=== add_round_key_stream ===
==> config.mk <==
export PLATFORM = sky130hd
export DESIGN_NAME = add_round_key_stream
export DESIGN_NICKNAME = d
export VERILOG_FILES = /design/src/rtl/add_round_key_stream.sv
export SDC_FILE = /design/constraint.sdc
export NUM_CORES = 2
export LEC_CHECK = 0
export CAP_MARGIN = 10
export CORE_ASPECT_RATIO = 0.6
export CORE_UTILIZATION = 45
export CTS_BUF_LIST = sky130_fd_sc_hd__clkbuf_8
export CTS_CLUSTER_DIAMETER = 80
export DETAILED_ROUTE_END_ITERATION = 10
export PLACE_DENSITY = 0.58
export SKIP_CTS_REPAIR_TIMING = 1
export SYNTH_ARGS = -nofsm -noshare
export SYNTH_HDL_FRONTEND = slang
export SYNTH_SLANG_ARGS = --single-unit
==> constraint.sdc <==
create_clock -name clk -period 7.05 [get_ports clk]
set_input_delay 0.705 -clock clk [delete_from_list [all_inputs] [get_ports clk]]
set_output_delay 0.705 -clock clk [all_outputs]
set_load 0.02 [all_outputs]
==> src/rtl/add_round_key_stream.sv <==
// add_round_key_stream: byte-stream AddRoundKey stage with a run-time writable
// round-key store. Processes LANES state bytes per beat, tracks the beat
// position inside each 16-byte block, and registers the XOR result with one
// cycle of latency behind a valid/ready handshake on both sides.
module add_round_key_stream #(
   parameter int LANES = 1,
   parameter int NR    = 10
) (
   input  logic               clk,
   input  logic               rst,
   input  logic               key_wr_en,
   input  logic [3:0]         key_wr_round,
   input  logic [3:0]         key_wr_byte,
   input  logic [7:0]         key_wr_data,
   input  logic               in_valid,
   output logic               in_ready,
   input  logic [8*LANES-1:0] in_data,
   input  logic [3:0]         in_round,
   output logic               out_valid,
   input  logic               out_ready,
   output logic [8*LANES-1:0] out_data,
   output logic               out_last,
   output logic [3:0]         out_round,
   output logic               err
);

   localparam int         BEATS     = 16 / LANES;
   localparam logic [3:0] LAST_BIDX = 4'(BEATS - 1);

   // Round keys live in flops so any round can be read in the same cycle.
   logic [7:0]         key_mem [0:NR][0:15];
   logic [NR:0]        loaded;

   logic [3:0]         bidx;
   logic [3:0]         cur_round;
   logic               accept;
   logic               first_beat;
   logic               last_beat;
   logic [3:0]         sel_round;
   logic               key_ok;
   logic [7:0]         key_block [0:15];
   logic [8*LANES-1:0] key_lanes;
   logic [8*LANES-1:0] next_data;

   // Single output register: room exists when it is empty or being drained.
   assign in_ready   = !out_valid || out_ready;
   assign accept     = in_valid && in_ready;
   assign first_beat = (bidx == 4'd0);
   assign last_beat  = (bidx == LAST_BIDX);
   assign sel_round  = first_beat ? in_round : cur_round;
   assign next_data  = in_data ^ key_lanes;

   // Store one key byte per cycle; rounds beyond NR have no storage and are dropped.
   always_ff @(posedge clk) begin
      for (int r = 0; r <= NR; r++) begin
         if (key_wr_en && (key_wr_round == 4'(r))) begin
            key_mem[r][key_wr_byte] <= key_wr_data;
         end
      end
   end

   // A round counts as loaded once its final byte (index 15) has been written.
   always_ff @(posedge clk or posedge rst) begin
      if (rst) begin
         loaded <= '0;
      end else begin
         for (int r = 0; r <= NR; r++) begin
            if (key_wr_en && (key_wr_round == 4'(r)) && (key_wr_byte == 4'd15)) begin
               loaded[r] <= 1'b1;
            end
         end
      end
   end

   // Pick the selected round key; out-of-range or unloaded rounds yield an all-zero key.
   always_comb begin
      key_ok = 1'b0;
      for (int b = 0; b < 16; b++) begin
         key_block[b] = 8'h00;
      end
      for (int r = 0; r <= NR; r++) begin
         if ((sel_round == 4'(r)) && loaded[r]) begin
            key_ok = 1'b1;
            for (int b = 0; b < 16; b++) begin
               key_block[b] = key_mem[r][b];
            end
         end
      end
   end

   // Map the key bytes for this beat onto lanes, lowest byte index in the top lane.
   always_comb begin
      key_lanes = '0;
      for (int k = 0; k < LANES; k++) begin
         key_lanes[8*LANES-1-8*k -: 8] = key_block[4'(int'(bidx) * LANES + k)];
      end
   end

   // Track beat position within the block and latch the round on the first beat.
   always_ff @(posedge clk or posedge rst) begin
      if (rst) begin
         bidx      <= 4'd0;
         cur_round <= 4'd0;
      end else if (accept) begin
         bidx <= last_beat ? 4'd0 : bidx + 4'd1;
         if (first_beat) begin
            cur_round <= in_round;
         end
      end
   end

   // Output register: load on acceptance, empty when drained with nothing new arriving.
   always_ff @(posedge clk or posedge rst) begin
      if (rst) begin
         out_valid <= 1'b0;
         out_data  <= '0;
         out_last  <= 1'b0;
         out_round <= 4'd0;
      end else if (accept) begin
         out_valid <= 1'b1;
         out_data  <= next_data;
         out_last  <= last_beat;
         out_round <= sel_round;
      end else if (out_ready) begin
         out_valid <= 1'b0;
      end
   end

   // Sticky error whenever an accepted beat had no usable key.
   always_ff @(posedge clk or posedge rst) begin
      if (rst) begin
         err <= 1'b0;
      end else if (accept && !key_ok) begin
         err <= 1'b1;
      end
   end

endmodule

add_round_key_stream/flops_by_reg.png
(1 px per um) Other sequential cells in the stronger gray, the rest of the logic in the fainter gray.
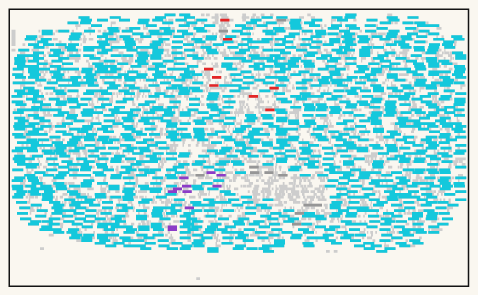
`out_data` -> red  # sequential cells 8, where top center
`key_mem` -> cyan  # sequential cells 1408, where widely spread
`loaded` -> purple  # sequential cells 11
not colored = 11
sequential power: 9540 uW
end-of-flow core utilization: 51.0%
flop share of the area: 68.9%
Reg area: 43000 um^2

add_round_key_stream/clocks.png
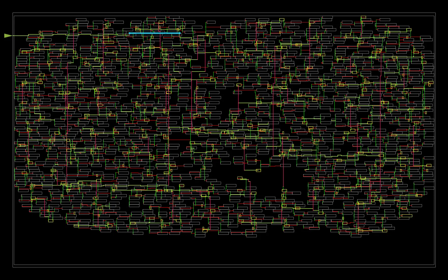
clock group power: 6190 uW
Final Skew: 35.0 ps

==> results.ini <==
[run_status]
outcome=complete, no violations

[logic_synthesis]
ys_types=96
yosysTopAreaCell=edfxtp_1
netlist_instances=3569
yosys_warnings=0
synth-seq-area-share_pct=76.7
simple_gate_share_pct=6.36
ys_ff=1438

[power_and_ir_drop]
combPwrFrac_pct=26.8
p_leak_uw=0.0194
power_leader=sequential cells
comb_power_uw=5770

[global_routing]
grt_pass1_wl_um=306000
grt_remaining_overflow=0

[cts]
cts_sinks=1438
cts_root_buffer=clkbuf_8
cts_tree=done

[place]
place_ws_ps=1190

[finish]
drive_gt1_share_pct=12.5
area_growth_pct=11.5
largest_register=key_mem
lay_top_cells=1408 x edfxtp_1, 279 x nor2_1, 201 x clkbuf_8, 162 x o22ai_1, 153 x a21oi_1

[routing]
num_vias=39000
drt_iter0_drc=7991
routedWlPerCell_um=41.4

[critical_path]
crit_buf_inv=3
crit_path_start_kind=flop
regToRegEndpoint=out_data[6]
critPathKind=flop to flop

[timing]
final.min_clock_period_ps=5990
tightestPinTransition_ps=1400
worst_slack_ps=1060

[floorplanning]
fp.dieH_um=275

[layout make-up]
type | count | area, um^2
inverters | 16 | 60.1
multi-input cells | 1853 | 12000
repair buffers | 205 | 1810
well taps | 1616 | 2020
clock buffers | 201 | 2770
flip-flops and latches | 1438 | 43000
fillers | 10200 | 60000
clock inverters | 169 | 841
diodes | 4 | 10.0
[metal layers]
metal / vias to the layer above / track usage [%] / routed length, um
met1: 19800 / 52.8 / 89800
li1: 14900 / - / -
met3: 492 / 18.2 / 44500
met4: 18 / 11.2 / 7530
met5: - / 0.659 / 258
met2: 3831 / 44.8 / 85400

=== mux_scan_ctrl_flat ===
mux_scan_ctrl_flat/logic_types.png
(6 px per um)
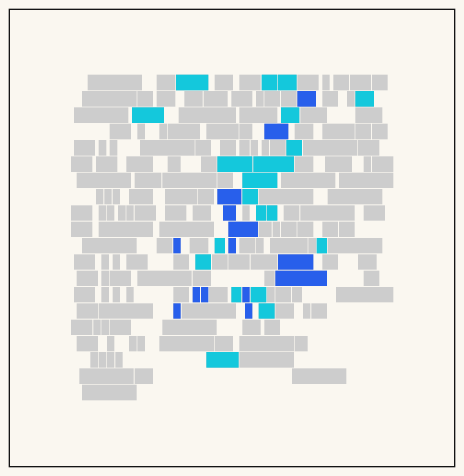
mux_scan_ctrl_flat/io_fan.png
(4 px per um)
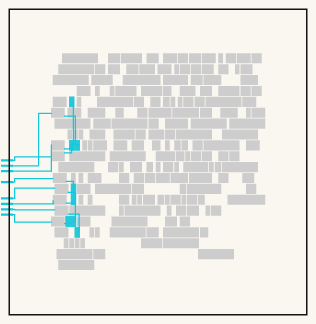
**src/rtl/mux_scan_ctrl_if.sv**
```systemverilog
// Load handshake and serialiser outputs between the mux scan sequencer and its neighbours.
// The master side feeds bytes and abort; the slave side is the sequencer itself.
interface mux_scan_ctrl_if;
    logic       load_valid;
    logic [7:0] load_data;
    logic       load_ready;
    logic       abort;
    logic [7:0] mux_in;
    logic [2:0] sel;
    logic       bit_valid;
    logic       bit_strobe;
    logic       bit_last;
    logic       busy;
    logic       done;

    modport master (
        output load_valid, load_data, abort,
        input  load_ready, mux_in, sel, bit_valid, bit_strobe, bit_last, busy, done
    );

    modport slave (
        input  load_valid, load_data, abort,
        output load_ready, mux_in, sel, bit_valid, bit_strobe, bit_last, busy, done
    );
endinterface

```
**src/rtl/mux_scan_ctrl.sv**
```systemverilog
// Sequencer in front of an 8:1 mux: latches a byte, then walks sel across all eight
// inputs, holding each index DIV clocks, so the mux output becomes a serial bit stream.
module mux_scan_ctrl #(
    parameter int DIV       = 1,
    parameter bit MSB_FIRST = 1'b0
) (
    input  logic           clk,
    input  logic           rst_n,
    mux_scan_ctrl_if.slave bus
);

    generate
        if (DIV < 1 || DIV > 255) begin : g_divCheck
            $error("mux_scan_ctrl: DIV must be in 1..255");
        end
    endgenerate

    localparam logic [2:0] START     = MSB_FIRST ? 3'd7 : 3'd0;
    localparam logic [2:0] FINAL     = MSB_FIRST ? 3'd0 : 3'd7;
    localparam logic [7:0] LAST_TICK = 8'(DIV - 1);

    typedef enum logic [1:0] {
        IDLE,
        SHIFT,
        DONE
    } state_t;

    state_t     r_state,      w_nextState;
    logic [7:0] r_prescale,   w_nextPrescale;
    logic [7:0] r_muxIn,      w_nextMuxIn;
    logic [2:0] r_sel,        w_nextSel;
    logic       r_loadReady,  w_nextLoadReady;
    logic       r_bitValid,   w_nextBitValid;
    logic       r_bitStrobe,  w_nextBitStrobe;
    logic       r_bitLast,    w_nextBitLast;
    logic       r_busy,       w_nextBusy;
    logic       r_done,       w_nextDone;
    logic [2:0] w_selStep;

    assign w_selStep = MSB_FIRST ? (r_sel - 3'd1) : (r_sel + 3'd1);

    always_ff @(posedge clk or negedge rst_n) begin
        if (!rst_n) begin
            r_state     <= IDLE;
            r_prescale  <= 8'd0;
            r_muxIn     <= 8'd0;
            r_sel       <= START;
            r_loadReady <= 1'b1;
            r_bitValid  <= 1'b0;
            r_bitStrobe <= 1'b0;
            r_bitLast   <= 1'b0;
            r_busy      <= 1'b0;
            r_done      <= 1'b0;
        end else begin
            r_state     <= w_nextState;
            r_prescale  <= w_nextPrescale;
            r_muxIn     <= w_nextMuxIn;
            r_sel       <= w_nextSel;
            r_loadReady <= w_nextLoadReady;
            r_bitValid  <= w_nextBitValid;
            r_bitStrobe <= w_nextBitStrobe;
            r_bitLast   <= w_nextBitLast;
            r_busy      <= w_nextBusy;
            r_done      <= w_nextDone;
        end
    end

    always_comb begin
        w_nextState     = r_state;
        w_nextPrescale  = r_prescale;
        w_nextMuxIn     = r_muxIn;
        w_nextSel       = r_sel;
        w_nextLoadReady = r_loadReady;
        w_nextBitValid  = r_bitValid;
        w_nextBitStrobe = r_bitStrobe;
        w_nextBitLast   = r_bitLast;
        w_nextBusy      = r_busy;
        w_nextDone      = r_done;

        unique case (r_state)
            IDLE: begin
                if (bus.load_valid && r_loadReady) begin
                    w_nextMuxIn     = bus.load_data;
                    w_nextSel       = START;
                    w_nextPrescale  = 8'd0;
                    w_nextBusy      = 1'b1;
                    w_nextBitValid  = 1'b1;
                    w_nextBitStrobe = 1'b1;
                    w_nextBitLast   = 1'b0;
                    w_nextLoadReady = 1'b0;
                    w_nextState     = SHIFT;
                end
            end
            SHIFT: begin
                // abort wins over stepping and finishing, including on the very last cycle
                if (bus.abort) begin
                    w_nextState     = IDLE;
                    w_nextPrescale  = 8'd0;
                    w_nextSel       = START;
                    w_nextLoadReady = 1'b1;
                    w_nextBitValid  = 1'b0;
                    w_nextBitStrobe = 1'b0;
                    w_nextBitLast   = 1'b0;
                    w_nextBusy      = 1'b0;
                end else if (r_prescale == LAST_TICK) begin
                    w_nextPrescale = 8'd0;
                    if (r_sel == FINAL) begin
                        w_nextBitValid  = 1'b0;
                        w_nextBitStrobe = 1'b0;
                        w_nextBitLast   = 1'b0;
                        w_nextBusy      = 1'b0;
                        w_nextDone      = 1'b1;
                        w_nextState     = DONE;
                    end else begin
                        w_nextSel       = w_selStep;
                        w_nextBitStrobe = 1'b1;
                        w_nextBitLast   = (w_selStep == FINAL);
                    end
                end else begin
                    w_nextPrescale  = r_prescale + 8'd1;
                    w_nextBitStrobe = 1'b0;
                end
            end
            DONE: begin
                w_nextDone      = 1'b0;
                w_nextLoadReady = 1'b1;
                w_nextSel       = START;
                w_nextState     = IDLE;
            end
            default: begin
                w_nextState = IDLE;
            end
        endcase
    end

    assign bus.load_ready = r_loadReady;
    assign bus.mux_in     = r_muxIn;
    assign bus.sel        = r_sel;
    assign bus.bit_valid  = r_bitValid;
    assign bus.bit_strobe = r_bitStrobe;
    assign bus.bit_last   = r_bitLast;
    assign bus.busy       = r_busy;
    assign bus.done       = r_done;

endmodule
```
**src/flat_wrapper.sv**
```systemverilog
// flat-port wrapper written by rule: the top's interface ports become plain ports
module mux_scan_ctrl_flat 
#(
    parameter int DIV       = 1,
    parameter bit MSB_FIRST = 1'b0
)
  (clk, rst_n, bus_load_valid, bus_load_data, bus_abort, bus_load_ready, bus_mux_in, bus_sel, bus_bit_valid, bus_bit_strobe, bus_bit_last, bus_busy, bus_done);
  mux_scan_ctrl_if bus_i ();
  input  logic clk;
  input  logic rst_n;
  input wire logic [$bits(bus_i.load_valid)-1:0] bus_load_valid;
  input wire logic [$bits(bus_i.load_data)-1:0] bus_load_data;
  input wire logic [$bits(bus_i.abort)-1:0] bus_abort;
  output wire logic [$bits(bus_i.load_ready)-1:0] bus_load_ready;
  output wire logic [$bits(bus_i.mux_in)-1:0] bus_mux_in;
  output wire logic [$bits(bus_i.sel)-1:0] bus_sel;
  output wire logic [$bits(bus_i.bit_valid)-1:0] bus_bit_valid;
  output wire logic [$bits(bus_i.bit_strobe)-1:0] bus_bit_strobe;
  output wire logic [$bits(bus_i.bit_last)-1:0] bus_bit_last;
  output wire logic [$bits(bus_i.busy)-1:0] bus_busy;
  output wire logic [$bits(bus_i.done)-1:0] bus_done;
  assign bus_i.load_valid = bus_load_valid;
  assign bus_i.load_data = bus_load_data;
  assign bus_i.abort = bus_abort;
  assign bus_load_ready = bus_i.load_ready;
  assign bus_mux_in = bus_i.mux_in;
  assign bus_sel = bus_i.sel;
  assign bus_bit_valid = bus_i.bit_valid;
  assign bus_bit_strobe = bus_i.bit_strobe;
  assign bus_bit_last = bus_i.bit_last;
  assign bus_busy = bus_i.busy;
  assign bus_done = bus_i.done;
  mux_scan_ctrl #(.DIV(DIV), .MSB_FIRST(MSB_FIRST)) u_core (.clk(clk), .rst_n(rst_n), .bus(bus_i));
endmodule
```
**config.mk**
```make
export PLATFORM = sky130hd
export DESIGN_NAME = mux_scan_ctrl_flat
export DESIGN_NICKNAME = d
export VERILOG_FILES = /design/src/rtl/mux_scan_ctrl_if.sv /design/src/rtl/mux_scan_ctrl.sv /design/src/flat_wrapper.sv
export SDC_FILE = /design/constraint.sdc
export NUM_CORES = 1
export LEC_CHECK = 0
export ABC_AREA = 0
export CORE_AREA = 10 10 64 66
export CTS_BUF_LIST = sky130_fd_sc_hd__clkbuf_4 sky130_fd_sc_hd__clkbuf_8
export DETAILED_ROUTE_END_ITERATION = 7
export DIE_AREA = 0 0 74 76
export PLACE_DENSITY = 0.76
export RECOVER_POWER = 100
export SETUP_SLACK_MARGIN = 0.5
export SLEW_MARGIN = 10
export SYNTH_ARGS = -nofsm -noshare
export SYNTH_HDL_FRONTEND = slang
export SYNTH_SLANG_ARGS = --single-unit
export TNS_END_PERCENT = 50
```
**constraint.sdc**
```tcl
create_clock -name clk -period 2 [get_ports clk]
set_input_delay 0.4 -clock clk [delete_from_list [all_inputs] [get_ports clk]]
set_output_delay 0.4 -clock clk [all_outputs]
set_load 0.005 [all_outputs]
```
==> results.ini <==
[cts]
clk_path_buf_depth=2
clk_pin_slew_worst_paths_ps=150
cts_tree=done

[power_and_ir_drop]
powerDensity_nw_per_um2=403
p_leak_uw=0.000949
power_frac_seq_pct=64.3
p_sw_share_pct=22.0
pwr-share-clk_pct=31.3

[logic_synthesis]
flop_cell=dfrtp_1
yosysTopAreaCell=dfrtp_1
top_cells_by_area=dfrtp_1 46%, nand2_1 8.5%, ha_1 8.2%
ys_top_cells_by_count=31 x nand2_1, 25 x dfrtp_1, 9 x ha_1, 9 x nor2_1, 7 x inv_1
synth-seq-area-share_pct=47.6
synth-xor-area-share_pct=3.84
top_area_share_pct=45.7

[finish]
logic_gates=101
n_antenna_cell=0
layout.nets=212

[routing]
top_layer_used=met4
wl_met2_um=1900

[critical_path]
crit_buf_inv=1
ff2ff_setup_slack_ps=260
worstSetupEndpointType=flop
regToRegEndpoint=u_core.bus.bit_last

[global_routing]
grt-busiest-layer=met2

[place]
gp_congestion=0.904
dp.cells=198

[run_status]
outcome=complete, no violations

[timing]
worst_slack_ps=265

[floorplanning]
core-area_um2=2930
fp.dieH_um=76

Notes on mux_scan_ctrl_flat/logic_types.png above:
aoi and oai cells -> cyan  # cells 20, most used o21ai_0
nor cells -> blue  # cells 14, most used nor2_1, where center
most numerous logic cell after layout: nand2_1
Final Non-Filler Cells: 223
Comb/total area: 40.2%

Notes on mux_scan_ctrl_flat/io_fan.png above:
`bus_load_data` -> cyan  # direction input, end cells 8, buffers 8, wire 162 um
I/O pin cnt: 29
number of port buffers: 28

[worst max path at each step]
stage | startpoint | endpoint | cells after the start | slack [ps]
floorplan | u_core.r_prescale[0] | u_core.r_state[0] | 6 | 430
global placement | bus_abort | u_core.bus.bit_last | 5 | 180
detailed placement | bus_load_valid | u_core.r_prescale[4] | 6 | 140
CTS | u_core.r_prescale[1] | u_core.r_state[0] | 6 | 290
global route | u_core.r_state[1] | u_core.r_prescale[4] | 7 | 140
finish | u_core.r_state[1] | u_core.bus.bit_last | 6 | 260

=== pool_ctrl ===
pool_ctrl/io_fan.png
(4 px per um)
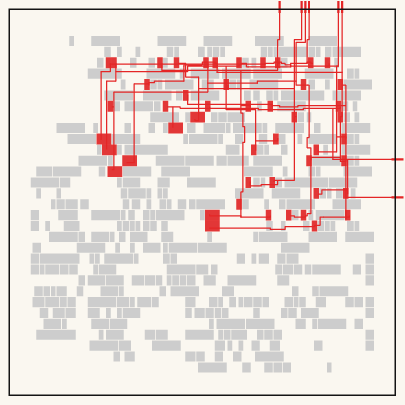
pool_ctrl/cell_density.png
(3 px per um) 10 x 10 tiles, from dark purple (low) to yellow (high), 0 to 100% covered.
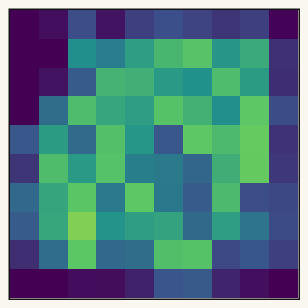
pool_ctrl/clocks.png
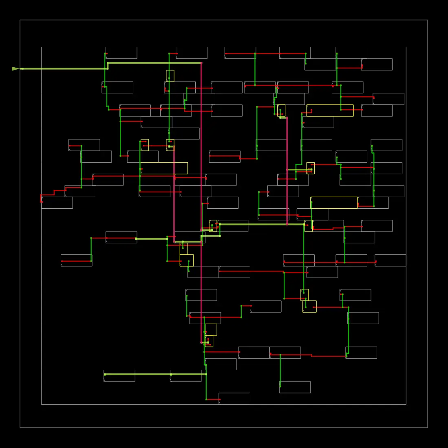
### src/rtl/pool_ctrl.sv
// pool_ctrl: max-pooling sequencer for a byte-wide feature map held in BRAM.
// The map is walked in non-overlapping 2-row x 3-column windows in raster
// order. For each window, six pixels are read into tap registers. An external
// 6-input comparator reduces the taps to one value, and that result is written
// to the output BRAM. Each window takes 8 cycles: 6 READ, 1 WAIT, 1 WRITE.
//
// Ports:
//   clk, rst_n        - single clock, synchronous active-low reset
//   start             - job request, only sampled in IDLE
//   rd_en/rd_addr     - input-BRAM read port; rd_data is valid one cycle later
//   tap0..tap5        - registered window pixels, fed to the external comparator
//   max_in            - comparator result (unsigned max of tap0..tap5)
//   wr_en/wr_addr/
//   wr_data           - output-BRAM write port
//   busy              - high from the first READ until the last WRITE
//   done              - one-cycle completion pulse
module pool_ctrl #(
  parameter int IMG_W    = 6,
  parameter int IMG_H    = 4,
  parameter int ADDR_W   = 10,
  parameter int IN_BASE  = 0,
  parameter int OUT_BASE = 0
) (
  input  logic              clk,
  input  logic              rst_n,
  input  logic              start,
  output logic              rd_en,
  output logic [ADDR_W-1:0] rd_addr,
  input  logic [7:0]        rd_data,
  output logic [7:0]        tap0,
  output logic [7:0]        tap1,
  output logic [7:0]        tap2,
  output logic [7:0]        tap3,
  output logic [7:0]        tap4,
  output logic [7:0]        tap5,
  input  logic [7:0]        max_in,
  output logic              wr_en,
  output logic [ADDR_W-1:0] wr_addr,
  output logic [7:0]        wr_data,
  output logic              busy,
  output logic              done
);

  localparam int RW = $clog2(IMG_H + 1);
  localparam int CW = $clog2(IMG_W + 1);

  typedef enum logic [2:0] {
    S_IDLE,
    S_READ,
    S_WAIT,
    S_WRITE,
    S_DONE
  } state_t;

  state_t            state_q, state_d;
  logic [2:0]        k_q, k_d;
  logic [RW-1:0]     row_q, row_d;
  logic [CW-1:0]     col_q, col_d;
  logic [ADDR_W-1:0] out_q, out_d;
  logic              cap_vld_q, cap_vld_d;
  logic [2:0]        cap_idx_q, cap_idx_d;
  logic [7:0]        tap_q [6];
  logic [7:0]        tap_d [6];

  logic              last_win;
  logic              row_end;
  logic              k_row;
  logic [1:0]        k_col;
  logic [ADDR_W-1:0] rd_addr_calc;

  assign last_win = (row_q == RW'(IMG_H - 2)) && (col_q == CW'(IMG_W - 3));
  assign row_end  = (col_q == CW'(IMG_W - 3));

  // Split k into window-row (k/3) and window-column (k%3).
  assign k_row = (k_q >= 3'd3);
  assign k_col = k_row ? 2'(k_q - 3'd3) : k_q[1:0];

  // Every term is taken to ADDR_W bits, so the address wraps modulo 2^ADDR_W.
  assign rd_addr_calc = ADDR_W'(IN_BASE)
                      + (ADDR_W'(row_q) + ADDR_W'(k_row)) * ADDR_W'(IMG_W)
                      + ADDR_W'(col_q) + ADDR_W'(k_col);

  always_comb begin
    state_d   = state_q;
    k_d       = k_q;
    row_d     = row_q;
    col_d     = col_q;
    out_d     = out_q;
    cap_vld_d = 1'b0;
    cap_idx_d = k_q;
    tap_d     = tap_q;

    rd_en   = 1'b0;
    rd_addr = '0;
    wr_en   = 1'b0;
    wr_addr = '0;
    wr_data = '0;
    busy    = 1'b0;
    done    = 1'b0;

    // Data for the read issued last cycle is on rd_data now. It is latched
    // into its tap at the end of this cycle, so tap5 is captured during WAIT.
    for (int unsigned i = 0; i < 6; i++) begin
      if (cap_vld_q && (cap_idx_q == 3'(i))) begin
        tap_d[i] = rd_data;
      end
    end

    unique case (state_q)
      S_IDLE: begin
        if (start) begin
          state_d = S_READ;
          k_d     = '0;
          row_d   = '0;
          col_d   = '0;
          out_d   = '0;
        end
      end
      S_READ: begin
        busy      = 1'b1;
        rd_en     = 1'b1;
        rd_addr   = rd_addr_calc;
        cap_vld_d = 1'b1;
        if (k_q == 3'd5) begin
          state_d = S_WAIT;
          k_d     = '0;
        end else begin
          k_d = k_q + 3'd1;
        end
      end
      S_WAIT: begin
        busy    = 1'b1;
        state_d = S_WRITE;
      end
      S_WRITE: begin
        busy    = 1'b1;
        wr_en   = 1'b1;
        wr_addr = ADDR_W'(OUT_BASE) + out_q;
        wr_data = max_in;
        out_d   = out_q + 1'b1;
        if (last_win) begin
          state_d = S_DONE;
        end else begin
          state_d = S_READ;
          if (row_end) begin
            col_d = '0;
            row_d = row_q + RW'(2);
          end else begin
            col_d = col_q + CW'(3);
          end
        end
      end
      S_DONE: begin
        done    = 1'b1;
        state_d = S_IDLE;
      end
      default: state_d = S_IDLE;
    endcase
  end

  always_ff @(posedge clk) begin
    if (!rst_n) begin
      state_q   <= S_IDLE;
      k_q       <= '0;
      row_q     <= '0;
      col_q     <= '0;
      out_q     <= '0;
      cap_vld_q <= 1'b0;
      cap_idx_q <= '0;
      tap_q     <= '{default: '0};
    end else begin
      state_q   <= state_d;
      k_q       <= k_d;
      row_q     <= row_d;
      col_q     <= col_d;
      out_q     <= out_d;
      cap_vld_q <= cap_vld_d;
      cap_idx_q <= cap_idx_d;
      tap_q     <= tap_d;
    end
  end

  assign tap0 = tap_q[0];
  assign tap1 = tap_q[1];
  assign tap2 = tap_q[2];
  assign tap3 = tap_q[3];
  assign tap4 = tap_q[4];
  assign tap5 = tap_q[5];

endmodule

### config.mk
export PLATFORM = sky130hd
export DESIGN_NAME = pool_ctrl
export DESIGN_NICKNAME = d
export VERILOG_FILES = /design/src/rtl/pool_ctrl.sv
export SDC_FILE = /design/constraint.sdc
export NUM_CORES = 1
export LEC_CHECK = 0
export CAP_MARGIN = 0
export CORE_MARGIN = 5
export CORE_UTILIZATION = 46
export CTS_BUF_LIST = sky130_fd_sc_hd__clkbuf_2
export CTS_CLUSTER_DIAMETER = 80
export CTS_CLUSTER_SIZE = 24
export DETAILED_ROUTE_END_ITERATION = 10
export DONT_BUFFER_PORTS = 1
export SYNTH_ARGS = -nofsm -noshare
export SYNTH_HDL_FRONTEND = slang
export SYNTH_SLANG_ARGS = --single-unit
### constraint.sdc
create_clock -name clk -period 7.5 [get_ports clk]
set_clock_uncertainty 0.2 [all_clocks]
set_input_delay 1.125 -clock clk [delete_from_list [all_inputs] [get_ports clk]]
set_output_delay 1.125 -clock clk [all_outputs]
set_load 0.1 [all_outputs]
==> results.ini <==
[finish]
non_clock_buffer_count=3
post-route-util_pct=51.0
comb_area_share_pct=49.2
n_antenna_cell=0

[run_status]
outcome=finished, violations left
violations=slew limit

[critical_path]
crit_buf_inv=2
worstPathArrival_ps=4200
worst_path_max_delay_cell=nor2_2

[global_routing]
gr-usage-met3_pct=4.93

[logic_synthesis]
netlist_instances=420
synthArstFlopShare_pct=0
yosysChipArea_um2=3410

[floorplanning]
fp.dieH_um=96.2
core-area_um2=7250

[routing]
drtPass1Iterations=4

[worst_hold_path]
hp-start=out_q[9]
hp-class=flop to flop

[power_and_ir_drop]
finalPower_uw=752

[timing]
maxSlewViolCount=1

Notes on pool_ctrl/io_fan.png above:
`rd_data` -> red  # direction input, end cells 48, buffers 0, wire 948 um
number of port buffers: 0
I/O pin cnt: 99

Notes on pool_ctrl/cell_density.png above:
tiles over 75% full = 3.0%
nearly empty tiles = 9.0%
mean over tiles = 39%
emptiest ninth of the die = upper left
fullest tile = 81%

Notes on pool_ctrl/clocks.png above:
number of buffers created by CTS: 9
CLK BUF: 10
worst-skew pair later-pin latency: 480 ps
flip-flops: 73

==> cells by family after synthesis <==
kind of cell | count (synthesis) | share of synthesized area (%)
adders and majority gates | 18 | 7.26
xor gates and xnor gates | 5 | 1.28
muxes | 11 | 3.30
and+or+nand+nor | 191 | 27.0
other | 1 | 0.110
DFF | 73 | 42.8
AOI/OAI and AO/OA | 80 | 13.0
buffers and inverters | 41 | 5.20
==> registers in the layout (all words and copies together), names as in the netlist <==
signal	flops
tap3	8
cap_vld_q	1
state_q	3
tap4	8
row_q	2
cap_idx_q	3
tap0	8
tap2	8
tap1	8
tap5	8
col_q	3
out_q	10
cap_idx_d	3

=== vote_collector ===
$ cat src/rtl/vote_pkg.sv
// rtl/vote_pkg.sv - shared types and constants for the vote collector and its downstream voter
package vote_pkg;

    localparam int N_VOTERS = 4;

    typedef enum logic [1:0] {
        IDLE    = 2'd0,
        COLLECT = 2'd1,
        HOLD    = 2'd2
    } state_t;

    // Result encodings produced by the downstream 4-person voter
    localparam logic [2:0] RES_REJECT = 3'b100;
    localparam logic [2:0] RES_TIE    = 3'b010;
    localparam logic [2:0] RES_PASS   = 3'b001;

endpackage

$ cat src/rtl/vote_debounce.sv
// rtl/vote_debounce.sv - one-bit synchroniser, debounce counter and press-edge pulse
module vote_debounce #(
    parameter int DEBOUNCE_CYCLES = 4
) (
    input  logic clk,
    input  logic rst,
    input  logic btn_i,
    output logic press_o
);

    localparam int CW = $clog2(DEBOUNCE_CYCLES + 1);
    localparam logic [CW-1:0] CNT_LAST = CW'(DEBOUNCE_CYCLES - 1);

    logic          sync1_q;
    logic          sync2_q;
    logic [CW-1:0] cnt_q;
    logic          level_q;
    logic          press_q;

    // Two-flop synchroniser for the asynchronous button
    always_ff @(posedge clk) begin
        if (rst) begin
            sync1_q <= 1'b0;
            sync2_q <= 1'b0;
        end else begin
            sync1_q <= btn_i;
            sync2_q <= sync1_q;
        end
    end

    // Level rises after DEBOUNCE_CYCLES high samples, drops on the first low one; press marks the rise
    always_ff @(posedge clk) begin
        if (rst) begin
            cnt_q   <= '0;
            level_q <= 1'b0;
            press_q <= 1'b0;
        end else begin
            press_q <= 1'b0;
            if (!sync2_q) begin
                cnt_q   <= '0;
                level_q <= 1'b0;
            end else if (!level_q) begin
                if (cnt_q == CNT_LAST) begin
                    level_q <= 1'b1;
                    press_q <= 1'b1;
                end else begin
                    cnt_q <= cnt_q + CW'(1);
                end
            end
        end
    end

    assign press_o = press_q;

endmodule

$ cat src/rtl/vote_collector.sv
// rtl/vote_collector.sv - timed four-voter press collector with valid/ack result hold
module vote_collector
    import vote_pkg::*;
#(
    parameter int DEBOUNCE_CYCLES = 4,
    parameter int WINDOW_CYCLES   = 1000
) (
    input  logic                clk,
    input  logic                rst,
    input  logic                start_i,
    input  logic [N_VOTERS-1:0] btn_i,
    input  logic                ack_i,
    output logic [N_VOTERS-1:0] votes_o,
    output logic                valid_o,
    output logic                busy_o,
    output logic                timeout_o
);

    localparam int WW = (WINDOW_CYCLES > 1) ? $clog2(WINDOW_CYCLES) : 1;
    localparam logic [WW-1:0] WIN_LAST = WW'(WINDOW_CYCLES - 1);

    state_t              state_q;
    logic [N_VOTERS-1:0] votes_q;
    logic [N_VOTERS-1:0] votes_d;
    logic [N_VOTERS-1:0] press;
    logic [WW-1:0]       win_q;
    logic                valid_q;
    logic                timeout_q;

    for (genvar g = 0; g < N_VOTERS; g++) begin : g_db
        vote_debounce #(
            .DEBOUNCE_CYCLES(DEBOUNCE_CYCLES)
        ) u_db (
            .clk    (clk),
            .rst    (rst),
            .btn_i  (btn_i[g]),
            .press_o(press[g])
        );
    end

    // Votes with this cycle's presses applied; bits are sticky within a session
    always_comb begin
        votes_d = votes_q | press;
    end

    // Session FSM: all-voted close has priority over window expiry in the same cycle
    always_ff @(posedge clk) begin
        if (rst) begin
            state_q   <= IDLE;
            votes_q   <= '0;
            win_q     <= '0;
            valid_q   <= 1'b0;
            timeout_q <= 1'b0;
        end else begin
            case (state_q)
                IDLE: begin
                    if (start_i) begin
                        state_q   <= COLLECT;
                        votes_q   <= '0;
                        win_q     <= '0;
                        timeout_q <= 1'b0;
                    end
                end
                COLLECT: begin
                    votes_q <= votes_d;
                    win_q   <= win_q + WW'(1);
                    if (&votes_d) begin
                        state_q <= HOLD;
                        valid_q <= 1'b1;
                    end else if (win_q == WIN_LAST) begin
                        state_q   <= HOLD;
                        valid_q   <= 1'b1;
                        timeout_q <= 1'b1;
                    end
                end
                HOLD: begin
                    if (ack_i) begin
                        state_q <= IDLE;
                        valid_q <= 1'b0;
                    end
                end
                default: begin
                    state_q <= IDLE;
                    valid_q <= 1'b0;
                end
            endcase
        end
    end

    assign votes_o   = votes_q;
    assign valid_o   = valid_q;
    assign timeout_o = timeout_q;
    assign busy_o    = (state_q != IDLE);

endmodule
$ cat config.mk
export PLATFORM = sky130hd
export DESIGN_NAME = vote_collector
export DESIGN_NICKNAME = d
export VERILOG_FILES = /design/src/rtl/vote_pkg.sv /design/src/rtl/vote_debounce.sv /design/src/rtl/vote_collector.sv
export SDC_FILE = /design/constraint.sdc
export NUM_CORES = 1
export LEC_CHECK = 0
export CAP_MARGIN = 25
export CORE_MARGIN = 3
export CORE_UTILIZATION = 50
export CTS_CLUSTER_DIAMETER = 40
export DETAILED_ROUTE_END_ITERATION = 7
export PLACE_DENSITY = 0.73
export SETUP_SLACK_MARGIN = 0.4
export SLEW_MARGIN = 5
export SYNTH_ARGS = -nofsm -noshare
export SYNTH_HDL_FRONTEND = slang
export SYNTH_SLANG_ARGS = --single-unit
export TNS_END_PERCENT = 100
$ cat constraint.sdc
create_clock -name clk -period 1.4 [get_ports clk]
set_input_delay 0.28 -clock clk [delete_from_list [all_inputs] [get_ports clk]]
set_output_delay 0.28 -clock clk [all_outputs]
set_load 0.03 [all_outputs]
vote_collector/cell_density.png
(4 px per um) 7 x 7 tiles, from dark purple (low) to yellow (high), 0 to 100% covered.
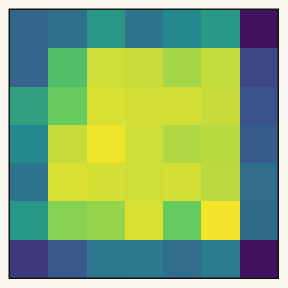
fullest tile = 98%
mean over tiles = 63%
tiles over 75% full = 49%

==> results.ini <==
[run_status]
outcome=finished, violations left
violations=setup timing

[floorplanning]
rows=21
nWellTaps=46
io_pins=15

[routing]
route.detailed.drc=0
drt_iter0_drc=128
wl_met3_um=180

[worst_hold_path]
holdPathStages=3

[timing]
finalClockPeriodUsage_pct=102
max_slew_margin_pct=78.7
max_freq_mhz=698
fin_hold_ws_ps=432
setup_viol=4
worst_slack_ps=-32.2
maxSlewViolCount=0

[logic_synthesis]
ys_ff=46
syn_area_per_cell_um2=9.23
syn_nets=218

[finish]
logic_area_um2=1220
nFillCells=191
non_clock_buffer_count=54
flop_area_um2=967
layout.nets=275
bufAreaShareNonClock_pct=17.7
fin_area_um2=2870

[cts]
clk_path_buf_depth=2
h-tree-depth=2

[critical_path]
worstPathArrival_ps=1680

[global_routing]
met1_usage_pct=22.2

[place]
dpl_cell_area_um2=2360

vote_collector/clocks.png
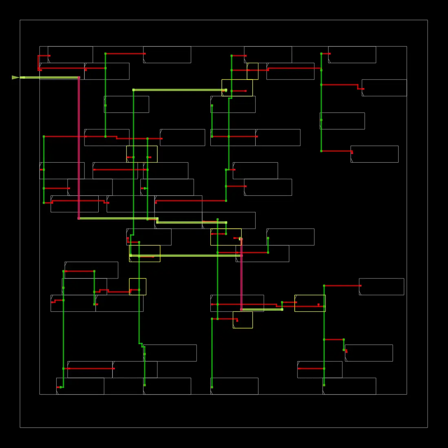
number of buffers created by CTS: 5
clk sinks: 46
flip-flops: 46
worst-skew pair later-pin latency: 300 ps

kinds of logic after synthesis:
logic type | after synthesis | share of synthesized area [%]
simple gates | 82 | 23.1
compound gates | 47 | 15.9
flops | 46 | 49.7
buf+inv | 11 | 2.23
fa+ha+maj | 9 | 6.07
xor+xnor | 4 | 1.89
mux | 2 | 1.15
report_power, final:
group / switching, uW / internal, uW
logic: 128 / 163
registers: 18.6 / 1320
clock network: 456 / 351
worst max-delay path, stage by stage, from the launching register on:
cell	delay (ps)
dfxtp_4	360
buf_6	110
or3b_4	410
or4_4	430
nand3_2	70

=== keypad_scan_ctrl_flat ===
keypad_scan_ctrl_flat/flops_by_reg.png
(4 px per um) Other sequential cells in the stronger gray, the rest of the logic in the fainter gray.
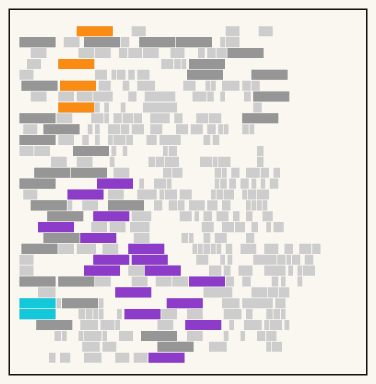
<file path="config.mk">
export PLATFORM = sky130hd
export DESIGN_NAME = keypad_scan_ctrl_flat
export DESIGN_NICKNAME = d
export VERILOG_FILES = /design/src/rtl/keypad_scan_ctrl_if.sv /design/src/rtl/keypad_scan_ctrl.sv /design/src/flat_wrapper.sv
export SDC_FILE = /design/constraint.sdc
export NUM_CORES = 1
export LEC_CHECK = 0
export CAP_MARGIN = 20
export CORE_AREA = 2 2 87 89
export CTS_CLUSTER_SIZE = 10
export DETAILED_ROUTE_END_ITERATION = 12
export DIE_AREA = 0 0 89 91
export SLEW_MARGIN = 20
export SYNTH_ARGS = -nofsm -noshare
export SYNTH_HDL_FRONTEND = slang
export SYNTH_SLANG_ARGS = --single-unit
</file>
<file path="constraint.sdc">
create_clock -name clk -period 7.8 [get_ports clk]
set_clock_uncertainty 0.15 [all_clocks]
set_input_delay 0.78 -clock clk [delete_from_list [all_inputs] [get_ports clk]]
set_output_delay 0.78 -clock clk [all_outputs]
set_load 0.05 [all_outputs]
</file>
<file path="src/rtl/keypad_scan_ctrl_if.sv">
// Keypad scanner pin/event bundle: row/column pins plus the press-event port.
// Latency: none, wires only.
// Backpressure: evt_valid/evt_ready handshake; the master holds the event until it is accepted.
interface keypad_scan_ctrl_if #(
   parameter int ROWS = 4,
   parameter int COLS = 4
) ();
   localparam int CODE_W = $clog2(ROWS * COLS);

   logic [ROWS-1:0]   fila;
   logic [COLS-1:0]   col;
   logic [CODE_W-1:0] evt_code;
   logic              evt_valid;
   logic              evt_ready;
   logic              evt_overrun;
   logic              key_held;
   logic              multi_key;

   // Scanner side
   modport master (
      input  fila, evt_ready,
      output col, evt_code, evt_valid, evt_overrun, key_held, multi_key
   );

   // Keypad pins plus digit-entry consumer side
   modport slave (
      output fila, evt_ready,
      input  col, evt_code, evt_valid, evt_overrun, key_held, multi_key
   );
endinterface

</file>
<file path="src/rtl/keypad_scan_ctrl.sv">
// Matrix keypad scanner: one-hot column drive, 2-flop row sync, per-frame debounce, one event per new press.
// Latency: accept 1 cycle after the qualifying frame ends; press-to-event <= (DEBOUNCE+1)*COLS*SCAN_DIV+3.
// Backpressure: one pending event; a press arriving while it is unaccepted is dropped and sets sticky evt_overrun.
module keypad_scan_ctrl #(
   parameter int  ROWS     = 4,
   parameter int  COLS     = 4,
   parameter int  SCAN_DIV = 4,
   parameter int  DEBOUNCE = 3,
   localparam int CODE_W   = $clog2(ROWS * COLS)
) (
   input  logic              clk,
   input  logic              rst_n,
   keypad_scan_ctrl_if.master bus
);
   localparam int NK     = ROWS * COLS;
   localparam int CIDX_W = $clog2(COLS);
   localparam int DW     = $clog2(SCAN_DIV);
   localparam int SW     = 4;

   typedef enum logic [1:0] {
      ST_NONE   = 2'd0,
      ST_SINGLE = 2'd1,
      ST_MULTI  = 2'd2
   } kind_e;

   // Row synchroniser
   logic [ROWS-1:0]   sync1_q, sync1_d;
   logic [ROWS-1:0]   sync2_q, sync2_d;
   // Column scan
   logic [DW-1:0]     dwell_q, dwell_d;
   logic [CIDX_W-1:0] cidx_q, cidx_d;
   logic [NK-1:0]     acc_q, acc_d;
   logic              frame_done_q, frame_done_d;
   logic              dwell_end;
   // Frame classification and debounce
   kind_e             cls_kind;
   logic [CODE_W-1:0] cls_code;
   kind_e             prev_kind_q, prev_kind_d;
   logic [CODE_W-1:0] prev_code_q, prev_code_d;
   logic [SW-1:0]     stable_q, stable_d;
   logic              accept;
   // Accepted state
   kind_e             state_q, state_d;
   logic [CODE_W-1:0] state_code_q, state_code_d;
   logic              press_evt;
   logic              key_held_w;
   logic              multi_key_w;
   // Event port
   logic              evt_valid_q, evt_valid_d;
   logic [CODE_W-1:0] evt_code_q, evt_code_d;
   logic              overrun_q, overrun_d;
   logic              hs;

   // Synchroniser, dwell counter, column index and frame accumulator registers
   always_ff @(posedge clk or negedge rst_n) begin
      if (!rst_n) begin
         sync1_q      <= '0;
         sync2_q      <= '0;
         dwell_q      <= '0;
         cidx_q       <= '0;
         acc_q        <= '0;
         frame_done_q <= 1'b0;
      end else begin
         sync1_q      <= sync1_d;
         sync2_q      <= sync2_d;
         dwell_q      <= dwell_d;
         cidx_q       <= cidx_d;
         acc_q        <= acc_d;
         frame_done_q <= frame_done_d;
      end
   end

   // Scan sequencing: capture the synced rows of the driven column at dwell end, then advance the column
   always_comb begin
      sync1_d      = bus.fila;
      sync2_d      = sync1_q;
      dwell_end    = (dwell_q == DW'(SCAN_DIV - 1));
      dwell_d      = dwell_end ? '0 : dwell_q + DW'(1);
      cidx_d       = cidx_q;
      acc_d        = acc_q;
      frame_done_d = 1'b0;
      if (dwell_end) begin
         cidx_d       = (cidx_q == CIDX_W'(COLS - 1)) ? '0 : cidx_q + CIDX_W'(1);
         frame_done_d = (cidx_q == CIDX_W'(COLS - 1));
         for (int r = 0; r < ROWS; r++) begin
            for (int c = 0; c < COLS; c++) begin
               if (CIDX_W'(c) == cidx_q) begin
                  acc_d[r*COLS + c] = sync2_q[r];
               end
            end
         end
      end
   end

   // Classify the completed frame; acc_q is whole during the cycle after frame_done
   always_comb begin
      logic [1:0] n;
      n        = 2'd0;
      cls_code = '0;
      for (int i = 0; i < NK; i++) begin
         if (acc_q[i]) begin
            if (n == 2'd0) begin
               n        = 2'd1;
               cls_code = CODE_W'(i);
            end else begin
               n = 2'd2;
            end
         end
      end
      case (n)
         2'd0:    cls_kind = ST_NONE;
         2'd1:    cls_kind = ST_SINGLE;
         default: begin
            cls_kind = ST_MULTI;
            cls_code = '0;
         end
      endcase
   end

   // Debounce bookkeeping registers
   always_ff @(posedge clk or negedge rst_n) begin
      if (!rst_n) begin
         prev_kind_q <= ST_NONE;
         prev_code_q <= '0;
         stable_q    <= '0;
      end else begin
         prev_kind_q <= prev_kind_d;
         prev_code_q <= prev_code_d;
         stable_q    <= stable_d;
      end
   end

   // Count consecutive identical frames, saturating at DEBOUNCE; accept when stable and different
   always_comb begin
      prev_kind_d = prev_kind_q;
      prev_code_d = prev_code_q;
      stable_d    = stable_q;
      accept      = 1'b0;
      if (frame_done_q) begin
         prev_kind_d = cls_kind;
         prev_code_d = cls_code;
         if ((cls_kind == prev_kind_q) && (cls_code == prev_code_q)) begin
            stable_d = (stable_q >= SW'(DEBOUNCE)) ? SW'(DEBOUNCE) : stable_q + SW'(1);
         end else begin
            stable_d = SW'(1);
         end
         accept = (stable_d == SW'(DEBOUNCE)) &&
                  ((cls_kind != state_q) || (cls_code != state_code_q));
      end
   end

   // Accepted-state register
   always_ff @(posedge clk or negedge rst_n) begin
      if (!rst_n) begin
         state_q      <= ST_NONE;
         state_code_q <= '0;
      end else begin
         state_q      <= state_d;
         state_code_q <= state_code_d;
      end
   end

   // Accepted-state next state: follow the qualified classification
   always_comb begin
      state_d      = state_q;
      state_code_d = state_code_q;
      if (accept) begin
         state_d      = cls_kind;
         state_code_d = cls_code;
      end
   end

   // Accepted-state outputs; any accepted move into SINGLE is a new press
   always_comb begin
      key_held_w  = (state_q == ST_SINGLE);
      multi_key_w = (state_q == ST_MULTI);
      press_evt   = accept && (cls_kind == ST_SINGLE);
   end

   // Event port registers
   always_ff @(posedge clk or negedge rst_n) begin
      if (!rst_n) begin
         evt_valid_q <= 1'b0;
         evt_code_q  <= '0;
         overrun_q   <= 1'b0;
      end else begin
         evt_valid_q <= evt_valid_d;
         evt_code_q  <= evt_code_d;
         overrun_q   <= overrun_d;
      end
   end

   // Single-entry event holder: handshake frees it, a press into a busy holder is dropped as overrun
   always_comb begin
      hs          = evt_valid_q & bus.evt_ready;
      evt_valid_d = evt_valid_q;
      evt_code_d  = evt_code_q;
      overrun_d   = overrun_q;
      if (hs) begin
         evt_valid_d = 1'b0;
         overrun_d   = 1'b0;
      end
      if (press_evt) begin
         if (!evt_valid_q || hs) begin
            evt_valid_d = 1'b1;
            evt_code_d  = cls_code;
         end else begin
            overrun_d = 1'b1;
         end
      end
   end

   assign bus.col         = COLS'(1) << cidx_q;
   assign bus.evt_code    = evt_code_q;
   assign bus.evt_valid   = evt_valid_q;
   assign bus.evt_overrun = overrun_q;
   assign bus.key_held    = key_held_w;
   assign bus.multi_key   = multi_key_w;
endmodule

</file>
<file path="src/flat_wrapper.sv">
// flat-port wrapper written by rule: the top's interface ports become plain ports
module keypad_scan_ctrl_flat 
#(
   parameter int  ROWS     = 4,
   parameter int  COLS     = 4,
   parameter int  SCAN_DIV = 4,
   parameter int  DEBOUNCE = 3,
   localparam int CODE_W   = $clog2(ROWS * COLS)
)
  (clk, rst_n, bus_fila, bus_evt_ready, bus_col, bus_evt_code, bus_evt_valid, bus_evt_overrun, bus_key_held, bus_multi_key);
  keypad_scan_ctrl_if #(.ROWS(ROWS), .COLS(COLS)) bus_i ();
  input  logic clk;
  input  logic rst_n;
  input wire logic [$bits(bus_i.fila)-1:0] bus_fila;
  input wire logic [$bits(bus_i.evt_ready)-1:0] bus_evt_ready;
  output wire logic [$bits(bus_i.col)-1:0] bus_col;
  output wire logic [$bits(bus_i.evt_code)-1:0] bus_evt_code;
  output wire logic [$bits(bus_i.evt_valid)-1:0] bus_evt_valid;
  output wire logic [$bits(bus_i.evt_overrun)-1:0] bus_evt_overrun;
  output wire logic [$bits(bus_i.key_held)-1:0] bus_key_held;
  output wire logic [$bits(bus_i.multi_key)-1:0] bus_multi_key;
  assign bus_i.fila = bus_fila;
  assign bus_i.evt_ready = bus_evt_ready;
  assign bus_col = bus_i.col;
  assign bus_evt_code = bus_i.evt_code;
  assign bus_evt_valid = bus_i.evt_valid;
  assign bus_evt_overrun = bus_i.evt_overrun;
  assign bus_key_held = bus_i.key_held;
  assign bus_multi_key = bus_i.multi_key;
  keypad_scan_ctrl #(.ROWS(ROWS), .COLS(COLS), .SCAN_DIV(SCAN_DIV), .DEBOUNCE(DEBOUNCE)) u_core (.clk(clk), .rst_n(rst_n), .bus(bus_i));
endmodule
</file>
==> results.ini <==
[run_status]
outcome=complete, no violations

[critical_path]
worstSetupEndpointType=flop
cpPeakStageDelay_ps=510
cpMostUsedCell=a211oi_1
path_delay_family=simple AND/OR/NAND/NOR gates
r2r.worst_path.cells=14
r2r-start=u_core.acc_q[0]
cp.depth=14
critPathLaunch=u_core.acc_q[0]

[logic_synthesis]
ys_ff=51
yosysTopAreaCell=dfrtp_1
synth-seq-area-share_pct=42.0
synth.cell_area_um2=3040
synth-compound-area-share_pct=14.9

[power_and_ir_drop]
p_sw_share_pct=26.2
ir_drop_mv=0.134
p_leak_uw=0.00143

[routing]
route.detailed.drc=0
antenna_left=0
drt_iter0_drc=135
wl_met3_um=275

[timing]
fin_setup_tns_ps=0
hold_viol=0
fin_hold_ws_ps=204
tightestPinTransition_ps=742
rsz0062_at_grt=false
max_slew_margin_pct=50.3

[finish]
lay_top_cells=51 x dfrtp_1, 30 x mux2_2, 26 x nor2_1, 24 x nand2_1, 17 x clkdlybuf4s50_1
lay_top_count=dfrtp_1
drive_gt1_share_pct=17.6
logic_area_um2=1640
bufAreaShareNonClock_pct=5.42

[worst_hold_path]
hp-class=flop to flop
holdPathEnd=u_core.sync2_q[1]

[cts]
cts_sinks=51
clk_latency_ps=300

[floorplanning]
rows=31

[global_routing]
grt_remaining_overflow=0

Notes on keypad_scan_ctrl_flat/flops_by_reg.png above:
`u_core.state_code_q` -> orange  # sequential cells 4, where upper left
`u_core.acc_q` -> purple  # sequential cells 16
`u_core.dwell_q` -> cyan  # sequential cells 2
not colored = 29
sequential power: 285 uW
flop share of the area: 37.9%
end-of-flow core utilization: 47.2%
Reg area: 1280 um^2

-- metrics by stage --
step,total power (uW),setup WS (ps)
4_1_cts,504,3210
3_5_place_dp,345,3230
5_1_grt,523,2850
6_report,498,3230
3_3_place_gp,345,3290
2_1_floorplan,327,3670
-- power groups by stage --
stage | combinational [uW] | sequential, uW | clock (uW)
floorplan | 45.6 | 282 | 0
global placement | 54.4 | 290 | 0
detailed placement | 54.8 | 290 | 0
CTS | 55.1 | 285 | 164
global route | 61.1 | 287 | 175
finish | 54.5 | 285 | 159

=== accel_mem_arbiter ===
## src/rtl/accel_arb_pkg.sv

```systemverilog
// Shared types and widths for the accelerator data-memory arbiter.
// Line read is 512 bits, word write is 32 bits, all addresses 16 bits.
package accel_arb_pkg;

  typedef enum logic [1:0] {
    IDLE  = 2'd0,
    ISSUE = 2'd1,
    WAIT  = 2'd2
  } arb_state_t;

  localparam int ACC_ADDR_W  = 16;
  localparam int ACC_WDATA_W = 32;
  localparam int ACC_LINE_W  = 512;

endpackage

```

## src/rtl/accel_rr_picker.sv

```systemverilog
// Round-robin search: first requesting core at or after rr_ptr_i, wrapping.
// Purely combinational; found_o is low when no core requests.
module accel_rr_picker #(
  parameter int NUM_ACC = 4,
  parameter int IDX_W   = 2
) (
  input  logic [NUM_ACC-1:0] req_i,
  input  logic [IDX_W-1:0]   rr_ptr_i,
  output logic               found_o,
  output logic [IDX_W-1:0]   idx_o
);

  int j;

  // Walk from the farthest offset down so the nearest hit to rr_ptr_i wins.
  always_comb begin
    found_o = 1'b0;
    idx_o   = '0;
    j       = 0;
    for (int i = NUM_ACC - 1; i >= 0; i--) begin
      j = int'(rr_ptr_i) + i;
      if (j >= NUM_ACC) begin
        j = j - NUM_ACC;
      end
      if (req_i[j]) begin
        found_o = 1'b1;
        idx_o   = IDX_W'(j);
      end
    end
  end

endmodule

```

## src/rtl/accel_mem_arbiter.sv

```systemverilog
// Shares one accelerator data-memory port among NUM_ACC cores, one transaction
// outstanding, round-robin grant, per-core completion, watchdog abort on silence.
module accel_mem_arbiter
  import accel_arb_pkg::*;
#(
  parameter int NUM_ACC = 4,
  parameter int TIMEOUT = 1024
) (
  input  logic                          clk,
  input  logic                          rst_n,
  input  logic [NUM_ACC-1:0]            acc_read_en,
  input  logic [NUM_ACC*ACC_ADDR_W-1:0] acc_read_addr,
  input  logic [NUM_ACC-1:0]            acc_write_en,
  input  logic [NUM_ACC*ACC_ADDR_W-1:0] acc_write_addr,
  input  logic [NUM_ACC*ACC_WDATA_W-1:0] acc_write_data,
  output logic [ACC_LINE_W-1:0]         acc_read_data,
  output logic [NUM_ACC-1:0]            acc_read_data_valid,
  output logic [NUM_ACC-1:0]            acc_write_done,
  output logic [NUM_ACC-1:0]            acc_err,
  output logic                          mem_acc_read_en,
  output logic [ACC_ADDR_W-1:0]         mem_acc_read_addr,
  output logic                          mem_acc_write_en,
  output logic [ACC_ADDR_W-1:0]         mem_acc_write_addr,
  output logic [ACC_WDATA_W-1:0]        mem_acc_write_data,
  input  logic [ACC_LINE_W-1:0]         mem_acc_read_data,
  input  logic                          mem_acc_read_data_valid,
  input  logic                          mem_acc_write_done,
  output logic                          arb_timeout
);

  localparam int IDX_W  = (NUM_ACC > 1) ? $clog2(NUM_ACC) : 1;
  localparam int WDOG_W = (TIMEOUT > 1) ? $clog2(TIMEOUT) : 1;
  localparam logic [IDX_W-1:0]  IDX_LAST  = IDX_W'(NUM_ACC - 1);
  localparam logic [WDOG_W-1:0] WDOG_LAST = WDOG_W'(TIMEOUT - 1);

  arb_state_t              state_q, state_d;
  logic [IDX_W-1:0]        rr_ptr_q;
  logic [IDX_W-1:0]        grant_q;
  logic                    is_read_q;
  logic [ACC_ADDR_W-1:0]   addr_q;
  logic [ACC_WDATA_W-1:0]  wdata_q;
  logic [WDOG_W-1:0]       wdog_q;
  logic                    arb_timeout_q;

  logic [NUM_ACC-1:0]      req_vec;
  logic                    pick_found;
  logic [IDX_W-1:0]        pick_idx;
  logic                    rsp_hit;
  logic                    wdog_expire;
  logic                    txn_done;
  logic [IDX_W-1:0]        rr_next;
  logic [NUM_ACC-1:0]      grant_oh;

  assign req_vec = acc_read_en | acc_write_en;

  accel_rr_picker #(
    .NUM_ACC (NUM_ACC),
    .IDX_W   (IDX_W)
  ) u_picker (
    .req_i    (req_vec),
    .rr_ptr_i (rr_ptr_q),
    .found_o  (pick_found),
    .idx_o    (pick_idx)
  );

  // Only the response type matching the latched op can finish a transaction;
  // a real response in the expiry cycle wins over the watchdog.
  assign rsp_hit     = (state_q == WAIT) &&
                       (is_read_q ? mem_acc_read_data_valid : mem_acc_write_done);
  assign wdog_expire = (state_q == WAIT) && !rsp_hit && (wdog_q == WDOG_LAST);
  assign txn_done    = rsp_hit || wdog_expire;
  assign rr_next     = (grant_q == IDX_LAST) ? '0 : grant_q + 1'b1;

  always_ff @(posedge clk or negedge rst_n) begin
    if (!rst_n) begin
      state_q <= IDLE;
    end else begin
      state_q <= state_d;
    end
  end

  always_comb begin
    state_d = state_q;
    case (state_q)
      IDLE:    if (pick_found) state_d = ISSUE;
      ISSUE:   state_d = WAIT;
      WAIT:    if (txn_done) state_d = IDLE;
      default: state_d = IDLE;
    endcase
  end

  always_ff @(posedge clk or negedge rst_n) begin
    if (!rst_n) begin
      rr_ptr_q      <= '0;
      grant_q       <= '0;
      is_read_q     <= 1'b0;
      addr_q        <= '0;
      wdata_q       <= '0;
      wdog_q        <= '0;
      arb_timeout_q <= 1'b0;
    end else begin
      case (state_q)
        IDLE: begin
          if (pick_found) begin
            grant_q   <= pick_idx;
            // Read has priority when a core raises both.
            is_read_q <= acc_read_en[pick_idx];
            addr_q    <= acc_read_en[pick_idx]
                         ? acc_read_addr[int'(pick_idx)*ACC_ADDR_W +: ACC_ADDR_W]
                         : acc_write_addr[int'(pick_idx)*ACC_ADDR_W +: ACC_ADDR_W];
            wdata_q   <= acc_write_data[int'(pick_idx)*ACC_WDATA_W +: ACC_WDATA_W];
          end
        end
        ISSUE: begin
          wdog_q <= '0;
        end
        WAIT: begin
          wdog_q <= wdog_q + 1'b1;
          if (txn_done) begin
            rr_ptr_q <= rr_next;
          end
          if (wdog_expire) begin
            arb_timeout_q <= 1'b1;
          end
        end
        default: ;
      endcase
    end
  end

  always_comb begin
    grant_oh          = '0;
    grant_oh[grant_q] = 1'b1;
  end

  // Completion pulses are combinational so they land in the response cycle.
  always_comb begin
    mem_acc_read_en     = 1'b0;
    mem_acc_write_en    = 1'b0;
    acc_read_data_valid = '0;
    acc_write_done      = '0;
    acc_err             = '0;
    if (state_q == ISSUE) begin
      mem_acc_read_en  = is_read_q;
      mem_acc_write_en = !is_read_q;
    end
    if (txn_done) begin
      if (is_read_q) begin
        acc_read_data_valid = grant_oh;
      end else begin
        acc_write_done = grant_oh;
      end
    end
    if (wdog_expire) begin
      acc_err = grant_oh;
    end
  end

  assign mem_acc_read_addr  = addr_q;
  assign mem_acc_write_addr = addr_q;
  assign mem_acc_write_data = wdata_q;
  assign acc_read_data      = mem_acc_read_data;
  assign arb_timeout        = arb_timeout_q;

endmodule

```

## config.mk

```make
export PLATFORM = sky130hd
export DESIGN_NAME = accel_mem_arbiter
export DESIGN_NICKNAME = d
export VERILOG_FILES = /design/src/rtl/accel_arb_pkg.sv /design/src/rtl/accel_rr_picker.sv /design/src/rtl/accel_mem_arbiter.sv
export SDC_FILE = /design/constraint.sdc
export NUM_CORES = 1
export LEC_CHECK = 0
export ABC_AREA = 0
export CORE_AREA = 2 2 539 541
export CTS_CLUSTER_DIAMETER = 40
export DETAILED_ROUTE_END_ITERATION = 7
export DIE_AREA = 0 0 541 543
export GPL_TIMING_DRIVEN = 0
export SYNTH_ARGS = -nofsm -noshare
export SYNTH_HDL_FRONTEND = slang
export SYNTH_SLANG_ARGS = --single-unit
```

## constraint.sdc

```tcl
create_clock -name clk -period 2.8 [get_ports clk]
set_input_delay 0.56 -clock clk [delete_from_list [all_inputs] [get_ports clk]]
set_output_delay 0.56 -clock clk [all_outputs]
set_load 0.02 [all_outputs]
```

accel_mem_arbiter/cell_density.png
(0.5 px per um) 27 x 27 tiles, from dark purple (low) to yellow (high), 0 to 100% covered.
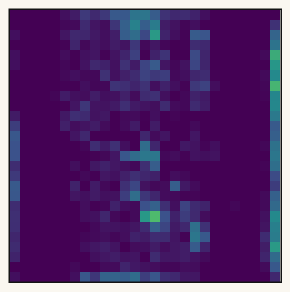
nearly empty tiles = 51%
mean over tiles = 6.7%
densest ninth of the die = top center
FP Core Util: 3.27%
Placeable Area: 287000 um^2

==> results.ini <==
[logic_synthesis]
top_area_share_pct=42.4
simple_gate_share_pct=12.7
netlist_instances=1138
yosysChipArea_um2=9410
ys_types=60
top_cells_by_area=buf_4 42%, dfrtp_1 18%, a211oi_2 4.3%

[power_and_ir_drop]
power_frac_seq_pct=11.3
p_switching_uw=9490
powerSeq_uw=1870
ir_drop_mv=0.354

[finish]
lay_top_cells=841 x clkdlybuf4s50_1, 556 x buf_4, 80 x nand2_1, 65 x dfrtp_1, 52 x and3_1
post-route-util_pct=8.54
fin_area_um2=24500
flop_area_um2=1660
bufAreaShareNonClock_pct=54.5
layout.nets=2820
dominant_cells=buffers
drive_gt1_share_pct=37.5
non_clock_buffer_count=1467
logic_gates=472
stdcell_count=5917
comb_area_share_pct=17.0

[place]
hpwl_um=221000

[global_routing]
grt_remaining_overflow=0

[timing]
final.min_clock_period_ps=2800
fin_setup_tns_ps=0
hold_viol=0
finalClockPeriodUsage_pct=100
max_freq_mhz=357

[critical_path]
crit_buf_inv=3
worst_path_max_delay_cell=dfrtp_4
cp.required_ps=2240
r2r.worst_path.cells=9
crit_path_start_kind=flop

[floorplanning]
rows=197
nWellTaps=3781

[cts]
cts_tree=done

[run_status]
outcome=complete, no violations

[routing]
drt_wl_total_um=234000
drt_iter0_drc=967

accel_mem_arbiter/clocks.png
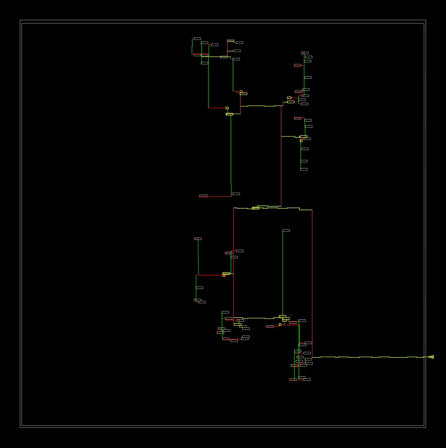
number of buffers created by CTS: 9
flip-flops: 66
CLK BUF: 11

==> layer usage <==
layer / share of wire (%) / wire (um) / up-vias / track usage (%)
met1: 31 / 71500 / 6083 / 13.5
li1: - / - / 5369 / -
met2: 41 / 96900 / 1542 / 22.8
met4: 3.5 / 8190 / 292 / 4.25
met3: 24 / 55200 / 591 / 16.8
met5: 0.82 / 1920 / - / 0.0164
==> registers in the layout (all words and copies together) (netlist names) <==
name / cells
mem_acc_read_addr: 16
rr_ptr_q: 2
mem_acc_write_data: 32
arb_timeout: 1
wdog_q: 10
grant_q: 2
state_q: 2
is_read_q: 1

=== s1423_cmp_count_unit ===
s1423_cmp_count_unit/cell_density.png
(6 px per um) 9 x 9 tiles, from dark purple (low) to yellow (high), 0 to 100% covered.
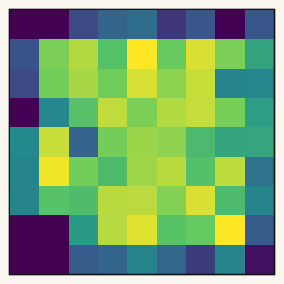
s1423_cmp_count_unit/clocks.png
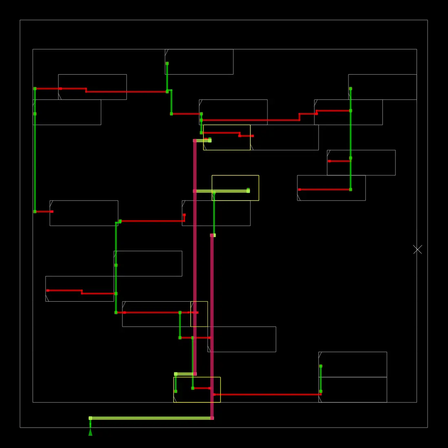
--- src/rtl/s1423_pkg.sv ---
// Shared constants and helpers for the s1423 compare/count unit.
package s1423_pkg;

  localparam int MODE_WRAP = 0;
  localparam int MODE_SAT  = 1;

  function automatic int unsigned cnt_max(input int unsigned w);
    return (32'd1 << w) - 32'd1;
  endfunction

endpackage

--- src/rtl/s1423_ge_ripple.sv ---
// Combinational unsigned a >= b, resolved LSB to MSB.
module s1423_ge_ripple #(
  parameter int WIDTH = 5
) (
  input  logic [WIDTH-1:0] a,
  input  logic [WIDTH-1:0] b,
  output logic             ge
);

  logic [WIDTH:0] c;

  // Equal bits pass the lower result up; equal operands give 1.
  assign c[0] = 1'b1;

  for (genvar i = 0; i < WIDTH; i++) begin : g_bit
    assign c[i+1] = (a[i] ^ b[i]) ? a[i] : c[i];
  end

  assign ge = c[WIDTH];

endmodule

--- src/rtl/s1423_cmp_count_unit.sv ---
// Operand select, ripple compare and event counter with
// terminal-count pulse.
module s1423_cmp_count_unit
  import s1423_pkg::*;
#(
  parameter int WIDTH = 5,
  parameter int CNT_W = 4,
  parameter int MODE  = MODE_WRAP
) (
  input  logic             CK,
  input  logic             RST,
  input  logic             in_valid,
  input  logic             sel,
  input  logic [WIDTH-1:0] din,
  input  logic             load_hold,
  input  logic [WIDTH-1:0] thr_in,
  input  logic             load_thr,
  input  logic             en,
  input  logic             clr,
  output logic             out_valid,
  output logic             ge,
  output logic [CNT_W-1:0] cnt,
  output logic             tc,
  output logic [WIDTH-1:0] hold_q
);

  localparam logic [CNT_W-1:0] MAX = CNT_W'(cnt_max(CNT_W));

  logic [WIDTH-1:0] thr_q;
  logic [CNT_W-1:0] cnt_q, cnt_d;
  logic             tc_q, tc_d;
  logic             ov_q, ge_q, ge_d;
  logic [WIDTH-1:0] operand;
  logic             ge_c, evt;

  assign operand = sel ? hold_q : din;

  s1423_ge_ripple #(.WIDTH(WIDTH)) u_ge (
    .a (operand),
    .b (thr_q),
    .ge(ge_c)
  );

  assign evt  = in_valid & en & ge_c & ~clr;
  assign ge_d = in_valid ? ge_c : ge_q;

  always_comb begin
    cnt_d = cnt_q;
    tc_d  = 1'b0;
    if (clr) begin
      cnt_d = '0;
    end else if (evt) begin
      if (cnt_q == MAX) begin
        tc_d  = 1'b1;
        cnt_d = (MODE == MODE_SAT) ? MAX : '0;
      end else begin
        cnt_d = cnt_q + 1'b1;
      end
    end
  end

  always_ff @(posedge CK) begin
    if (RST) begin
      hold_q <= '0;
      thr_q  <= '0;
      cnt_q  <= '0;
      tc_q   <= 1'b0;
      ov_q   <= 1'b0;
      ge_q   <= 1'b0;
    end else begin
      if (load_hold) hold_q <= din;
      if (load_thr)  thr_q  <= thr_in;
      cnt_q <= cnt_d;
      tc_q  <= tc_d;
      ov_q  <= in_valid;
      ge_q  <= ge_d;
    end
  end

  assign out_valid = ov_q;
  assign ge        = ge_q;
  assign cnt       = cnt_q;
  assign tc        = tc_q;

endmodule
--- config.mk ---
export PLATFORM = sky130hd
export DESIGN_NAME = s1423_cmp_count_unit
export DESIGN_NICKNAME = d
export VERILOG_FILES = /design/src/rtl/s1423_pkg.sv /design/src/rtl/s1423_ge_ripple.sv /design/src/rtl/s1423_cmp_count_unit.sv
export SDC_FILE = /design/constraint.sdc
export NUM_CORES = 1
export LEC_CHECK = 0
export CAP_MARGIN = 20
export CORE_UTILIZATION = 46
export CTS_BUF_LIST = sky130_fd_sc_hd__clkbuf_8 sky130_fd_sc_hd__clkbuf_16
export CTS_CLUSTER_SIZE = 28
export DETAILED_ROUTE_END_ITERATION = 8
export GPL_TIMING_DRIVEN = 1
export HOLD_SLACK_MARGIN = 0.15
export PLACE_DENSITY = 0.86
export SLEW_MARGIN = 10
export SYNTH_ARGS = -nofsm -noshare
export SYNTH_HDL_FRONTEND = slang
export SYNTH_SLANG_ARGS = --single-unit
--- constraint.sdc ---
create_clock -name CK -period 4.1 [get_ports CK]
set_input_delay 0.615 -clock CK [delete_from_list [all_inputs] [get_ports CK]]
set_output_delay 0.615 -clock CK [all_outputs]
set_load 0.02 [all_outputs]
==> results.ini <==
[run_status]
outcome=finished, violations left
violations=DRC

[routing]
route.detailed.drc=1
drtPass1Iterations=8
num_vias=767
drt_iter0_drc=22

[logic_synthesis]
synth-edff-count=0
yosys_cells=86
synth-xor-area-share_pct=0
synth.cell_area_um2=810
ys_types=30
netlist_instances=86

[critical_path]
r2r-start=hold_q[0]
cpPeakStageDelay_ps=660
path_delay_family=AND-OR/OR-AND gates
path_cells=clkdlybuf4s50_1, mux2i_1, and2_1, a222oi_1, a31o_2, nand3_1, a32o_1

[power_and_ir_drop]
comb_power_uw=66.7
finalPower_uw=371
pwr-share-clk_pct=33.8
combPwrFrac_pct=18.0
powerDensity_nw_per_um2=325

[finish]
stdcell_count=130
logic_area_um2=443
bufAreaShareNonClock_pct=25.5
flop_area_um2=340
dominant_cells=multi-input combinational cells
n_antenna_cell=0
lay_top_cells=29 x clkdlybuf4s50_1, 17 x dfxtp_1, 15 x mux2i_1, 12 x nor2_1, 5 x nand2_1

[flow_run]
warning_count=26

[global_routing]
grt_pass1_vias=692

[place]
gp_congestion=0.894
portBuffers=29

[cts]
cts_root_buffer=clkbuf_8
cts_sinks=17

[floorplanning]
fp_util_pct=51.3

[worst_hold_path]
hp-start=cnt[1]

[timing]
rsz0062_at_grt=false

## Picture notes: s1423_cmp_count_unit/cell_density.png
mean over tiles = 58%
emptiest ninth of the die = lower left
nearly empty tiles = 9.9%

## Picture notes: s1423_cmp_count_unit/clocks.png
flip-flops: 17
CLK BUF: 3
Final Skew: 3.11 ps

-- final timing paths --
path	slack, ps	cells after the start	endpoint
setup / recovery	1610	7	cnt[3]
hold / removal	500	2	cnt[1]
setup reg to reg	2340	6	cnt[3]
hold reg to reg	500	2	cnt[1]
-- worst reg2reg max path, stage by stage, from the launching register on --
cell and delay, ps:
dfxtp_1 370, mux2i_1 110, and2_2 220, a222oi_1 310, a31o_2 290, nand3_1 90, a32o_1 270
-- layer usage --
metal	vias up	global-route usage (%)	wire length [um]
li1	370	-	-
met1	357	26.2	813
met2	35	35.2	908
met3	5	4.17	90
met4	0	12.7	44
met5	-	0	0

=== dev_dma_arbiter ===
<file path="src/rtl/dev_dma_arbiter.sv">
// ---------------------------------------------------------------------------
// dev_dma_arbiter
//
// Round-robin arbiter sharing the single device-bus DMA master port between
// NREQ DMA engines. One request is granted at a time. Its address and
// direction are latched and forwarded to the bus. The bus acknowledge is
// routed back only to the granted engine.
//
// Ports
//   clk        clock
//   rst        asynchronous reset, active-low
//   reqI       per-requester DMA request (level, held until ackO or withdraw)
//   addrI      per-requester address, requester i at [i*AW +: AW]
//   wrI        per-requester direction (1 = write to memory)
//   ackO       per-requester acknowledge, 1-cycle pulse
//   grantO     one-hot current grant (zero when nothing is granted)
//   busREQO    request to the device bus
//   busADDRO   address of the granted requester
//   busWRO     direction of the granted requester
//   busACKI    device bus acknowledge
//   strayACKO  1-cycle pulse when busACKI arrives with no request outstanding
// ---------------------------------------------------------------------------
module dev_dma_arbiter #(
  parameter int NREQ = 4,
  parameter int AW   = 18
) (
  input  logic               clk,
  input  logic               rst,
  input  logic [NREQ-1:0]    reqI,
  input  logic [NREQ*AW-1:0] addrI,
  input  logic [NREQ-1:0]    wrI,
  output logic [NREQ-1:0]    ackO,
  output logic [NREQ-1:0]    grantO,
  output logic               busREQO,
  output logic [AW-1:0]      busADDRO,
  output logic               busWRO,
  input  logic               busACKI,
  output logic               strayACKO
);

  localparam int PW = (NREQ > 1) ? $clog2(NREQ) : 1;

  typedef enum logic [1:0] {
    ST_IDLE,
    ST_BUSY,
    ST_RELEASE
  } state_e;

  state_e          state_q,     state_d;
  logic [PW-1:0]   ptr_q,       ptr_d;      // most recently served requester
  logic [PW-1:0]   gidx_q,      gidx_d;     // index of the current grant
  logic [NREQ-1:0] grant_q,     grant_d;
  logic            bus_req_q,   bus_req_d;
  logic [AW-1:0]   bus_addr_q,  bus_addr_d;
  logic            bus_wr_q,    bus_wr_d;
  logic [NREQ-1:0] ack_q,       ack_d;
  logic            stray_ack_q, stray_ack_d;

  // Round-robin pick: scan ptr+1, ptr+2, ... wrapping modulo NREQ, so the
  // last served requester is examined last.
  logic            pick_found;
  logic [PW-1:0]   pick_idx;
  logic [PW-1:0]   cand;
  logic [NREQ-1:0] pick_onehot;
  logic [AW-1:0]   pick_addr;
  logic            pick_wr;

  always_comb begin
    // NOTE: every combinational output gets a default first so no path
    // through the block leaves a variable unassigned (no latch is inferred).
    pick_found = 1'b0;
    pick_idx   = '0;
    cand       = '0;
    for (int k = 0; k < NREQ; k++) begin
      cand = PW'((int'(ptr_q) + 1 + k) % NREQ);
      if (!pick_found && reqI[cand]) begin
        pick_found = 1'b1;
        pick_idx   = cand;
      end
    end
  end

  always_comb begin
    pick_onehot = '0;
    pick_addr   = '0;
    pick_wr     = 1'b0;
    for (int i = 0; i < NREQ; i++) begin
      if (pick_idx == PW'(i)) begin
        pick_onehot[i] = 1'b1;
        pick_addr      = addrI[i*AW +: AW];
        pick_wr        = wrI[i];
      end
    end
  end

  // Next-state and registered-output logic.
  always_comb begin
    state_d     = state_q;
    ptr_d       = ptr_q;
    gidx_d      = gidx_q;
    grant_d     = grant_q;
    bus_req_d   = bus_req_q;
    bus_addr_d  = bus_addr_q;
    bus_wr_d    = bus_wr_q;
    ack_d       = '0;
    stray_ack_d = 1'b0;

    unique case (state_q)
      ST_IDLE: begin
        stray_ack_d = busACKI;
        if (pick_found) begin
          gidx_d     = pick_idx;
          grant_d    = pick_onehot;
          bus_req_d  = 1'b1;
          bus_addr_d = pick_addr;
          bus_wr_d   = pick_wr;
          state_d    = ST_BUSY;
        end
      end

      ST_BUSY: begin
        // Address/direction stay frozen; an ACK takes precedence over a
        // withdraw arriving in the same cycle.
        if (busACKI) begin
          ack_d     = grant_q;
          bus_req_d = 1'b0;
          grant_d   = '0;
          ptr_d     = gidx_q;
          state_d   = ST_RELEASE;
        end else if (!reqI[gidx_q]) begin
          bus_req_d = 1'b0;
          grant_d   = '0;
          ptr_d     = gidx_q;
          state_d   = ST_RELEASE;
        end
      end

      ST_RELEASE: begin
        // Dead cycle with no grant; guarantees busREQO stays low for at least
        // two clocks between transfers.
        stray_ack_d = busACKI;
        grant_d     = '0;
        state_d     = ST_IDLE;
      end

      default: begin
        grant_d   = '0;
        bus_req_d = 1'b0;
        state_d   = ST_IDLE;
      end
    endcase
  end

  // ptr resets to NREQ-1 so requester 0 wins the first arbitration.
  always_ff @(posedge clk or negedge rst) begin
    if (!rst) begin
      state_q     <= ST_IDLE;
      ptr_q       <= PW'(NREQ - 1);
      gidx_q      <= '0;
      grant_q     <= '0;
      bus_req_q   <= 1'b0;
      bus_addr_q  <= '0;
      bus_wr_q    <= 1'b0;
      ack_q       <= '0;
      stray_ack_q <= 1'b0;
    end else begin
      // NOTE: sequential state uses non-blocking assignments so every flop
      // samples the pre-edge values regardless of statement order.
      state_q     <= state_d;
      ptr_q       <= ptr_d;
      gidx_q      <= gidx_d;
      grant_q     <= grant_d;
      bus_req_q   <= bus_req_d;
      bus_addr_q  <= bus_addr_d;
      bus_wr_q    <= bus_wr_d;
      ack_q       <= ack_d;
      stray_ack_q <= stray_ack_d;
    end
  end

  assign ackO      = ack_q;
  assign grantO    = grant_q;
  assign busREQO   = bus_req_q;
  assign busADDRO  = bus_addr_q;
  assign busWRO    = bus_wr_q;
  assign strayACKO = stray_ack_q;

endmodule

</file>
<file path="config.mk">
export PLATFORM = sky130hd
export DESIGN_NAME = dev_dma_arbiter
export DESIGN_NICKNAME = d
export VERILOG_FILES = /design/src/rtl/dev_dma_arbiter.sv
export SDC_FILE = /design/constraint.sdc
export NUM_CORES = 1
export LEC_CHECK = 0
export CORE_UTILIZATION = 35
export DETAILED_ROUTE_END_ITERATION = 8
export DONT_BUFFER_PORTS = 1
export SYNTH_ARGS = -nofsm -noshare
export SYNTH_HDL_FRONTEND = slang
export SYNTH_SLANG_ARGS = --single-unit
</file>
<file path="constraint.sdc">
create_clock -name clk -period 4.33 [get_ports clk]
set_input_delay 0.866 -clock clk [delete_from_list [all_inputs] [get_ports clk]]
set_output_delay 0.866 -clock clk [all_outputs]
set_load 0.02 [all_outputs]
</file>
dev_dma_arbiter/logic_types.png
(6 px per um)
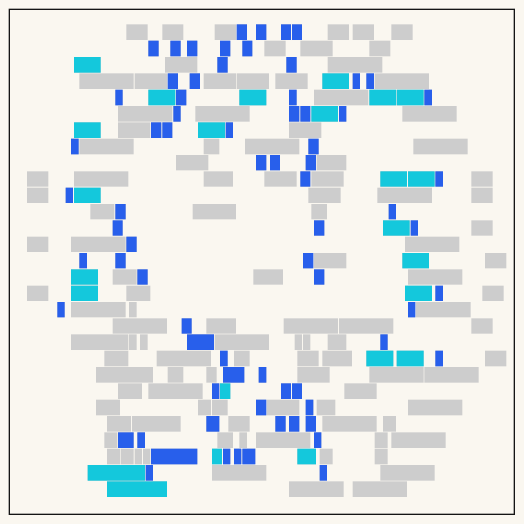
aoi and oai cells -> cyan  # cells 24, most used a211oi_2, where widely spread
nor cells -> blue  # cells 73, most used nor3_1

dev_dma_arbiter/io_fan.png
(4 px per um)
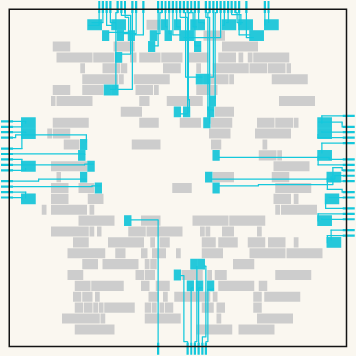
`addrI` -> cyan  # direction input, end cells 54, buffers 0, wire 872 um
number of port buffers: 0
I/O pin cnt: 112

==> results.ini <==
[critical_path]
path_delay_family=AND-OR/OR-AND gates
cp.required_ps=4460
cp.depth=5
cpPeakStageDelay_ps=720
r2r.worst_path.cells=5
worstSetupEndpointType=flop

[timing]
worst_slack_ps=1790
max_freq_mhz=393
fin_hold_ws_ps=263

[logic_synthesis]
yosysChipArea_um2=2350
synth-xor-area-share_pct=0
synth.cell_area_um2=2350

[routing]
route.detailed.drc=10
num_vias=1578
antenna_left=0

[cts]
cts_tree=done
hold_buffers=0

[run_status]
violations=DRC
outcome=finished, violations left

[global_routing]
met2_usage_pct=24.8
grt_pass1_vias=1618

[finish]
fin_area_um2=2440

[power_and_ir_drop]
p_sw_share_pct=46.1

==> final timing paths <==
check,to,slack (ps)
max in group asynchronous,ptr_q[0],3900
min in group clk,gidx_q[1],540
max,busADDRO[16],1790
min,gidx_q[1],260
max reg2reg,busADDRO[16],1800
min reg2reg,gidx_q[1],540
==> layout make-up <==
type	instances	area [um^2]	share of cell area, %
Tap cell	77	96.3	3.95
Sequential cell	35	878	36.1
Clock buffer	5	68.8	2.82
Timing Repair Buffer	3	35.0	1.44
Inverter	3	11.3	0.462
Multi-Input combinational cell	159	1330	54.4
Clock inverter	3	20.0	0.822

=== adc_scale_bcd ===
adc_scale_bcd/logic_types.png
(2 px per um)
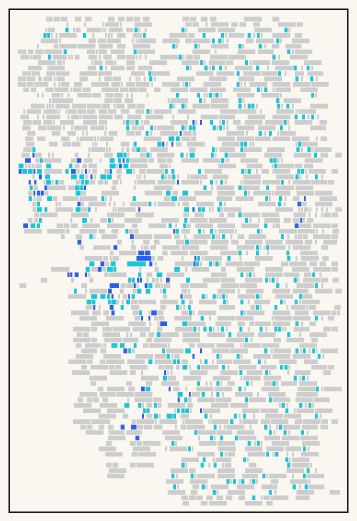
==> src/rtl/adc_scale_bcd.sv <==
// rtl/adc_scale_bcd.sv - multi-channel ADC code to packed-BCD scaler with per-channel result bank
//
// Converts one raw ADC code at a time to floor(code*FULL_SCALE/(2^ADC_W-1)).
// A restoring divider produces the quotient, and a shift-add-3 pass converts it
// to packed BCD. The last result of every channel is kept for the display logic.
//
// Ports:
//   clk, reset_n           clock (rising edge), asynchronous active-low reset
//   in_valid/in_ready      sample handshake; in_ready is high only while idle
//   in_chan, in_data       channel index and raw ADC code of the sample
//   out_valid              one-cycle pulse when a result completes
//   out_chan, out_bcd      channel and packed BCD (digit 0 in [3:0]) of that result
//   out_ovf                result did not fit in NUM_DIGITS digits (out_bcd is all 9s)
//   rd_chan                bank read select
//   rd_bcd, rd_ovf         combinational read of the bank; 0 for rd_chan >= CHANNELS

module adc_scale_bcd #(
    parameter int  ADC_W      = 12,
    parameter int  FULL_SCALE = 500000,
    parameter int  NUM_DIGITS = 6,
    parameter int  CHANNELS   = 8,
    localparam int CH_W       = (CHANNELS > 1) ? $clog2(CHANNELS) : 1
) (
    input  logic                    clk,
    input  logic                    reset_n,
    input  logic                    in_valid,
    output logic                    in_ready,
    input  logic [CH_W-1:0]         in_chan,
    input  logic [ADC_W-1:0]        in_data,
    output logic                    out_valid,
    output logic [CH_W-1:0]         out_chan,
    output logic [4*NUM_DIGITS-1:0] out_bcd,
    output logic                    out_ovf,
    input  logic [CH_W-1:0]         rd_chan,
    output logic [4*NUM_DIGITS-1:0] rd_bcd,
    output logic                    rd_ovf
);

    localparam int Q_W   = $clog2(FULL_SCALE + 1);
    localparam int P_W   = ADC_W + Q_W;
    localparam int OUT_W = 4 * NUM_DIGITS;
    // One spare digit above the output width so an oversize result is visible.
    localparam int BCD_W = 4 * (NUM_DIGITS + 1);
    localparam int CNT_W = $clog2(P_W);

    localparam logic [P_W-1:0]   DIVISOR     = {{Q_W{1'b0}}, {ADC_W{1'b1}}};
    localparam logic [ADC_W:0]   DIV_SHORT   = DIVISOR[ADC_W:0];
    localparam logic [P_W-1:0]   SCALE       = P_W'(FULL_SCALE);
    localparam logic [CNT_W-1:0] CNT_DIV_TOP = CNT_W'(P_W - 1);
    localparam logic [CNT_W-1:0] CNT_BCD_TOP = CNT_W'(Q_W - 1);
    localparam logic [OUT_W-1:0] ALL_NINES   = {NUM_DIGITS{4'h9}};

    typedef enum logic [2:0] {
        ST_IDLE,
        ST_MUL,
        ST_DIV,
        ST_BCD,
        ST_DONE
    } state_t;

    state_t             state;
    logic [CH_W-1:0]    lat_chan;
    logic [ADC_W-1:0]   lat_data;
    logic [P_W-1:0]     prod;
    logic [ADC_W-1:0]   rem;
    logic [P_W-1:0]     quot;
    logic [CNT_W-1:0]   cnt;
    logic [BCD_W-1:0]   bcd;
    logic               bcd_lost;

    logic [OUT_W-1:0]   bank_bcd [CHANNELS];
    logic [CHANNELS-1:0] bank_ovf;

    // Divider step. The remainder is always below the divisor, so ADC_W bits
    // hold it and one extra bit covers the shifted trial value.
    logic [ADC_W:0]     trial;
    logic               trial_ge;
    logic [ADC_W-1:0]   rem_next;

    always_comb begin
        trial    = {rem, prod[cnt]};
        trial_ge = (trial >= DIV_SHORT);
        rem_next = trial_ge ? ADC_W'(trial - DIV_SHORT) : trial[ADC_W-1:0];
    end

    // Add-3 correction applied to every digit before the shift.
    logic [BCD_W-1:0]   bcd_adj;

    always_comb begin
        bcd_adj = bcd;
        for (int k = 0; k < NUM_DIGITS + 1; k++) begin
            if (bcd[4*k +: 4] >= 4'd5) begin
                bcd_adj[4*k +: 4] = bcd[4*k +: 4] + 4'd3;
            end
        end
    end

    // bcd_lost catches a digit shifted out of the spare digit, so the overflow
    // flag stays correct even when Q_W is large relative to NUM_DIGITS.
    logic               res_ovf;
    logic [OUT_W-1:0]   res_bcd;
    logic               lat_in_range;

    always_comb begin
        res_ovf      = (bcd[BCD_W-1 -: 4] != 4'h0) || bcd_lost || (|quot[P_W-1:Q_W]);
        res_bcd      = res_ovf ? ALL_NINES : bcd[OUT_W-1:0];
        lat_in_range = (32'(lat_chan) < CHANNELS);
    end

    always_ff @(posedge clk or negedge reset_n) begin
        if (!reset_n) begin
            state     <= ST_IDLE;
            in_ready  <= 1'b1;
            out_valid <= 1'b0;
            out_chan  <= '0;
            out_bcd   <= '0;
            out_ovf   <= 1'b0;
            lat_chan  <= '0;
            lat_data  <= '0;
            prod      <= '0;
            rem       <= '0;
            quot      <= '0;
            cnt       <= '0;
            bcd       <= '0;
            bcd_lost  <= 1'b0;
            bank_ovf  <= '0;
            for (int k = 0; k < CHANNELS; k++) begin
                bank_bcd[k] <= '0;
            end
        end else begin
            out_valid <= 1'b0;
            case (state)
                ST_IDLE: begin
                    if (in_valid && in_ready) begin
                        lat_chan <= in_chan;
                        lat_data <= in_data;
                        in_ready <= 1'b0;
                        state    <= ST_MUL;
                    end
                end
                ST_MUL: begin
                    prod  <= {{Q_W{1'b0}}, lat_data} * SCALE;
                    rem   <= '0;
                    quot  <= '0;
                    cnt   <= CNT_DIV_TOP;
                    state <= ST_DIV;
                end
                ST_DIV: begin
                    rem  <= rem_next;
                    quot <= {quot[P_W-2:0], trial_ge};
                    if (cnt == '0) begin
                        cnt      <= CNT_BCD_TOP;
                        bcd      <= '0;
                        bcd_lost <= 1'b0;
                        state    <= ST_BCD;
                    end else begin
                        cnt <= cnt - 1'b1;
                    end
                end
                ST_BCD: begin
                    bcd      <= {bcd_adj[BCD_W-2:0], quot[cnt]};
                    bcd_lost <= bcd_lost | bcd_adj[BCD_W-1];
                    if (cnt == '0) begin
                        state <= ST_DONE;
                    end else begin
                        cnt <= cnt - 1'b1;
                    end
                end
                ST_DONE: begin
                    out_valid <= 1'b1;
                    out_chan  <= lat_chan;
                    out_bcd   <= res_bcd;
                    out_ovf   <= res_ovf;
                    // Out-of-range channels are reported but never banked.
                    if (lat_in_range) begin
                        bank_bcd[lat_chan] <= res_bcd;
                        bank_ovf[lat_chan] <= res_ovf;
                    end
                    in_ready <= 1'b1;
                    state    <= ST_IDLE;
                end
                default: begin
                    in_ready <= 1'b1;
                    state    <= ST_IDLE;
                end
            endcase
        end
    end

    logic rd_in_range;

    always_comb begin
        rd_in_range = (32'(rd_chan) < CHANNELS);
        rd_bcd      = rd_in_range ? bank_bcd[rd_chan] : '0;
        rd_ovf      = rd_in_range ? bank_ovf[rd_chan] : 1'b0;
    end

endmodule

==> config.mk <==
export PLATFORM = sky130hd
export DESIGN_NAME = adc_scale_bcd
export DESIGN_NICKNAME = d
export VERILOG_FILES = /design/src/rtl/adc_scale_bcd.sv
export SDC_FILE = /design/constraint.sdc
export NUM_CORES = 1
export LEC_CHECK = 0
export CORE_ASPECT_RATIO = 1.5
export CORE_MARGIN = 2
export CORE_UTILIZATION = 45
export DETAILED_ROUTE_END_ITERATION = 7
export PLACE_DENSITY_LB_ADDON = 0.2
export SLEW_MARGIN = 20
export SYNTH_ARGS = -nofsm -noshare
export SYNTH_HDL_FRONTEND = slang
export SYNTH_SLANG_ARGS = --single-unit
export TNS_END_PERCENT = 10
==> constraint.sdc <==
create_clock -name clk -period 4.7 [get_ports clk]
set_input_delay 0.94 -clock clk [delete_from_list [all_inputs] [get_ports clk]]
set_output_delay 0.94 -clock clk [all_outputs]
set_load 0.01 [all_outputs]
==> results.ini <==
[global_routing]
antenna_found_initial=0
grt_pass1_wl_um=70200
grt_max_degree=101

[logic_synthesis]
synth-edff-count=0
ys_top_cells_by_count=350 x dfrtp_1, 319 x nand2_1, 273 x o21ai_0
synth-seq-area-share_pct=48.1
synth-compound-area-share_pct=14.7
yosys_cells=1714
yosysChipArea_um2=18300
synthArstFlopShare_pct=100
top_area_share_pct=48.0

[power_and_ir_drop]
p_sw_share_pct=21.3

[timing]
fin_setup_tns_ps=0
final.min_clock_period_ps=4470
setup_viol=0
hold_viol=0

[floorplanning]
die_area_um2=42200
fp_util_pct=45.5
fp.dieH_um=251

[routing]
drt_wl_total_um=42500

[finish]
dominant_cells=registers
sh_seq_area_pct=42.4
clockNetworkAreaShare_pct=5.53
bufAreaShareNonClock_pct=4.88

[run_status]
outcome=complete, no violations

[worst_hold_path]
hp-class=primary input to async pin

## Picture notes: adc_scale_bcd/logic_types.png
nor cells -> blue  # cells 79, most used nor2_1
aoi and oai cells -> cyan  # cells 374, most used o21ai_0, where widely spread

worst paths after layout:
path	from	slack [ps]	depth (start not counted)	end
max in group asynchronous	reset_n	3250	2	out_bcd[13]
setup / recovery	lat_data[5]	230	13	prod[29]
min in group clk	prod[11]	470	2	prod[11]
setup reg to reg	lat_data[5]	230	13	prod[29]
hold reg to reg	prod[11]	470	2	prod[11]
hold / removal	reset_n	440	1	bank_bcd[73]
metal layers:
layer,global-route usage (%),part of all wire (%),up-vias
met4,6.75,2.5,0
met2,38.1,53,188
met1,25.4,42,6417
li1,-,-,6103
met3,2.29,2.7,68
met5,0,0,-

=== dsp_mac_seq_flat ===
dsp_mac_seq_flat/cell_density.png
(3 px per um) 8 x 9 tiles, from dark purple (low) to yellow (high), 0 to 100% covered.
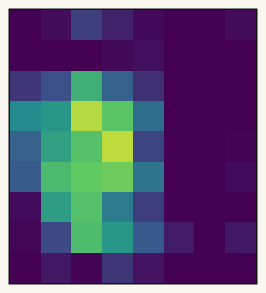
dsp_mac_seq_flat/logic_types.png
(4 px per um)
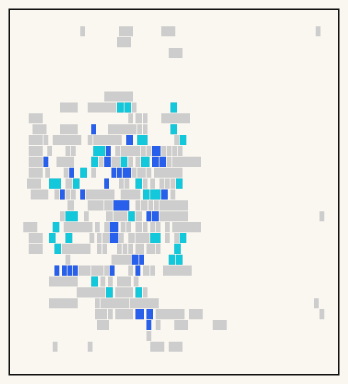
--- src/rtl/dsp_mac_seq_if.sv ---
// Bundle of the job, sample-stream, result and DSP-slice signals of the MAC sequencer.
// The slave side is the sequencer; the master side is its environment (source, sink and DSP slice).
interface dsp_mac_seq_if #(
    parameter int LEN_W = 8
);
    logic             start;
    logic [LEN_W-1:0] len;
    logic             in_valid;
    logic [17:0]      in_a;
    logic [17:0]      in_b;
    logic             in_ready;
    logic [17:0]      dsp_a;
    logic [17:0]      dsp_b;
    logic [7:0]       dsp_opmode;
    logic             dsp_rstp;
    logic [47:0]      dsp_p;
    logic             res_valid;
    logic [47:0]      res_data;
    logic             res_ready;
    logic             busy;

    modport master (
        output start, len, in_valid, in_a, in_b, dsp_p, res_ready,
        input  in_ready, dsp_a, dsp_b, dsp_opmode, dsp_rstp, res_valid, res_data, busy
    );

    modport slave (
        input  start, len, in_valid, in_a, in_b, dsp_p, res_ready,
        output in_ready, dsp_a, dsp_b, dsp_opmode, dsp_rstp, res_valid, res_data, busy
    );
endinterface

--- src/rtl/dsp_mac_seq.sv ---
// Sequencer that runs an external DSP48 slice (A1/B1/M/P/OPMODE registered) as an
// unsigned multiply-accumulator for one dot-product job at a time.
module dsp_mac_seq #(
    parameter int LEN_W = 8
) (
    input  logic         clk,
    input  logic         rst,
    dsp_mac_seq_if.slave bus,
    output logic [1:0]   dbg_state
);
    localparam logic [7:0] OPM_ADD  = 8'h09;
    localparam logic [7:0] OPM_HOLD = 8'h08;

    typedef enum logic [1:0] {
        IDLE  = 2'd0,
        RUN   = 2'd1,
        DRAIN = 2'd2,
        DONE  = 2'd3
    } state_t;

    state_t           state;
    state_t           state_next;
    logic [LEN_W-1:0] len_q;
    logic [LEN_W-1:0] len_next;
    logic [LEN_W-1:0] cnt;
    logic [LEN_W-1:0] cnt_next;
    logic [LEN_W-1:0] cnt_inc;
    logic             drain_tag;
    logic             drain_tag_next;
    logic [7:0]       opmode_q;
    logic [7:0]       opmode_next;
    logic             rstp_q;
    logic             rstp_next;
    logic             accept;

    // Handshakes: a sample pair moves on a cycle where in_valid and in_ready are both
    // high, and in_ready never depends on in_valid; a result is offered while res_valid
    // is high and retires on the first cycle res_ready is also high.
    assign bus.in_ready  = (state == RUN) && (cnt != len_q);
    assign accept        = bus.in_valid && bus.in_ready;
    assign cnt_inc       = cnt + LEN_W'(accept);

    assign bus.dsp_a      = bus.in_a;
    assign bus.dsp_b      = bus.in_b;
    assign bus.dsp_opmode = opmode_q;
    assign bus.dsp_rstp   = rstp_q;
    assign bus.res_valid  = (state == DONE);
    assign bus.res_data   = bus.dsp_p;
    assign bus.busy       = (state != IDLE);
    assign dbg_state      = state;

    always_comb begin
        state_next     = state;
        len_next       = len_q;
        cnt_next       = cnt;
        drain_tag_next = drain_tag;
        rstp_next      = 1'b0;
        // The add opcode lines up with the product through the DSP's A1/B1 and M stages.
        opmode_next    = accept ? OPM_ADD : OPM_HOLD;

        case (state)
            IDLE: begin
                if (bus.start) begin
                    state_next = RUN;
                    len_next   = bus.len;
                    cnt_next   = '0;
                    rstp_next  = 1'b1;
                end
            end
            RUN: begin
                cnt_next = cnt_inc;
                if (cnt_inc == len_q) begin
                    state_next     = DRAIN;
                    drain_tag_next = 1'b0;
                end
            end
            DRAIN: begin
                if (drain_tag) begin
                    state_next = DONE;
                end else begin
                    drain_tag_next = 1'b1;
                end
            end
            DONE: begin
                if (bus.res_ready) begin
                    state_next = IDLE;
                end
            end
            default: begin
                state_next = IDLE;
            end
        endcase
    end

    always_ff @(posedge clk) begin
        if (rst) begin
            state     <= IDLE;
            len_q     <= '0;
            cnt       <= '0;
            drain_tag <= 1'b0;
            opmode_q  <= OPM_HOLD;
            rstp_q    <= 1'b0;
        end else begin
            state     <= state_next;
            len_q     <= len_next;
            cnt       <= cnt_next;
            drain_tag <= drain_tag_next;
            opmode_q  <= opmode_next;
            rstp_q    <= rstp_next;
        end
    end
endmodule

--- src/flat_wrapper.sv ---
// flat-port wrapper written by rule: the top's interface ports become plain ports
module dsp_mac_seq_flat 
#(
    parameter int LEN_W = 8
)
  (clk, rst, dbg_state, bus_start, bus_len, bus_in_valid, bus_in_a, bus_in_b, bus_dsp_p, bus_res_ready, bus_in_ready, bus_dsp_a, bus_dsp_b, bus_dsp_opmode, bus_dsp_rstp, bus_res_valid, bus_res_data, bus_busy);
  dsp_mac_seq_if #(.LEN_W(LEN_W)) bus_i ();
  input  logic clk;
  input  logic rst;
  output logic [1:0] dbg_state;
  input wire logic [$bits(bus_i.start)-1:0] bus_start;
  input wire logic [$bits(bus_i.len)-1:0] bus_len;
  input wire logic [$bits(bus_i.in_valid)-1:0] bus_in_valid;
  input wire logic [$bits(bus_i.in_a)-1:0] bus_in_a;
  input wire logic [$bits(bus_i.in_b)-1:0] bus_in_b;
  input wire logic [$bits(bus_i.dsp_p)-1:0] bus_dsp_p;
  input wire logic [$bits(bus_i.res_ready)-1:0] bus_res_ready;
  output wire logic [$bits(bus_i.in_ready)-1:0] bus_in_ready;
  output wire logic [$bits(bus_i.dsp_a)-1:0] bus_dsp_a;
  output wire logic [$bits(bus_i.dsp_b)-1:0] bus_dsp_b;
  output wire logic [$bits(bus_i.dsp_opmode)-1:0] bus_dsp_opmode;
  output wire logic [$bits(bus_i.dsp_rstp)-1:0] bus_dsp_rstp;
  output wire logic [$bits(bus_i.res_valid)-1:0] bus_res_valid;
  output wire logic [$bits(bus_i.res_data)-1:0] bus_res_data;
  output wire logic [$bits(bus_i.busy)-1:0] bus_busy;
  assign bus_i.start = bus_start;
  assign bus_i.len = bus_len;
  assign bus_i.in_valid = bus_in_valid;
  assign bus_i.in_a = bus_in_a;
  assign bus_i.in_b = bus_in_b;
  assign bus_i.dsp_p = bus_dsp_p;
  assign bus_i.res_ready = bus_res_ready;
  assign bus_in_ready = bus_i.in_ready;
  assign bus_dsp_a = bus_i.dsp_a;
  assign bus_dsp_b = bus_i.dsp_b;
  assign bus_dsp_opmode = bus_i.dsp_opmode;
  assign bus_dsp_rstp = bus_i.dsp_rstp;
  assign bus_res_valid = bus_i.res_valid;
  assign bus_res_data = bus_i.res_data;
  assign bus_busy = bus_i.busy;
  dsp_mac_seq #(.LEN_W(LEN_W)) u_core (.clk(clk), .rst(rst), .bus(bus_i), .dbg_state(dbg_state));
endmodule
--- config.mk ---
export PLATFORM = sky130hd
export DESIGN_NAME = dsp_mac_seq_flat
export DESIGN_NICKNAME = d
export VERILOG_FILES = /design/src/rtl/dsp_mac_seq_if.sv /design/src/rtl/dsp_mac_seq.sv /design/src/flat_wrapper.sv
export SDC_FILE = /design/constraint.sdc
export NUM_CORES = 1
export LEC_CHECK = 0
export ABC_AREA = 1
export CAP_MARGIN = 10
export CORE_AREA = 3 3 79 88
export CTS_CLUSTER_SIZE = 20
export DETAILED_ROUTE_END_ITERATION = 12
export DIE_AREA = 0 0 82 91
export GPL_ROUTABILITY_DRIVEN = 0
export GPL_TIMING_DRIVEN = 1
export PLACE_DENSITY = 0.85
export RECOVER_POWER = 25
export SLEW_MARGIN = 20
export SYNTH_ARGS = -nofsm -noshare
export SYNTH_HDL_FRONTEND = slang
export SYNTH_SLANG_ARGS = --single-unit
--- constraint.sdc ---
create_clock -name clk -period 5.3 [get_ports clk]
set_input_delay 0.795 -clock clk [delete_from_list [all_inputs] [get_ports clk]]
set_output_delay 0.795 -clock clk [all_outputs]
set_load 0.01 [all_outputs]
==> results.ini <==
[flow_run]
warning_count=29
drv_cap=0

[floorplanning]
die_area_um2=7460
nWellTaps=80

[power_and_ir_drop]
p_switching_uw=257
power_leader=combinational cells
pg_clk_uw=107
p_int_uw=361

[logic_synthesis]
syn_area_per_cell_um2=6.93
synth.cell_area_um2=1960
ys_ff=21
yosysTopAreaCell=buf_4

[critical_path]
r2r-start=u_core.cnt[4]
worstPathMaxFanout=6
crit_path_start_kind=flop
ff2ff_setup_slack_ps=2310
cpPeakStageDelay_ps=470
worstSetupEndpointType=flop
crit_buf_inv=1

[timing]
finalClockPeriodUsage_pct=56.3
worst_slack_ps=2310
max_slew_margin_pct=65.9
rsz0062_at_grt=false
fin_hold_ws_ps=474

[global_routing]
grt_pass1_wl_um=6590

[routing]
routedWlPerCell_um=14.1
drt_wl_total_um=4180
top_layer_used=met4
route.detailed.drc=0
wl_met2_um=2040

[cts]
cts_root_buffer=clkbuf_8
clk_pin_slew_worst_paths_ps=80
cts_resized=0

[worst_hold_path]
hp-class=flop to flop
holdPathStages=2

[finish]
clockNetworkAreaShare_pct=2.79
flop_area_um2=420

[run_status]
outcome=complete, no violations

Notes on dsp_mac_seq_flat/cell_density.png above:
nearly empty tiles = 42%
fullest tile = 90%
tiles over 75% full = 5.6%
Placeable Area: 6160 um^2
end-of-flow core utilization: 26.2%
FP Core Util: 31.8%

Notes on dsp_mac_seq_flat/logic_types.png above:
aoi and oai cells -> cyan  # cells 31, most used a21oi_1
nor cells -> blue  # cells 32, most used nor2_1
most numerous logic cell after layout: nand2_1
Comb/total area: 46.7%
Final Non-Filler Cells: 296

==> sequential cells by signal, indices dropped and copies added (netlist names) <==
register / count
u_core.bus.dsp_opmode: 1
u_core.bus.dsp_rstp: 1
u_core.cnt: 8
u_core.dbg_state: 2
u_core.drain_tag: 1
u_core.len_q: 8
==> cells by family after synthesis <==
group	after synthesis	synth area share (%)
xor gates and xnor gates	4	1.79
adders and majority gates	6	3.84
and+or+nand+nor	96	22.6
buffers and inverters	122	40.9
other	2	0.384
DFF	21	21.5
AOI/OAI and AO/OA	31	8.96

=== mem_arb ===
### src/rtl/mem_arb.sv
// Three-port arbiter sharing one memory-controller request port between
// video fetch (port 0), CPU (port 1) and DMA (port 2).
module mem_arb #(
  parameter int unsigned AW   = 20,
  parameter int unsigned DW   = 32,
  parameter int unsigned PRIO = 0
) (
  input  logic          clk,
  input  logic          reset,
  input  logic          memreset,
  input  logic          p0req,
  input  logic          p0wr,
  input  logic [AW-1:0] p0addr,
  input  logic [DW-1:0] p0wdata,
  output logic          p0ack,
  output logic [DW-1:0] p0rdata,
  input  logic          p1req,
  input  logic          p1wr,
  input  logic [AW-1:0] p1addr,
  input  logic [DW-1:0] p1wdata,
  output logic          p1ack,
  output logic [DW-1:0] p1rdata,
  input  logic          p2req,
  input  logic          p2wr,
  input  logic [AW-1:0] p2addr,
  input  logic [DW-1:0] p2wdata,
  output logic          p2ack,
  output logic [DW-1:0] p2rdata,
  output logic [AW-1:0] memaddr,
  output logic          memwr,
  output logic [DW-1:0] memwdata,
  output logic          memreq,
  input  logic          memack,
  input  logic [DW-1:0] memrdata,
  output logic [1:0]    grant,
  output logic          busy
);

  localparam int unsigned NP = 3;

  typedef enum logic [1:0] {S_IDLE, S_ISSUE, S_WAIT, S_DONE} state_t;

  state_t        r_state, w_state_nxt;
  logic [AW-1:0] r_memaddr, w_memaddr_nxt;
  logic          r_memwr, w_memwr_nxt;
  logic [DW-1:0] r_memwdata, w_memwdata_nxt;
  logic          r_memreq, w_memreq_nxt;
  logic [1:0]    r_grant, w_grant_nxt;
  logic          r_busy, w_busy_nxt;
  logic [NP-1:0] r_ack, w_ack_nxt;
  logic [DW-1:0] r_rdata [NP];
  logic [DW-1:0] w_rdata_nxt [NP];

  logic [NP-1:0] w_req, w_wr;
  logic [AW-1:0] w_addr [NP];
  logic [DW-1:0] w_wdata [NP];
  logic [1:0]    w_sel;

  assign w_req      = {p2req, p1req, p0req};
  assign w_wr       = {p2wr, p1wr, p0wr};
  assign w_addr[0]  = p0addr;
  assign w_addr[1]  = p1addr;
  assign w_addr[2]  = p2addr;
  assign w_wdata[0] = p0wdata;
  assign w_wdata[1] = p1wdata;
  assign w_wdata[2] = p2wdata;

  // Round-robin search starts one past the last grant; only meaningful when |req.
  function automatic logic [1:0] rr_pick(input logic [NP-1:0] req, input logic [1:0] last);
    logic [1:0] pick;
    pick = 2'd0;
    case (last)
      2'd0:    pick = req[1] ? 2'd1 : (req[2] ? 2'd2 : 2'd0);
      2'd1:    pick = req[2] ? 2'd2 : (req[0] ? 2'd0 : 2'd1);
      default: pick = req[0] ? 2'd0 : (req[1] ? 2'd1 : 2'd2);
    endcase
    return pick;
  endfunction

  function automatic logic [1:0] fixed_pick(input logic [NP-1:0] req);
    return req[0] ? 2'd0 : (req[1] ? 2'd1 : 2'd2);
  endfunction

  always_comb begin
    if (PRIO != 0) w_sel = fixed_pick(w_req);
    else           w_sel = rr_pick(w_req, r_grant);
  end

  // Next-state and next-output logic; every register holds unless updated.
  always_comb begin
    w_state_nxt    = r_state;
    w_memaddr_nxt  = r_memaddr;
    w_memwr_nxt    = r_memwr;
    w_memwdata_nxt = r_memwdata;
    w_memreq_nxt   = 1'b0;
    w_grant_nxt    = r_grant;
    w_ack_nxt      = '0;
    for (int i = 0; i < NP; i++) w_rdata_nxt[i] = r_rdata[i];

    case (r_state)
      S_IDLE: begin
        if (!memreset && (|w_req)) begin
          for (int i = 0; i < NP; i++) begin
            if (w_sel == 2'(i)) begin
              w_memaddr_nxt  = w_addr[i];
              w_memwr_nxt    = w_wr[i];
              w_memwdata_nxt = w_wdata[i];
            end
          end
          w_grant_nxt  = w_sel;
          w_memreq_nxt = 1'b1;
          w_state_nxt  = S_ISSUE;
        end
      end
      S_ISSUE: w_state_nxt = S_WAIT;
      S_WAIT: begin
        if (memack) begin
          for (int i = 0; i < NP; i++) begin
            if (r_grant == 2'(i)) begin
              w_rdata_nxt[i] = memrdata;
              w_ack_nxt[i]   = 1'b1;
            end
          end
          w_state_nxt = S_DONE;
        end
      end
      S_DONE:  w_state_nxt = S_IDLE;
      default: w_state_nxt = S_IDLE;
    endcase

    w_busy_nxt = (w_state_nxt != S_IDLE);
  end

  always_ff @(posedge clk) begin
    if (reset) begin
      r_state    <= S_IDLE;
      r_memaddr  <= '0;
      r_memwr    <= 1'b0;
      r_memwdata <= '0;
      r_memreq   <= 1'b0;
      r_grant    <= 2'd2;
      r_busy     <= 1'b0;
      r_ack      <= '0;
      for (int i = 0; i < NP; i++) r_rdata[i] <= '0;
    end else begin
      r_state    <= w_state_nxt;
      r_memaddr  <= w_memaddr_nxt;
      r_memwr    <= w_memwr_nxt;
      r_memwdata <= w_memwdata_nxt;
      r_memreq   <= w_memreq_nxt;
      r_grant    <= w_grant_nxt;
      r_busy     <= w_busy_nxt;
      r_ack      <= w_ack_nxt;
      for (int i = 0; i < NP; i++) r_rdata[i] <= w_rdata_nxt[i];
    end
  end

  assign memaddr  = r_memaddr;
  assign memwr    = r_memwr;
  assign memwdata = r_memwdata;
  assign memreq   = r_memreq;
  assign grant    = r_grant;
  assign busy     = r_busy;
  assign p0ack    = r_ack[0];
  assign p1ack    = r_ack[1];
  assign p2ack    = r_ack[2];
  assign p0rdata  = r_rdata[0];
  assign p1rdata  = r_rdata[1];
  assign p2rdata  = r_rdata[2];

endmodule

### config.mk
export PLATFORM = sky130hd
export DESIGN_NAME = mem_arb
export DESIGN_NICKNAME = d
export VERILOG_FILES = /design/src/rtl/mem_arb.sv
export SDC_FILE = /design/constraint.sdc
export NUM_CORES = 1
export LEC_CHECK = 0
export CELL_PAD_IN_SITES_DETAIL_PLACEMENT = 0
export CELL_PAD_IN_SITES_GLOBAL_PLACEMENT = 1
export CORE_MARGIN = 4
export CORE_UTILIZATION = 29
export DETAILED_ROUTE_END_ITERATION = 8
export PLACE_DENSITY_LB_ADDON = 0.1
export SYNTH_ARGS = -nofsm -noshare
export SYNTH_HDL_FRONTEND = slang
export SYNTH_SLANG_ARGS = --single-unit
### constraint.sdc
create_clock -name clk -period 1.7 [get_ports clk]
set_input_delay 0.17 -clock clk [delete_from_list [all_inputs] [get_ports clk]]
set_output_delay 0.17 -clock clk [all_outputs]
set_load 0.05 [all_outputs]
mem_arb/io_fan.png
(2 px per um)
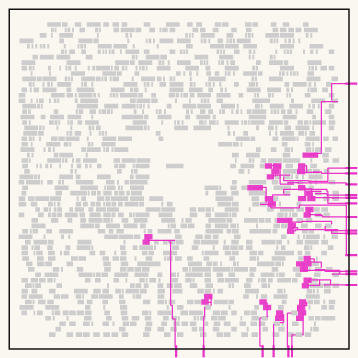
`p0addr` -> magenta  # direction input, end cells 40, buffers 20, wire 787 um
I/O pin cnt: 354
number of port buffers: 353

mem_arb/clocks.png
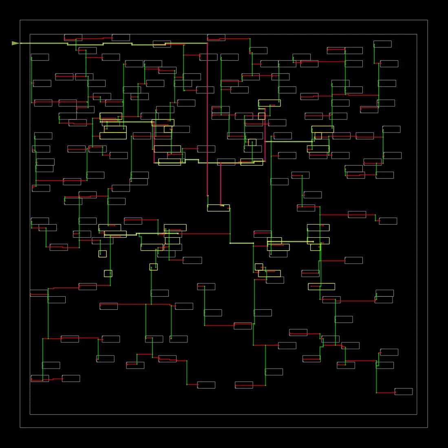
clock group power: 4130 uW
clk sinks: 158

==> results.ini <==
[timing]
final.min_clock_period_ps=1790
setup_viol=45
worst_slack_ps=-91.7
rsz0062_at_grt=true
tightestPinTransition_ps=519
maxSlewViolCount=0

[critical_path]
cp.required_ps=2000
worstSetupEndpointType=flop
path_cells=nor3b_4, nor3_4, buf_6, clkbuf_16, a222oi_1, a211o_1, a21oi_2
r2r-start=grant[0]
critPathLaunch=grant[0]
path_delay_family=AND-OR/OR-AND gates

[finish]
dominant_cells=buffers
area_growth_pct=63.7
clockNetworkAreaShare_pct=5.09
non_clock_buffer_count=409

[run_status]
outcome=finished, violations left
violations=setup timing

[cts]
cts_tree=done
cts_buffers=17

[logic_synthesis]
yosys_warnings=0
yosysChipArea_um2=7530
synth-edff-count=0
yosysTopAreaCell=dfxtp_1
synth.area.mux_share_pct=7.78
flop_cell=dfxtp_1

[place]
dp.cells=1531

[floorplanning]
fp_util_pct=29.7
core-area_um2=25300
die_area_um2=28600

[routing]
drt_wl_total_um=31100
antenna_left=0

[power_and_ir_drop]
p_switching_uw=5630

[global_routing]
antenna_found_initial=6
grt_pass1_vias=7728

[cell usage in the layout (no fill, tap or decap), types with 3 or more instances in the layout]
cell,Yosys,final
a211o_1,53,53
a21oi_1,111,108
a21oi_2,39,42
a222oi_1,52,52
buf_12,0,23
buf_4,2,100
buf_6,16,6
bufinv_16,0,3
clkbuf_16,0,24
clkdlybuf4s50_1,0,194
dfxtp_1,158,156
diode_2,0,5
dlygate4sd2_1,0,75
ha_1,3,3
inv_1,4,4
inv_6,0,5
mux2_1,51,51
nand2_1,247,247
nor2_1,61,59

=== snow64_mem_access_arbiter_flat ===
[src/rtl/snow64_mem_access_arbiter_pkg.sv]
// Shared types and constants for the snow64 memory access arbiter.
package snow64_mem_access_arbiter_pkg;

  localparam int unsigned LineOffset = 5;

  typedef enum logic {
    Icache = 1'b0,
    Data   = 1'b1
  } requester_e;

  typedef enum logic [1:0] {
    StIdle,
    StIssue,
    StWait
  } state_e;

  // Per-transaction control captured at grant time.
  typedef struct packed {
    requester_e id;
    logic       write;
  } grant_t;

endpackage

[src/rtl/snow64_mem_access_arbiter_if.sv]
// Bus bundle between the two caches, the arbiter and the memory controller.
interface snow64_mem_access_arbiter_if #(
  parameter int unsigned WIDTH_ADDR = 64,
  parameter int unsigned WIDTH_LINE = 256
);
  logic                  in_icache_req_valid;
  logic [WIDTH_ADDR-1:0] in_icache_req_addr;
  logic                  out_icache_ack;
  logic [WIDTH_LINE-1:0] out_icache_rdata;

  logic                  in_data_req_valid;
  logic                  in_data_req_write;
  logic [WIDTH_ADDR-1:0] in_data_req_addr;
  logic [WIDTH_LINE-1:0] in_data_req_wdata;
  logic                  out_data_ack;
  logic [WIDTH_LINE-1:0] out_data_rdata;

  logic                  out_mem_req_valid;
  logic                  out_mem_req_write;
  logic [WIDTH_ADDR-1:0] out_mem_req_addr;
  logic [WIDTH_LINE-1:0] out_mem_req_wdata;
  logic                  in_mem_busy;
  logic                  in_mem_ack;
  logic [WIDTH_LINE-1:0] in_mem_rdata;

  // Arbiter side.
  modport slave (
    input  in_icache_req_valid, in_icache_req_addr,
    input  in_data_req_valid, in_data_req_write, in_data_req_addr, in_data_req_wdata,
    input  in_mem_busy, in_mem_ack, in_mem_rdata,
    output out_icache_ack, out_icache_rdata, out_data_ack, out_data_rdata,
    output out_mem_req_valid, out_mem_req_write, out_mem_req_addr, out_mem_req_wdata
  );

  // Environment side: caches plus memory controller.
  modport master (
    output in_icache_req_valid, in_icache_req_addr,
    output in_data_req_valid, in_data_req_write, in_data_req_addr, in_data_req_wdata,
    output in_mem_busy, in_mem_ack, in_mem_rdata,
    input  out_icache_ack, out_icache_rdata, out_data_ack, out_data_rdata,
    input  out_mem_req_valid, out_mem_req_write, out_mem_req_addr, out_mem_req_wdata
  );
endinterface

[src/rtl/snow64_rr_arbiter2.sv]
// Two-way round-robin grant; on a tie the requester not granted last time wins.
module snow64_rr_arbiter2
  import snow64_mem_access_arbiter_pkg::*;
(
  input  logic       clk,
  input  logic       rst_n,
  input  logic       enable,
  input  logic       req_icache,
  input  logic       req_data,
  output logic       grant_valid,
  output requester_e grant_id
);

  requester_e last_q;

  always_comb begin
    grant_valid = req_icache | req_data;
    if (req_icache && req_data) begin
      grant_id = (last_q == Icache) ? Data : Icache;
    end else if (req_data) begin
      grant_id = Data;
    end else begin
      grant_id = Icache;
    end
  end

  // Reset to Icache so the data side wins the first tie.
  always_ff @(posedge clk or negedge rst_n) begin
    if (!rst_n) begin
      last_q <= Icache;
    end else if (enable && grant_valid) begin
      last_q <= grant_id;
    end
  end

endmodule

[src/rtl/snow64_mem_access_arbiter.sv]
// Serialises icache refills and data line loads/stores onto the single memory port.
module snow64_mem_access_arbiter
  import snow64_mem_access_arbiter_pkg::*;
#(
  parameter int unsigned WIDTH_ADDR = 64,
  parameter int unsigned WIDTH_LINE = 256
) (
  input logic                        clk,
  input logic                        rst_n,
  snow64_mem_access_arbiter_if.slave bus
);

  localparam logic [WIDTH_ADDR-1:0] LineMask = ~WIDTH_ADDR'((1 << LineOffset) - 1);

  state_e                state_q, state_d;
  grant_t                cur_q;
  logic [WIDTH_ADDR-1:0] addr_q;
  logic [WIDTH_LINE-1:0] wdata_q;
  logic                  icache_ack_q, data_ack_q;
  logic [WIDTH_LINE-1:0] icache_rdata_q, data_rdata_q;

  logic       grant_valid;
  requester_e grant_id;
  logic       take, issue, done;

  // The requester being acked still shows its stale valid this cycle; mask it.
  snow64_rr_arbiter2 u_rr (
    .clk        (clk),
    .rst_n      (rst_n),
    .enable     (state_q == StIdle),
    .req_icache (bus.in_icache_req_valid & ~icache_ack_q),
    .req_data   (bus.in_data_req_valid & ~data_ack_q),
    .grant_valid(grant_valid),
    .grant_id   (grant_id)
  );

  always_comb begin
    state_d = state_q;
    take    = 1'b0;
    issue   = 1'b0;
    done    = 1'b0;
    unique case (state_q)
      StIdle: begin
        if (grant_valid) begin
          take    = 1'b1;
          state_d = StIssue;
        end
      end
      StIssue: begin
        if (!bus.in_mem_busy) begin
          issue   = 1'b1;
          state_d = StWait;
        end
      end
      StWait: begin
        if (bus.in_mem_ack) begin
          done    = 1'b1;
          state_d = StIdle;
        end
      end
      default: state_d = StIdle;
    endcase
  end

  always_ff @(posedge clk or negedge rst_n) begin
    if (!rst_n) begin
      state_q <= StIdle;
    end else begin
      state_q <= state_d;
    end
  end

  always_ff @(posedge clk or negedge rst_n) begin
    if (!rst_n) begin
      cur_q          <= '0;
      addr_q         <= '0;
      wdata_q        <= '0;
      icache_ack_q   <= 1'b0;
      data_ack_q     <= 1'b0;
      icache_rdata_q <= '0;
      data_rdata_q   <= '0;
    end else begin
      icache_ack_q <= done && (cur_q.id == Icache);
      data_ack_q   <= done && (cur_q.id == Data);
      if (take) begin
        cur_q.id <= grant_id;
        if (grant_id == Data) begin
          cur_q.write <= bus.in_data_req_write;
          addr_q      <= bus.in_data_req_addr & LineMask;
          wdata_q     <= bus.in_data_req_wdata;
        end else begin
          cur_q.write <= 1'b0;
          addr_q      <= bus.in_icache_req_addr & LineMask;
          wdata_q     <= '0;
        end
      end
      if (done && (cur_q.id == Icache)) begin
        icache_rdata_q <= bus.in_mem_rdata;
      end
      // Write completions leave the data-side read line untouched.
      if (done && (cur_q.id == Data) && !cur_q.write) begin
        data_rdata_q <= bus.in_mem_rdata;
      end
    end
  end

  assign bus.out_mem_req_valid = issue;
  assign bus.out_mem_req_write = cur_q.write;
  assign bus.out_mem_req_addr  = addr_q;
  assign bus.out_mem_req_wdata = wdata_q;
  assign bus.out_icache_ack    = icache_ack_q;
  assign bus.out_icache_rdata  = icache_rdata_q;
  assign bus.out_data_ack      = data_ack_q;
  assign bus.out_data_rdata    = data_rdata_q;

endmodule

[src/flat_wrapper.sv]
// flat-port wrapper written by rule: the top's interface ports become plain ports
module snow64_mem_access_arbiter_flat import snow64_mem_access_arbiter_pkg::*;
#(
  parameter int unsigned WIDTH_ADDR = 64,
  parameter int unsigned WIDTH_LINE = 256
)
  (clk, rst_n, bus_in_icache_req_valid, bus_in_icache_req_addr, bus_in_data_req_valid, bus_in_data_req_write, bus_in_data_req_addr, bus_in_data_req_wdata, bus_in_mem_busy, bus_in_mem_ack, bus_in_mem_rdata, bus_out_icache_ack, bus_out_icache_rdata, bus_out_data_ack, bus_out_data_rdata, bus_out_mem_req_valid, bus_out_mem_req_write, bus_out_mem_req_addr, bus_out_mem_req_wdata);
  snow64_mem_access_arbiter_if #(.WIDTH_ADDR(WIDTH_ADDR), .WIDTH_LINE(WIDTH_LINE)) bus_i ();
  input logic clk;
  input logic rst_n;
  input wire logic [$bits(bus_i.in_icache_req_valid)-1:0] bus_in_icache_req_valid;
  input wire logic [$bits(bus_i.in_icache_req_addr)-1:0] bus_in_icache_req_addr;
  input wire logic [$bits(bus_i.in_data_req_valid)-1:0] bus_in_data_req_valid;
  input wire logic [$bits(bus_i.in_data_req_write)-1:0] bus_in_data_req_write;
  input wire logic [$bits(bus_i.in_data_req_addr)-1:0] bus_in_data_req_addr;
  input wire logic [$bits(bus_i.in_data_req_wdata)-1:0] bus_in_data_req_wdata;
  input wire logic [$bits(bus_i.in_mem_busy)-1:0] bus_in_mem_busy;
  input wire logic [$bits(bus_i.in_mem_ack)-1:0] bus_in_mem_ack;
  input wire logic [$bits(bus_i.in_mem_rdata)-1:0] bus_in_mem_rdata;
  output wire logic [$bits(bus_i.out_icache_ack)-1:0] bus_out_icache_ack;
  output wire logic [$bits(bus_i.out_icache_rdata)-1:0] bus_out_icache_rdata;
  output wire logic [$bits(bus_i.out_data_ack)-1:0] bus_out_data_ack;
  output wire logic [$bits(bus_i.out_data_rdata)-1:0] bus_out_data_rdata;
  output wire logic [$bits(bus_i.out_mem_req_valid)-1:0] bus_out_mem_req_valid;
  output wire logic [$bits(bus_i.out_mem_req_write)-1:0] bus_out_mem_req_write;
  output wire logic [$bits(bus_i.out_mem_req_addr)-1:0] bus_out_mem_req_addr;
  output wire logic [$bits(bus_i.out_mem_req_wdata)-1:0] bus_out_mem_req_wdata;
  assign bus_i.in_icache_req_valid = bus_in_icache_req_valid;
  assign bus_i.in_icache_req_addr = bus_in_icache_req_addr;
  assign bus_i.in_data_req_valid = bus_in_data_req_valid;
  assign bus_i.in_data_req_write = bus_in_data_req_write;
  assign bus_i.in_data_req_addr = bus_in_data_req_addr;
  assign bus_i.in_data_req_wdata = bus_in_data_req_wdata;
  assign bus_i.in_mem_busy = bus_in_mem_busy;
  assign bus_i.in_mem_ack = bus_in_mem_ack;
  assign bus_i.in_mem_rdata = bus_in_mem_rdata;
  assign bus_out_icache_ack = bus_i.out_icache_ack;
  assign bus_out_icache_rdata = bus_i.out_icache_rdata;
  assign bus_out_data_ack = bus_i.out_data_ack;
  assign bus_out_data_rdata = bus_i.out_data_rdata;
  assign bus_out_mem_req_valid = bus_i.out_mem_req_valid;
  assign bus_out_mem_req_write = bus_i.out_mem_req_write;
  assign bus_out_mem_req_addr = bus_i.out_mem_req_addr;
  assign bus_out_mem_req_wdata = bus_i.out_mem_req_wdata;
  snow64_mem_access_arbiter #(.WIDTH_ADDR(WIDTH_ADDR), .WIDTH_LINE(WIDTH_LINE)) u_core (.clk(clk), .rst_n(rst_n), .bus(bus_i));
endmodule
[config.mk]
export PLATFORM = sky130hd
export DESIGN_NAME = snow64_mem_access_arbiter_flat
export DESIGN_NICKNAME = d
export VERILOG_FILES = /design/src/rtl/snow64_mem_access_arbiter_pkg.sv /design/src/rtl/snow64_mem_access_arbiter_if.sv /design/src/rtl/snow64_rr_arbiter2.sv /design/src/rtl/snow64_mem_access_arbiter.sv /design/src/flat_wrapper.sv
export SDC_FILE = /design/constraint.sdc
export NUM_CORES = 1
export LEC_CHECK = 0
export ABC_AREA = 0
export CAP_MARGIN = 10
export CELL_PAD_IN_SITES_DETAIL_PLACEMENT = 1
export CELL_PAD_IN_SITES_GLOBAL_PLACEMENT = 1
export CORE_AREA = 3 3 578 580
export DETAILED_ROUTE_END_ITERATION = 8
export DIE_AREA = 0 0 581 583
export DONT_BUFFER_PORTS = 1
export PLACE_DENSITY = 0.3
export REMOVE_ABC_BUFFERS = 1
export SYNTH_ARGS = -nofsm -noshare
export SYNTH_HDL_FRONTEND = slang
export SYNTH_HIERARCHICAL = 1
export SYNTH_SLANG_ARGS = --single-unit
[constraint.sdc]
create_clock -name clk -period 2.92 [get_ports clk]
set_clock_uncertainty 0.15 [all_clocks]
set_input_delay 0.584 -clock clk [delete_from_list [all_inputs] [get_ports clk]]
set_output_delay 0.584 -clock clk [all_outputs]
set_load 0.01 [all_outputs]
snow64_mem_access_arbiter_flat/cell_density.png
(0.5 px per um) 29 x 29 tiles, from dark purple (low) to yellow (high), 0 to 100% covered.
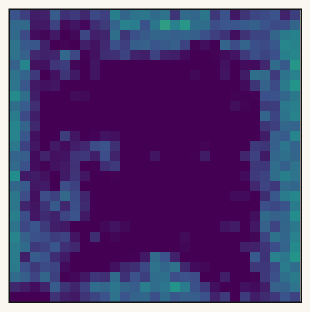
mean over tiles = 13%
fullest tile = 56%
emptiest ninth of the die = center
nearly empty tiles = 43%
densest ninth of the die = upper right
FP Core Util: 10.1%
Placeable Area: 330000 um^2
end-of-flow core utilization: 14.8%

-- flip-flops by register name, summed over array words and instances, names as in the netlist --
| name | flops |
|---|---|
| u_core/bus.out_data_ack | 1 |
| u_core/bus.out_mem_req_write | 1 |
| u_core/bus.out_mem_req_wdata | 256 |
| u_core/bus.out_data_rdata | 256 |
| u_core/cur_q | 1 |
| u_core/bus.out_icache_rdata | 256 |
| u_core/u_rr/last_q | 1 |
| u_core/bus.out_mem_req_addr | 59 |
| u_core/bus.out_icache_ack | 1 |
| u_core/state_q | 2 |
==> results.ini <==
[run_status]
outcome=finished, violations left
violations=hold timing

[place]
portBuffers=0
gp_congestion=0.782

[timing]
fin_hold_ws_ps=-471
hold_viol=133

[logic_synthesis]
synth.cell_area_um2=33300
top_logic_kind=multiplexers
top_area_share_pct=62.7
ys_top_cells_by_count=834 x dfrtp_1, 573 x nand2_1, 316 x o21ai_0

[global_routing]
grt_pass1_wl_um=258000

[finish]
n_antenna_cell=64
non_clock_buffer_count=716
dominant_cells=registers

[critical_path]
path_delay_family=buffers and inverters

[power_and_ir_drop]
p_sw_share_pct=41.2


=== reg_pipeline ===
reg_pipeline/logic_types.png
(4 px per um)
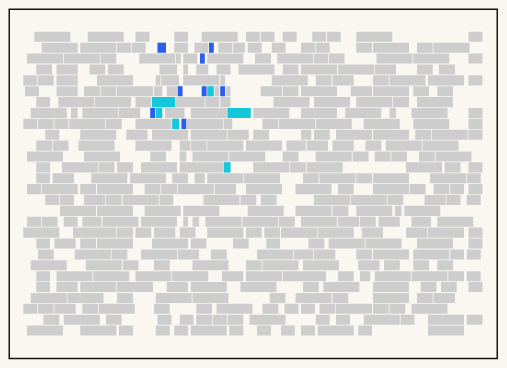
reg_pipeline/clocks.png
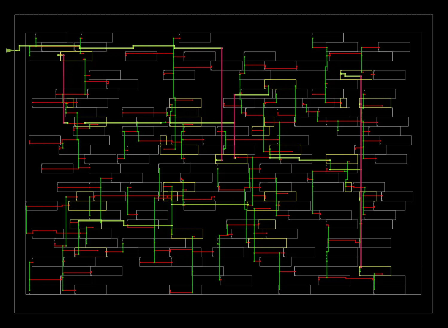
File: src/rtl/reg_pipeline.sv
// Elastic valid/ready register pipeline: DEPTH stages of N-bit data with
// collapsing bubbles, synchronous flush and an occupancy count.

module reg_pipeline_stage #(
    parameter int N = 32
) (
    input  logic         clock,
    input  logic         resetN,
    input  logic         flush,
    input  logic         load,
    input  logic         up_valid,
    input  logic [N-1:0] up_data,
    output logic         valid,
    output logic [N-1:0] data
);

    always_ff @(posedge clock or negedge resetN) begin
        if (!resetN) begin
            valid <= 1'b0;
            data  <= '0;
        end else begin
            if (flush)
                valid <= 1'b0;
            else if (load)
                valid <= up_valid;
            // data only moves with a real word so bubbles never overwrite it
            if (load && up_valid)
                data <= up_data;
        end
    end

endmodule

module reg_pipeline #(
    parameter int N     = 32,
    parameter int DEPTH = 4
) (
    input  logic                       clock,
    input  logic                       resetN,
    input  logic                       flush,
    input  logic                       in_valid,
    input  logic [N-1:0]               in_data,
    output logic                       in_ready,
    output logic                       out_valid,
    output logic [N-1:0]               out_data,
    input  logic                       out_ready,
    output logic [$clog2(DEPTH+1)-1:0] count
);

    localparam int CW = $clog2(DEPTH+1);

    // chain_*[0] is the input side; chain_*[i+1] is the output of stage i
    logic [DEPTH:0]        chain_v;
    logic [DEPTH:0][N-1:0] chain_d;
    logic [DEPTH:0]        r;
    logic                  in_fire;
    logic                  out_fire;

    assign chain_v[0] = in_valid && !flush;
    assign chain_d[0] = in_data;

    // A stage can load when empty or when the stage after it is moving.
    always_comb begin
        r        = '0;
        r[DEPTH] = out_ready;
        for (int i = DEPTH - 1; i >= 0; i--)
            r[i] = !chain_v[i+1] || r[i+1];
    end

    for (genvar i = 0; i < DEPTH; i++) begin : g_stage
        reg_pipeline_stage #(.N(N)) u_stage (
            .clock    (clock),
            .resetN   (resetN),
            .flush    (flush),
            .load     (r[i]),
            .up_valid (chain_v[i]),
            .up_data  (chain_d[i]),
            .valid    (chain_v[i+1]),
            .data     (chain_d[i+1])
        );
    end

    assign in_ready  = r[0] && !flush;
    assign out_valid = chain_v[DEPTH];
    assign out_data  = chain_d[DEPTH];
    assign in_fire   = in_valid && in_ready;
    assign out_fire  = out_valid && out_ready;

    always_ff @(posedge clock or negedge resetN) begin
        if (!resetN)
            count <= '0;
        else if (flush)
            count <= '0;
        else
            count <= count + CW'(in_fire) - CW'(out_fire);
    end

endmodule

File: config.mk
export PLATFORM = sky130hd
export DESIGN_NAME = reg_pipeline
export DESIGN_NICKNAME = d
export VERILOG_FILES = /design/src/rtl/reg_pipeline.sv
export SDC_FILE = /design/constraint.sdc
export NUM_CORES = 1
export LEC_CHECK = 0
export CAP_MARGIN = 30
export CORE_ASPECT_RATIO = 0.7
export CORE_MARGIN = 3
export CORE_UTILIZATION = 59
export CTS_CLUSTER_DIAMETER = 60
export DETAILED_ROUTE_END_ITERATION = 12
export PLACE_DENSITY_LB_ADDON = 0.15
export SLEW_MARGIN = 20
export SYNTH_ARGS = -nofsm -noshare
export SYNTH_HDL_FRONTEND = slang
export SYNTH_SLANG_ARGS = --single-unit
export TNS_END_PERCENT = 5
File: constraint.sdc
create_clock -name clock -period 4.2 [get_ports clock]
set_input_delay 0.84 -clock clock [delete_from_list [all_inputs] [get_ports clock]]
set_output_delay 0.84 -clock clock [all_outputs]
set_load 0.01 [all_outputs]
==> results.ini <==
[cts]
cts_tree=done
cts_buffers=17

[run_status]
outcome=complete, no violations

[global_routing]
met1_usage_pct=24.1
grt-busiest-layer=met2
grt_remaining_overflow=0

[finish]
reg_top3=g_stage.u_stage.data: 128 flops, g_stage.u_stage.valid: 4 flops, count: 3 flops
flop_area_um2=3380
layout.nets=429
post-route-util_pct=76.1
fin_area_um2=6670
nFillCells=542
drive_gt1_share_pct=41.4

[critical_path]
cp.depth=4
critPathLaunch=out_ready
crit_path_start_kind=primary input
worstSetupEndpointType=output pin

[logic_synthesis]
synth-edff-count=0
synthArstFlopShare_pct=100
yosysTopAreaCell=dfrtp_1
netlist_instances=340
top_area_share_pct=61.2
yosys_cells=340

[timing]
max_slew_margin_pct=42.7
rsz0062_at_grt=false

[floorplanning]
die_w_um=122

[power_and_ir_drop]
combPwrFrac_pct=21.4
powerDensity_nw_per_um2=650

About reg_pipeline/logic_types.png:
nor cells -> blue  # cells 8, most used nor2_1
aoi and oai cells -> cyan  # cells 6, most used a21oi_1

About reg_pipeline/clocks.png:
worst-skew pair later-pin latency: 410 ps
CLK BUF: 22
clk sinks: 135

## logic make-up (layout without fill, tap and decap cells)
| logic type | count (synthesis) | count (layout) |
|---|---|---|
| xor gates and xnor gates | 2 | 2 |
| adders and majority gates | 3 | 3 |
| muxes | 128 | 128 |
| AOI/OAI and AO/OA | 6 | 6 |
| and+or+nand+nor | 13 | 13 |
| DFF | 135 | 135 |
| buffers and inverters | 53 | 114 |
## layout make-up
class                   count  share of cell area [%]
multi-input cells         152                    26.2
repair buffers             77                    11.4
flip-flops and latches    135                    50.7
inverters                   6                   0.338
well taps                 120                    2.25
clock buffers              22                    7.26
clock inverters             9                    1.84

=== mem_port_arbiter ===
File: src/rtl/mem_arb_pkg.sv
// rtl/mem_arb_pkg.sv - shared types and defaults for the dual-port RAM arbiter
// Purpose: address/data width defaults, requester-index width, owner record
//          and the round-robin increment helper used by mem_port_arbiter.
// Ports:   none (package).
package mem_arb_pkg;

  localparam int AW_DEF = 4;
  localparam int DW_DEF = 16;
  // Wide enough for NREQ up to 8.
  localparam int IDX_W  = 3;

  typedef struct packed {
    logic             vld;
    logic [IDX_W-1:0] idx;
  } owner_t;

  // Index following i in a ring of n requesters.
  function automatic logic [IDX_W-1:0] next_idx(input logic [IDX_W-1:0] i, input int n);
    if (int'(i) == n - 1) return '0;
    return i + 1'b1;
  endfunction

endpackage

File: src/rtl/mem_port_arbiter_rr_pick2.sv
// rtl/mem_port_arbiter_rr_pick2.sv - combinational first/second round-robin pick
// Purpose: scans valid_i starting at ptr_i (wrapping) and reports the first
//          and second set bits found.
// Ports:   valid_i  request vector
//          ptr_i    scan start index
//          a_found_o/a_idx_o  first winner
//          b_found_o/b_idx_o  second winner
module rr_pick2
  import mem_arb_pkg::*;
#(
  parameter int NREQ = 4,
  parameter int IW   = IDX_W
) (
  input  logic [NREQ-1:0] valid_i,
  input  logic [IW-1:0]   ptr_i,
  output logic            a_found_o,
  output logic [IW-1:0]   a_idx_o,
  output logic            b_found_o,
  output logic [IW-1:0]   b_idx_o
);

  // One extra bit so ptr + offset cannot overflow before the wrap.
  logic [IW:0] pos;

  always_comb begin
    a_found_o = 1'b0;
    a_idx_o   = '0;
    b_found_o = 1'b0;
    b_idx_o   = '0;
    pos       = '0;
    for (int k = 0; k < NREQ; k++) begin
      pos = {1'b0, ptr_i} + (IW+1)'(k);
      if (pos >= (IW+1)'(NREQ)) pos = pos - (IW+1)'(NREQ);
      for (int j = 0; j < NREQ; j++) begin
        if (pos == (IW+1)'(j) && valid_i[j]) begin
          if (!a_found_o) begin
            a_found_o = 1'b1;
            a_idx_o   = IW'(j);
          end else if (!b_found_o) begin
            b_found_o = 1'b1;
            b_idx_o   = IW'(j);
          end
        end
      end
    end
  end

endmodule

File: src/rtl/mem_port_arbiter.sv
// rtl/mem_port_arbiter.sv - round-robin arbiter sharing a dual-port RAM between NREQ requesters
// Purpose: grants up to two requests per cycle (winner A -> port 1, winner B
//          -> port 2), blocks B on a same-address hazard involving a write,
//          and returns a one-cycle-latency response to each granted requester.
// Ports:   clk, rst (async, active high)
//          req_valid/req_we/req_addr/req_wdata  requester side inputs
//          req_ready                            combinational grant
//          rsp_valid/rsp_rdata                  response, one cycle after grant
//          mem_addr1/2, mem_din1/2, mem_we1/2   RAM port drive
//          mem_dout1/2                          registered RAM read data
//          conflict_cnt                         saturating deferred-grant count
module mem_port_arbiter
  import mem_arb_pkg::*;
#(
  parameter int NREQ = 4,
  parameter int AW   = AW_DEF,
  parameter int DW   = DW_DEF
) (
  input  logic               clk,
  input  logic               rst,
  input  logic [NREQ-1:0]    req_valid,
  input  logic [NREQ-1:0]    req_we,
  input  logic [NREQ*AW-1:0] req_addr,
  input  logic [NREQ*DW-1:0] req_wdata,
  output logic [NREQ-1:0]    req_ready,
  output logic [NREQ-1:0]    rsp_valid,
  output logic [NREQ*DW-1:0] rsp_rdata,
  output logic [AW-1:0]      mem_addr1,
  output logic [AW-1:0]      mem_addr2,
  output logic [DW-1:0]      mem_din1,
  output logic [DW-1:0]      mem_din2,
  output logic               mem_we1,
  output logic               mem_we2,
  input  logic [DW-1:0]      mem_dout1,
  input  logic [DW-1:0]      mem_dout2,
  output logic [15:0]        conflict_cnt
);

  localparam int IW = IDX_W;

  logic [IW-1:0] ptr_q, ptr_d;
  owner_t        own1_q, own1_d, own2_q, own2_d;
  logic [15:0]   cnt_q, cnt_d;

  logic          a_found, b_found;
  logic [IW-1:0] a_idx, b_idx;

  logic [AW-1:0] addr_a, addr_b;
  logic [DW-1:0] wdata_a, wdata_b;
  logic          we_a, we_b;
  logic          hazard, grant_a, grant_b;

  rr_pick2 #(.NREQ(NREQ), .IW(IW)) u_pick (
    .valid_i   (req_valid),
    .ptr_i     (ptr_q),
    .a_found_o (a_found),
    .a_idx_o   (a_idx),
    .b_found_o (b_found),
    .b_idx_o   (b_idx)
  );

  // Winner request fields, selected with constant indices so the mux stays flat.
  always_comb begin
    addr_a  = '0;
    addr_b  = '0;
    wdata_a = '0;
    wdata_b = '0;
    we_a    = 1'b0;
    we_b    = 1'b0;
    for (int i = 0; i < NREQ; i++) begin
      if (a_idx == IW'(i)) begin
        addr_a  = req_addr[i*AW +: AW];
        wdata_a = req_wdata[i*DW +: DW];
        we_a    = req_we[i];
      end
      if (b_idx == IW'(i)) begin
        addr_b  = req_addr[i*AW +: AW];
        wdata_b = req_wdata[i*DW +: DW];
        we_b    = req_we[i];
      end
    end
  end

  // Grant, port drive and next-state logic. rst gates the grants directly so
  // the RAM ports go idle the moment reset rises.
  always_comb begin
    hazard  = a_found && b_found && (addr_a == addr_b) && (we_a || we_b);
    grant_a = a_found && !rst;
    grant_b = b_found && !hazard && !rst;

    req_ready = '0;
    for (int i = 0; i < NREQ; i++) begin
      if (grant_a && a_idx == IW'(i)) req_ready[i] = 1'b1;
      if (grant_b && b_idx == IW'(i)) req_ready[i] = 1'b1;
    end

    mem_addr1 = grant_a ? addr_a  : '0;
    mem_din1  = grant_a ? wdata_a : '0;
    mem_we1   = grant_a && we_a;
    mem_addr2 = grant_b ? addr_b  : '0;
    mem_din2  = grant_b ? wdata_b : '0;
    mem_we2   = grant_b && we_b;

    // B is always later in scan order than A, so it is the last granted.
    ptr_d = ptr_q;
    if (grant_b)      ptr_d = next_idx(b_idx, NREQ);
    else if (grant_a) ptr_d = next_idx(a_idx, NREQ);

    own1_d.vld = grant_a;
    own1_d.idx = grant_a ? a_idx : '0;
    own2_d.vld = grant_b;
    own2_d.idx = grant_b ? b_idx : '0;

    cnt_d = cnt_q;
    if (hazard && !rst && cnt_q != 16'hFFFF) cnt_d = cnt_q + 16'd1;
  end

  always_ff @(posedge clk or posedge rst) begin
    if (rst) begin
      ptr_q  <= '0;
      own1_q <= '0;
      own2_q <= '0;
      cnt_q  <= '0;
    end else begin
      ptr_q  <= ptr_d;
      own1_q <= own1_d;
      own2_q <= own2_d;
      cnt_q  <= cnt_d;
    end
  end

  // The two owners are always distinct requesters, so the ORed slices never overlap.
  always_comb begin
    rsp_valid = '0;
    rsp_rdata = '0;
    for (int i = 0; i < NREQ; i++) begin
      if (own1_q.vld && own1_q.idx == IW'(i)) begin
        rsp_valid[i]          = 1'b1;
        rsp_rdata[i*DW +: DW] = mem_dout1;
      end
      if (own2_q.vld && own2_q.idx == IW'(i)) begin
        rsp_valid[i]          = 1'b1;
        rsp_rdata[i*DW +: DW] = mem_dout2;
      end
    end
  end

  assign conflict_cnt = cnt_q;

endmodule

File: config.mk
export PLATFORM = sky130hd
export DESIGN_NAME = mem_port_arbiter
export DESIGN_NICKNAME = d
export VERILOG_FILES = /design/src/rtl/mem_arb_pkg.sv /design/src/rtl/mem_port_arbiter_rr_pick2.sv /design/src/rtl/mem_port_arbiter.sv
export SDC_FILE = /design/constraint.sdc
export NUM_CORES = 1
export LEC_CHECK = 0
export CAP_MARGIN = 20
export CORE_MARGIN = 3
export CORE_UTILIZATION = 39
export CTS_CLUSTER_SIZE = 14
export DETAILED_ROUTE_END_ITERATION = 12
export GPL_TIMING_DRIVEN = 0
export PLACE_DENSITY = 0.83
export REMOVE_ABC_BUFFERS = 1
export SYNTH_ARGS = -nofsm -noshare
export SYNTH_HDL_FRONTEND = slang
export SYNTH_SLANG_ARGS = --single-unit
File: constraint.sdc
create_clock -name clk -period 7.55 [get_ports clk]
set_input_delay 1.51 -clock clk [delete_from_list [all_inputs] [get_ports clk]]
set_output_delay 1.51 -clock clk [all_outputs]
set_load 0.01 [all_outputs]
mem_port_arbiter/cell_density.png
(2 px per um) 11 x 11 tiles, from dark purple (low) to yellow (high), 0 to 100% covered.
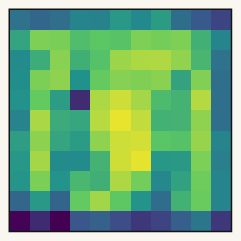
mean over tiles = 60%
tiles over 75% full = 36%
fullest tile = 97%
Placeable Area: 10500 um^2
FP Core Util: 40.6%
end-of-flow core utilization: 71.8%

==> results.ini <==
[routing]
drt_wl_total_um=20200
antenna_left=0
drt_iter0_drc=662

[critical_path]
r2r-start=ptr_q[1]
crit_buf_inv=6
path_delay_family=AND-OR/OR-AND gates
worstPathMaxFanout=15
regToRegEndpoint=ptr_q[0]
ff2ff_setup_slack_ps=1920
cp-endpoint=mem_din2[1]

[worst_hold_path]
holdPathStages=1
holdPathEnd=conflict_cnt[5]
hp-class=flop to flop

[timing]
finalClockPeriodUsage_pct=99.2
setup_viol=0

[power_and_ir_drop]
combPwrFrac_pct=93.0
comb_power_uw=3850
p_int_uw=1970
p_switching_uw=2160
powerSeq_uw=213
p_sw_share_pct=52.3
finalPower_uw=4130

[global_routing]
gr-usage-met3_pct=6.00
grt_pass1_wl_um=29500

[logic_synthesis]
yosysChipArea_um2=4250
synth-xor-area-share_pct=3.92
ys_top_cells_by_count=113 x nor2_1, 68 x a21oi_1, 64 x a22o_1
simple_gate_share_pct=23.9

[cts]
clk_path_buf_depth=2
h-tree-depth=1

[run_status]
outcome=complete, no violations

[finish]
drive_gt1_share_pct=12.0
flop_area_um2=603
dominant_cells=multi-input combinational cells

[floorplanning]
io_pins=252
nWellTaps=136
die_area_um2=12200

[place]
gp_congestion=0.935

mem_port_arbiter/clocks.png
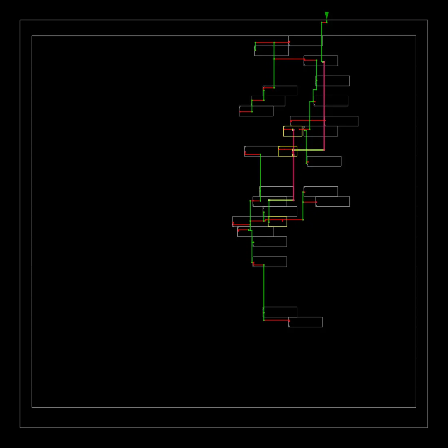
number of buffers created by CTS: 3
CLK BUF: 3
flip-flops: 24
clock group power: 74.7 uW
worst-skew pair later-pin latency: 260 ps

-- flip-flops by register name, summed over array words and instances, names as in the netlist --
register      count
conflict_cnt     16
own1_q            3
ptr_q             2
own2_q            3
-- metrics by stage --
step / cell area, um^2 / instances
2_1_floorplan: 4030 / 571
3_3_place_gp: 6710 / 958
3_5_place_dp: 6820 / 963
4_1_cts: 7200 / 984
5_1_grt: 7510 / 1003
6_report: 7510 / 1003
-- repair_timing --
action	CTS	global route
cloned	2	1
buffers inserted	16	11
resized	59	38
pin swaps	10	10
setup endpoints to repair	67	25

=== window_averager ===
### config.mk
export PLATFORM = sky130hd
export DESIGN_NAME = window_averager
export DESIGN_NICKNAME = d
export VERILOG_FILES = /design/src/rtl/window_averager.sv
export SDC_FILE = /design/constraint.sdc
export NUM_CORES = 1
export LEC_CHECK = 0
export ABC_CLOCK_PERIOD_IN_PS = 3300
export CAP_MARGIN = 20
export CORE_MARGIN = 2
export CORE_UTILIZATION = 40
export CTS_CLUSTER_SIZE = 12
export DETAILED_ROUTE_END_ITERATION = 16
export GPL_ROUTABILITY_DRIVEN = 0
export PLACE_DENSITY = 0.6
export SETUP_SLACK_MARGIN = 0.05
export SLEW_MARGIN = 25
export SYNTH_ARGS = -nofsm -noshare
export SYNTH_HDL_FRONTEND = slang
export SYNTH_SLANG_ARGS = --single-unit
### constraint.sdc
create_clock -name clk -period 3.3 [get_ports clk]
set_clock_uncertainty 0.05 [all_clocks]
set_input_delay 0.495 -clock clk [delete_from_list [all_inputs] [get_ports clk]]
set_output_delay 0.495 -clock clk [all_outputs]
set_load 0.01 [all_outputs]
### src/rtl/window_averager.sv
// Sliding-window sum and floor average over the last WIN signed samples.
// Once the window is full, each accepted sample produces one out_valid strobe.
module window_averager #(
   parameter int DATA_W  = 4,
   parameter int WIN     = 4,
   parameter int LOG_WIN = 2,
   parameter int SUM_W   = DATA_W + LOG_WIN
) (
   input  logic              clk,
   input  logic              clear,
   input  logic              in_valid,
   input  logic [DATA_W-1:0] a,
   input  logic              flush,
   output logic [SUM_W-1:0]  y_sum,
   output logic [DATA_W-1:0] y_avg,
   output logic              out_valid,
   output logic              full,
   output logic              o_dbg_state
);

   // Handshake: in_valid qualifies a for one cycle. There is no ready signal,
   // so every cycle with in_valid=1 (and no clear/flush) accepts a sample.
   // out_valid is a one-cycle strobe with no downstream backpressure.

   typedef enum logic {
      FILL = 1'b0,
      RUN  = 1'b1
   } state_t;

   localparam logic [LOG_WIN-1:0] CNT_MAX = LOG_WIN'(WIN - 1);

   state_t              r_state;
   state_t              w_state_next;
   logic [DATA_W-1:0]   r_win [WIN];
   logic [SUM_W-1:0]    r_sum;
   logic [LOG_WIN-1:0]  r_count;
   logic [SUM_W-1:0]    w_a_ext;
   logic [SUM_W-1:0]    w_old_ext;
   logic [SUM_W-1:0]    w_sum_next;
   logic                w_load;

   always_ff @(posedge clk) begin
      if (!clear) begin
         r_state <= FILL;
      end else begin
         r_state <= w_state_next;
      end
   end

   always_comb begin
      w_state_next = r_state;
      case (r_state)
         FILL: begin
            if (flush) begin
               w_state_next = FILL;
            end else if (in_valid && (r_count == CNT_MAX)) begin
               w_state_next = RUN;
            end
         end
         RUN: begin
            if (flush) begin
               w_state_next = FILL;
            end
         end
         default: w_state_next = FILL;
      endcase
   end

   // While filling, the oldest slot is still zero from reset, but it is masked anyway.
   assign w_a_ext    = {{LOG_WIN{a[DATA_W-1]}}, a};
   assign w_old_ext  = (r_state == RUN) ?
                       {{LOG_WIN{r_win[WIN-1][DATA_W-1]}}, r_win[WIN-1]} : '0;
   assign w_sum_next = r_sum + w_a_ext - w_old_ext;
   assign w_load     = (r_state == RUN) || (r_count == CNT_MAX);

   always_ff @(posedge clk) begin
      if (!clear || flush) begin
         for (int i = 0; i < WIN; i++) begin
            r_win[i] <= '0;
         end
         r_sum     <= '0;
         r_count   <= '0;
         y_sum     <= '0;
         y_avg     <= '0;
         out_valid <= 1'b0;
      end else if (in_valid) begin
         for (int i = WIN - 1; i > 0; i--) begin
            r_win[i] <= r_win[i-1];
         end
         r_win[0] <= a;
         r_sum    <= w_sum_next;
         if (r_state == FILL) begin
            r_count <= r_count + LOG_WIN'(1);
         end
         if (w_load) begin
            y_sum     <= w_sum_next;
            // Upper DATA_W bits of the sum are the arithmetic shift by LOG_WIN (floor).
            y_avg     <= w_sum_next[SUM_W-1:LOG_WIN];
            out_valid <= 1'b1;
         end else begin
            out_valid <= 1'b0;
         end
      end else begin
         out_valid <= 1'b0;
      end
   end

   assign full        = (r_state == RUN);
   assign o_dbg_state = r_state;

endmodule

window_averager/cell_density.png
(4 px per um) 7 x 7 tiles, from dark purple (low) to yellow (high), 0 to 100% covered.
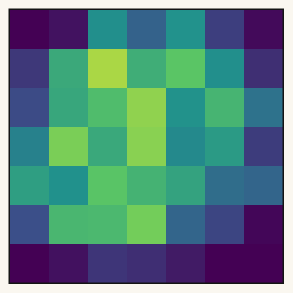
tiles over 75% full = 10%
nearly empty tiles = 10%
mean over tiles = 41%

window_averager/flops_by_reg.png
(6 px per um) Other sequential cells in the stronger gray, the rest of the logic in the fainter gray.
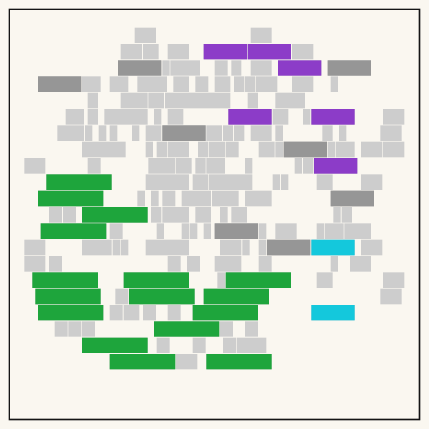
`y_sum` -> purple  # sequential cells 6
`r_win` -> green  # sequential cells 16
`r_count` -> cyan  # sequential cells 2

[layer usage]
layer	part of all wire [%]	vias to the layer above
met5	0	-
met1	46	540
li1	-	556
met2	48	21
met4	2.2	0
met3	3.9	6
[flip-flops by register name (all words and copies together) (netlist names)]
| name | count |
|---|---|
| r_sum | 6 |
| r_win | 16 |
| out_valid | 1 |
| full | 1 |
| r_count | 2 |
| y_sum | 6 |
[power by group]
group / total, uW / leakage [uW] / internal (uW) / switching, uW
clock network: 364 / 0.0000532 / 220 / 145
logic: 116 / 0.000501 / 49.9 / 66.3
registers: 436 / 0.000315 / 431 / 4.79
total: 916 / 0.000869 / 701 / 216
==> results.ini <==
[run_status]
outcome=complete, no violations

[global_routing]
grt_remaining_overflow=0
grt_pass1_vias=1141
grt-busiest-layer=met2
met1_usage_pct=17.6
gr-usage-met3_pct=5.43

[finish]
sh_seq_area_pct=40.9
nClkBuffers=5
clockNetworkAreaShare_pct=5.44
drive_gt1_share_pct=5.81
lay_top_count=clkdlybuf4s50_1
logic_gates=92
comb_area_share_pct=36.0
non_clock_buffer_count=22
n_antenna_cell=0

[logic_synthesis]
top_logic_kind=simple AND/OR/NAND/NOR gates
simple_gate_share_pct=16.9
ys_ff=32
synth.cell_area_um2=1650
synth-edff-count=16
yosys_cells=154
syn_nets=175
synth-xor-area-share_pct=2.66
synth.area.mux_share_pct=3.04
ys_types=31

[floorplanning]
fp.dieH_um=68.1
nWellTaps=50

[routing]
antenna_left=0
routedWlPerCell_um=13.4

[place]
place_ws_ps=256
dpl_cell_area_um2=1850
dp.cells=214

[worst_hold_path]
hp-class=flop to flop
holdPathStages=2

[timing]
setup_viol=0
maxSlewViolCount=0
worst_slack_ps=570

[critical_path]
worstPathArrival_ps=2830

[cts]
clk_pin_slew_worst_paths_ps=70
cts_sinks=32


=== jump_sequencer ===
File: src/rtl/jump_pkg.sv
// Shared types and constants for the jump sequencer: FSM states, widths and
// the power-on contents of the label table.
package jump_pkg;

  localparam int PC_W  = 16;
  localparam int LBL_W = 4;
  localparam int LBL_N = 1 << LBL_W;

  typedef enum logic [1:0] {
    S_IDLE = 2'd0,
    S_RUN  = 2'd1,
    S_HALT = 2'd2
  } state_t;

  localparam logic [PC_W-1:0] LBL_DEFAULT [LBL_N] = '{
    16'd152, 16'd22,  16'd102, 16'd152,
    16'd196, 16'd212, 16'd8,   16'd39,
    16'd18,  16'd46,  16'd83,  16'd60,
    16'd0,   16'd0,   16'd0,   16'd0
  };

endpackage

File: src/rtl/jump_label_table.sv
// 16-entry branch-label store: one synchronous write port, one asynchronous
// read port, defaults reloaded on reset.
module jump_label_table
  import jump_pkg::*;
(
  input  logic             clk,
  input  logic             rst_n,
  input  logic             we,
  input  logic [LBL_W-1:0] waddr,
  input  logic [PC_W-1:0]  wdata,
  input  logic [LBL_W-1:0] raddr,
  output logic [PC_W-1:0]  rdata
);

  logic [PC_W-1:0] mem [LBL_N];

  always_ff @(posedge clk or negedge rst_n) begin
    if (!rst_n) begin
      for (int i = 0; i < LBL_N; i++) mem[i] <= LBL_DEFAULT[i];
    end else if (we) begin
      mem[waddr] <= wdata;
    end
  end

  // Read sees the pre-edge contents, so a same-cycle write is not bypassed.
  assign rdata = mem[raddr];

endmodule

File: src/rtl/jump_sequencer.sv
// Fetch-address sequencer: free-running PC with stall, taken-branch redirect
// (absolute or via label table), halt, restart and a taken-branch counter.
module jump_sequencer
  import jump_pkg::*;
(
  input  logic             clk,
  input  logic             rst_n,
  input  logic             start,
  input  logic             stall,
  input  logic             halt_in,
  input  logic             br_valid,
  input  logic             br_taken,
  input  logic             br_mode,
  input  logic [PC_W-1:0]  br_target,
  input  logic [LBL_W-1:0] br_label,
  input  logic             lbl_we,
  input  logic [LBL_W-1:0] lbl_waddr,
  input  logic [PC_W-1:0]  lbl_wdata,
  output logic [PC_W-1:0]  pc,
  output logic             pc_valid,
  output logic             flush,
  output logic             done,
  output logic [PC_W-1:0]  taken_cnt,
  output state_t           fsm_state
);

  state_t          state;
  logic [PC_W-1:0] lbl_target;
  logic [PC_W-1:0] br_dest;
  logic            take;

  jump_label_table u_label_table (
    .clk   (clk),
    .rst_n (rst_n),
    .we    (lbl_we),
    .waddr (lbl_waddr),
    .wdata (lbl_wdata),
    .raddr (br_label),
    .rdata (lbl_target)
  );

  // A restart outranks a branch, so a branch coinciding with start is not taken.
  assign take      = (state == S_RUN) && br_valid && br_taken && !start;
  assign br_dest   = br_mode ? br_target : lbl_target;
  assign flush     = take;
  assign fsm_state = state;

  always_ff @(posedge clk or negedge rst_n) begin
    if (!rst_n) begin
      state     <= S_IDLE;
      pc        <= '0;
      pc_valid  <= 1'b0;
      done      <= 1'b0;
      taken_cnt <= '0;
    end else if (start) begin
      state     <= S_RUN;
      pc        <= '0;
      pc_valid  <= 1'b1;
      done      <= 1'b0;
      taken_cnt <= '0;
    end else begin
      case (state)
        S_RUN: begin
          if (take) begin
            pc        <= br_dest;
            taken_cnt <= taken_cnt + 1'b1;
          end else if (halt_in) begin
            state    <= S_HALT;
            pc_valid <= 1'b0;
            done     <= 1'b1;
          end else if (!stall) begin
            pc <= pc + 1'b1;
          end
        end
        default: ;
      endcase
    end
  end

endmodule

File: config.mk
export PLATFORM = sky130hd
export DESIGN_NAME = jump_sequencer
export DESIGN_NICKNAME = d
export VERILOG_FILES = /design/src/rtl/jump_pkg.sv /design/src/rtl/jump_label_table.sv /design/src/rtl/jump_sequencer.sv
export SDC_FILE = /design/constraint.sdc
export NUM_CORES = 1
export LEC_CHECK = 0
export CAP_MARGIN = 5
export CORE_MARGIN = 4
export CORE_UTILIZATION = 45
export CTS_CLUSTER_DIAMETER = 50
export DETAILED_ROUTE_END_ITERATION = 8
export GPL_TIMING_DRIVEN = 1
export PLACE_DENSITY_LB_ADDON = 0.25
export SLEW_MARGIN = 20
export SYNTH_ARGS = -nofsm -noshare
export SYNTH_HDL_FRONTEND = slang
export SYNTH_HIERARCHICAL = 1
export SYNTH_SLANG_ARGS = --single-unit
File: constraint.sdc
create_clock -name clk -period 2.5 [get_ports clk]
set_input_delay 0.25 -clock clk [delete_from_list [all_inputs] [get_ports clk]]
set_output_delay 0.25 -clock clk [all_outputs]
set_load 0.03 [all_outputs]
jump_sequencer/logic_types.png
(2 px per um)
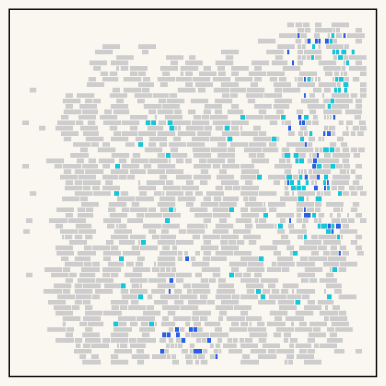
nor cells -> blue  # cells 48, most used nor2_1
aoi and oai cells -> cyan  # cells 84, most used a22oi_1
Final Non-Filler Cells: 1472
most numerous logic cell after layout: mux2_2
Comb/total area: 37.1%

==> results.ini <==
[critical_path]
r2r-start=pc[0]
crit_path_start_kind=flop
cp.required_ps=2250
path_cells=and4b_1, nand2_1, inv_1, clkdlybuf4s50_1

[logic_synthesis]
synth-compound-area-share_pct=5.11
synth.area.mux_share_pct=32.8

[cts]
cts_buffers=34
cts_tree=done
cts_root_buffer=clkbuf_16
h-tree-depth=2
hold_buffers=1
post_cts_buffers=0
clk_pin_slew_worst_paths_ps=60

[place]
hpwl_um=22400
place_ws_ps=167

[global_routing]
antenna_found_initial=1
met1_usage_pct=31.1
grt-busiest-layer=met2
grt_max_degree=77

[finish]
flops=290
area_growth_pct=19.0
layout.nets=1109
dominant_cells=registers
fin_area_um2=16400
largest_register=u_label_table/mem
nFillCells=2445
clockNetworkAreaShare_pct=6.74

[power_and_ir_drop]
finalPower_uw=13500
pg_clk_uw=4860
combPwrFrac_pct=17.6
pwr-share-clk_pct=35.9
powerDensity_nw_per_um2=827
power_leader=sequential cells

[floorplanning]
nWellTaps=390
fp_util_pct=46.0

[routing]
drt_iter0_drc=763
antenna_left=0
route.detailed.drc=0

[timing]
final.min_clock_period_ps=2400
hold_viol=0
rsz0062_at_grt=false
fin_skew_ps=15.6

[run_status]
outcome=complete, no violations

[flow_run]
warning_count=26

[cell usage after synthesis (6+ instances only)]
master      n  area, um^2
nand4_1    10        62.6
o21ai_0    12        60.1
nor3_1      8        40.0
nor2_1     22        82.6
nand3_1     8        40.0
buf_2      24         120
dfstp_2    39        1020
nor2_2      8        50.1
clkbuf_1   37         139
a21oi_1    13        65.1
o31ai_1     8        60.1
mux2i_1    16         160
inv_1       6        22.5
nand2_1    40         150
or3_1      11        68.8
mux4_2     64        1440
dfrtp_1   251        6280
a22oi_1    32         240
mux2_2    256        2880

=== dif_bfu ===
dif_bfu/clocks.png
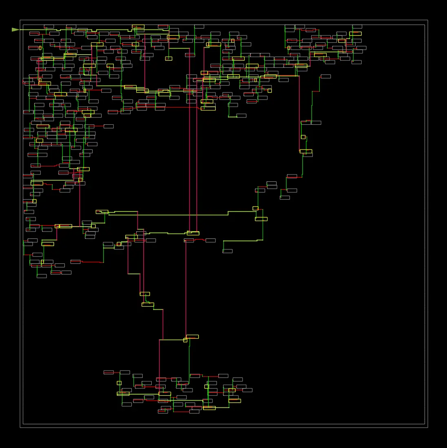
dif_bfu/logic_types.png
(1.5 px per um)
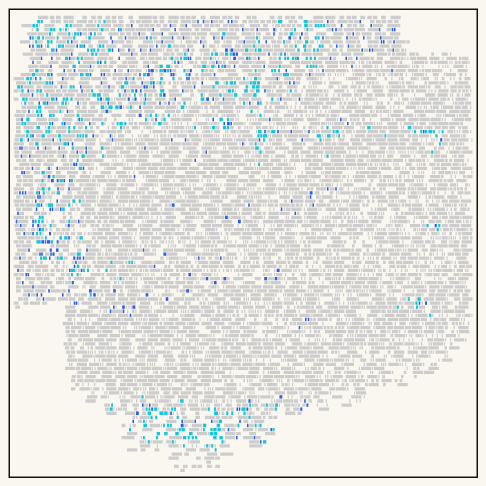
**config.mk**
```make
export PLATFORM = sky130hd
export DESIGN_NAME = dif_bfu
export DESIGN_NICKNAME = d
export VERILOG_FILES = /design/src/rtl/dif_bfu.sv
export SDC_FILE = /design/constraint.sdc
export NUM_CORES = 2
export LEC_CHECK = 0
export CORE_MARGIN = 2
export CORE_UTILIZATION = 60
export DETAILED_ROUTE_END_ITERATION = 6
export PLACE_DENSITY = 0.78
export SLEW_MARGIN = 10
export SYNTH_ARGS = -nofsm -noshare
export SYNTH_HDL_FRONTEND = slang
export SYNTH_SLANG_ARGS = --single-unit
```
**constraint.sdc**
```tcl
create_clock -name clk -period 19.2 [get_ports clk]
set_input_delay 2.88 -clock clk [delete_from_list [all_inputs] [get_ports clk]]
set_output_delay 2.88 -clock clk [all_outputs]
set_load 0.02 [all_outputs]
```
**src/rtl/dif_bfu.sv**
```systemverilog
// Fixed-point formats shared by the FFT datapath.
package fft_consts;
    localparam int FP_BITS   = 16;
    localparam int FRAC_BITS = 14;

    typedef struct packed {
        logic signed [FP_BITS-1:0] r;
        logic signed [FP_BITS-1:0] i;
    } complex_t;
endpackage

// Radix-2 DIF butterfly: A' = A + B, B' = (A - B) * W, with conj(W) when inverse=1.
// Latency: 4 en-qualified cycles, fully pipelined, one operand pair per cycle.
// Backpressure: en=0 freezes every stage and the outputs; nothing is buffered internally.
module dif_bfu
    import fft_consts::*;
#(
    parameter bit SCALE_EN = 1'b0,
    parameter bit SATURATE = 1'b1
) (
    input  logic     clk,
    input  logic     rst_n,
    input  logic     en,
    input  logic     in_valid,
    input  logic     inverse,
    input  complex_t A_in,
    input  complex_t B_in,
    input  complex_t W_in,
    input  logic     ovf_clr,
    output complex_t A_out,
    output complex_t B_out,
    output logic     out_valid,
    output logic     ovf
);
    localparam int SW = FP_BITS + 1;
    localparam int PW = 2 * FP_BITS + 2;
    localparam int SH = SCALE_EN ? 1 : 0;
    localparam logic signed [FP_BITS-1:0] MAX_V = {1'b0, {(FP_BITS-1){1'b1}}};
    localparam logic signed [FP_BITS-1:0] MIN_V = {1'b1, {(FP_BITS-1){1'b0}}};
    localparam logic signed [PW-1:0]      MAX_P = PW'(MAX_V);
    localparam logic signed [PW-1:0]      MIN_P = PW'(MIN_V);

    function automatic logic out_of_range(input logic signed [PW-1:0] v);
        return (v > MAX_P) || (v < MIN_P);
    endfunction

    function automatic logic signed [FP_BITS-1:0] fit(input logic signed [PW-1:0] v);
        if (SATURATE && (v > MAX_P)) return MAX_V;
        if (SATURATE && (v < MIN_P)) return MIN_V;
        return v[FP_BITS-1:0];
    endfunction

    complex_t              a_s1, b_s1, w_s1, w_s2;
    logic                  v_s1, v_s2, v_s3;
    logic signed [SW-1:0]  sr_s2, si_s2, dr_s2, di_s2, sr_s3, si_s3;
    logic signed [PW-1:0]  pr_s3, pi_s3;
    logic signed [PW-1:0]  pr_n, pi_n;
    logic signed [PW-1:0]  ar_sh, ai_sh, br_sh, bi_sh;
    logic signed [FP_BITS-1:0] wi_adj;
    logic                  any_oor;

    // -MIN_V has no representation, so conjugation pins it to MAX_V silently.
    always_comb begin
        wi_adj = W_in.i;
        if (inverse) wi_adj = (W_in.i == MIN_V) ? MAX_V : -W_in.i;
    end

    always_comb begin
        pr_n = PW'(dr_s2) * PW'(w_s2.r) - PW'(di_s2) * PW'(w_s2.i);
        pi_n = PW'(dr_s2) * PW'(w_s2.i) + PW'(di_s2) * PW'(w_s2.r);
    end

    assign ar_sh   = PW'(sr_s3) >>> SH;
    assign ai_sh   = PW'(si_s3) >>> SH;
    assign br_sh   = pr_s3 >>> (FRAC_BITS + SH);
    assign bi_sh   = pi_s3 >>> (FRAC_BITS + SH);
    assign any_oor = out_of_range(ar_sh) || out_of_range(ai_sh) ||
                     out_of_range(br_sh) || out_of_range(bi_sh);

    always_ff @(posedge clk) begin
        if (!rst_n) begin
            v_s1      <= 1'b0;
            v_s2      <= 1'b0;
            v_s3      <= 1'b0;
            out_valid <= 1'b0;
            a_s1      <= '0;
            b_s1      <= '0;
            w_s1      <= '0;
            w_s2      <= '0;
            sr_s2     <= '0;
            si_s2     <= '0;
            dr_s2     <= '0;
            di_s2     <= '0;
            sr_s3     <= '0;
            si_s3     <= '0;
            pr_s3     <= '0;
            pi_s3     <= '0;
            A_out     <= '0;
            B_out     <= '0;
        end else if (en) begin
            v_s1      <= in_valid;
            a_s1      <= A_in;
            b_s1      <= B_in;
            w_s1      <= '{r: W_in.r, i: wi_adj};

            v_s2      <= v_s1;
            sr_s2     <= SW'(a_s1.r) + SW'(b_s1.r);
            si_s2     <= SW'(a_s1.i) + SW'(b_s1.i);
            dr_s2     <= SW'(a_s1.r) - SW'(b_s1.r);
            di_s2     <= SW'(a_s1.i) - SW'(b_s1.i);
            w_s2      <= w_s1;

            v_s3      <= v_s2;
            sr_s3     <= sr_s2;
            si_s3     <= si_s2;
            pr_s3     <= pr_n;
            pi_s3     <= pi_n;

            out_valid <= v_s3;
            A_out     <= '{r: fit(ar_sh), i: fit(ai_sh)};
            B_out     <= '{r: fit(br_sh), i: fit(bi_sh)};
        end
    end

    // Clear is not gated by en; a same-cycle overflow event takes precedence.
    always_ff @(posedge clk) begin
        if (!rst_n)                      ovf <= 1'b0;
        else if (en && v_s3 && any_oor)  ovf <= 1'b1;
        else if (ovf_clr)                ovf <= 1'b0;
    end
endmodule

```
==> results.ini <==
[timing]
worst_slack_ps=10640
tightestPinTransition_ps=1200
max_freq_mhz=117
fin_setup_tns_ps=0

[place]
hpwl_um=104000
dp.cells=7287

[cts]
cts_root_buffer=clkbuf_16
cts_sinks=337
cts_resized=0

[global_routing]
grt_pass1_vias=44200
grt_remaining_overflow=0
grt_max_degree=107
grt_usage_pct=29.9
met2_usage_pct=50.5

[finish]
comb_area_share_pct=71.7
area_growth_pct=6.69
post-route-util_pct=64.6
nFillCells=7491
stdcell_count=7355
bufAreaShareNonClock_pct=3.55

[critical_path]
path_cells=clkinv_1, buf_4, nor2_1, fa_1, fa_1, fa_1, fa_1, fa_1, fa_1, fa_1, inv_1, fa_1, inv_1, ha_1, nand3_1, o221ai_1, a2111o_1, o21bai_1, nand3_1, a211oi_1, o211ai_1, and3_1, o311a_1
cpMostUsedCell=fa_1
crit_path_start_kind=flop

[routing]
num_vias=40500
drt-met1-wl_um=52300
routedWlPerCell_um=18.7
route.detailed.drc=0

[logic_synthesis]
yosysTopAreaCell=fa_1
synth-xor-area-share_pct=2.09
syn_area_per_cell_um2=9.22
syn_nets=7841

[run_status]
outcome=complete, no violations

[flow_run]
warning_count=62

## Picture notes: dif_bfu/clocks.png
number of buffers created by CTS: 39
CLK BUF: 52
worst-skew pair later-pin latency: 590 ps

## Picture notes: dif_bfu/logic_types.png
nor cells -> blue  # cells 376, most used nor2_1
aoi and oai cells -> cyan  # cells 420, most used o21ai_0

==> cells in the final DEF, fill, tap and decap left out, types with 37 or more instances in the layout <==
| master | instances |
|---|---|
| ha_1 | 373 |
| inv_1 | 1413 |
| nand2_1 | 663 |
| nor2_1 | 302 |
| o21ai_0 | 136 |
| a211oi_1 | 37 |
| fa_1 | 1236 |
| nand2b_1 | 40 |
| clkbuf_16 | 39 |
| a21oi_1 | 120 |
| mux2i_1 | 182 |
| and2_1 | 497 |
| a31oi_1 | 43 |
| dfxtp_1 | 318 |
| clkdlybuf4s50_1 | 165 |
| xnor2_1 | 103 |
| buf_4 | 63 |

=== vend_change_dispenser_flat ===
$ cat config.mk
export PLATFORM = sky130hd
export DESIGN_NAME = vend_change_dispenser_flat
export DESIGN_NICKNAME = d
export VERILOG_FILES = /design/src/rtl/vend_pkg.sv /design/src/rtl/vend_change_dispenser_if.sv /design/src/rtl/vend_change_dispenser_coin_stock_ctr.sv /design/src/rtl/vend_change_dispenser.sv /design/src/flat_wrapper.sv
export SDC_FILE = /design/constraint.sdc
export NUM_CORES = 1
export LEC_CHECK = 0
export CAP_MARGIN = 25
export CORE_UTILIZATION = 45
export CTS_CLUSTER_SIZE = 12
export DETAILED_ROUTE_END_ITERATION = 6
export GPL_TIMING_DRIVEN = 0
export PLACE_DENSITY = 0.65
export SETUP_SLACK_MARGIN = 0.2
export SYNTH_ARGS = -nofsm -noshare
export SYNTH_HDL_FRONTEND = slang
export SYNTH_SLANG_ARGS = --single-unit
$ cat constraint.sdc
create_clock -name clk -period 4.65 [get_ports clk]
set_input_delay 0.93 -clock clk [delete_from_list [all_inputs] [get_ports clk]]
set_output_delay 0.93 -clock clk [all_outputs]
set_load 0.05 [all_outputs]
$ cat src/rtl/vend_pkg.sv
// -----------------------------------------------------------------------------
// vend_pkg
// Shared types for the vending datapath: coin denominations, the payout FSM
// state encoding and the coin face values used by the change dispenser.
// No ports (package).
// -----------------------------------------------------------------------------
package vend_pkg;

  // Encoding matches the hopper command: 0=$1, 1=$5, 2=$10 (3 never used).
  typedef enum logic [1:0] {
    DEN_1  = 2'd0,
    DEN_5  = 2'd1,
    DEN_10 = 2'd2
  } denom_t;

  typedef enum logic [1:0] {
    IDLE   = 2'd0,
    SELECT = 2'd1,
    EJECT  = 2'd2,
    DONE   = 2'd3
  } state_t;

  localparam int unsigned VAL_1     = 1;
  localparam int unsigned VAL_5     = 5;
  localparam int unsigned VAL_10    = 10;
  localparam int unsigned NUM_DENOM = 3;

  // Face value in dollars of one coin of the given denomination.
  function automatic logic [3:0] coin_value(input denom_t d);
    case (d)
      DEN_10:  return 4'(VAL_10);
      DEN_5:   return 4'(VAL_5);
      default: return 4'(VAL_1);
    endcase
  endfunction

endpackage

$ cat src/rtl/vend_change_dispenser_if.sv
// -----------------------------------------------------------------------------
// vend_change_dispenser_if
// Bundles the payout request handshake, the hopper eject handshake and the
// completion report of the change dispenser.
//   master : requester/hopper side (drives req_valid, req_amount, eject_ack)
//   slave  : dispenser side (drives req_ready, eject_valid, eject_denom,
//            done, short_amt)
// -----------------------------------------------------------------------------
interface vend_change_dispenser_if #(
  parameter int AMT_W = 8
) ();

  logic             req_valid;
  logic [AMT_W-1:0] req_amount;
  logic             req_ready;
  logic             eject_valid;
  logic [1:0]       eject_denom;
  logic             eject_ack;
  logic             done;
  logic [AMT_W-1:0] short_amt;

  modport master (
    output req_valid, req_amount, eject_ack,
    input  req_ready, eject_valid, eject_denom, done, short_amt
  );

  modport slave (
    input  req_valid, req_amount, eject_ack,
    output req_ready, eject_valid, eject_denom, done, short_amt
  );

endinterface

$ cat src/rtl/vend_change_dispenser_coin_stock_ctr.sv
// -----------------------------------------------------------------------------
// coin_stock_ctr
// Stock counter for one coin denomination. Refill adds refill_count, an
// accepted eject removes one coin; both may happen in the same cycle and the
// net result saturates at the all-ones value.
// Ports:
//   clk, rst      clock / asynchronous active-high reset (stock -> INIT_STOCK)
//   refill_en     add refill_count this cycle
//   refill_count  coins added by a refill
//   dec_en        one coin of this denomination was ejected this cycle
//   stock         current stock
// -----------------------------------------------------------------------------
module coin_stock_ctr #(
  parameter int STOCK_W    = 8,
  parameter int INIT_STOCK = 20
) (
  input  logic               clk,
  input  logic               rst,
  input  logic               refill_en,
  input  logic [STOCK_W-1:0] refill_count,
  input  logic               dec_en,
  output logic [STOCK_W-1:0] stock
);

  localparam logic [STOCK_W+1:0] STOCK_MAX = {2'b00, {STOCK_W{1'b1}}};

  logic [STOCK_W-1:0] stock_q, stock_d;
  // Two guard bits: one for the refill carry, one so a (never expected)
  // decrement below zero shows up as a large value rather than wrapping low.
  logic [STOCK_W+1:0] sum;

  always_comb begin
    sum = {2'b00, stock_q};
    if (refill_en) begin
      sum = sum + {2'b00, refill_count};
    end
    if (dec_en) begin
      sum = sum - (STOCK_W+2)'(1);
    end
    stock_d = (sum > STOCK_MAX) ? {STOCK_W{1'b1}} : sum[STOCK_W-1:0];
  end

  always_ff @(posedge clk or posedge rst) begin
    if (rst) begin
      stock_q <= STOCK_W'(INIT_STOCK);
    end else begin
      stock_q <= stock_d;
    end
  end

  assign stock = stock_q;

endmodule

$ cat src/rtl/vend_change_dispenser.sv
// -----------------------------------------------------------------------------
// vend_change_dispenser
// Change/refund scheduler. Accepts one payout request, then drives the coin
// hopper one coin at a time, greedy largest-first over $10/$5/$1 limited by
// the per-denomination stock, and reports any unpaid remainder.
// Ports:
//   clk, rst                  clock / asynchronous active-high reset
//   bus (slave)               req_valid/req_amount/req_ready request,
//                             eject_valid/eject_denom/eject_ack hopper command,
//                             done pulse and short_amt remainder
//   refill_valid/denom/count  add coins to a denomination's stock (any state)
//   stock1/stock5/stock10     current stock per denomination
//   paid_total                (only with CHANGE_AUDIT_EN) running total of
//                             dollars ejected, modulo 2^16
// Build option: define CHANGE_AUDIT_EN to add the paid_total audit counter.
// -----------------------------------------------------------------------------
module vend_change_dispenser
  import vend_pkg::*;
#(
  parameter int AMT_W      = 8,
  parameter int STOCK_W    = 8,
  parameter int INIT_STOCK = 20
) (
  input  logic                  clk,
  input  logic                  rst,
  vend_change_dispenser_if.slave bus,
  input  logic                  refill_valid,
  input  logic [1:0]            refill_denom,
  input  logic [STOCK_W-1:0]    refill_count,
  output logic [STOCK_W-1:0]    stock1,
  output logic [STOCK_W-1:0]    stock5,
  output logic [STOCK_W-1:0]    stock10
`ifdef CHANGE_AUDIT_EN
  ,
  output logic [15:0]           paid_total
`endif
);

  localparam logic [AMT_W-1:0] AMT_1  = AMT_W'(VAL_1);
  localparam logic [AMT_W-1:0] AMT_5  = AMT_W'(VAL_5);
  localparam logic [AMT_W-1:0] AMT_10 = AMT_W'(VAL_10);

  state_t             state_q, state_d;
  logic [AMT_W-1:0]   remaining_q, remaining_d;
  logic [AMT_W-1:0]   short_q, short_d;
  denom_t             denom_q, denom_d;
  logic               eject_valid_q, eject_valid_d;
  logic               done_q, done_d;
  logic               req_ready_q, req_ready_d;

  logic [STOCK_W-1:0] stock_cnt [NUM_DENOM];
  logic [NUM_DENOM-1:0] dec_en;
  logic [NUM_DENOM-1:0] refill_en;
  logic               eject_fire;
  logic               can_10, can_5, can_1;

  // An ack only counts while a coin is actually being offered.
  assign eject_fire = (state_q == EJECT) && bus.eject_ack;

  genvar gi;
  generate
    for (gi = 0; gi < NUM_DENOM; gi++) begin : g_stock
      assign dec_en[gi]    = eject_fire && (denom_q == denom_t'(gi));
      assign refill_en[gi] = refill_valid && (refill_denom == 2'(gi));

      coin_stock_ctr #(
        .STOCK_W    (STOCK_W),
        .INIT_STOCK (INIT_STOCK)
      ) u_ctr (
        .clk          (clk),
        .rst          (rst),
        .refill_en    (refill_en[gi]),
        .refill_count (refill_count),
        .dec_en       (dec_en[gi]),
        .stock        (stock_cnt[gi])
      );
    end
  endgenerate

  assign can_10 = (remaining_q >= AMT_10) && (stock_cnt[DEN_10] != '0);
  assign can_5  = (remaining_q >= AMT_5)  && (stock_cnt[DEN_5]  != '0);
  assign can_1  = (remaining_q >= AMT_1)  && (stock_cnt[DEN_1]  != '0);

  always_comb begin
    state_d       = state_q;
    remaining_d   = remaining_q;
    short_d       = short_q;
    denom_d       = denom_q;
    eject_valid_d = eject_valid_q;
    done_d        = 1'b0;
    req_ready_d   = req_ready_q;

    case (state_q)
      IDLE: begin
        if (bus.req_valid && req_ready_q) begin
          remaining_d = bus.req_amount;
          short_d     = '0;
          req_ready_d = 1'b0;
          state_d     = SELECT;
        end
      end

      SELECT: begin
        if (can_10) begin
          denom_d       = DEN_10;
          eject_valid_d = 1'b1;
          state_d       = EJECT;
        end else if (can_5) begin
          denom_d       = DEN_5;
          eject_valid_d = 1'b1;
          state_d       = EJECT;
        end else if (can_1) begin
          denom_d       = DEN_1;
          eject_valid_d = 1'b1;
          state_d       = EJECT;
        end else begin
          // Covers both "fully paid" (remaining is 0) and "no coin fits":
          // the shortfall is simply whatever is left.
          short_d = remaining_q;
          done_d  = 1'b1;
          state_d = DONE;
        end
      end

      EJECT: begin
        // denom_q stays frozen here, so a concurrent refill cannot
        // change the coin already offered to the hopper.
        if (bus.eject_ack) begin
          remaining_d   = remaining_q - AMT_W'(coin_value(denom_q));
          eject_valid_d = 1'b0;
          state_d       = SELECT;
        end
      end

      DONE: begin
        req_ready_d = 1'b1;
        state_d     = IDLE;
      end

      default: begin
        eject_valid_d = 1'b0;
        req_ready_d   = 1'b1;
        state_d       = IDLE;
      end
    endcase
  end

  always_ff @(posedge clk or posedge rst) begin
    if (rst) begin
      state_q       <= IDLE;
      remaining_q   <= '0;
      short_q       <= '0;
      denom_q       <= DEN_1;
      eject_valid_q <= 1'b0;
      done_q        <= 1'b0;
      req_ready_q   <= 1'b1;
    end else begin
      state_q       <= state_d;
      remaining_q   <= remaining_d;
      short_q       <= short_d;
      denom_q       <= denom_d;
      eject_valid_q <= eject_valid_d;
      done_q        <= done_d;
      req_ready_q   <= req_ready_d;
    end
  end

  assign bus.req_ready   = req_ready_q;
  assign bus.eject_valid = eject_valid_q;
  assign bus.eject_denom = denom_q;
  assign bus.done        = done_q;
  assign bus.short_amt   = short_q;

  assign stock1  = stock_cnt[DEN_1];
  assign stock5  = stock_cnt[DEN_5];
  assign stock10 = stock_cnt[DEN_10];

`ifdef CHANGE_AUDIT_EN
  logic [15:0] paid_total_q, paid_total_d;

  always_comb begin
    paid_total_d = paid_total_q;
    if (eject_fire) begin
      paid_total_d = paid_total_q + 16'(coin_value(denom_q));
    end
  end

  always_ff @(posedge clk or posedge rst) begin
    if (rst) begin
      paid_total_q <= '0;
    end else begin
      paid_total_q <= paid_total_d;
    end
  end

  assign paid_total = paid_total_q;
`endif

endmodule
$ cat src/flat_wrapper.sv
// flat-port wrapper written by rule: the top's interface ports become plain ports
module vend_change_dispenser_flat import vend_pkg::*;
#(
  parameter int AMT_W      = 8,
  parameter int STOCK_W    = 8,
  parameter int INIT_STOCK = 20
)
  (clk, rst, refill_valid, refill_denom, refill_count, stock1, stock5, stock10, bus_req_valid, bus_req_amount, bus_eject_ack, bus_req_ready, bus_eject_valid, bus_eject_denom, bus_done, bus_short_amt);
  vend_change_dispenser_if #(.AMT_W(AMT_W)) bus_i ();
  input  logic clk;
  input  logic rst;
  input  logic refill_valid;
  input  logic [1:0] refill_denom;
  input  logic [STOCK_W-1:0] refill_count;
  output logic [STOCK_W-1:0] stock1;
  output logic [STOCK_W-1:0] stock5;
  output logic [STOCK_W-1:0] stock10;
  input wire logic [$bits(bus_i.req_valid)-1:0] bus_req_valid;
  input wire logic [$bits(bus_i.req_amount)-1:0] bus_req_amount;
  input wire logic [$bits(bus_i.eject_ack)-1:0] bus_eject_ack;
  output wire logic [$bits(bus_i.req_ready)-1:0] bus_req_ready;
  output wire logic [$bits(bus_i.eject_valid)-1:0] bus_eject_valid;
  output wire logic [$bits(bus_i.eject_denom)-1:0] bus_eject_denom;
  output wire logic [$bits(bus_i.done)-1:0] bus_done;
  output wire logic [$bits(bus_i.short_amt)-1:0] bus_short_amt;
  assign bus_i.req_valid = bus_req_valid;
  assign bus_i.req_amount = bus_req_amount;
  assign bus_i.eject_ack = bus_eject_ack;
  assign bus_req_ready = bus_i.req_ready;
  assign bus_eject_valid = bus_i.eject_valid;
  assign bus_eject_denom = bus_i.eject_denom;
  assign bus_done = bus_i.done;
  assign bus_short_amt = bus_i.short_amt;
  vend_change_dispenser #(.AMT_W(AMT_W), .STOCK_W(STOCK_W), .INIT_STOCK(INIT_STOCK)) u_core (.clk(clk), .rst(rst), .bus(bus_i), .refill_valid(refill_valid), .refill_denom(refill_denom), .refill_count(refill_count), .stock1(stock1), .stock5(stock5), .stock10(stock10));
endmodule
vend_change_dispenser_flat/clocks.png
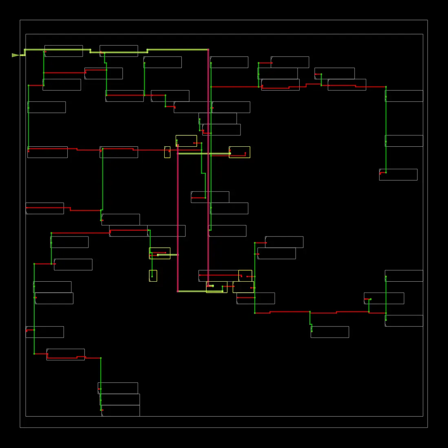
number of buffers created by CTS: 5
CLK BUF: 6
clk sinks: 47
worst-skew pair later-pin latency: 310 ps

vend_change_dispenser_flat/io_fan.png
(4 px per um)
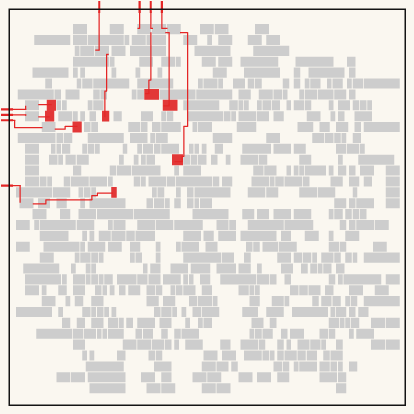
`bus_req_amount` -> red  # direction input, end cells 8, buffers 8, wire 176 um
number of port buffers: 59
I/O pin cnt: 60

==> stage by stage <==
step                util (%)  std cells  setup WS (ps)  hold WS [ps]  instance area (um^2)
finish                  56.6        673            671           513                  5030
global route            56.6        673            547           535                  5030
CTS                     56.6        673            716           513                  5030
detailed placement      55.6        665            388           477                  4950
global placement        55.4        664            424           479                  4930
floorplan                  -        497           1260           528                  4200
==> per-layer routing <==
metal / global-route usage, % / part of all wire (%) / up-vias
li1: - / - / 1969
met1: 30.5 / 47 / 1888
met2: 41.3 / 48 / 70
met3: 2.84 / 2.0 / 16
met4: 7.69 / 2.1 / 0
met5: 0 / 0 / -
==> results.ini <==
[routing]
drt_wl_total_um=10800
via_per_inst=5.86
drtPass1Iterations=5

[timing]
hold_viol=0
maxSlewViolCount=0

[power_and_ir_drop]
ir_drop_mv=0.417
pwr-share-clk_pct=7.0
p_leak_uw=0.00211
powerDensity_nw_per_um2=714

[global_routing]
antenna_found_initial=0

[logic_synthesis]
top_area_share_pct=23.8
syn_nets=560
synth.most_common_cell=nand2_1

[critical_path]
cpPeakStageDelay_ps=520
worstSetupEndpointType=flop
path_delay_family=AND-OR/OR-AND gates

[floorplanning]
rows=34
die_w_um=98.6
core-area_um2=8890
fp.dieH_um=98.6

[worst_hold_path]
hp-start=u_core.bus.eject_valid
holdPathEnd=u_core.bus.eject_valid

[finish]
drive_gt1_share_pct=7.61
comb_area_share_pct=57.1
bufAreaShareNonClock_pct=13.3
logic_gates=414
area_growth_pct=19.8

[cts]
clk_pin_slew_worst_paths_ps=100

[run_status]
outcome=complete, no violations


=== mem_lsu_flat ===
mem_lsu_flat/flops_by_reg.png
(3 px per um) Other sequential cells in the stronger gray, the rest of the logic in the fainter gray.
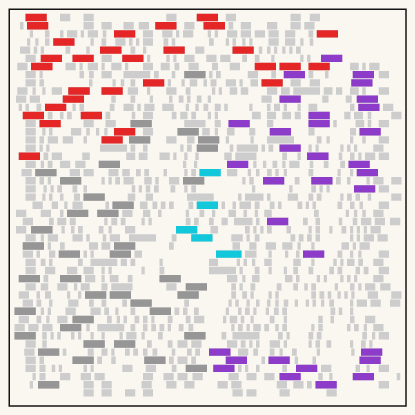
mem_lsu_flat/io_fan.png
(3 px per um)
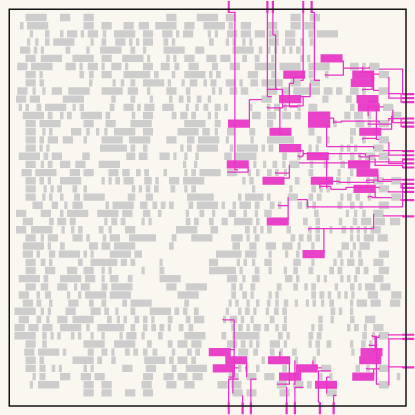
mem_lsu_flat/cell_density.png
(2 px per um) 13 x 13 tiles, from dark purple (low) to yellow (high), 0 to 100% covered.
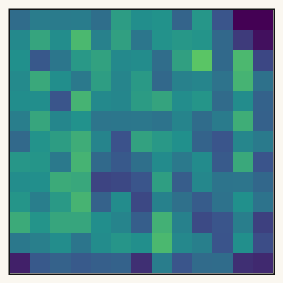
**config.mk**
```make
export PLATFORM = sky130hd
export DESIGN_NAME = mem_lsu_flat
export DESIGN_NICKNAME = d
export VERILOG_FILES = /design/src/rtl/lsu_pkg.sv /design/src/rtl/mem_lsu_if.sv /design/src/rtl/load_aligner.sv /design/src/rtl/mem_lsu.sv /design/src/flat_wrapper.sv
export SDC_FILE = /design/constraint.sdc
export NUM_CORES = 1
export LEC_CHECK = 0
export ABC_AREA = 1
export CELL_PAD_IN_SITES_DETAIL_PLACEMENT = 1
export CELL_PAD_IN_SITES_GLOBAL_PLACEMENT = 1
export CORE_UTILIZATION = 29
export CTS_CLUSTER_SIZE = 14
export DETAILED_ROUTE_END_ITERATION = 8
export PLACE_DENSITY_LB_ADDON = 0.1
export SLEW_MARGIN = 20
export SYNTH_ARGS = -nofsm -noshare
export SYNTH_HDL_FRONTEND = slang
export SYNTH_SLANG_ARGS = --single-unit
```
**constraint.sdc**
```tcl
create_clock -name clk -period 1.65 [get_ports clk]
set_input_delay 0.165 -clock clk [delete_from_list [all_inputs] [get_ports clk]]
set_output_delay 0.165 -clock clk [all_outputs]
set_load 0.02 [all_outputs]
```
**src/rtl/lsu_pkg.sv**
```systemverilog
// Shared types and helpers for the MEM-stage load/store unit.
package lsu_pkg;

    localparam int unsigned XLEN  = 32;
    localparam int unsigned NLANE = XLEN / 8;

    localparam logic [1:0] SZ_BYTE = 2'b00;
    localparam logic [1:0] SZ_HALF = 2'b01;
    localparam logic [1:0] SZ_WORD = 2'b10;

    typedef enum logic [2:0] {
        IDLE     = 3'd0,
        REQ      = 3'd1,
        WAIT_R   = 3'd2,
        RESP     = 3'd3,
        ERR_RESP = 3'd4
    } lsu_state_e;

    // Request fields kept for the lifetime of one access
    typedef struct packed {
        logic       we;
        logic [1:0] size;
        logic       sext;
        logic [1:0] lane;
    } lsu_ctl_t;

    // Size 11 is illegal; halves need an even address, words a 4-aligned one
    function automatic logic is_misaligned(input logic [1:0] size, input logic [1:0] lane);
        logic bad;
        case (size)
            SZ_BYTE: bad = 1'b0;
            SZ_HALF: bad = lane[0];
            SZ_WORD: bad = (lane != 2'b00);
            default: bad = 1'b1;
        endcase
        return bad;
    endfunction

endpackage

```
**src/rtl/mem_lsu_if.sv**
```systemverilog
// Pipeline request, memory port and response signals of the load/store unit.
interface mem_lsu_if;
    import lsu_pkg::*;

    logic                req_valid;
    logic                req_ready;
    logic                req_we;
    logic [1:0]          req_size;
    logic                req_sext;
    logic [XLEN-1:0]     req_addr;
    logic [XLEN-1:0]     req_wdata;

    logic                mem_valid;
    logic                mem_ready;
    logic                mem_we;
    logic [NLANE-1:0]    mem_be;
    logic [XLEN-1:0]     mem_addr;
    logic [XLEN-1:0]     mem_wdata;
    logic                mem_rvalid;
    logic [XLEN-1:0]     mem_rdata;

    logic                rsp_valid;
    logic [XLEN-1:0]     rsp_rdata;
    logic                rsp_err;

    modport slave (
        input  req_valid, req_we, req_size, req_sext, req_addr, req_wdata,
        input  mem_ready, mem_rvalid, mem_rdata,
        output req_ready, mem_valid, mem_we, mem_be, mem_addr, mem_wdata,
        output rsp_valid, rsp_rdata, rsp_err
    );

    modport master (
        output req_valid, req_we, req_size, req_sext, req_addr, req_wdata,
        output mem_ready, mem_rvalid, mem_rdata,
        input  req_ready, mem_valid, mem_we, mem_be, mem_addr, mem_wdata,
        input  rsp_valid, rsp_rdata, rsp_err
    );

endinterface

```
**src/rtl/load_aligner.sv**
```systemverilog
// Picks the addressed byte/half out of a memory word and sign- or zero-extends it.
module load_aligner
    import lsu_pkg::*;
(
    input  logic [XLEN-1:0] rdata,
    input  logic [1:0]      lane,
    input  logic [1:0]      size,
    input  logic            sext,
    output logic [XLEN-1:0] data
);

    logic [7:0]  byte_sel;
    logic [15:0] half_sel;

    always_comb begin
        case (lane)
            2'd0:    byte_sel = rdata[7:0];
            2'd1:    byte_sel = rdata[15:8];
            2'd2:    byte_sel = rdata[23:16];
            default: byte_sel = rdata[31:24];
        endcase
        half_sel = lane[1] ? rdata[31:16] : rdata[15:0];

        case (size)
            SZ_BYTE: data = {{(XLEN-8){sext & byte_sel[7]}}, byte_sel};
            SZ_HALF: data = {{(XLEN-16){sext & half_sel[15]}}, half_sel};
            default: data = rdata;
        endcase
    end

endmodule

```
**src/rtl/mem_lsu.sv**
```systemverilog
// MEM-stage load/store unit: one byte/half/word access at a time over a valid/ready word port.
module mem_lsu
    import lsu_pkg::*;
(
    input  logic      clk,
    input  logic      rst,
    mem_lsu_if.slave  bus
);

    lsu_state_e       state;
    lsu_state_e       state_nxt;
    lsu_ctl_t         ctl;
    logic             accept_c;
    logic             bad_c;
    logic [XLEN-1:0]  st_wdata_c;
    logic [NLANE-1:0] st_be_c;
    logic [XLEN-1:0]  ld_data_c;

    assign accept_c = bus.req_valid && (state == IDLE);
    assign bad_c    = is_misaligned(bus.req_size, bus.req_addr[1:0]);

    always_ff @(posedge clk) begin
        if (rst) state <= IDLE;
        else     state <= state_nxt;
    end

    always_comb begin
        state_nxt = state;
        case (state)
            IDLE:     if (accept_c) state_nxt = bad_c ? ERR_RESP : REQ;
            REQ:      if (bus.mem_ready) state_nxt = ctl.we ? RESP : WAIT_R;
            WAIT_R:   if (bus.mem_rvalid) state_nxt = RESP;
            RESP:     state_nxt = IDLE;
            ERR_RESP: state_nxt = IDLE;
            default:  state_nxt = IDLE;
        endcase
    end

    // Handshake and response strobes are pure state decodes
    always_comb begin
        bus.req_ready = (state == IDLE);
        bus.mem_valid = (state == REQ);
        bus.rsp_valid = (state == RESP) || (state == ERR_RESP);
        bus.rsp_err   = (state == ERR_RESP);
    end

    // Store data is replicated across lanes so the memory just honours mem_be
    always_comb begin
        case (bus.req_size)
            SZ_BYTE: begin
                st_wdata_c = {4{bus.req_wdata[7:0]}};
                st_be_c    = 4'b0001 << bus.req_addr[1:0];
            end
            SZ_HALF: begin
                st_wdata_c = {2{bus.req_wdata[15:0]}};
                st_be_c    = bus.req_addr[1] ? 4'b1100 : 4'b0011;
            end
            default: begin
                st_wdata_c = bus.req_wdata;
                st_be_c    = 4'b1111;
            end
        endcase
        if (!bus.req_we) st_be_c = 4'b1111;
    end

    load_aligner u_load_aligner (
        .rdata (bus.mem_rdata),
        .lane  (ctl.lane),
        .size  (ctl.size),
        .sext  (ctl.sext),
        .data  (ld_data_c)
    );

    // Memory-side fields are frozen at accept, which keeps them stable through stalls
    always_ff @(posedge clk) begin
        if (rst) begin
            ctl           <= '0;
            bus.mem_we    <= 1'b0;
            bus.mem_be    <= '0;
            bus.mem_addr  <= '0;
            bus.mem_wdata <= '0;
            bus.rsp_rdata <= '0;
        end else begin
            if (accept_c) begin
                ctl           <= '{we: bus.req_we, size: bus.req_size,
                                   sext: bus.req_sext, lane: bus.req_addr[1:0]};
                bus.mem_we    <= bus.req_we;
                bus.mem_be    <= st_be_c;
                bus.mem_addr  <= {bus.req_addr[XLEN-1:2], 2'b00};
                bus.mem_wdata <= st_wdata_c;
                bus.rsp_rdata <= '0;
            end
            if ((state == WAIT_R) && bus.mem_rvalid) bus.rsp_rdata <= ld_data_c;
        end
    end

endmodule

```
**src/flat_wrapper.sv**
```systemverilog
// flat-port wrapper written by rule: the top's interface ports become plain ports
module mem_lsu_flat import lsu_pkg::*;
  (clk, rst, bus_req_valid, bus_req_we, bus_req_size, bus_req_sext, bus_req_addr, bus_req_wdata, bus_mem_ready, bus_mem_rvalid, bus_mem_rdata, bus_req_ready, bus_mem_valid, bus_mem_we, bus_mem_be, bus_mem_addr, bus_mem_wdata, bus_rsp_valid, bus_rsp_rdata, bus_rsp_err);
  mem_lsu_if bus_i ();
  input  logic clk;
  input  logic rst;
  input wire logic [$bits(bus_i.req_valid)-1:0] bus_req_valid;
  input wire logic [$bits(bus_i.req_we)-1:0] bus_req_we;
  input wire logic [$bits(bus_i.req_size)-1:0] bus_req_size;
  input wire logic [$bits(bus_i.req_sext)-1:0] bus_req_sext;
  input wire logic [$bits(bus_i.req_addr)-1:0] bus_req_addr;
  input wire logic [$bits(bus_i.req_wdata)-1:0] bus_req_wdata;
  input wire logic [$bits(bus_i.mem_ready)-1:0] bus_mem_ready;
  input wire logic [$bits(bus_i.mem_rvalid)-1:0] bus_mem_rvalid;
  input wire logic [$bits(bus_i.mem_rdata)-1:0] bus_mem_rdata;
  output wire logic [$bits(bus_i.req_ready)-1:0] bus_req_ready;
  output wire logic [$bits(bus_i.mem_valid)-1:0] bus_mem_valid;
  output wire logic [$bits(bus_i.mem_we)-1:0] bus_mem_we;
  output wire logic [$bits(bus_i.mem_be)-1:0] bus_mem_be;
  output wire logic [$bits(bus_i.mem_addr)-1:0] bus_mem_addr;
  output wire logic [$bits(bus_i.mem_wdata)-1:0] bus_mem_wdata;
  output wire logic [$bits(bus_i.rsp_valid)-1:0] bus_rsp_valid;
  output wire logic [$bits(bus_i.rsp_rdata)-1:0] bus_rsp_rdata;
  output wire logic [$bits(bus_i.rsp_err)-1:0] bus_rsp_err;
  assign bus_i.req_valid = bus_req_valid;
  assign bus_i.req_we = bus_req_we;
  assign bus_i.req_size = bus_req_size;
  assign bus_i.req_sext = bus_req_sext;
  assign bus_i.req_addr = bus_req_addr;
  assign bus_i.req_wdata = bus_req_wdata;
  assign bus_i.mem_ready = bus_mem_ready;
  assign bus_i.mem_rvalid = bus_mem_rvalid;
  assign bus_i.mem_rdata = bus_mem_rdata;
  assign bus_req_ready = bus_i.req_ready;
  assign bus_mem_valid = bus_i.mem_valid;
  assign bus_mem_we = bus_i.mem_we;
  assign bus_mem_be = bus_i.mem_be;
  assign bus_mem_addr = bus_i.mem_addr;
  assign bus_mem_wdata = bus_i.mem_wdata;
  assign bus_rsp_valid = bus_i.rsp_valid;
  assign bus_rsp_rdata = bus_i.rsp_rdata;
  assign bus_rsp_err = bus_i.rsp_err;
  mem_lsu u_core (.clk(clk), .rst(rst), .bus(bus_i));
endmodule
```
==> results.ini <==
[logic_synthesis]
yosys_cells=708
synth-compound-area-share_pct=23.1
netlist_instances=708
yosysChipArea_um2=4880
top_area_share_pct=43.9
top_logic_kind=simple AND/OR/NAND/NOR gates
synth.cell_area_um2=4880
synth-seq-area-share_pct=43.9

[finish]
logic_area_um2=2380
lay_top_count=clkdlybuf4s50_1
non_clock_buffer_count=238
stdcell_count=1134
n_antenna_cell=0

[routing]
num_vias=5521
top_layer_used=met4

[cts]
hold_buffers=0
cts_tree=done
cts_sinks=107
h-tree-depth=3

[floorplanning]
nWellTaps=220
fp.dieH_um=132
rows=47

[global_routing]
grt_pass1_wl_um=29400
gr-usage-met3_pct=7.14
grt_remaining_overflow=0

[place]
portBuffers=207
gp_congestion=0.907

[worst_hold_path]
hp-start=bus_req_addr[12]

[critical_path]
crit_path_start_kind=flop
worstPathArrival_ps=1420
cpPeakStageDelay_ps=350
critPathKind=flop to output pin
regToRegEndpoint=u_core.bus.rsp_rdata[10]

[power_and_ir_drop]
combPwrFrac_pct=35.6
powerDensity_nw_per_um2=1040

[run_status]
outcome=complete, no violations

Notes on mem_lsu_flat/flops_by_reg.png above:
`u_core.bus.mem_addr` -> red  # sequential cells 30
`u_core.bus.rsp_rdata` -> purple  # sequential cells 32
`u_core.ctl` -> cyan  # sequential cells 5, where center
not colored = 40
Reg area: 2150 um^2
flop share of the area: 28.3%
sequential power: 3070 uW

Notes on mem_lsu_flat/io_fan.png above:
`bus_rsp_rdata` -> magenta  # direction output, end cells 32, buffers 32, wire 949 um

Notes on mem_lsu_flat/cell_density.png above:
nearly empty tiles = 1.2%
mean over tiles = 42%
emptiest ninth of the die = lower right
Placeable Area: 16500 um^2
end-of-flow core utilization: 46.0%
FP Core Util: 29.5%

-- flip-flops by register name, summed over array words and instances (netlist names) --
name,flops
u_core.bus.mem_wdata,32
u_core.bus.rsp_rdata,32
u_core.bus.mem_addr,30
u_core.ctl,5
u_core.bus.mem_be,4
u_core.state,3
u_core.bus.mem_we,1
-- per-stage QoR --
step           utilization (%)  area, um^2  power [uW]  TNS (ps)
3_3_place_gp              44.0        7270        5820         0
2_1_floorplan                -        4880        4560         0
4_1_cts                   45.6        7540        7960         0
6_report                  46.0        7590        7920         0
3_5_place_dp              44.0        7270        5900         0
5_1_grt                   46.0        7590        8370     -48.4

=== pla_prog_array ===
--- src/rtl/pla_pkg.sv ---
// Shared PLA constants: default plane geometry and the controller state codes.
// Latency: none (declarations only).
// Backpressure: none (declarations only).
package pla_pkg;

   localparam int PLA_ROWS = 3;
   localparam int PLA_COLS = 7;

   localparam logic [1:0] ST_IDLE = 2'd0;
   localparam logic [1:0] ST_LOAD = 2'd1;
   localparam logic [1:0] ST_RUN  = 2'd2;

endpackage

--- src/rtl/pla_and_plane.sv ---
// Combinational AND plane: each row ANDs the inputs its personality selects.
// Latency: zero cycles, purely combinational.
// Backpressure: none.
module pla_and_plane
   import pla_pkg::*;
#(
   parameter int ROWS = PLA_ROWS,
   parameter int COLS = PLA_COLS
) (
   input  logic [1:ROWS][1:COLS] mem,
   input  logic [1:COLS]         a,
   output logic [1:ROWS]         b_nxt
);

   // A personality bit of 0 masks its column to 1, so an all-zero row yields 1.
   always_comb begin
      b_nxt = '0;
      for (int r = 1; r <= ROWS; r++) begin
         b_nxt[r] = &(~mem[r] | a);
      end
   end

endmodule

--- src/rtl/pla_prog_array.sv ---
// Serially programmed PLA AND plane with registered outputs and readback.
// Latency: b is registered one cycle after a is sampled; rd_data is combinational.
// Backpressure: prog_ready is high only while loading; bits are taken on prog_valid & prog_ready.
module pla_prog_array
   import pla_pkg::*;
#(
   parameter int ROWS = PLA_ROWS,
   parameter int COLS = PLA_COLS
) (
   input  logic                        clk,
   input  logic                        rst,
   input  logic                        prog_start,
   input  logic                        prog_valid,
   input  logic                        prog_bit,
   output logic                        prog_ready,
   output logic                        prog_done,
   input  logic [1:COLS]               a,
   output logic [1:ROWS]               b,
   input  logic [$clog2(ROWS+1)-1:0]   rd_row,
   output logic [1:COLS]               rd_data
);

   localparam int RW = $clog2(ROWS + 1);
   localparam int CW = $clog2(COLS + 1);
   localparam logic [RW-1:0] ROW_FIRST = RW'(1);
   localparam logic [RW-1:0] ROW_LAST  = RW'(ROWS);
   localparam logic [CW-1:0] COL_FIRST = CW'(1);
   localparam logic [CW-1:0] COL_LAST  = CW'(COLS);

   logic [1:0]              state_q, state_d;
   logic [RW-1:0]           row_q, row_d;
   logic [CW-1:0]           col_q, col_d;
   logic [1:ROWS][1:COLS]   mem_q, mem_d;
   logic [1:ROWS]           b_q, b_d;
   logic                    done_q, done_d;
   logic [1:ROWS]           plane_b;
   logic                    accept;

   pla_and_plane #(
      .ROWS (ROWS),
      .COLS (COLS)
   ) u_and_plane (
      .mem   (mem_q),
      .a     (a),
      .b_nxt (plane_b)
   );

   assign accept     = (state_q == ST_LOAD) && prog_valid;
   assign prog_ready = (state_q == ST_LOAD);
   assign prog_done  = done_q;
   assign b          = b_q;

   // Next-state: prog_start restarts loading and wins over a bit arriving the same cycle.
   always_comb begin
      state_d = state_q;
      row_d   = row_q;
      col_d   = col_q;
      mem_d   = mem_q;
      b_d     = b_q;
      done_d  = 1'b0;

      // Output register: evaluates only once already in RUN, holds through LOAD, zero in IDLE.
      case (state_q)
         ST_RUN:  b_d = plane_b;
         ST_LOAD: b_d = b_q;
         default: b_d = '0;
      endcase

      if (prog_start) begin
         state_d = ST_LOAD;
         row_d   = ROW_FIRST;
         col_d   = COL_FIRST;
      end else if (accept) begin
         mem_d[row_q][col_q] = prog_bit;
         if ((row_q == ROW_LAST) && (col_q == COL_LAST)) begin
            state_d = ST_RUN;
            done_d  = 1'b1;
         end else if (col_q == COL_LAST) begin
            col_d = COL_FIRST;
            row_d = row_q + RW'(1);
         end else begin
            col_d = col_q + CW'(1);
         end
      end
   end

   // Readback of one personality row; row 0 and rows past ROWS read as zero.
   always_comb begin
      rd_data = '0;
      if ((rd_row != '0) && (rd_row <= ROW_LAST)) begin
         rd_data = mem_q[rd_row];
      end
   end

   // State register with synchronous reset that wipes the personality too.
   always_ff @(posedge clk) begin
      if (rst) begin
         state_q <= ST_IDLE;
         row_q   <= ROW_FIRST;
         col_q   <= COL_FIRST;
         mem_q   <= '0;
         b_q     <= '0;
         done_q  <= 1'b0;
      end else begin
         state_q <= state_d;
         row_q   <= row_d;
         col_q   <= col_d;
         mem_q   <= mem_d;
         b_q     <= b_d;
         done_q  <= done_d;
      end
   end

endmodule

--- config.mk ---
export PLATFORM = sky130hd
export DESIGN_NAME = pla_prog_array
export DESIGN_NICKNAME = d
export VERILOG_FILES = /design/src/rtl/pla_pkg.sv /design/src/rtl/pla_and_plane.sv /design/src/rtl/pla_prog_array.sv
export SDC_FILE = /design/constraint.sdc
export NUM_CORES = 1
export LEC_CHECK = 0
export CAP_MARGIN = 20
export CORE_UTILIZATION = 50
export DETAILED_ROUTE_END_ITERATION = 12
export GPL_TIMING_DRIVEN = 0
export HOLD_SLACK_MARGIN = 0.06
export PLACE_DENSITY = 0.74
export SYNTH_ARGS = -nofsm -noshare
export SYNTH_HDL_FRONTEND = slang
export SYNTH_HIERARCHICAL = 1
export SYNTH_SLANG_ARGS = --single-unit
--- constraint.sdc ---
create_clock -name clk -period 3.4 [get_ports clk]
set_input_delay 0.68 -clock clk [delete_from_list [all_inputs] [get_ports clk]]
set_output_delay 0.68 -clock clk [all_outputs]
set_load 0.05 [all_outputs]
==> results.ini <==
[run_status]
outcome=complete, no violations

[global_routing]
grt_max_degree=11

[power_and_ir_drop]
p_sw_share_pct=23.7
power_frac_seq_pct=51.1
p_switching_uw=176

[logic_synthesis]
ys_types=32
yosysTopAreaCell=dfxtp_1
synth-xor-area-share_pct=0
top_logic_kind=simple AND/OR/NAND/NOR gates
yosys_cells=206
ys_ff=32
synth-seq-area-share_pct=34.5

[routing]
drt_wl_total_um=4410
wl_met3_um=242

[place]
portBuffers=22
hpwl_um=3280

[timing]
max_slew_margin_pct=66.8
final.min_clock_period_ps=3000
fin_skew_ps=5.70
hold_viol=0
fin_hold_ws_ps=498
fin_setup_tns_ps=0

[floorplanning]
io_pins=26
fp.dieH_um=62.9
die_area_um2=3960

[worst_hold_path]
hp-class=flop to flop

[finish]
layout.nets=254
logic_gates=138
dominant_cells=multi-input combinational cells
non_clock_buffer_count=37
nFillCells=299

[cts]
cts_buffers=5
cts_tree=done
post_cts_buffers=0
cts_sinks=32
clk_path_buf_depth=2
clk_pin_slew_worst_paths_ps=60

[critical_path]
cpPeakStageDelay_ps=800

## path summary, 6_finish.rpt
| kind | start | endpoint | slack (ps) | cells past startpoint |
|---|---|---|---|---|
| worst min-delay path | mem_q[4] | mem_q[4] | 500 | 2 |
| worst max register to register | col_q[0] | row_q[1] | 1850 | 5 |
| worst min register to register | mem_q[4] | mem_q[4] | 500 | 2 |
| worst max-delay path | rd_row[1] | rd_data[2] | 400 | 5 |
## registers in the layout (all words and copies together), names as in the netlist
name / flops
row_q: 2
prog_done: 1
mem_q: 21
b: 3
col_q: 3
state_q: 2
pla_prog_array/clocks.png
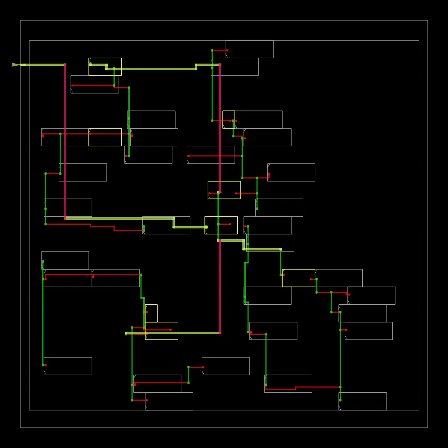
clock group power: 302 uW
flip-flops: 32
CLK BUF: 6


=== reg_file_flat ===
--- src/rtl/reg_file_if.sv ---
// Bus between the CPU datapath (master) and the register file (slave):
// two decode read ports plus the write-back port.
interface reg_file_if #(
  parameter int DATA_W = 32,
  parameter int ADDR_W = 5
);
  // No valid/ready pair: a write is accepted on every rising edge with wr_en=1,
  // and the read ports are purely combinational with no acknowledge.
  logic [ADDR_W-1:0] rd_addr_a;
  logic [ADDR_W-1:0] rd_addr_b;
  logic [DATA_W-1:0] rd_data_a;
  logic [DATA_W-1:0] rd_data_b;
  logic              wr_en;
  logic [ADDR_W-1:0] wr_addr;
  logic [DATA_W-1:0] wr_data;
  logic [15:0]       wr_count;

  modport master (
    output rd_addr_a, rd_addr_b, wr_en, wr_addr, wr_data,
    input  rd_data_a, rd_data_b, wr_count
  );

  modport slave (
    input  rd_addr_a, rd_addr_b, wr_en, wr_addr, wr_data,
    output rd_data_a, rd_data_b, wr_count
  );
endinterface

--- src/rtl/reg_file.sv ---
// 2R1W general-purpose register file: r0 reads as zero, same-cycle write-to-read
// bypass, and a saturating count of accepted writes.
module reg_file #(
  parameter int DATA_W = 32,
  parameter int ADDR_W = 5
) (
  input  logic       clk,
  input  logic       rst_n,
  reg_file_if.slave  rf
);
  localparam int DEPTH = 1 << ADDR_W;

  logic [DATA_W-1:0] regs [DEPTH];
  logic [15:0]       wr_count_q;
  logic              wr_fire;
  logic [DATA_W-1:0] rd_a;
  logic [DATA_W-1:0] rd_b;

  // Writes to r0 are dropped entirely, including the count.
  assign wr_fire = rf.wr_en && (rf.wr_addr != '0);

  always_ff @(posedge clk) begin
    if (!rst_n) begin
      for (int i = 0; i < DEPTH; i++) regs[i] <= '0;
      wr_count_q <= '0;
    end else if (wr_fire) begin
      regs[rf.wr_addr] <= rf.wr_data;
      if (wr_count_q != 16'hFFFF) wr_count_q <= wr_count_q + 16'd1;
    end
  end

  // Bypass is suppressed during reset so reads show the array being cleared.
  always_comb begin
    rd_a = regs[rf.rd_addr_a];
    if (rst_n && rf.wr_en && (rf.wr_addr == rf.rd_addr_a)) rd_a = rf.wr_data;
    if (rf.rd_addr_a == '0) rd_a = '0;
  end

  always_comb begin
    rd_b = regs[rf.rd_addr_b];
    if (rst_n && rf.wr_en && (rf.wr_addr == rf.rd_addr_b)) rd_b = rf.wr_data;
    if (rf.rd_addr_b == '0) rd_b = '0;
  end

  assign rf.rd_data_a = rd_a;
  assign rf.rd_data_b = rd_b;
  assign rf.wr_count  = wr_count_q;
endmodule

--- src/flat_wrapper.sv ---
// flat-port wrapper written by rule: the top's interface ports become plain ports
module reg_file_flat 
#(
  parameter int DATA_W = 32,
  parameter int ADDR_W = 5
)
  (clk, rst_n, rf_rd_addr_a, rf_rd_addr_b, rf_wr_en, rf_wr_addr, rf_wr_data, rf_rd_data_a, rf_rd_data_b, rf_wr_count);
  reg_file_if #(.DATA_W(DATA_W), .ADDR_W(ADDR_W)) rf_i ();
  input  logic clk;
  input  logic rst_n;
  input wire logic [$bits(rf_i.rd_addr_a)-1:0] rf_rd_addr_a;
  input wire logic [$bits(rf_i.rd_addr_b)-1:0] rf_rd_addr_b;
  input wire logic [$bits(rf_i.wr_en)-1:0] rf_wr_en;
  input wire logic [$bits(rf_i.wr_addr)-1:0] rf_wr_addr;
  input wire logic [$bits(rf_i.wr_data)-1:0] rf_wr_data;
  output wire logic [$bits(rf_i.rd_data_a)-1:0] rf_rd_data_a;
  output wire logic [$bits(rf_i.rd_data_b)-1:0] rf_rd_data_b;
  output wire logic [$bits(rf_i.wr_count)-1:0] rf_wr_count;
  assign rf_i.rd_addr_a = rf_rd_addr_a;
  assign rf_i.rd_addr_b = rf_rd_addr_b;
  assign rf_i.wr_en = rf_wr_en;
  assign rf_i.wr_addr = rf_wr_addr;
  assign rf_i.wr_data = rf_wr_data;
  assign rf_rd_data_a = rf_i.rd_data_a;
  assign rf_rd_data_b = rf_i.rd_data_b;
  assign rf_wr_count = rf_i.wr_count;
  reg_file #(.DATA_W(DATA_W), .ADDR_W(ADDR_W)) u_core (.clk(clk), .rst_n(rst_n), .rf(rf_i));
endmodule
--- config.mk ---
export PLATFORM = sky130hd
export DESIGN_NAME = reg_file_flat
export DESIGN_NICKNAME = d
export VERILOG_FILES = /design/src/rtl/reg_file_if.sv /design/src/rtl/reg_file.sv /design/src/flat_wrapper.sv
export SDC_FILE = /design/constraint.sdc
export NUM_CORES = 2
export LEC_CHECK = 0
export CAP_MARGIN = 20
export CORE_ASPECT_RATIO = 1.4
export CORE_MARGIN = 10
export CORE_UTILIZATION = 24
export DETAILED_ROUTE_END_ITERATION = 10
export DONT_BUFFER_PORTS = 1
export HOLD_SLACK_MARGIN = 0.15
export SLEW_MARGIN = 15
export SYNTH_ARGS = -nofsm -noshare
export SYNTH_HDL_FRONTEND = slang
export SYNTH_SLANG_ARGS = --single-unit
--- constraint.sdc ---
create_clock -name clk -period 5.3 [get_ports clk]
set_input_delay 1.06 -clock clk [delete_from_list [all_inputs] [get_ports clk]]
set_output_delay 1.06 -clock clk [all_outputs]
set_load 0.005 [all_outputs]
==> results.ini <==
[finish]
lay_top_cells=1024 x edfxtp_1, 1010 x and2_1, 490 x mux4_2, 198 x mux2i_1, 134 x buf_4
non_clock_buffer_count=144

[global_routing]
grt_usage_pct=15.4
antenna_found_initial=16

[logic_synthesis]
top_logic_kind=multiplexers
synthArstFlopShare_pct=0
syn_area_per_cell_um2=14.9
fa_ha_area_share_pct=0.0221

[routing]
routedWlPerCell_um=30.0
top_layer_used=met5
antenna_left=0

[critical_path]
crit_path_start_kind=primary input
regToRegEndpoint=u_core.rf.wr_count[13]
path_delay_family=multiplexers

[flow_run]
drv_cap=0
warning_count=42

[place]
dp.cells=6625
gp_congestion=0.855
place_ws_ps=642
dpl_cell_area_um2=60400

[power_and_ir_drop]
power_frac_seq_pct=49.6
finalPower_uw=19500

[worst_hold_path]
holdPathEnd=u_core.rf.wr_count[2]

[timing]
maxSlewViolCount=0

[cts]
cts_resized=0
clk_latency_ps=740

[floorplanning]
die_area_um2=256000
fp_util_pct=24.1
nWellTaps=3074

[run_status]
outcome=complete, no violations

==> layer usage <==
metal	up-vias	GRT usage, %
met5	-	0
met4	2	9.86
met3	583	3.38
met2	2083	26.2
met1	18700	17.4
li1	14300	-
==> worst reg2reg max path, stage by stage (launching register included) <==
cell and delay (ps):
dfxtp_1 360, ha_1 240, nand2_1 200, nor3_1 160
a211oi_1 690, nand4_1 250, mux2i_1 160
==> state kept, by name (all words and copies together), names as in the netlist <==
register	cells
u_core.rf.wr_count	16
u_core.regs	1024
reg_file_flat/clocks.png
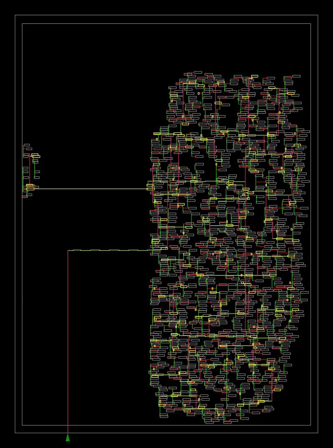
CLK BUF: 132
number of buffers created by CTS: 108
Final Skew: 1.26 ps
clock group power: 7690 uW

reg_file_flat/flops_by_reg.png
(1 px per um) Other cells in gray.
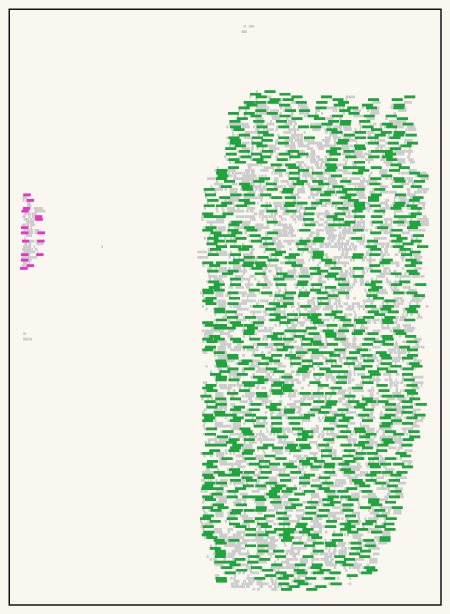
`u_core.regs` -> green  # sequential cells 1024
`u_core.rf.wr_count` -> magenta  # sequential cells 16

reg_file_flat/io_fan.png
(1 px per um)
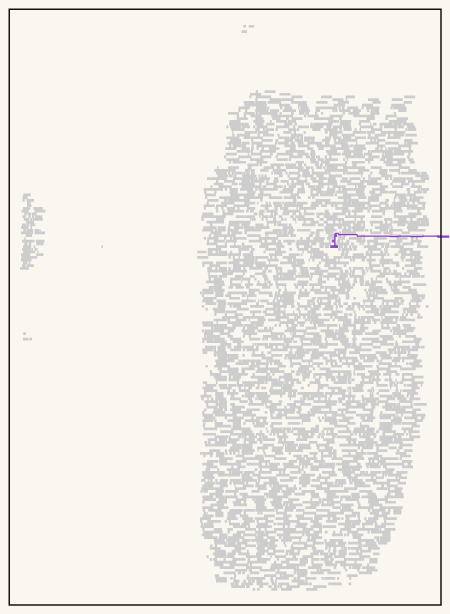
`rf_wr_en` -> purple  # direction input, end cells 3, buffers 0, wire 126 um
number of port buffers: 0
I/O pin cnt: 130


=== fetch_stage ===
$ cat src/rtl/riscv_pkg.sv
// riscv_pkg
// Shared types and constants for the RV32I pipeline front end.
//   XLEN               - datapath width
//   DEFAULT_RESET_PC   - PC loaded on reset unless a stage overrides it
//   DEFAULT_NOP_INSTR  - addi x0,x0,0, shown to F/D whenever fetch has nothing valid
//   fetch_state_t      - IF stage control states
//   alignWord()        - clears address bits [1:0] (no misaligned fetches exist)
package riscv_pkg;

    localparam int XLEN = 32;

    localparam logic [XLEN-1:0] DEFAULT_RESET_PC  = 32'h0000_0000;
    localparam logic [XLEN-1:0] DEFAULT_NOP_INSTR = 32'h0000_0013;

    // S_REQ : request outstanding at PCF
    // S_HOLD: instruction captured while the pipe was stalled
    // S_DROP: a redirected-away request is still waiting for its ack
    typedef enum logic [1:0] {
        S_REQ  = 2'd0,
        S_HOLD = 2'd1,
        S_DROP = 2'd2
    } fetch_state_t;

    function automatic logic [XLEN-1:0] alignWord(input logic [XLEN-1:0] addr);
        return addr & {{(XLEN-2){1'b1}}, 2'b00};
    endfunction

endpackage

$ cat src/rtl/fetch_pc_reg.sv
// fetch_pc_reg
// Program counter register of the IF stage.
//   clk      in   clock
//   rst      in   synchronous active-high reset, loads RESET_PC
//   load     in   redirect: take target (word aligned), wins over advance
//   target   in   redirect address
//   advance  in   step to pc+4
//   pc       out  current PC, bits [1:0] always zero
//   pcPlus4  out  pc+4, wraps modulo 2^XLEN
module fetch_pc_reg
    import riscv_pkg::*;
#(
    parameter logic [XLEN-1:0] RESET_PC = DEFAULT_RESET_PC
) (
    input  logic            clk,
    input  logic            rst,
    input  logic            load,
    input  logic [XLEN-1:0] target,
    input  logic            advance,
    output logic [XLEN-1:0] pc,
    output logic [XLEN-1:0] pcPlus4
);

    // Redirects beat sequential advance; with neither the PC simply holds.
    always_ff @(posedge clk) begin
        if (rst) begin
            pc <= alignWord(RESET_PC);
        end else if (load) begin
            pc <= alignWord(target);
        end else if (advance) begin
            pc <= pcPlus4;
        end
    end

    // Plain XLEN-bit add, so 0xFFFF_FFFC + 4 wraps to 0.
    assign pcPlus4 = pc + XLEN'(4);

endmodule

$ cat src/rtl/fetch_stage.sv
// fetch_stage
// IF stage of the 5-stage RV32I pipeline. Owns PCF, fetches from a
// variable-latency instruction memory over req/ack, holds a fetched
// instruction across stalls and discards fetches killed by EX redirects.
//   clk          in   clock
//   rst          in   synchronous active-high reset (shared with imem)
//   StallF       in   hold current instruction/PC
//   PCSrcE       in   redirect from EX
//   PCTargetE    in   redirect target (bits [1:0] ignored)
//   ImemReq      out  fetch request, held with stable ImemAddr until ImemAck
//   ImemAddr     out  fetch address
//   ImemAck      in   one-cycle pulse, ImemRdata valid
//   ImemRdata    in   fetched instruction
//   InstrF       out  instruction to F/D (NOP_INSTR when not valid)
//   PCF          out  PC of InstrF
//   PCPlus4F     out  PCF+4
//   FetchValidF  out  InstrF/PCF valid this cycle
module fetch_stage
    import riscv_pkg::*;
#(
    parameter logic [XLEN-1:0] RESET_PC  = DEFAULT_RESET_PC,
    parameter logic [XLEN-1:0] NOP_INSTR = DEFAULT_NOP_INSTR
) (
    input  logic            clk,
    input  logic            rst,
    input  logic            StallF,
    input  logic            PCSrcE,
    input  logic [XLEN-1:0] PCTargetE,
    output logic            ImemReq,
    output logic [XLEN-1:0] ImemAddr,
    input  logic            ImemAck,
    input  logic [XLEN-1:0] ImemRdata,
    output logic [XLEN-1:0] InstrF,
    output logic [XLEN-1:0] PCF,
    output logic [XLEN-1:0] PCPlus4F,
    output logic            FetchValidF
);

    fetch_state_t    state;
    fetch_state_t    stateNext;
    logic [XLEN-1:0] holdBuf;
    logic [XLEN-1:0] dropAddr;
    logic            pcLoad;
    logic            pcAdvance;
    logic            bufLoad;
    logic            dropLoad;

    fetch_pc_reg #(
        .RESET_PC (RESET_PC)
    ) pcReg (
        .clk     (clk),
        .rst     (rst),
        .load    (pcLoad),
        .target  (PCTargetE),
        .advance (pcAdvance),
        .pc      (PCF),
        .pcPlus4 (PCPlus4F)
    );

    // Control state register.
    always_ff @(posedge clk) begin
        if (rst) begin
            state <= S_REQ;
        end else begin
            state <= stateNext;
        end
    end

    // The hold buffer keeps an instruction that arrived while F/D was not
    // enabled. dropAddr remembers the address of a request that a redirect
    // killed before its ack: the handshake forbids moving ImemAddr until
    // that ack shows up, even though PCF has already jumped.
    always_ff @(posedge clk) begin
        if (rst) begin
            holdBuf  <= NOP_INSTR;
            dropAddr <= alignWord(RESET_PC);
        end else begin
            if (bufLoad) begin
                holdBuf <= ImemRdata;
            end
            if (dropLoad) begin
                dropAddr <= PCF;
            end
        end
    end

    // Next state, PC control and all outputs. Reset silences the request
    // and the valid flag; a redirect beats a stall in every state and
    // always turns the current cycle into a bubble.
    always_comb begin
        stateNext   = state;
        pcLoad      = 1'b0;
        pcAdvance   = 1'b0;
        bufLoad     = 1'b0;
        dropLoad    = 1'b0;
        ImemReq     = 1'b0;
        ImemAddr    = PCF;
        FetchValidF = 1'b0;
        InstrF      = NOP_INSTR;

        if (!rst) begin
            case (state)
                S_REQ: begin
                    ImemReq = 1'b1;
                    if (PCSrcE) begin
                        pcLoad = 1'b1;
                        // Without the ack the request is still in flight and
                        // has to be drained before fetching at the target.
                        if (!ImemAck) begin
                            dropLoad  = 1'b1;
                            stateNext = S_DROP;
                        end
                    end else if (ImemAck) begin
                        FetchValidF = 1'b1;
                        InstrF      = ImemRdata;
                        if (StallF) begin
                            bufLoad   = 1'b1;
                            stateNext = S_HOLD;
                        end else begin
                            pcAdvance = 1'b1;
                        end
                    end
                end

                S_HOLD: begin
                    if (PCSrcE) begin
                        pcLoad    = 1'b1;
                        stateNext = S_REQ;
                    end else begin
                        FetchValidF = 1'b1;
                        InstrF      = holdBuf;
                        if (!StallF) begin
                            pcAdvance = 1'b1;
                            stateNext = S_REQ;
                        end
                    end
                end

                S_DROP: begin
                    ImemReq  = 1'b1;
                    ImemAddr = dropAddr;
                    if (PCSrcE) begin
                        pcLoad = 1'b1;
                    end
                    if (ImemAck) begin
                        stateNext = S_REQ;
                    end
                end

                default: begin
                    stateNext = S_REQ;
                end
            endcase
        end
    end

endmodule

$ cat config.mk
export PLATFORM = sky130hd
export DESIGN_NAME = fetch_stage
export DESIGN_NICKNAME = d
export VERILOG_FILES = /design/src/rtl/riscv_pkg.sv /design/src/rtl/fetch_pc_reg.sv /design/src/rtl/fetch_stage.sv
export SDC_FILE = /design/constraint.sdc
export NUM_CORES = 1
export LEC_CHECK = 0
export CORE_MARGIN = 1
export CORE_UTILIZATION = 41
export DETAILED_ROUTE_END_ITERATION = 10
export PLACE_DENSITY = 0.77
export SLEW_MARGIN = 30
export SYNTH_ARGS = -nofsm -noshare
export SYNTH_HDL_FRONTEND = slang
export SYNTH_HIERARCHICAL = 1
export SYNTH_SLANG_ARGS = --single-unit
$ cat constraint.sdc
create_clock -name clk -period 3 [get_ports clk]
set_clock_uncertainty 0.2 [all_clocks]
set_input_delay 0.75 -clock clk [delete_from_list [all_inputs] [get_ports clk]]
set_output_delay 0.75 -clock clk [all_outputs]
set_load 0.005 [all_outputs]
fetch_stage/cell_density.png
(2 px per um) 12 x 12 tiles, from dark purple (low) to yellow (high), 0 to 100% covered.
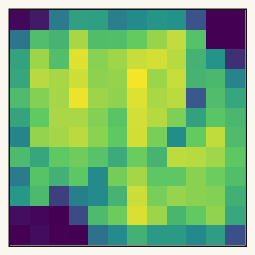
nearly empty tiles = 6.2%
tiles over 75% full = 42%
emptiest ninth of the die = lower left
fullest tile = 99%
mean over tiles = 64%

==> results.ini <==
[run_status]
outcome=finished, violations left
violations=DRC, setup timing

[power_and_ir_drop]
combPwrFrac_pct=22.2
ir_drop_mv=0.257
p_leak_uw=0.00393

[critical_path]
critPathLaunch=pcReg/pc[10]
cp-endpoint=PCPlus4F[30]
worstSetupEndpointType=output pin

[logic_synthesis]
synth-seq-area-share_pct=35.0
ys_ff=96
ys_top_cells_by_count=96 x dfxtp_1, 87 x nand2_1, 61 x nor2_1
synth-xor-area-share_pct=6.38
synthArstFlopShare_pct=0
simple_gate_share_pct=24.9
synth.cell_area_um2=5490
synth.area.mux_share_pct=6.92
ys_types=59
top_cells_by_area=dfxtp_1 35%, mux2_2 6.4%, nand2_1 5.9%

[timing]
rsz0062_at_grt=true
setup_viol=1
max_slew_margin_pct=48.0
hold_viol=0
max_freq_mhz=331
worst_slack_ps=-24.4

[finish]
logic_area_um2=3530
n_antenna_cell=0
dominant_cells=multi-input combinational cells
lay_top_cells=106 x buf_4, 101 x clkdlybuf4s50_1, 85 x nand2_1, 82 x dfxtp_1, 56 x nor2_1
non_clock_buffer_count=328
fin_area_um2=9100
post-route-util_pct=71.0
flops=96

[cts]
cts_tree=done
cts_root_buffer=clkbuf_16
cts_resized=215
clk_path_buf_depth=2
cts_sinks=96

[routing]
route.detailed.drc=1

[place]
portBuffers=192

[global_routing]
grt_pass1_wl_um=31900

per-layer routing:
layer,routed length (um),up-vias,GRT usage (%)
met5,0,-,0
met4,714,0,12.8
met3,1410,67,5.04
met2,10000,336,47.2
met1,8600,3046,35.7
li1,-,2939,-
cell families after synthesis:
logic type / count (synthesis)
simple gates: 260
compound gates: 148
flops: 96
buf+inv: 84
xor+xnor: 40
mux: 34
fa+ha+maj: 1
other cells: 1
worst max-delay path, cell delays in order (launching register included):
cell and delay (ps):
dfxtp_2 350, buf_6 110, nand4_1 100, buf_6 150, nor4_4 280, buf_4 160, buf_6 90, and3_4 190
xor2_1 160, buf_2 140

=== mem_arbiter ===
mem_arbiter/clocks.png
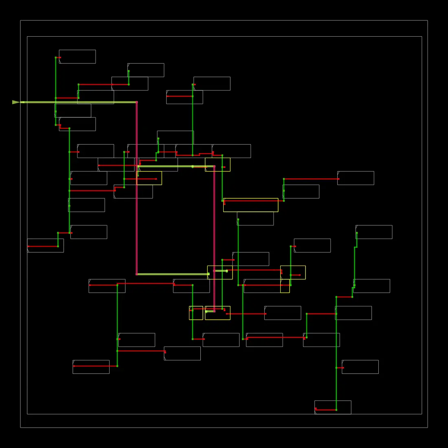
mem_arbiter/io_fan.png
(4 px per um)
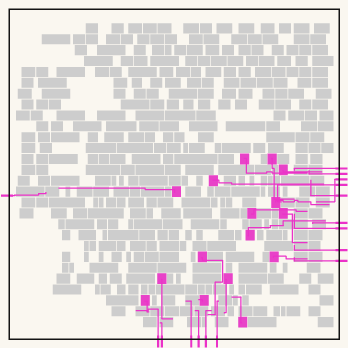
mem_arbiter/logic_types.png
(6 px per um)
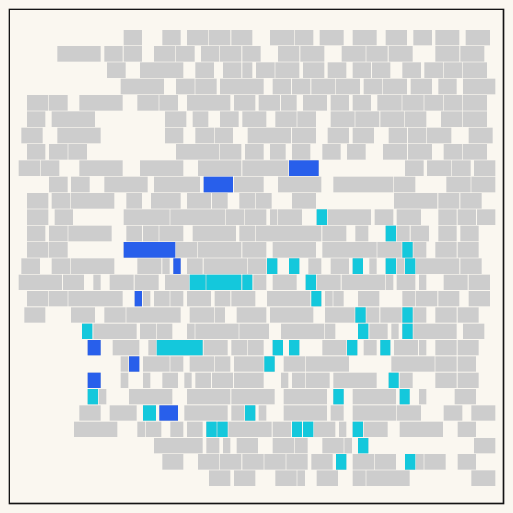
File: config.mk
export PLATFORM = sky130hd
export DESIGN_NAME = mem_arbiter
export DESIGN_NICKNAME = d
export VERILOG_FILES = /design/src/rtl/mem_arbiter.sv
export SDC_FILE = /design/constraint.sdc
export NUM_CORES = 1
export LEC_CHECK = 0
export CAP_MARGIN = 20
export CORE_UTILIZATION = 33
export DETAILED_ROUTE_END_ITERATION = 8
export PLACE_DENSITY = 0.78
export SETUP_SLACK_MARGIN = 0.2
export SYNTH_ARGS = -nofsm -noshare
export SYNTH_HDL_FRONTEND = slang
export SYNTH_SLANG_ARGS = --single-unit
File: constraint.sdc
create_clock -name clk -period 1.9 [get_ports clk]
set_clock_uncertainty 0.2 [all_clocks]
set_input_delay 0.475 -clock clk [delete_from_list [all_inputs] [get_ports clk]]
set_output_delay 0.475 -clock clk [all_outputs]
set_load 0.02 [all_outputs]
File: src/rtl/mem_arbiter.sv
// mem_arbiter: shares one single-port, fixed-latency memory between the fetch
// stage (read-only) and the data stage (load/store). Issues a one-cycle command,
// counts LATENCY cycles, then returns a one-cycle rdy pulse to the winner.
// Optional macro MEM_ARB_FAIRNESS_EN: after two consecutive data grants that
// were made while fetch was also waiting, the next contended grant goes to fetch.
module mem_arbiter #(
   parameter int unsigned LATENCY = 4,
   parameter int unsigned AW      = 16,
   parameter int unsigned DW      = 16
) (
   input  logic          clk,
   input  logic          rst_n,
   input  logic          if_req,
   input  logic [AW-1:0] if_addr,
   output logic          if_rdy,
   output logic [DW-1:0] if_data,
   input  logic          d_req,
   input  logic          d_wr,
   input  logic [AW-1:0] d_addr,
   input  logic [DW-1:0] d_wdata,
   output logic          d_rdy,
   output logic [DW-1:0] d_rdata,
   output logic          mem_en,
   output logic          mem_wr,
   output logic [AW-1:0] mem_addr,
   output logic [DW-1:0] mem_wdata,
   input  logic [DW-1:0] mem_rdata,
   output logic          busy
);

   typedef enum logic [1:0] {StIdle, StCmd, StWait, StDone} state_t;

   localparam logic [3:0] LatM1 = 4'(LATENCY - 1);

   state_t        state_q, state_d;
   logic [3:0]    cnt_q, cnt_d;
   logic          gnt_q, gnt_d;      // 1 = data stage owns the transaction
   logic          wr_q, wr_d;
   logic [AW-1:0] addr_q, addr_d;
   logic [DW-1:0] wdata_q, wdata_d;
   logic          pick_data;

`ifdef MEM_ARB_FAIRNESS_EN
   logic [1:0]    fair_q, fair_d;

   // Data wins unless fetch has already lost twice in a row while waiting.
   always_comb begin
      pick_data = d_req && !(if_req && (fair_q == 2'd2));
   end
`else
   // Fixed data priority.
   always_comb begin
      pick_data = d_req;
   end
`endif

   // Next-state logic: arbitration in idle, latency countdown, release after done.
   always_comb begin
      state_d = state_q;
      cnt_d   = cnt_q;
      gnt_d   = gnt_q;
      wr_d    = wr_q;
      addr_d  = addr_q;
      wdata_d = wdata_q;
`ifdef MEM_ARB_FAIRNESS_EN
      fair_d  = fair_q;
`endif
      unique case (state_q)
         StIdle: begin
            if (d_req || if_req) begin
               state_d = StCmd;
               cnt_d   = LatM1;
               gnt_d   = pick_data;
               addr_d  = pick_data ? d_addr : if_addr;
               wr_d    = pick_data & d_wr;
               wdata_d = pick_data ? d_wdata : '0;
`ifdef MEM_ARB_FAIRNESS_EN
               fair_d  = (pick_data && if_req) ? fair_q + 2'd1 : 2'd0;
`endif
            end
         end
         StCmd, StWait: begin
            if (cnt_q == 4'd0) begin
               state_d = StDone;
            end else begin
               state_d = StWait;
               cnt_d   = cnt_q - 4'd1;
            end
         end
         StDone: begin
            // Clearing the command registers here keeps mem_* at zero in idle.
            state_d = StIdle;
            cnt_d   = 4'd0;
            gnt_d   = 1'b0;
            wr_d    = 1'b0;
            addr_d  = '0;
            wdata_d = '0;
         end
         default: state_d = StIdle;
      endcase
   end

   // State and command registers with synchronous active-low reset.
   always_ff @(posedge clk) begin
      if (!rst_n) begin
         state_q <= StIdle;
         cnt_q   <= 4'd0;
         gnt_q   <= 1'b0;
         wr_q    <= 1'b0;
         addr_q  <= '0;
         wdata_q <= '0;
`ifdef MEM_ARB_FAIRNESS_EN
         fair_q  <= 2'd0;
`endif
      end else begin
         state_q <= state_d;
         cnt_q   <= cnt_d;
         gnt_q   <= gnt_d;
         wr_q    <= wr_d;
         addr_q  <= addr_d;
         wdata_q <= wdata_d;
`ifdef MEM_ARB_FAIRNESS_EN
         fair_q  <= fair_d;
`endif
      end
   end

   // Outputs decoded from state; read data passes through only during the rdy pulse.
   always_comb begin
      mem_en    = (state_q == StCmd);
      mem_wr    = wr_q;
      mem_addr  = addr_q;
      mem_wdata = wdata_q;
      busy      = (state_q != StIdle);
      if_rdy    = (state_q == StDone) && !gnt_q;
      d_rdy     = (state_q == StDone) && gnt_q;
      if_data   = if_rdy ? mem_rdata : '0;
      d_rdata   = (d_rdy && !wr_q) ? mem_rdata : '0;
   end

endmodule

==> results.ini <==
[run_status]
outcome=finished, violations left
violations=setup timing

[worst_hold_path]
hp-class=flop to flop

[floorplanning]
core-area_um2=6060
rows=28
nWellTaps=75

[logic_synthesis]
synth-compound-area-share_pct=26.6
synth-seq-area-share_pct=37.8
yosys_cells=239
ys_ff=40

[power_and_ir_drop]
p_sw_share_pct=39.9
pwr-share-clk_pct=12.7
comb_power_uw=3470

[timing]
hold_viol=0
maxSlewViolCount=0
worst_slack_ps=-276
setup_viol=53
finalClockPeriodUsage_pct=115

[routing]
num_vias=2424
antenna_left=0
route.detailed.drc=0

[finish]
inverters=7

[global_routing]
grt_max_degree=36

[cts]
cts_root_buffer=clkbuf_8

## Picture notes: mem_arbiter/clocks.png
flip-flops: 40
CLK BUF: 5
clk sinks: 40
number of buffers created by CTS: 5
worst-skew pair later-pin latency: 290 ps

## Picture notes: mem_arbiter/io_fan.png
`if_addr` -> magenta  # direction input, end cells 16, buffers 16, wire 403 um
I/O pin cnt: 138
number of port buffers: 137

## Picture notes: mem_arbiter/logic_types.png
aoi and oai cells -> cyan  # cells 38, most used a21oi_1
nor cells -> blue  # cells 9
most numerous logic cell after layout: clkdlybuf4s50_1
Comb/total area: 33.2%
Final Non-Filler Cells: 477

-- what timing repair did --
action                                  in CTS  in global routing
endpoints found under the setup margin     109                 86
buffers inserted                             8                  4
gates resized                              295                 28
cloned                                       3                  2
pin swaps                                    5                 22
-- registers in the layout (all words and copies together) (netlist names) --
register   cells
mem_wr         1
state_q        2
mem_wdata     16
gnt_q          1
cnt_q          4
mem_addr      16
-- per-layer routing --
metal / wire length [um] / GRT usage [%] / up-vias
li1: - / - / 1175
met1: 3010 / 26.0 / 1129
met2: 3860 / 40.3 / 111
met3: 656 / 4.95 / 9
met4: 105 / 5.79 / 0
met5: 0 / 0 / -

=== id_ex_stage_flat ===
## src/rtl/id_ex_stage_if.sv

```systemverilog
// Decode-to-execute bundle: IF/ID decoded fields, write-back port and the registered ID/EX outputs.
// Handshake: an instruction moves into ID/EX at an edge when in_valid=1, stall=0, flush=0; while stall=1 upstream holds the same instruction.
interface id_ex_stage_if #(parameter int XLEN = 32);
   logic            in_valid;
   logic [XLEN-1:0] pc;
   logic [2:0]      inst_type;
   logic [4:0]      rd;
   logic [2:0]      funct3;
   logic [4:0]      rs;
   logic [4:0]      rs2;
   logic [5:0]      funct7;
   logic [XLEN-1:0] imm;
   logic            flush;
   logic            wb_en;
   logic [4:0]      wb_rd;
   logic [XLEN-1:0] wb_data;
   logic            stall;
   logic            ex_valid;
   logic [XLEN-1:0] ex_pc;
   logic [XLEN-1:0] ex_imm;
   logic [2:0]      ex_inst_type;
   logic [2:0]      ex_funct3;
   logic [5:0]      ex_funct7;
   logic [4:0]      ex_rd;
   logic [4:0]      ex_rs;
   logic [4:0]      ex_rs2;
   logic [XLEN-1:0] ex_rs_val;
   logic [XLEN-1:0] ex_rs2_val;

   modport slave (
      input  in_valid, pc, inst_type, rd, funct3, rs, rs2, funct7, imm, flush,
             wb_en, wb_rd, wb_data,
      output stall, ex_valid, ex_pc, ex_imm, ex_inst_type, ex_funct3, ex_funct7,
             ex_rd, ex_rs, ex_rs2, ex_rs_val, ex_rs2_val
   );

   modport master (
      output in_valid, pc, inst_type, rd, funct3, rs, rs2, funct7, imm, flush,
             wb_en, wb_rd, wb_data,
      input  stall, ex_valid, ex_pc, ex_imm, ex_inst_type, ex_funct3, ex_funct7,
             ex_rd, ex_rs, ex_rs2, ex_rs_val, ex_rs2_val
   );
endinterface

```

## src/rtl/id_ex_stage.sv

```systemverilog
// Decode/operand-fetch stage: 32x32 register file with write-through read, load-use
// hazard detection and the ID/EX pipeline register.
module id_ex_stage #(
   parameter int XLEN  = 32,
   parameter int NREGS = 32
) (
   input  logic          clk,
   input  logic          rst_n,
   id_ex_stage_if.slave  bus
);
   localparam logic [2:0] T_R      = 3'd0;
   localparam logic [2:0] T_IALU   = 3'd1;
   localparam logic [2:0] T_LOAD   = 3'd2;
   localparam logic [2:0] T_STORE  = 3'd3;
   localparam logic [2:0] T_BRANCH = 3'd4;
   localparam logic [2:0] T_JALR   = 3'd6;

   typedef struct packed {
      logic            valid;
      logic [XLEN-1:0] pc;
      logic [2:0]      inst_type;
      logic [4:0]      rd;
      logic [2:0]      funct3;
      logic [4:0]      rs;
      logic [4:0]      rs2;
      logic [5:0]      funct7;
      logic [XLEN-1:0] imm;
      logic [XLEN-1:0] rs_val;
      logic [XLEN-1:0] rs2_val;
   } ex_t;

   logic [XLEN-1:0] rf_q [NREGS];
   logic [XLEN-1:0] rf_d [NREGS];
   ex_t             ex_q, ex_d;
   logic [XLEN-1:0] rs_val, rs2_val;
   logic            use_rs, use_rs2, hazard, stall;

   always_comb begin
      rf_d = rf_q;
      if (bus.wb_en && bus.wb_rd != 5'd0) rf_d[bus.wb_rd] = bus.wb_data;
   end

   // Write-through: a write-back landing this cycle is visible to this cycle's read.
   always_comb begin
      rs_val  = '0;
      rs2_val = '0;
      if (bus.rs != 5'd0)
         rs_val = (bus.wb_en && bus.wb_rd == bus.rs) ? bus.wb_data : rf_q[bus.rs];
      if (bus.rs2 != 5'd0)
         rs2_val = (bus.wb_en && bus.wb_rd == bus.rs2) ? bus.wb_data : rf_q[bus.rs2];
   end

   always_comb begin
      use_rs  = 1'b0;
      use_rs2 = 1'b0;
      case (bus.inst_type)
         T_R, T_STORE, T_BRANCH: begin
            use_rs  = 1'b1;
            use_rs2 = 1'b1;
         end
         T_IALU, T_LOAD, T_JALR: use_rs = 1'b1;
         default: ;
      endcase
   end

   // The bubble clears ex_valid, so a load-use stall never lasts more than one cycle.
   always_comb begin
      hazard = bus.in_valid && ex_q.valid && ex_q.inst_type == T_LOAD && ex_q.rd != 5'd0 &&
               ((use_rs && bus.rs == ex_q.rd) || (use_rs2 && bus.rs2 == ex_q.rd));
      stall  = hazard && !bus.flush;
   end

   always_comb begin
      ex_d = ex_q;
      if (bus.flush || stall) begin
         ex_d.valid = 1'b0;
      end else begin
         ex_d.valid     = bus.in_valid;
         ex_d.pc        = bus.pc;
         ex_d.inst_type = bus.inst_type;
         ex_d.rd        = bus.rd;
         ex_d.funct3    = bus.funct3;
         ex_d.rs        = bus.rs;
         ex_d.rs2       = bus.rs2;
         ex_d.funct7    = bus.funct7;
         ex_d.imm       = bus.imm;
         ex_d.rs_val    = rs_val;
         ex_d.rs2_val   = rs2_val;
      end
   end

   always_ff @(posedge clk) begin
      if (!rst_n) begin
         ex_q <= '0;
         for (int i = 0; i < NREGS; i++) rf_q[i] <= '0;
      end else begin
         ex_q <= ex_d;
         rf_q <= rf_d;
      end
   end

   assign bus.stall        = stall;
   assign bus.ex_valid     = ex_q.valid;
   assign bus.ex_pc        = ex_q.pc;
   assign bus.ex_imm       = ex_q.imm;
   assign bus.ex_inst_type = ex_q.inst_type;
   assign bus.ex_funct3    = ex_q.funct3;
   assign bus.ex_funct7    = ex_q.funct7;
   assign bus.ex_rd        = ex_q.rd;
   assign bus.ex_rs        = ex_q.rs;
   assign bus.ex_rs2       = ex_q.rs2;
   assign bus.ex_rs_val    = ex_q.rs_val;
   assign bus.ex_rs2_val   = ex_q.rs2_val;
endmodule

```

## src/flat_wrapper.sv

```systemverilog
// flat-port wrapper written by rule: the top's interface ports become plain ports
module id_ex_stage_flat 
#(
   parameter int XLEN  = 32,
   parameter int NREGS = 32
)
  (clk, rst_n, bus_in_valid, bus_pc, bus_inst_type, bus_rd, bus_funct3, bus_rs, bus_rs2, bus_funct7, bus_imm, bus_flush, bus_wb_en, bus_wb_rd, bus_wb_data, bus_stall, bus_ex_valid, bus_ex_pc, bus_ex_imm, bus_ex_inst_type, bus_ex_funct3, bus_ex_funct7, bus_ex_rd, bus_ex_rs, bus_ex_rs2, bus_ex_rs_val, bus_ex_rs2_val);
  id_ex_stage_if #(.XLEN(XLEN)) bus_i ();
  input  logic clk;
  input  logic rst_n;
  input wire logic [$bits(bus_i.in_valid)-1:0] bus_in_valid;
  input wire logic [$bits(bus_i.pc)-1:0] bus_pc;
  input wire logic [$bits(bus_i.inst_type)-1:0] bus_inst_type;
  input wire logic [$bits(bus_i.rd)-1:0] bus_rd;
  input wire logic [$bits(bus_i.funct3)-1:0] bus_funct3;
  input wire logic [$bits(bus_i.rs)-1:0] bus_rs;
  input wire logic [$bits(bus_i.rs2)-1:0] bus_rs2;
  input wire logic [$bits(bus_i.funct7)-1:0] bus_funct7;
  input wire logic [$bits(bus_i.imm)-1:0] bus_imm;
  input wire logic [$bits(bus_i.flush)-1:0] bus_flush;
  input wire logic [$bits(bus_i.wb_en)-1:0] bus_wb_en;
  input wire logic [$bits(bus_i.wb_rd)-1:0] bus_wb_rd;
  input wire logic [$bits(bus_i.wb_data)-1:0] bus_wb_data;
  output wire logic [$bits(bus_i.stall)-1:0] bus_stall;
  output wire logic [$bits(bus_i.ex_valid)-1:0] bus_ex_valid;
  output wire logic [$bits(bus_i.ex_pc)-1:0] bus_ex_pc;
  output wire logic [$bits(bus_i.ex_imm)-1:0] bus_ex_imm;
  output wire logic [$bits(bus_i.ex_inst_type)-1:0] bus_ex_inst_type;
  output wire logic [$bits(bus_i.ex_funct3)-1:0] bus_ex_funct3;
  output wire logic [$bits(bus_i.ex_funct7)-1:0] bus_ex_funct7;
  output wire logic [$bits(bus_i.ex_rd)-1:0] bus_ex_rd;
  output wire logic [$bits(bus_i.ex_rs)-1:0] bus_ex_rs;
  output wire logic [$bits(bus_i.ex_rs2)-1:0] bus_ex_rs2;
  output wire logic [$bits(bus_i.ex_rs_val)-1:0] bus_ex_rs_val;
  output wire logic [$bits(bus_i.ex_rs2_val)-1:0] bus_ex_rs2_val;
  assign bus_i.in_valid = bus_in_valid;
  assign bus_i.pc = bus_pc;
  assign bus_i.inst_type = bus_inst_type;
  assign bus_i.rd = bus_rd;
  assign bus_i.funct3 = bus_funct3;
  assign bus_i.rs = bus_rs;
  assign bus_i.rs2 = bus_rs2;
  assign bus_i.funct7 = bus_funct7;
  assign bus_i.imm = bus_imm;
  assign bus_i.flush = bus_flush;
  assign bus_i.wb_en = bus_wb_en;
  assign bus_i.wb_rd = bus_wb_rd;
  assign bus_i.wb_data = bus_wb_data;
  assign bus_stall = bus_i.stall;
  assign bus_ex_valid = bus_i.ex_valid;
  assign bus_ex_pc = bus_i.ex_pc;
  assign bus_ex_imm = bus_i.ex_imm;
  assign bus_ex_inst_type = bus_i.ex_inst_type;
  assign bus_ex_funct3 = bus_i.ex_funct3;
  assign bus_ex_funct7 = bus_i.ex_funct7;
  assign bus_ex_rd = bus_i.ex_rd;
  assign bus_ex_rs = bus_i.ex_rs;
  assign bus_ex_rs2 = bus_i.ex_rs2;
  assign bus_ex_rs_val = bus_i.ex_rs_val;
  assign bus_ex_rs2_val = bus_i.ex_rs2_val;
  id_ex_stage #(.XLEN(XLEN), .NREGS(NREGS)) u_core (.clk(clk), .rst_n(rst_n), .bus(bus_i));
endmodule
```

## config.mk

```make
export PLATFORM = sky130hd
export DESIGN_NAME = id_ex_stage_flat
export DESIGN_NICKNAME = d
export VERILOG_FILES = /design/src/rtl/id_ex_stage_if.sv /design/src/rtl/id_ex_stage.sv /design/src/flat_wrapper.sv
export SDC_FILE = /design/constraint.sdc
export NUM_CORES = 2
export LEC_CHECK = 0
export CAP_MARGIN = 20
export CORE_AREA = 2 2 279 487
export DETAILED_ROUTE_END_ITERATION = 6
export DIE_AREA = 0 0 281 489
export SYNTH_ARGS = -nofsm -noshare
export SYNTH_HDL_FRONTEND = slang
export SYNTH_SLANG_ARGS = --single-unit
```

## constraint.sdc

```tcl
create_clock -name clk -period 2.7 [get_ports clk]
set_input_delay 0.54 -clock clk [delete_from_list [all_inputs] [get_ports clk]]
set_output_delay 0.54 -clock clk [all_outputs]
set_load 0.02 [all_outputs]
```

id_ex_stage_flat/clocks.png
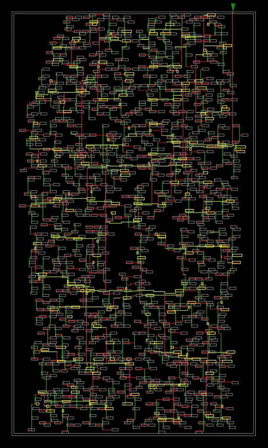
Final Skew: 23.3 ps
CLK BUF: 158
flip-flops: 1180
number of buffers created by CTS: 111

==> results.ini <==
[timing]
rsz0062_at_grt=false
max_freq_mhz=396
worst_slack_ps=178
fin_setup_tns_ps=0

[logic_synthesis]
netlist_instances=6389
top_cells_by_area=dfxtp_1 40%, mux4_2 21%, nand2_1 14%
fa_ha_area_share_pct=0
yosysChipArea_um2=59600
synth.area.mux_share_pct=21.6
top_logic_kind=multiplexers
flop_cell=dfxtp_1
top_area_share_pct=39.6
ys_top_cells_by_count=2233 x nand2_1, 1180 x dfxtp_1, 662 x a21boi_1

[routing]
via_per_inst=6.14
drt_wl_total_um=235000
route.detailed.drc=0

[critical_path]
regToRegEndpoint=u_core.bus.ex_rs2_val[22]
ff2ff_setup_slack_ps=590
path_cells=xnor2_1, nand4_1, o22ai_2, nand4_1, nor2_1, buf_2

[power_and_ir_drop]
power_frac_seq_pct=45.2
combPwrFrac_pct=10.3
power_leader=sequential cells
ir_drop_mv=0.499

[flow_run]
warning_count=48

[run_status]
outcome=complete, no violations

[cts]
post_cts_buffers=0

[global_routing]
grt_max_degree=175
met1_usage_pct=39.0

[worst_hold_path]
holdPathStages=4

-- final cells by class --
type                       count  area, um^2
clock buffer                 158        3270
antenna                        3        7.51
fill                       11800       61700
sequential                  1180       23600
inverter                       1        6.26
timing repair buffer         754        8800
tap                         1800        2250
clock inverter                49         741
multi-input combinational   4524       33400
-- worst register-to-register path, cell delays in order (launching register included) --
cell	delay, ps
dfxtp_4	370
xnor2_1	140
nand3_1	120
o22ai_2	100
buf_4	160
a41oi_4	200
buf_12	170
nand3_2	190
buf_12	240
o31ai_1	330

=== fetch_controller_flat ===
fetch_controller_flat/cell_density.png
(1.5 px per um) 16 x 13 tiles, from dark purple (low) to yellow (high), 0 to 100% covered.
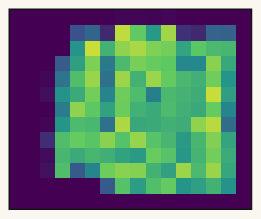
<file path="src/rtl/fetch_controller_if.sv">
// Core/program-memory side signals of the fetch sequencer, bundled so the
// decode/control stage (master) and fetch_controller (slave) share one port.
interface fetch_controller_if #(
  parameter int ADDR_WIDTH = 13
);
  // Handshake: exec_valid qualifies exec_pc every cycle. The core consumes the
  // instruction in a cycle where exec_valid=1 and stall=0; stall is the only
  // backpressure, and redirects are accepted in the cycle they are asserted.
  logic                  stall;
  logic                  jump_en;
  logic                  call_en;
  logic                  ret_en;
  logic                  skip_en;
  logic [ADDR_WIDTH-1:0] target;

  logic [ADDR_WIDTH-1:0] pm_addr;
  logic                  pm_rd_en;
  logic                  pm_flush;

  logic [ADDR_WIDTH-1:0] exec_pc;
  logic                  exec_valid;
  logic                  stk_ovf;
  logic                  stk_unf;

  modport master (
    output stall, jump_en, call_en, ret_en, skip_en, target,
    input  pm_addr, pm_rd_en, pm_flush, exec_pc, exec_valid, stk_ovf, stk_unf
  );

  modport slave (
    input  stall, jump_en, call_en, ret_en, skip_en, target,
    output pm_addr, pm_rd_en, pm_flush, exec_pc, exec_valid, stk_ovf, stk_unf
  );
endinterface

</file>
<file path="src/rtl/fetch_controller.sv">
// Program-counter sequencer for a 2-stage program memory (addr -> word reg -> instr reg)
// with goto/call/return/skip redirects and a circular hardware return stack.
module fetch_controller #(
  parameter int                    ADDR_WIDTH   = 13,
  parameter int                    STACK_DEPTH  = 8,
  parameter logic [ADDR_WIDTH-1:0] RESET_VECTOR = '0
) (
  input  logic              clk,
  input  logic              rst_n,
  fetch_controller_if.slave bus
);

  localparam int SP_W  = (STACK_DEPTH > 1) ? $clog2(STACK_DEPTH) : 1;
  localparam int CNT_W = $clog2(STACK_DEPTH + 1);

  typedef logic [ADDR_WIDTH-1:0] addr_t;

  addr_t            fetch_pc_q, fetch_pc_d;
  addr_t            word_pc_q,  word_pc_d;
  addr_t            exec_pc_q,  exec_pc_d;
  logic             exec_valid_q, exec_valid_d;
  logic             flush_d1_q, flush_d1_d;
  logic [SP_W-1:0]  sp_q, sp_d;
  logic [CNT_W-1:0] count_q, count_d;
  logic             ovf_q, ovf_d;
  logic             unf_q, unf_d;
  addr_t            stack_q [STACK_DEPTH];

  logic  do_call, do_jump, do_ret, redirect;
  logic  pm_flush_w, pm_rd_en_w;
  addr_t pm_addr_w;
  addr_t pop_addr;
  addr_t push_addr;

  // Conflicting requests resolve call > jump > ret; skip only adds a bubble.
  assign do_call  = bus.call_en;
  assign do_jump  = bus.jump_en & ~bus.call_en;
  assign do_ret   = bus.ret_en & ~bus.call_en & ~bus.jump_en;
  assign redirect = bus.jump_en | bus.call_en | bus.ret_en;

  assign pop_addr  = stack_q[sp_q - SP_W'(1)];
  assign push_addr = exec_pc_q + addr_t'(1);

  // A redirect needs two flushes: the word already in the memory's internal
  // register and the one being addressed this cycle are both on the old path.
  assign pm_flush_w = redirect | bus.skip_en | flush_d1_q;
  assign pm_rd_en_w = ~bus.stall | pm_flush_w;
  // Stall re-presents word_pc so the in-flight word survives the reload.
  assign pm_addr_w  = (bus.stall & ~redirect) ? word_pc_q : fetch_pc_q;

  assign bus.pm_addr    = pm_addr_w;
  assign bus.pm_rd_en   = pm_rd_en_w;
  assign bus.pm_flush   = pm_flush_w;
  assign bus.exec_pc    = exec_pc_q;
  assign bus.exec_valid = exec_valid_q;
  assign bus.stk_ovf    = ovf_q;
  assign bus.stk_unf    = unf_q;

  always_comb begin
    fetch_pc_d   = fetch_pc_q;
    word_pc_d    = pm_addr_w;
    exec_pc_d    = exec_pc_q;
    exec_valid_d = exec_valid_q;
    flush_d1_d   = redirect;
    sp_d         = sp_q;
    count_d      = count_q;
    ovf_d        = ovf_q;
    unf_d        = unf_q;

    if (pm_flush_w) begin
      exec_valid_d = 1'b0;
    end else if (pm_rd_en_w) begin
      exec_pc_d    = word_pc_q;
      exec_valid_d = 1'b1;
    end

    if (do_call || do_jump) begin
      fetch_pc_d = bus.target;
    end else if (do_ret) begin
      fetch_pc_d = pop_addr;
    end else if (!bus.stall) begin
      fetch_pc_d = fetch_pc_q + addr_t'(1);
    end

    // Stack is circular: overflow overwrites the oldest entry, underflow
    // pops whatever stale entry sits below sp.
    if (do_call) begin
      sp_d = sp_q + SP_W'(1);
      if (count_q == CNT_W'(STACK_DEPTH)) begin
        ovf_d = 1'b1;
      end else begin
        count_d = count_q + CNT_W'(1);
      end
    end else if (do_ret) begin
      sp_d = sp_q - SP_W'(1);
      if (count_q == '0) begin
        unf_d = 1'b1;
      end else begin
        count_d = count_q - CNT_W'(1);
      end
    end
  end

  always_ff @(posedge clk or negedge rst_n) begin
    if (!rst_n) begin
      fetch_pc_q   <= RESET_VECTOR;
      word_pc_q    <= '0;
      exec_pc_q    <= '0;
      exec_valid_q <= 1'b0;
      flush_d1_q   <= 1'b1;
      sp_q         <= '0;
      count_q      <= '0;
      ovf_q        <= 1'b0;
      unf_q        <= 1'b0;
      for (int i = 0; i < STACK_DEPTH; i++) begin
        stack_q[i] <= '0;
      end
    end else begin
      fetch_pc_q   <= fetch_pc_d;
      word_pc_q    <= word_pc_d;
      exec_pc_q    <= exec_pc_d;
      exec_valid_q <= exec_valid_d;
      flush_d1_q   <= flush_d1_d;
      sp_q         <= sp_d;
      count_q      <= count_d;
      ovf_q        <= ovf_d;
      unf_q        <= unf_d;
      if (do_call) begin
        stack_q[sp_q] <= push_addr;
      end
    end
  end

endmodule

</file>
<file path="src/flat_wrapper.sv">
// flat-port wrapper written by rule: the top's interface ports become plain ports
module fetch_controller_flat 
#(
  parameter int                    ADDR_WIDTH   = 13,
  parameter int                    STACK_DEPTH  = 8,
  parameter logic [ADDR_WIDTH-1:0] RESET_VECTOR = '0
)
  (clk, rst_n, bus_stall, bus_jump_en, bus_call_en, bus_ret_en, bus_skip_en, bus_target, bus_pm_addr, bus_pm_rd_en, bus_pm_flush, bus_exec_pc, bus_exec_valid, bus_stk_ovf, bus_stk_unf);
  fetch_controller_if #(.ADDR_WIDTH(ADDR_WIDTH)) bus_i ();
  input  logic clk;
  input  logic rst_n;
  input wire logic [$bits(bus_i.stall)-1:0] bus_stall;
  input wire logic [$bits(bus_i.jump_en)-1:0] bus_jump_en;
  input wire logic [$bits(bus_i.call_en)-1:0] bus_call_en;
  input wire logic [$bits(bus_i.ret_en)-1:0] bus_ret_en;
  input wire logic [$bits(bus_i.skip_en)-1:0] bus_skip_en;
  input wire logic [$bits(bus_i.target)-1:0] bus_target;
  output wire logic [$bits(bus_i.pm_addr)-1:0] bus_pm_addr;
  output wire logic [$bits(bus_i.pm_rd_en)-1:0] bus_pm_rd_en;
  output wire logic [$bits(bus_i.pm_flush)-1:0] bus_pm_flush;
  output wire logic [$bits(bus_i.exec_pc)-1:0] bus_exec_pc;
  output wire logic [$bits(bus_i.exec_valid)-1:0] bus_exec_valid;
  output wire logic [$bits(bus_i.stk_ovf)-1:0] bus_stk_ovf;
  output wire logic [$bits(bus_i.stk_unf)-1:0] bus_stk_unf;
  assign bus_i.stall = bus_stall;
  assign bus_i.jump_en = bus_jump_en;
  assign bus_i.call_en = bus_call_en;
  assign bus_i.ret_en = bus_ret_en;
  assign bus_i.skip_en = bus_skip_en;
  assign bus_i.target = bus_target;
  assign bus_pm_addr = bus_i.pm_addr;
  assign bus_pm_rd_en = bus_i.pm_rd_en;
  assign bus_pm_flush = bus_i.pm_flush;
  assign bus_exec_pc = bus_i.exec_pc;
  assign bus_exec_valid = bus_i.exec_valid;
  assign bus_stk_ovf = bus_i.stk_ovf;
  assign bus_stk_unf = bus_i.stk_unf;
  fetch_controller #(.ADDR_WIDTH(ADDR_WIDTH), .STACK_DEPTH(STACK_DEPTH), .RESET_VECTOR(RESET_VECTOR)) u_core (.clk(clk), .rst_n(rst_n), .bus(bus_i));
endmodule
</file>
<file path="config.mk">
export PLATFORM = sky130hd
export DESIGN_NAME = fetch_controller_flat
export DESIGN_NICKNAME = d
export VERILOG_FILES = /design/src/rtl/fetch_controller_if.sv /design/src/rtl/fetch_controller.sv /design/src/flat_wrapper.sv
export SDC_FILE = /design/constraint.sdc
export NUM_CORES = 1
export LEC_CHECK = 0
export CAP_MARGIN = 10
export CORE_ASPECT_RATIO = 0.8
export CORE_MARGIN = 10
export CORE_UTILIZATION = 45
export CTS_BUF_LIST = sky130_fd_sc_hd__clkbuf_4
export DETAILED_ROUTE_END_ITERATION = 8
export PLACE_DENSITY = 0.66
export SYNTH_ARGS = -nofsm -noshare
export SYNTH_HDL_FRONTEND = slang
export SYNTH_SLANG_ARGS = --single-unit
</file>
<file path="constraint.sdc">
create_clock -name clk -period 2.3 [get_ports clk]
set_input_delay 0.46 -clock clk [delete_from_list [all_inputs] [get_ports clk]]
set_output_delay 0.46 -clock clk [all_outputs]
set_load 0.01 [all_outputs]
</file>
==> results.ini <==
[critical_path]
worstPathMaxFanout=15
cpPeakStageDelay_ps=290
path_delay_family=buffers and inverters
critPathKind=primary input to output pin
worst_path_max_delay_cell=dlygate4sd2_1
crit_buf_inv=3
r2r-start=u_core.sp_q[0]
cp-endpoint=bus_pm_addr[1]

[run_status]
outcome=complete, no violations

[logic_synthesis]
synth-edff-count=0
synth.cell_area_um2=7110
yosysTopAreaCell=dfrtp_1
syn_area_per_cell_um2=10.8
synth.most_common_cell=dfrtp_1

[finish]
lay_top_cells=151 x dfrtp_1, 106 x nand2_1, 65 x nor2_1, 58 x buf_4, 55 x a21oi_1
flop_area_um2=3860
layout.nets=781
sh_seq_area_pct=45.2
area_growth_pct=20.1
dominant_cells=registers

[worst_hold_path]
holdPathStages=3
hp-start=bus_stall
hp-class=primary input to flop

[power_and_ir_drop]
pwr-share-clk_pct=17.9
powerDensity_nw_per_um2=1130
p_int_uw=6150
pg_clk_uw=1720
power_leader=sequential cells

[cts]
h-tree-depth=4
cts_tree=done

[timing]
worst_slack_ps=78.5
fin_skew_ps=21.0
finalClockPeriodUsage_pct=96.6
tightestPinTransition_ps=729

[global_routing]
grt_remaining_overflow=0
grt_max_degree=69

[floorplanning]
fp_util_pct=45.4
core-area_um2=15600

[flow_run]
drv_cap=0

[routing]
drt_iter0_drc=497
antenna_left=0

## Picture notes: fetch_controller_flat/cell_density.png
fullest tile = 92%
tiles over 75% full = 18%
densest ninth of the die = center

[sequential cells by signal, summed over array words and instances (netlist names)]
signal / cells
u_core.sp_q: 3
u_core.word_pc_q: 13
u_core.bus.stk_ovf: 1
u_core.bus.exec_valid: 1
u_core.bus.stk_unf: 1
u_core.fetch_pc_q: 13
u_core.flush_d1_q: 1
u_core.stack_q: 104
u_core.bus.exec_pc: 13
u_core.count_q: 4
[routing by layer]
layer  wire length (um)  track usage (%)
met4                165             4.53
met2               8390             26.6
met5                  0                0
met3                917             4.59
met1               7970             22.0


==> layout pictures side by side <==
Sequential cells colored by netlist name.
image #1
(3 px per um) Other sequential cells in the stronger gray, the rest of the logic in the fainter gray.
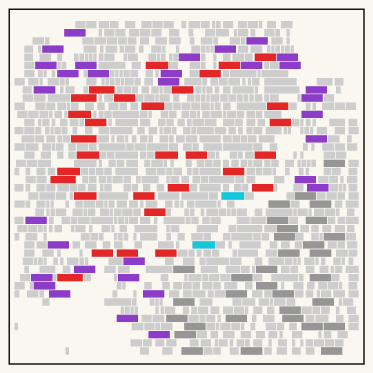
image #2
(4 px per um) Other sequential cells in the stronger gray, the rest of the logic in the fainter gray.
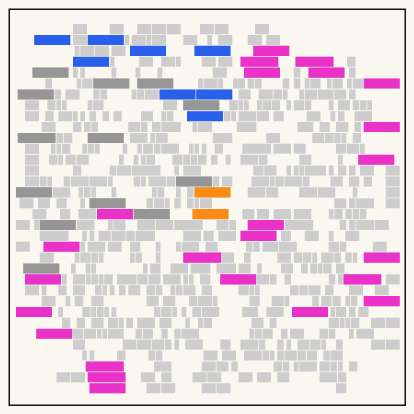
image #3
(3 px per um) Other sequential cells in the stronger gray, the rest of the logic in the fainter gray.
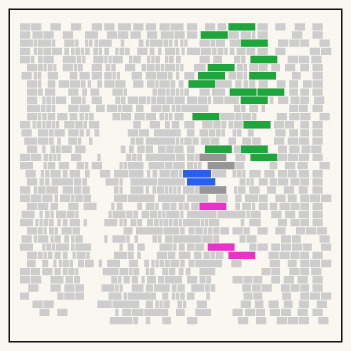
image #4
(1 px per um) Other sequential cells in the stronger gray, the rest of the logic in the fainter gray.
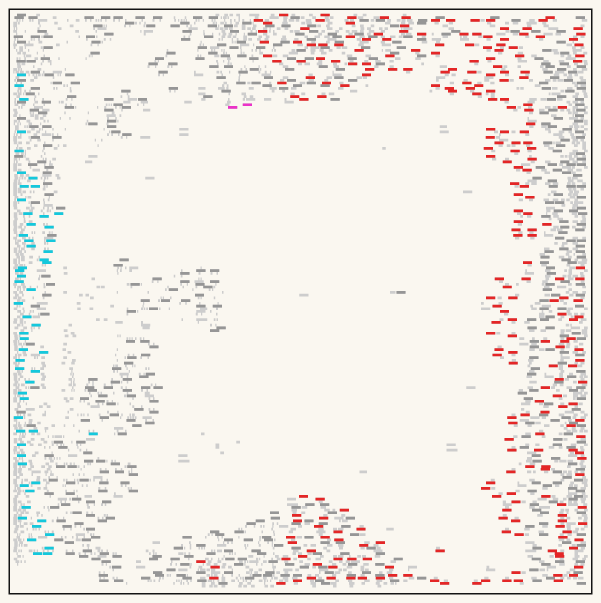
image #5
(4 px per um) Other sequential cells in the stronger gray, the rest of the logic in the fainter gray.
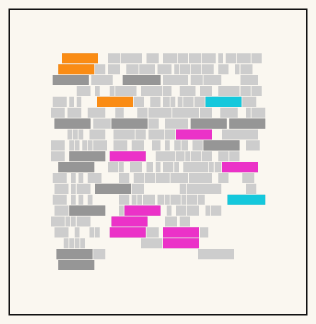
image #6
(4 px per um) Other sequential cells in the stronger gray, the rest of the logic in the fainter gray.
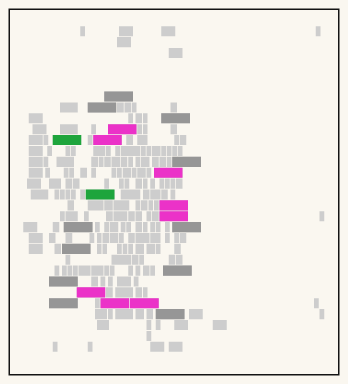
dsp_mac_seq_flat: image #6
snow64_mem_access_arbiter_flat: image #4
fetch_stage: image #1
mem_port_arbiter: image #3
mux_scan_ctrl_flat: image #5
vend_change_dispenser_flat: image #2
- smallest die: image #5
- fewest cells: image #5


==> screenshots <==
The clock network.
panel A
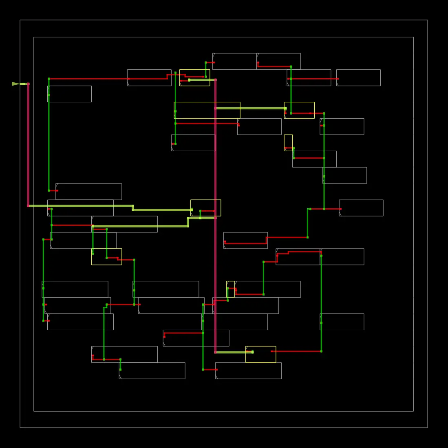
panel B
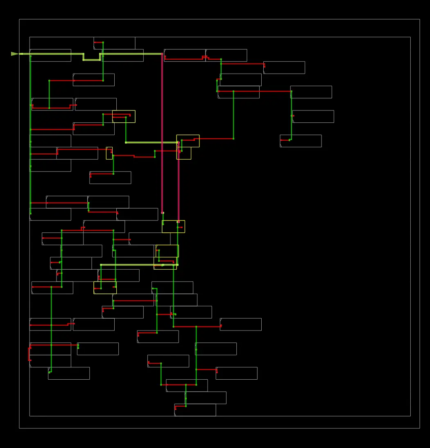
panel C
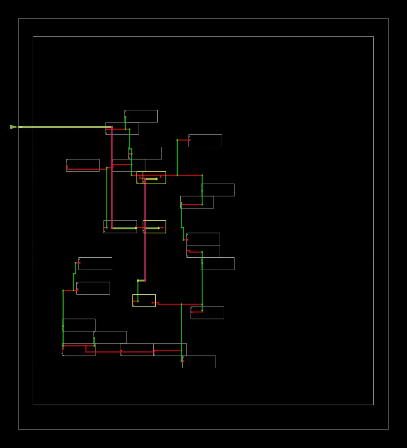
panel D
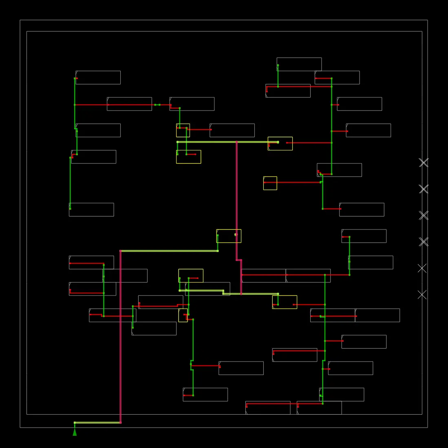
panel E
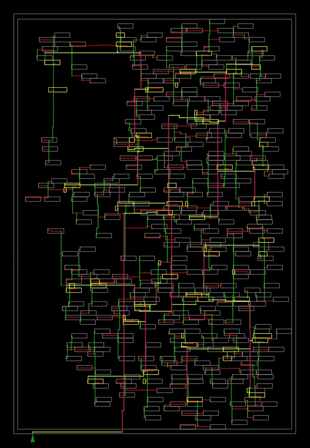
panel F
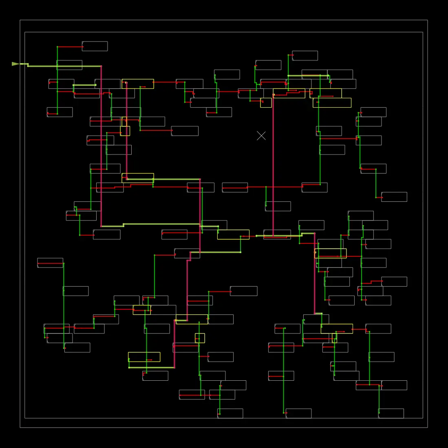
| from | picture |
|---|---|
| adc_scale_bcd | panel E |
| dsp_mac_seq_flat | panel C |
| keypad_scan_ctrl_flat | panel B |
| window_averager | panel A |
| dev_dma_arbiter | panel D |
| fetch_stage | panel F |

No activity file was given, so power comes from the tool's default toggle rates.
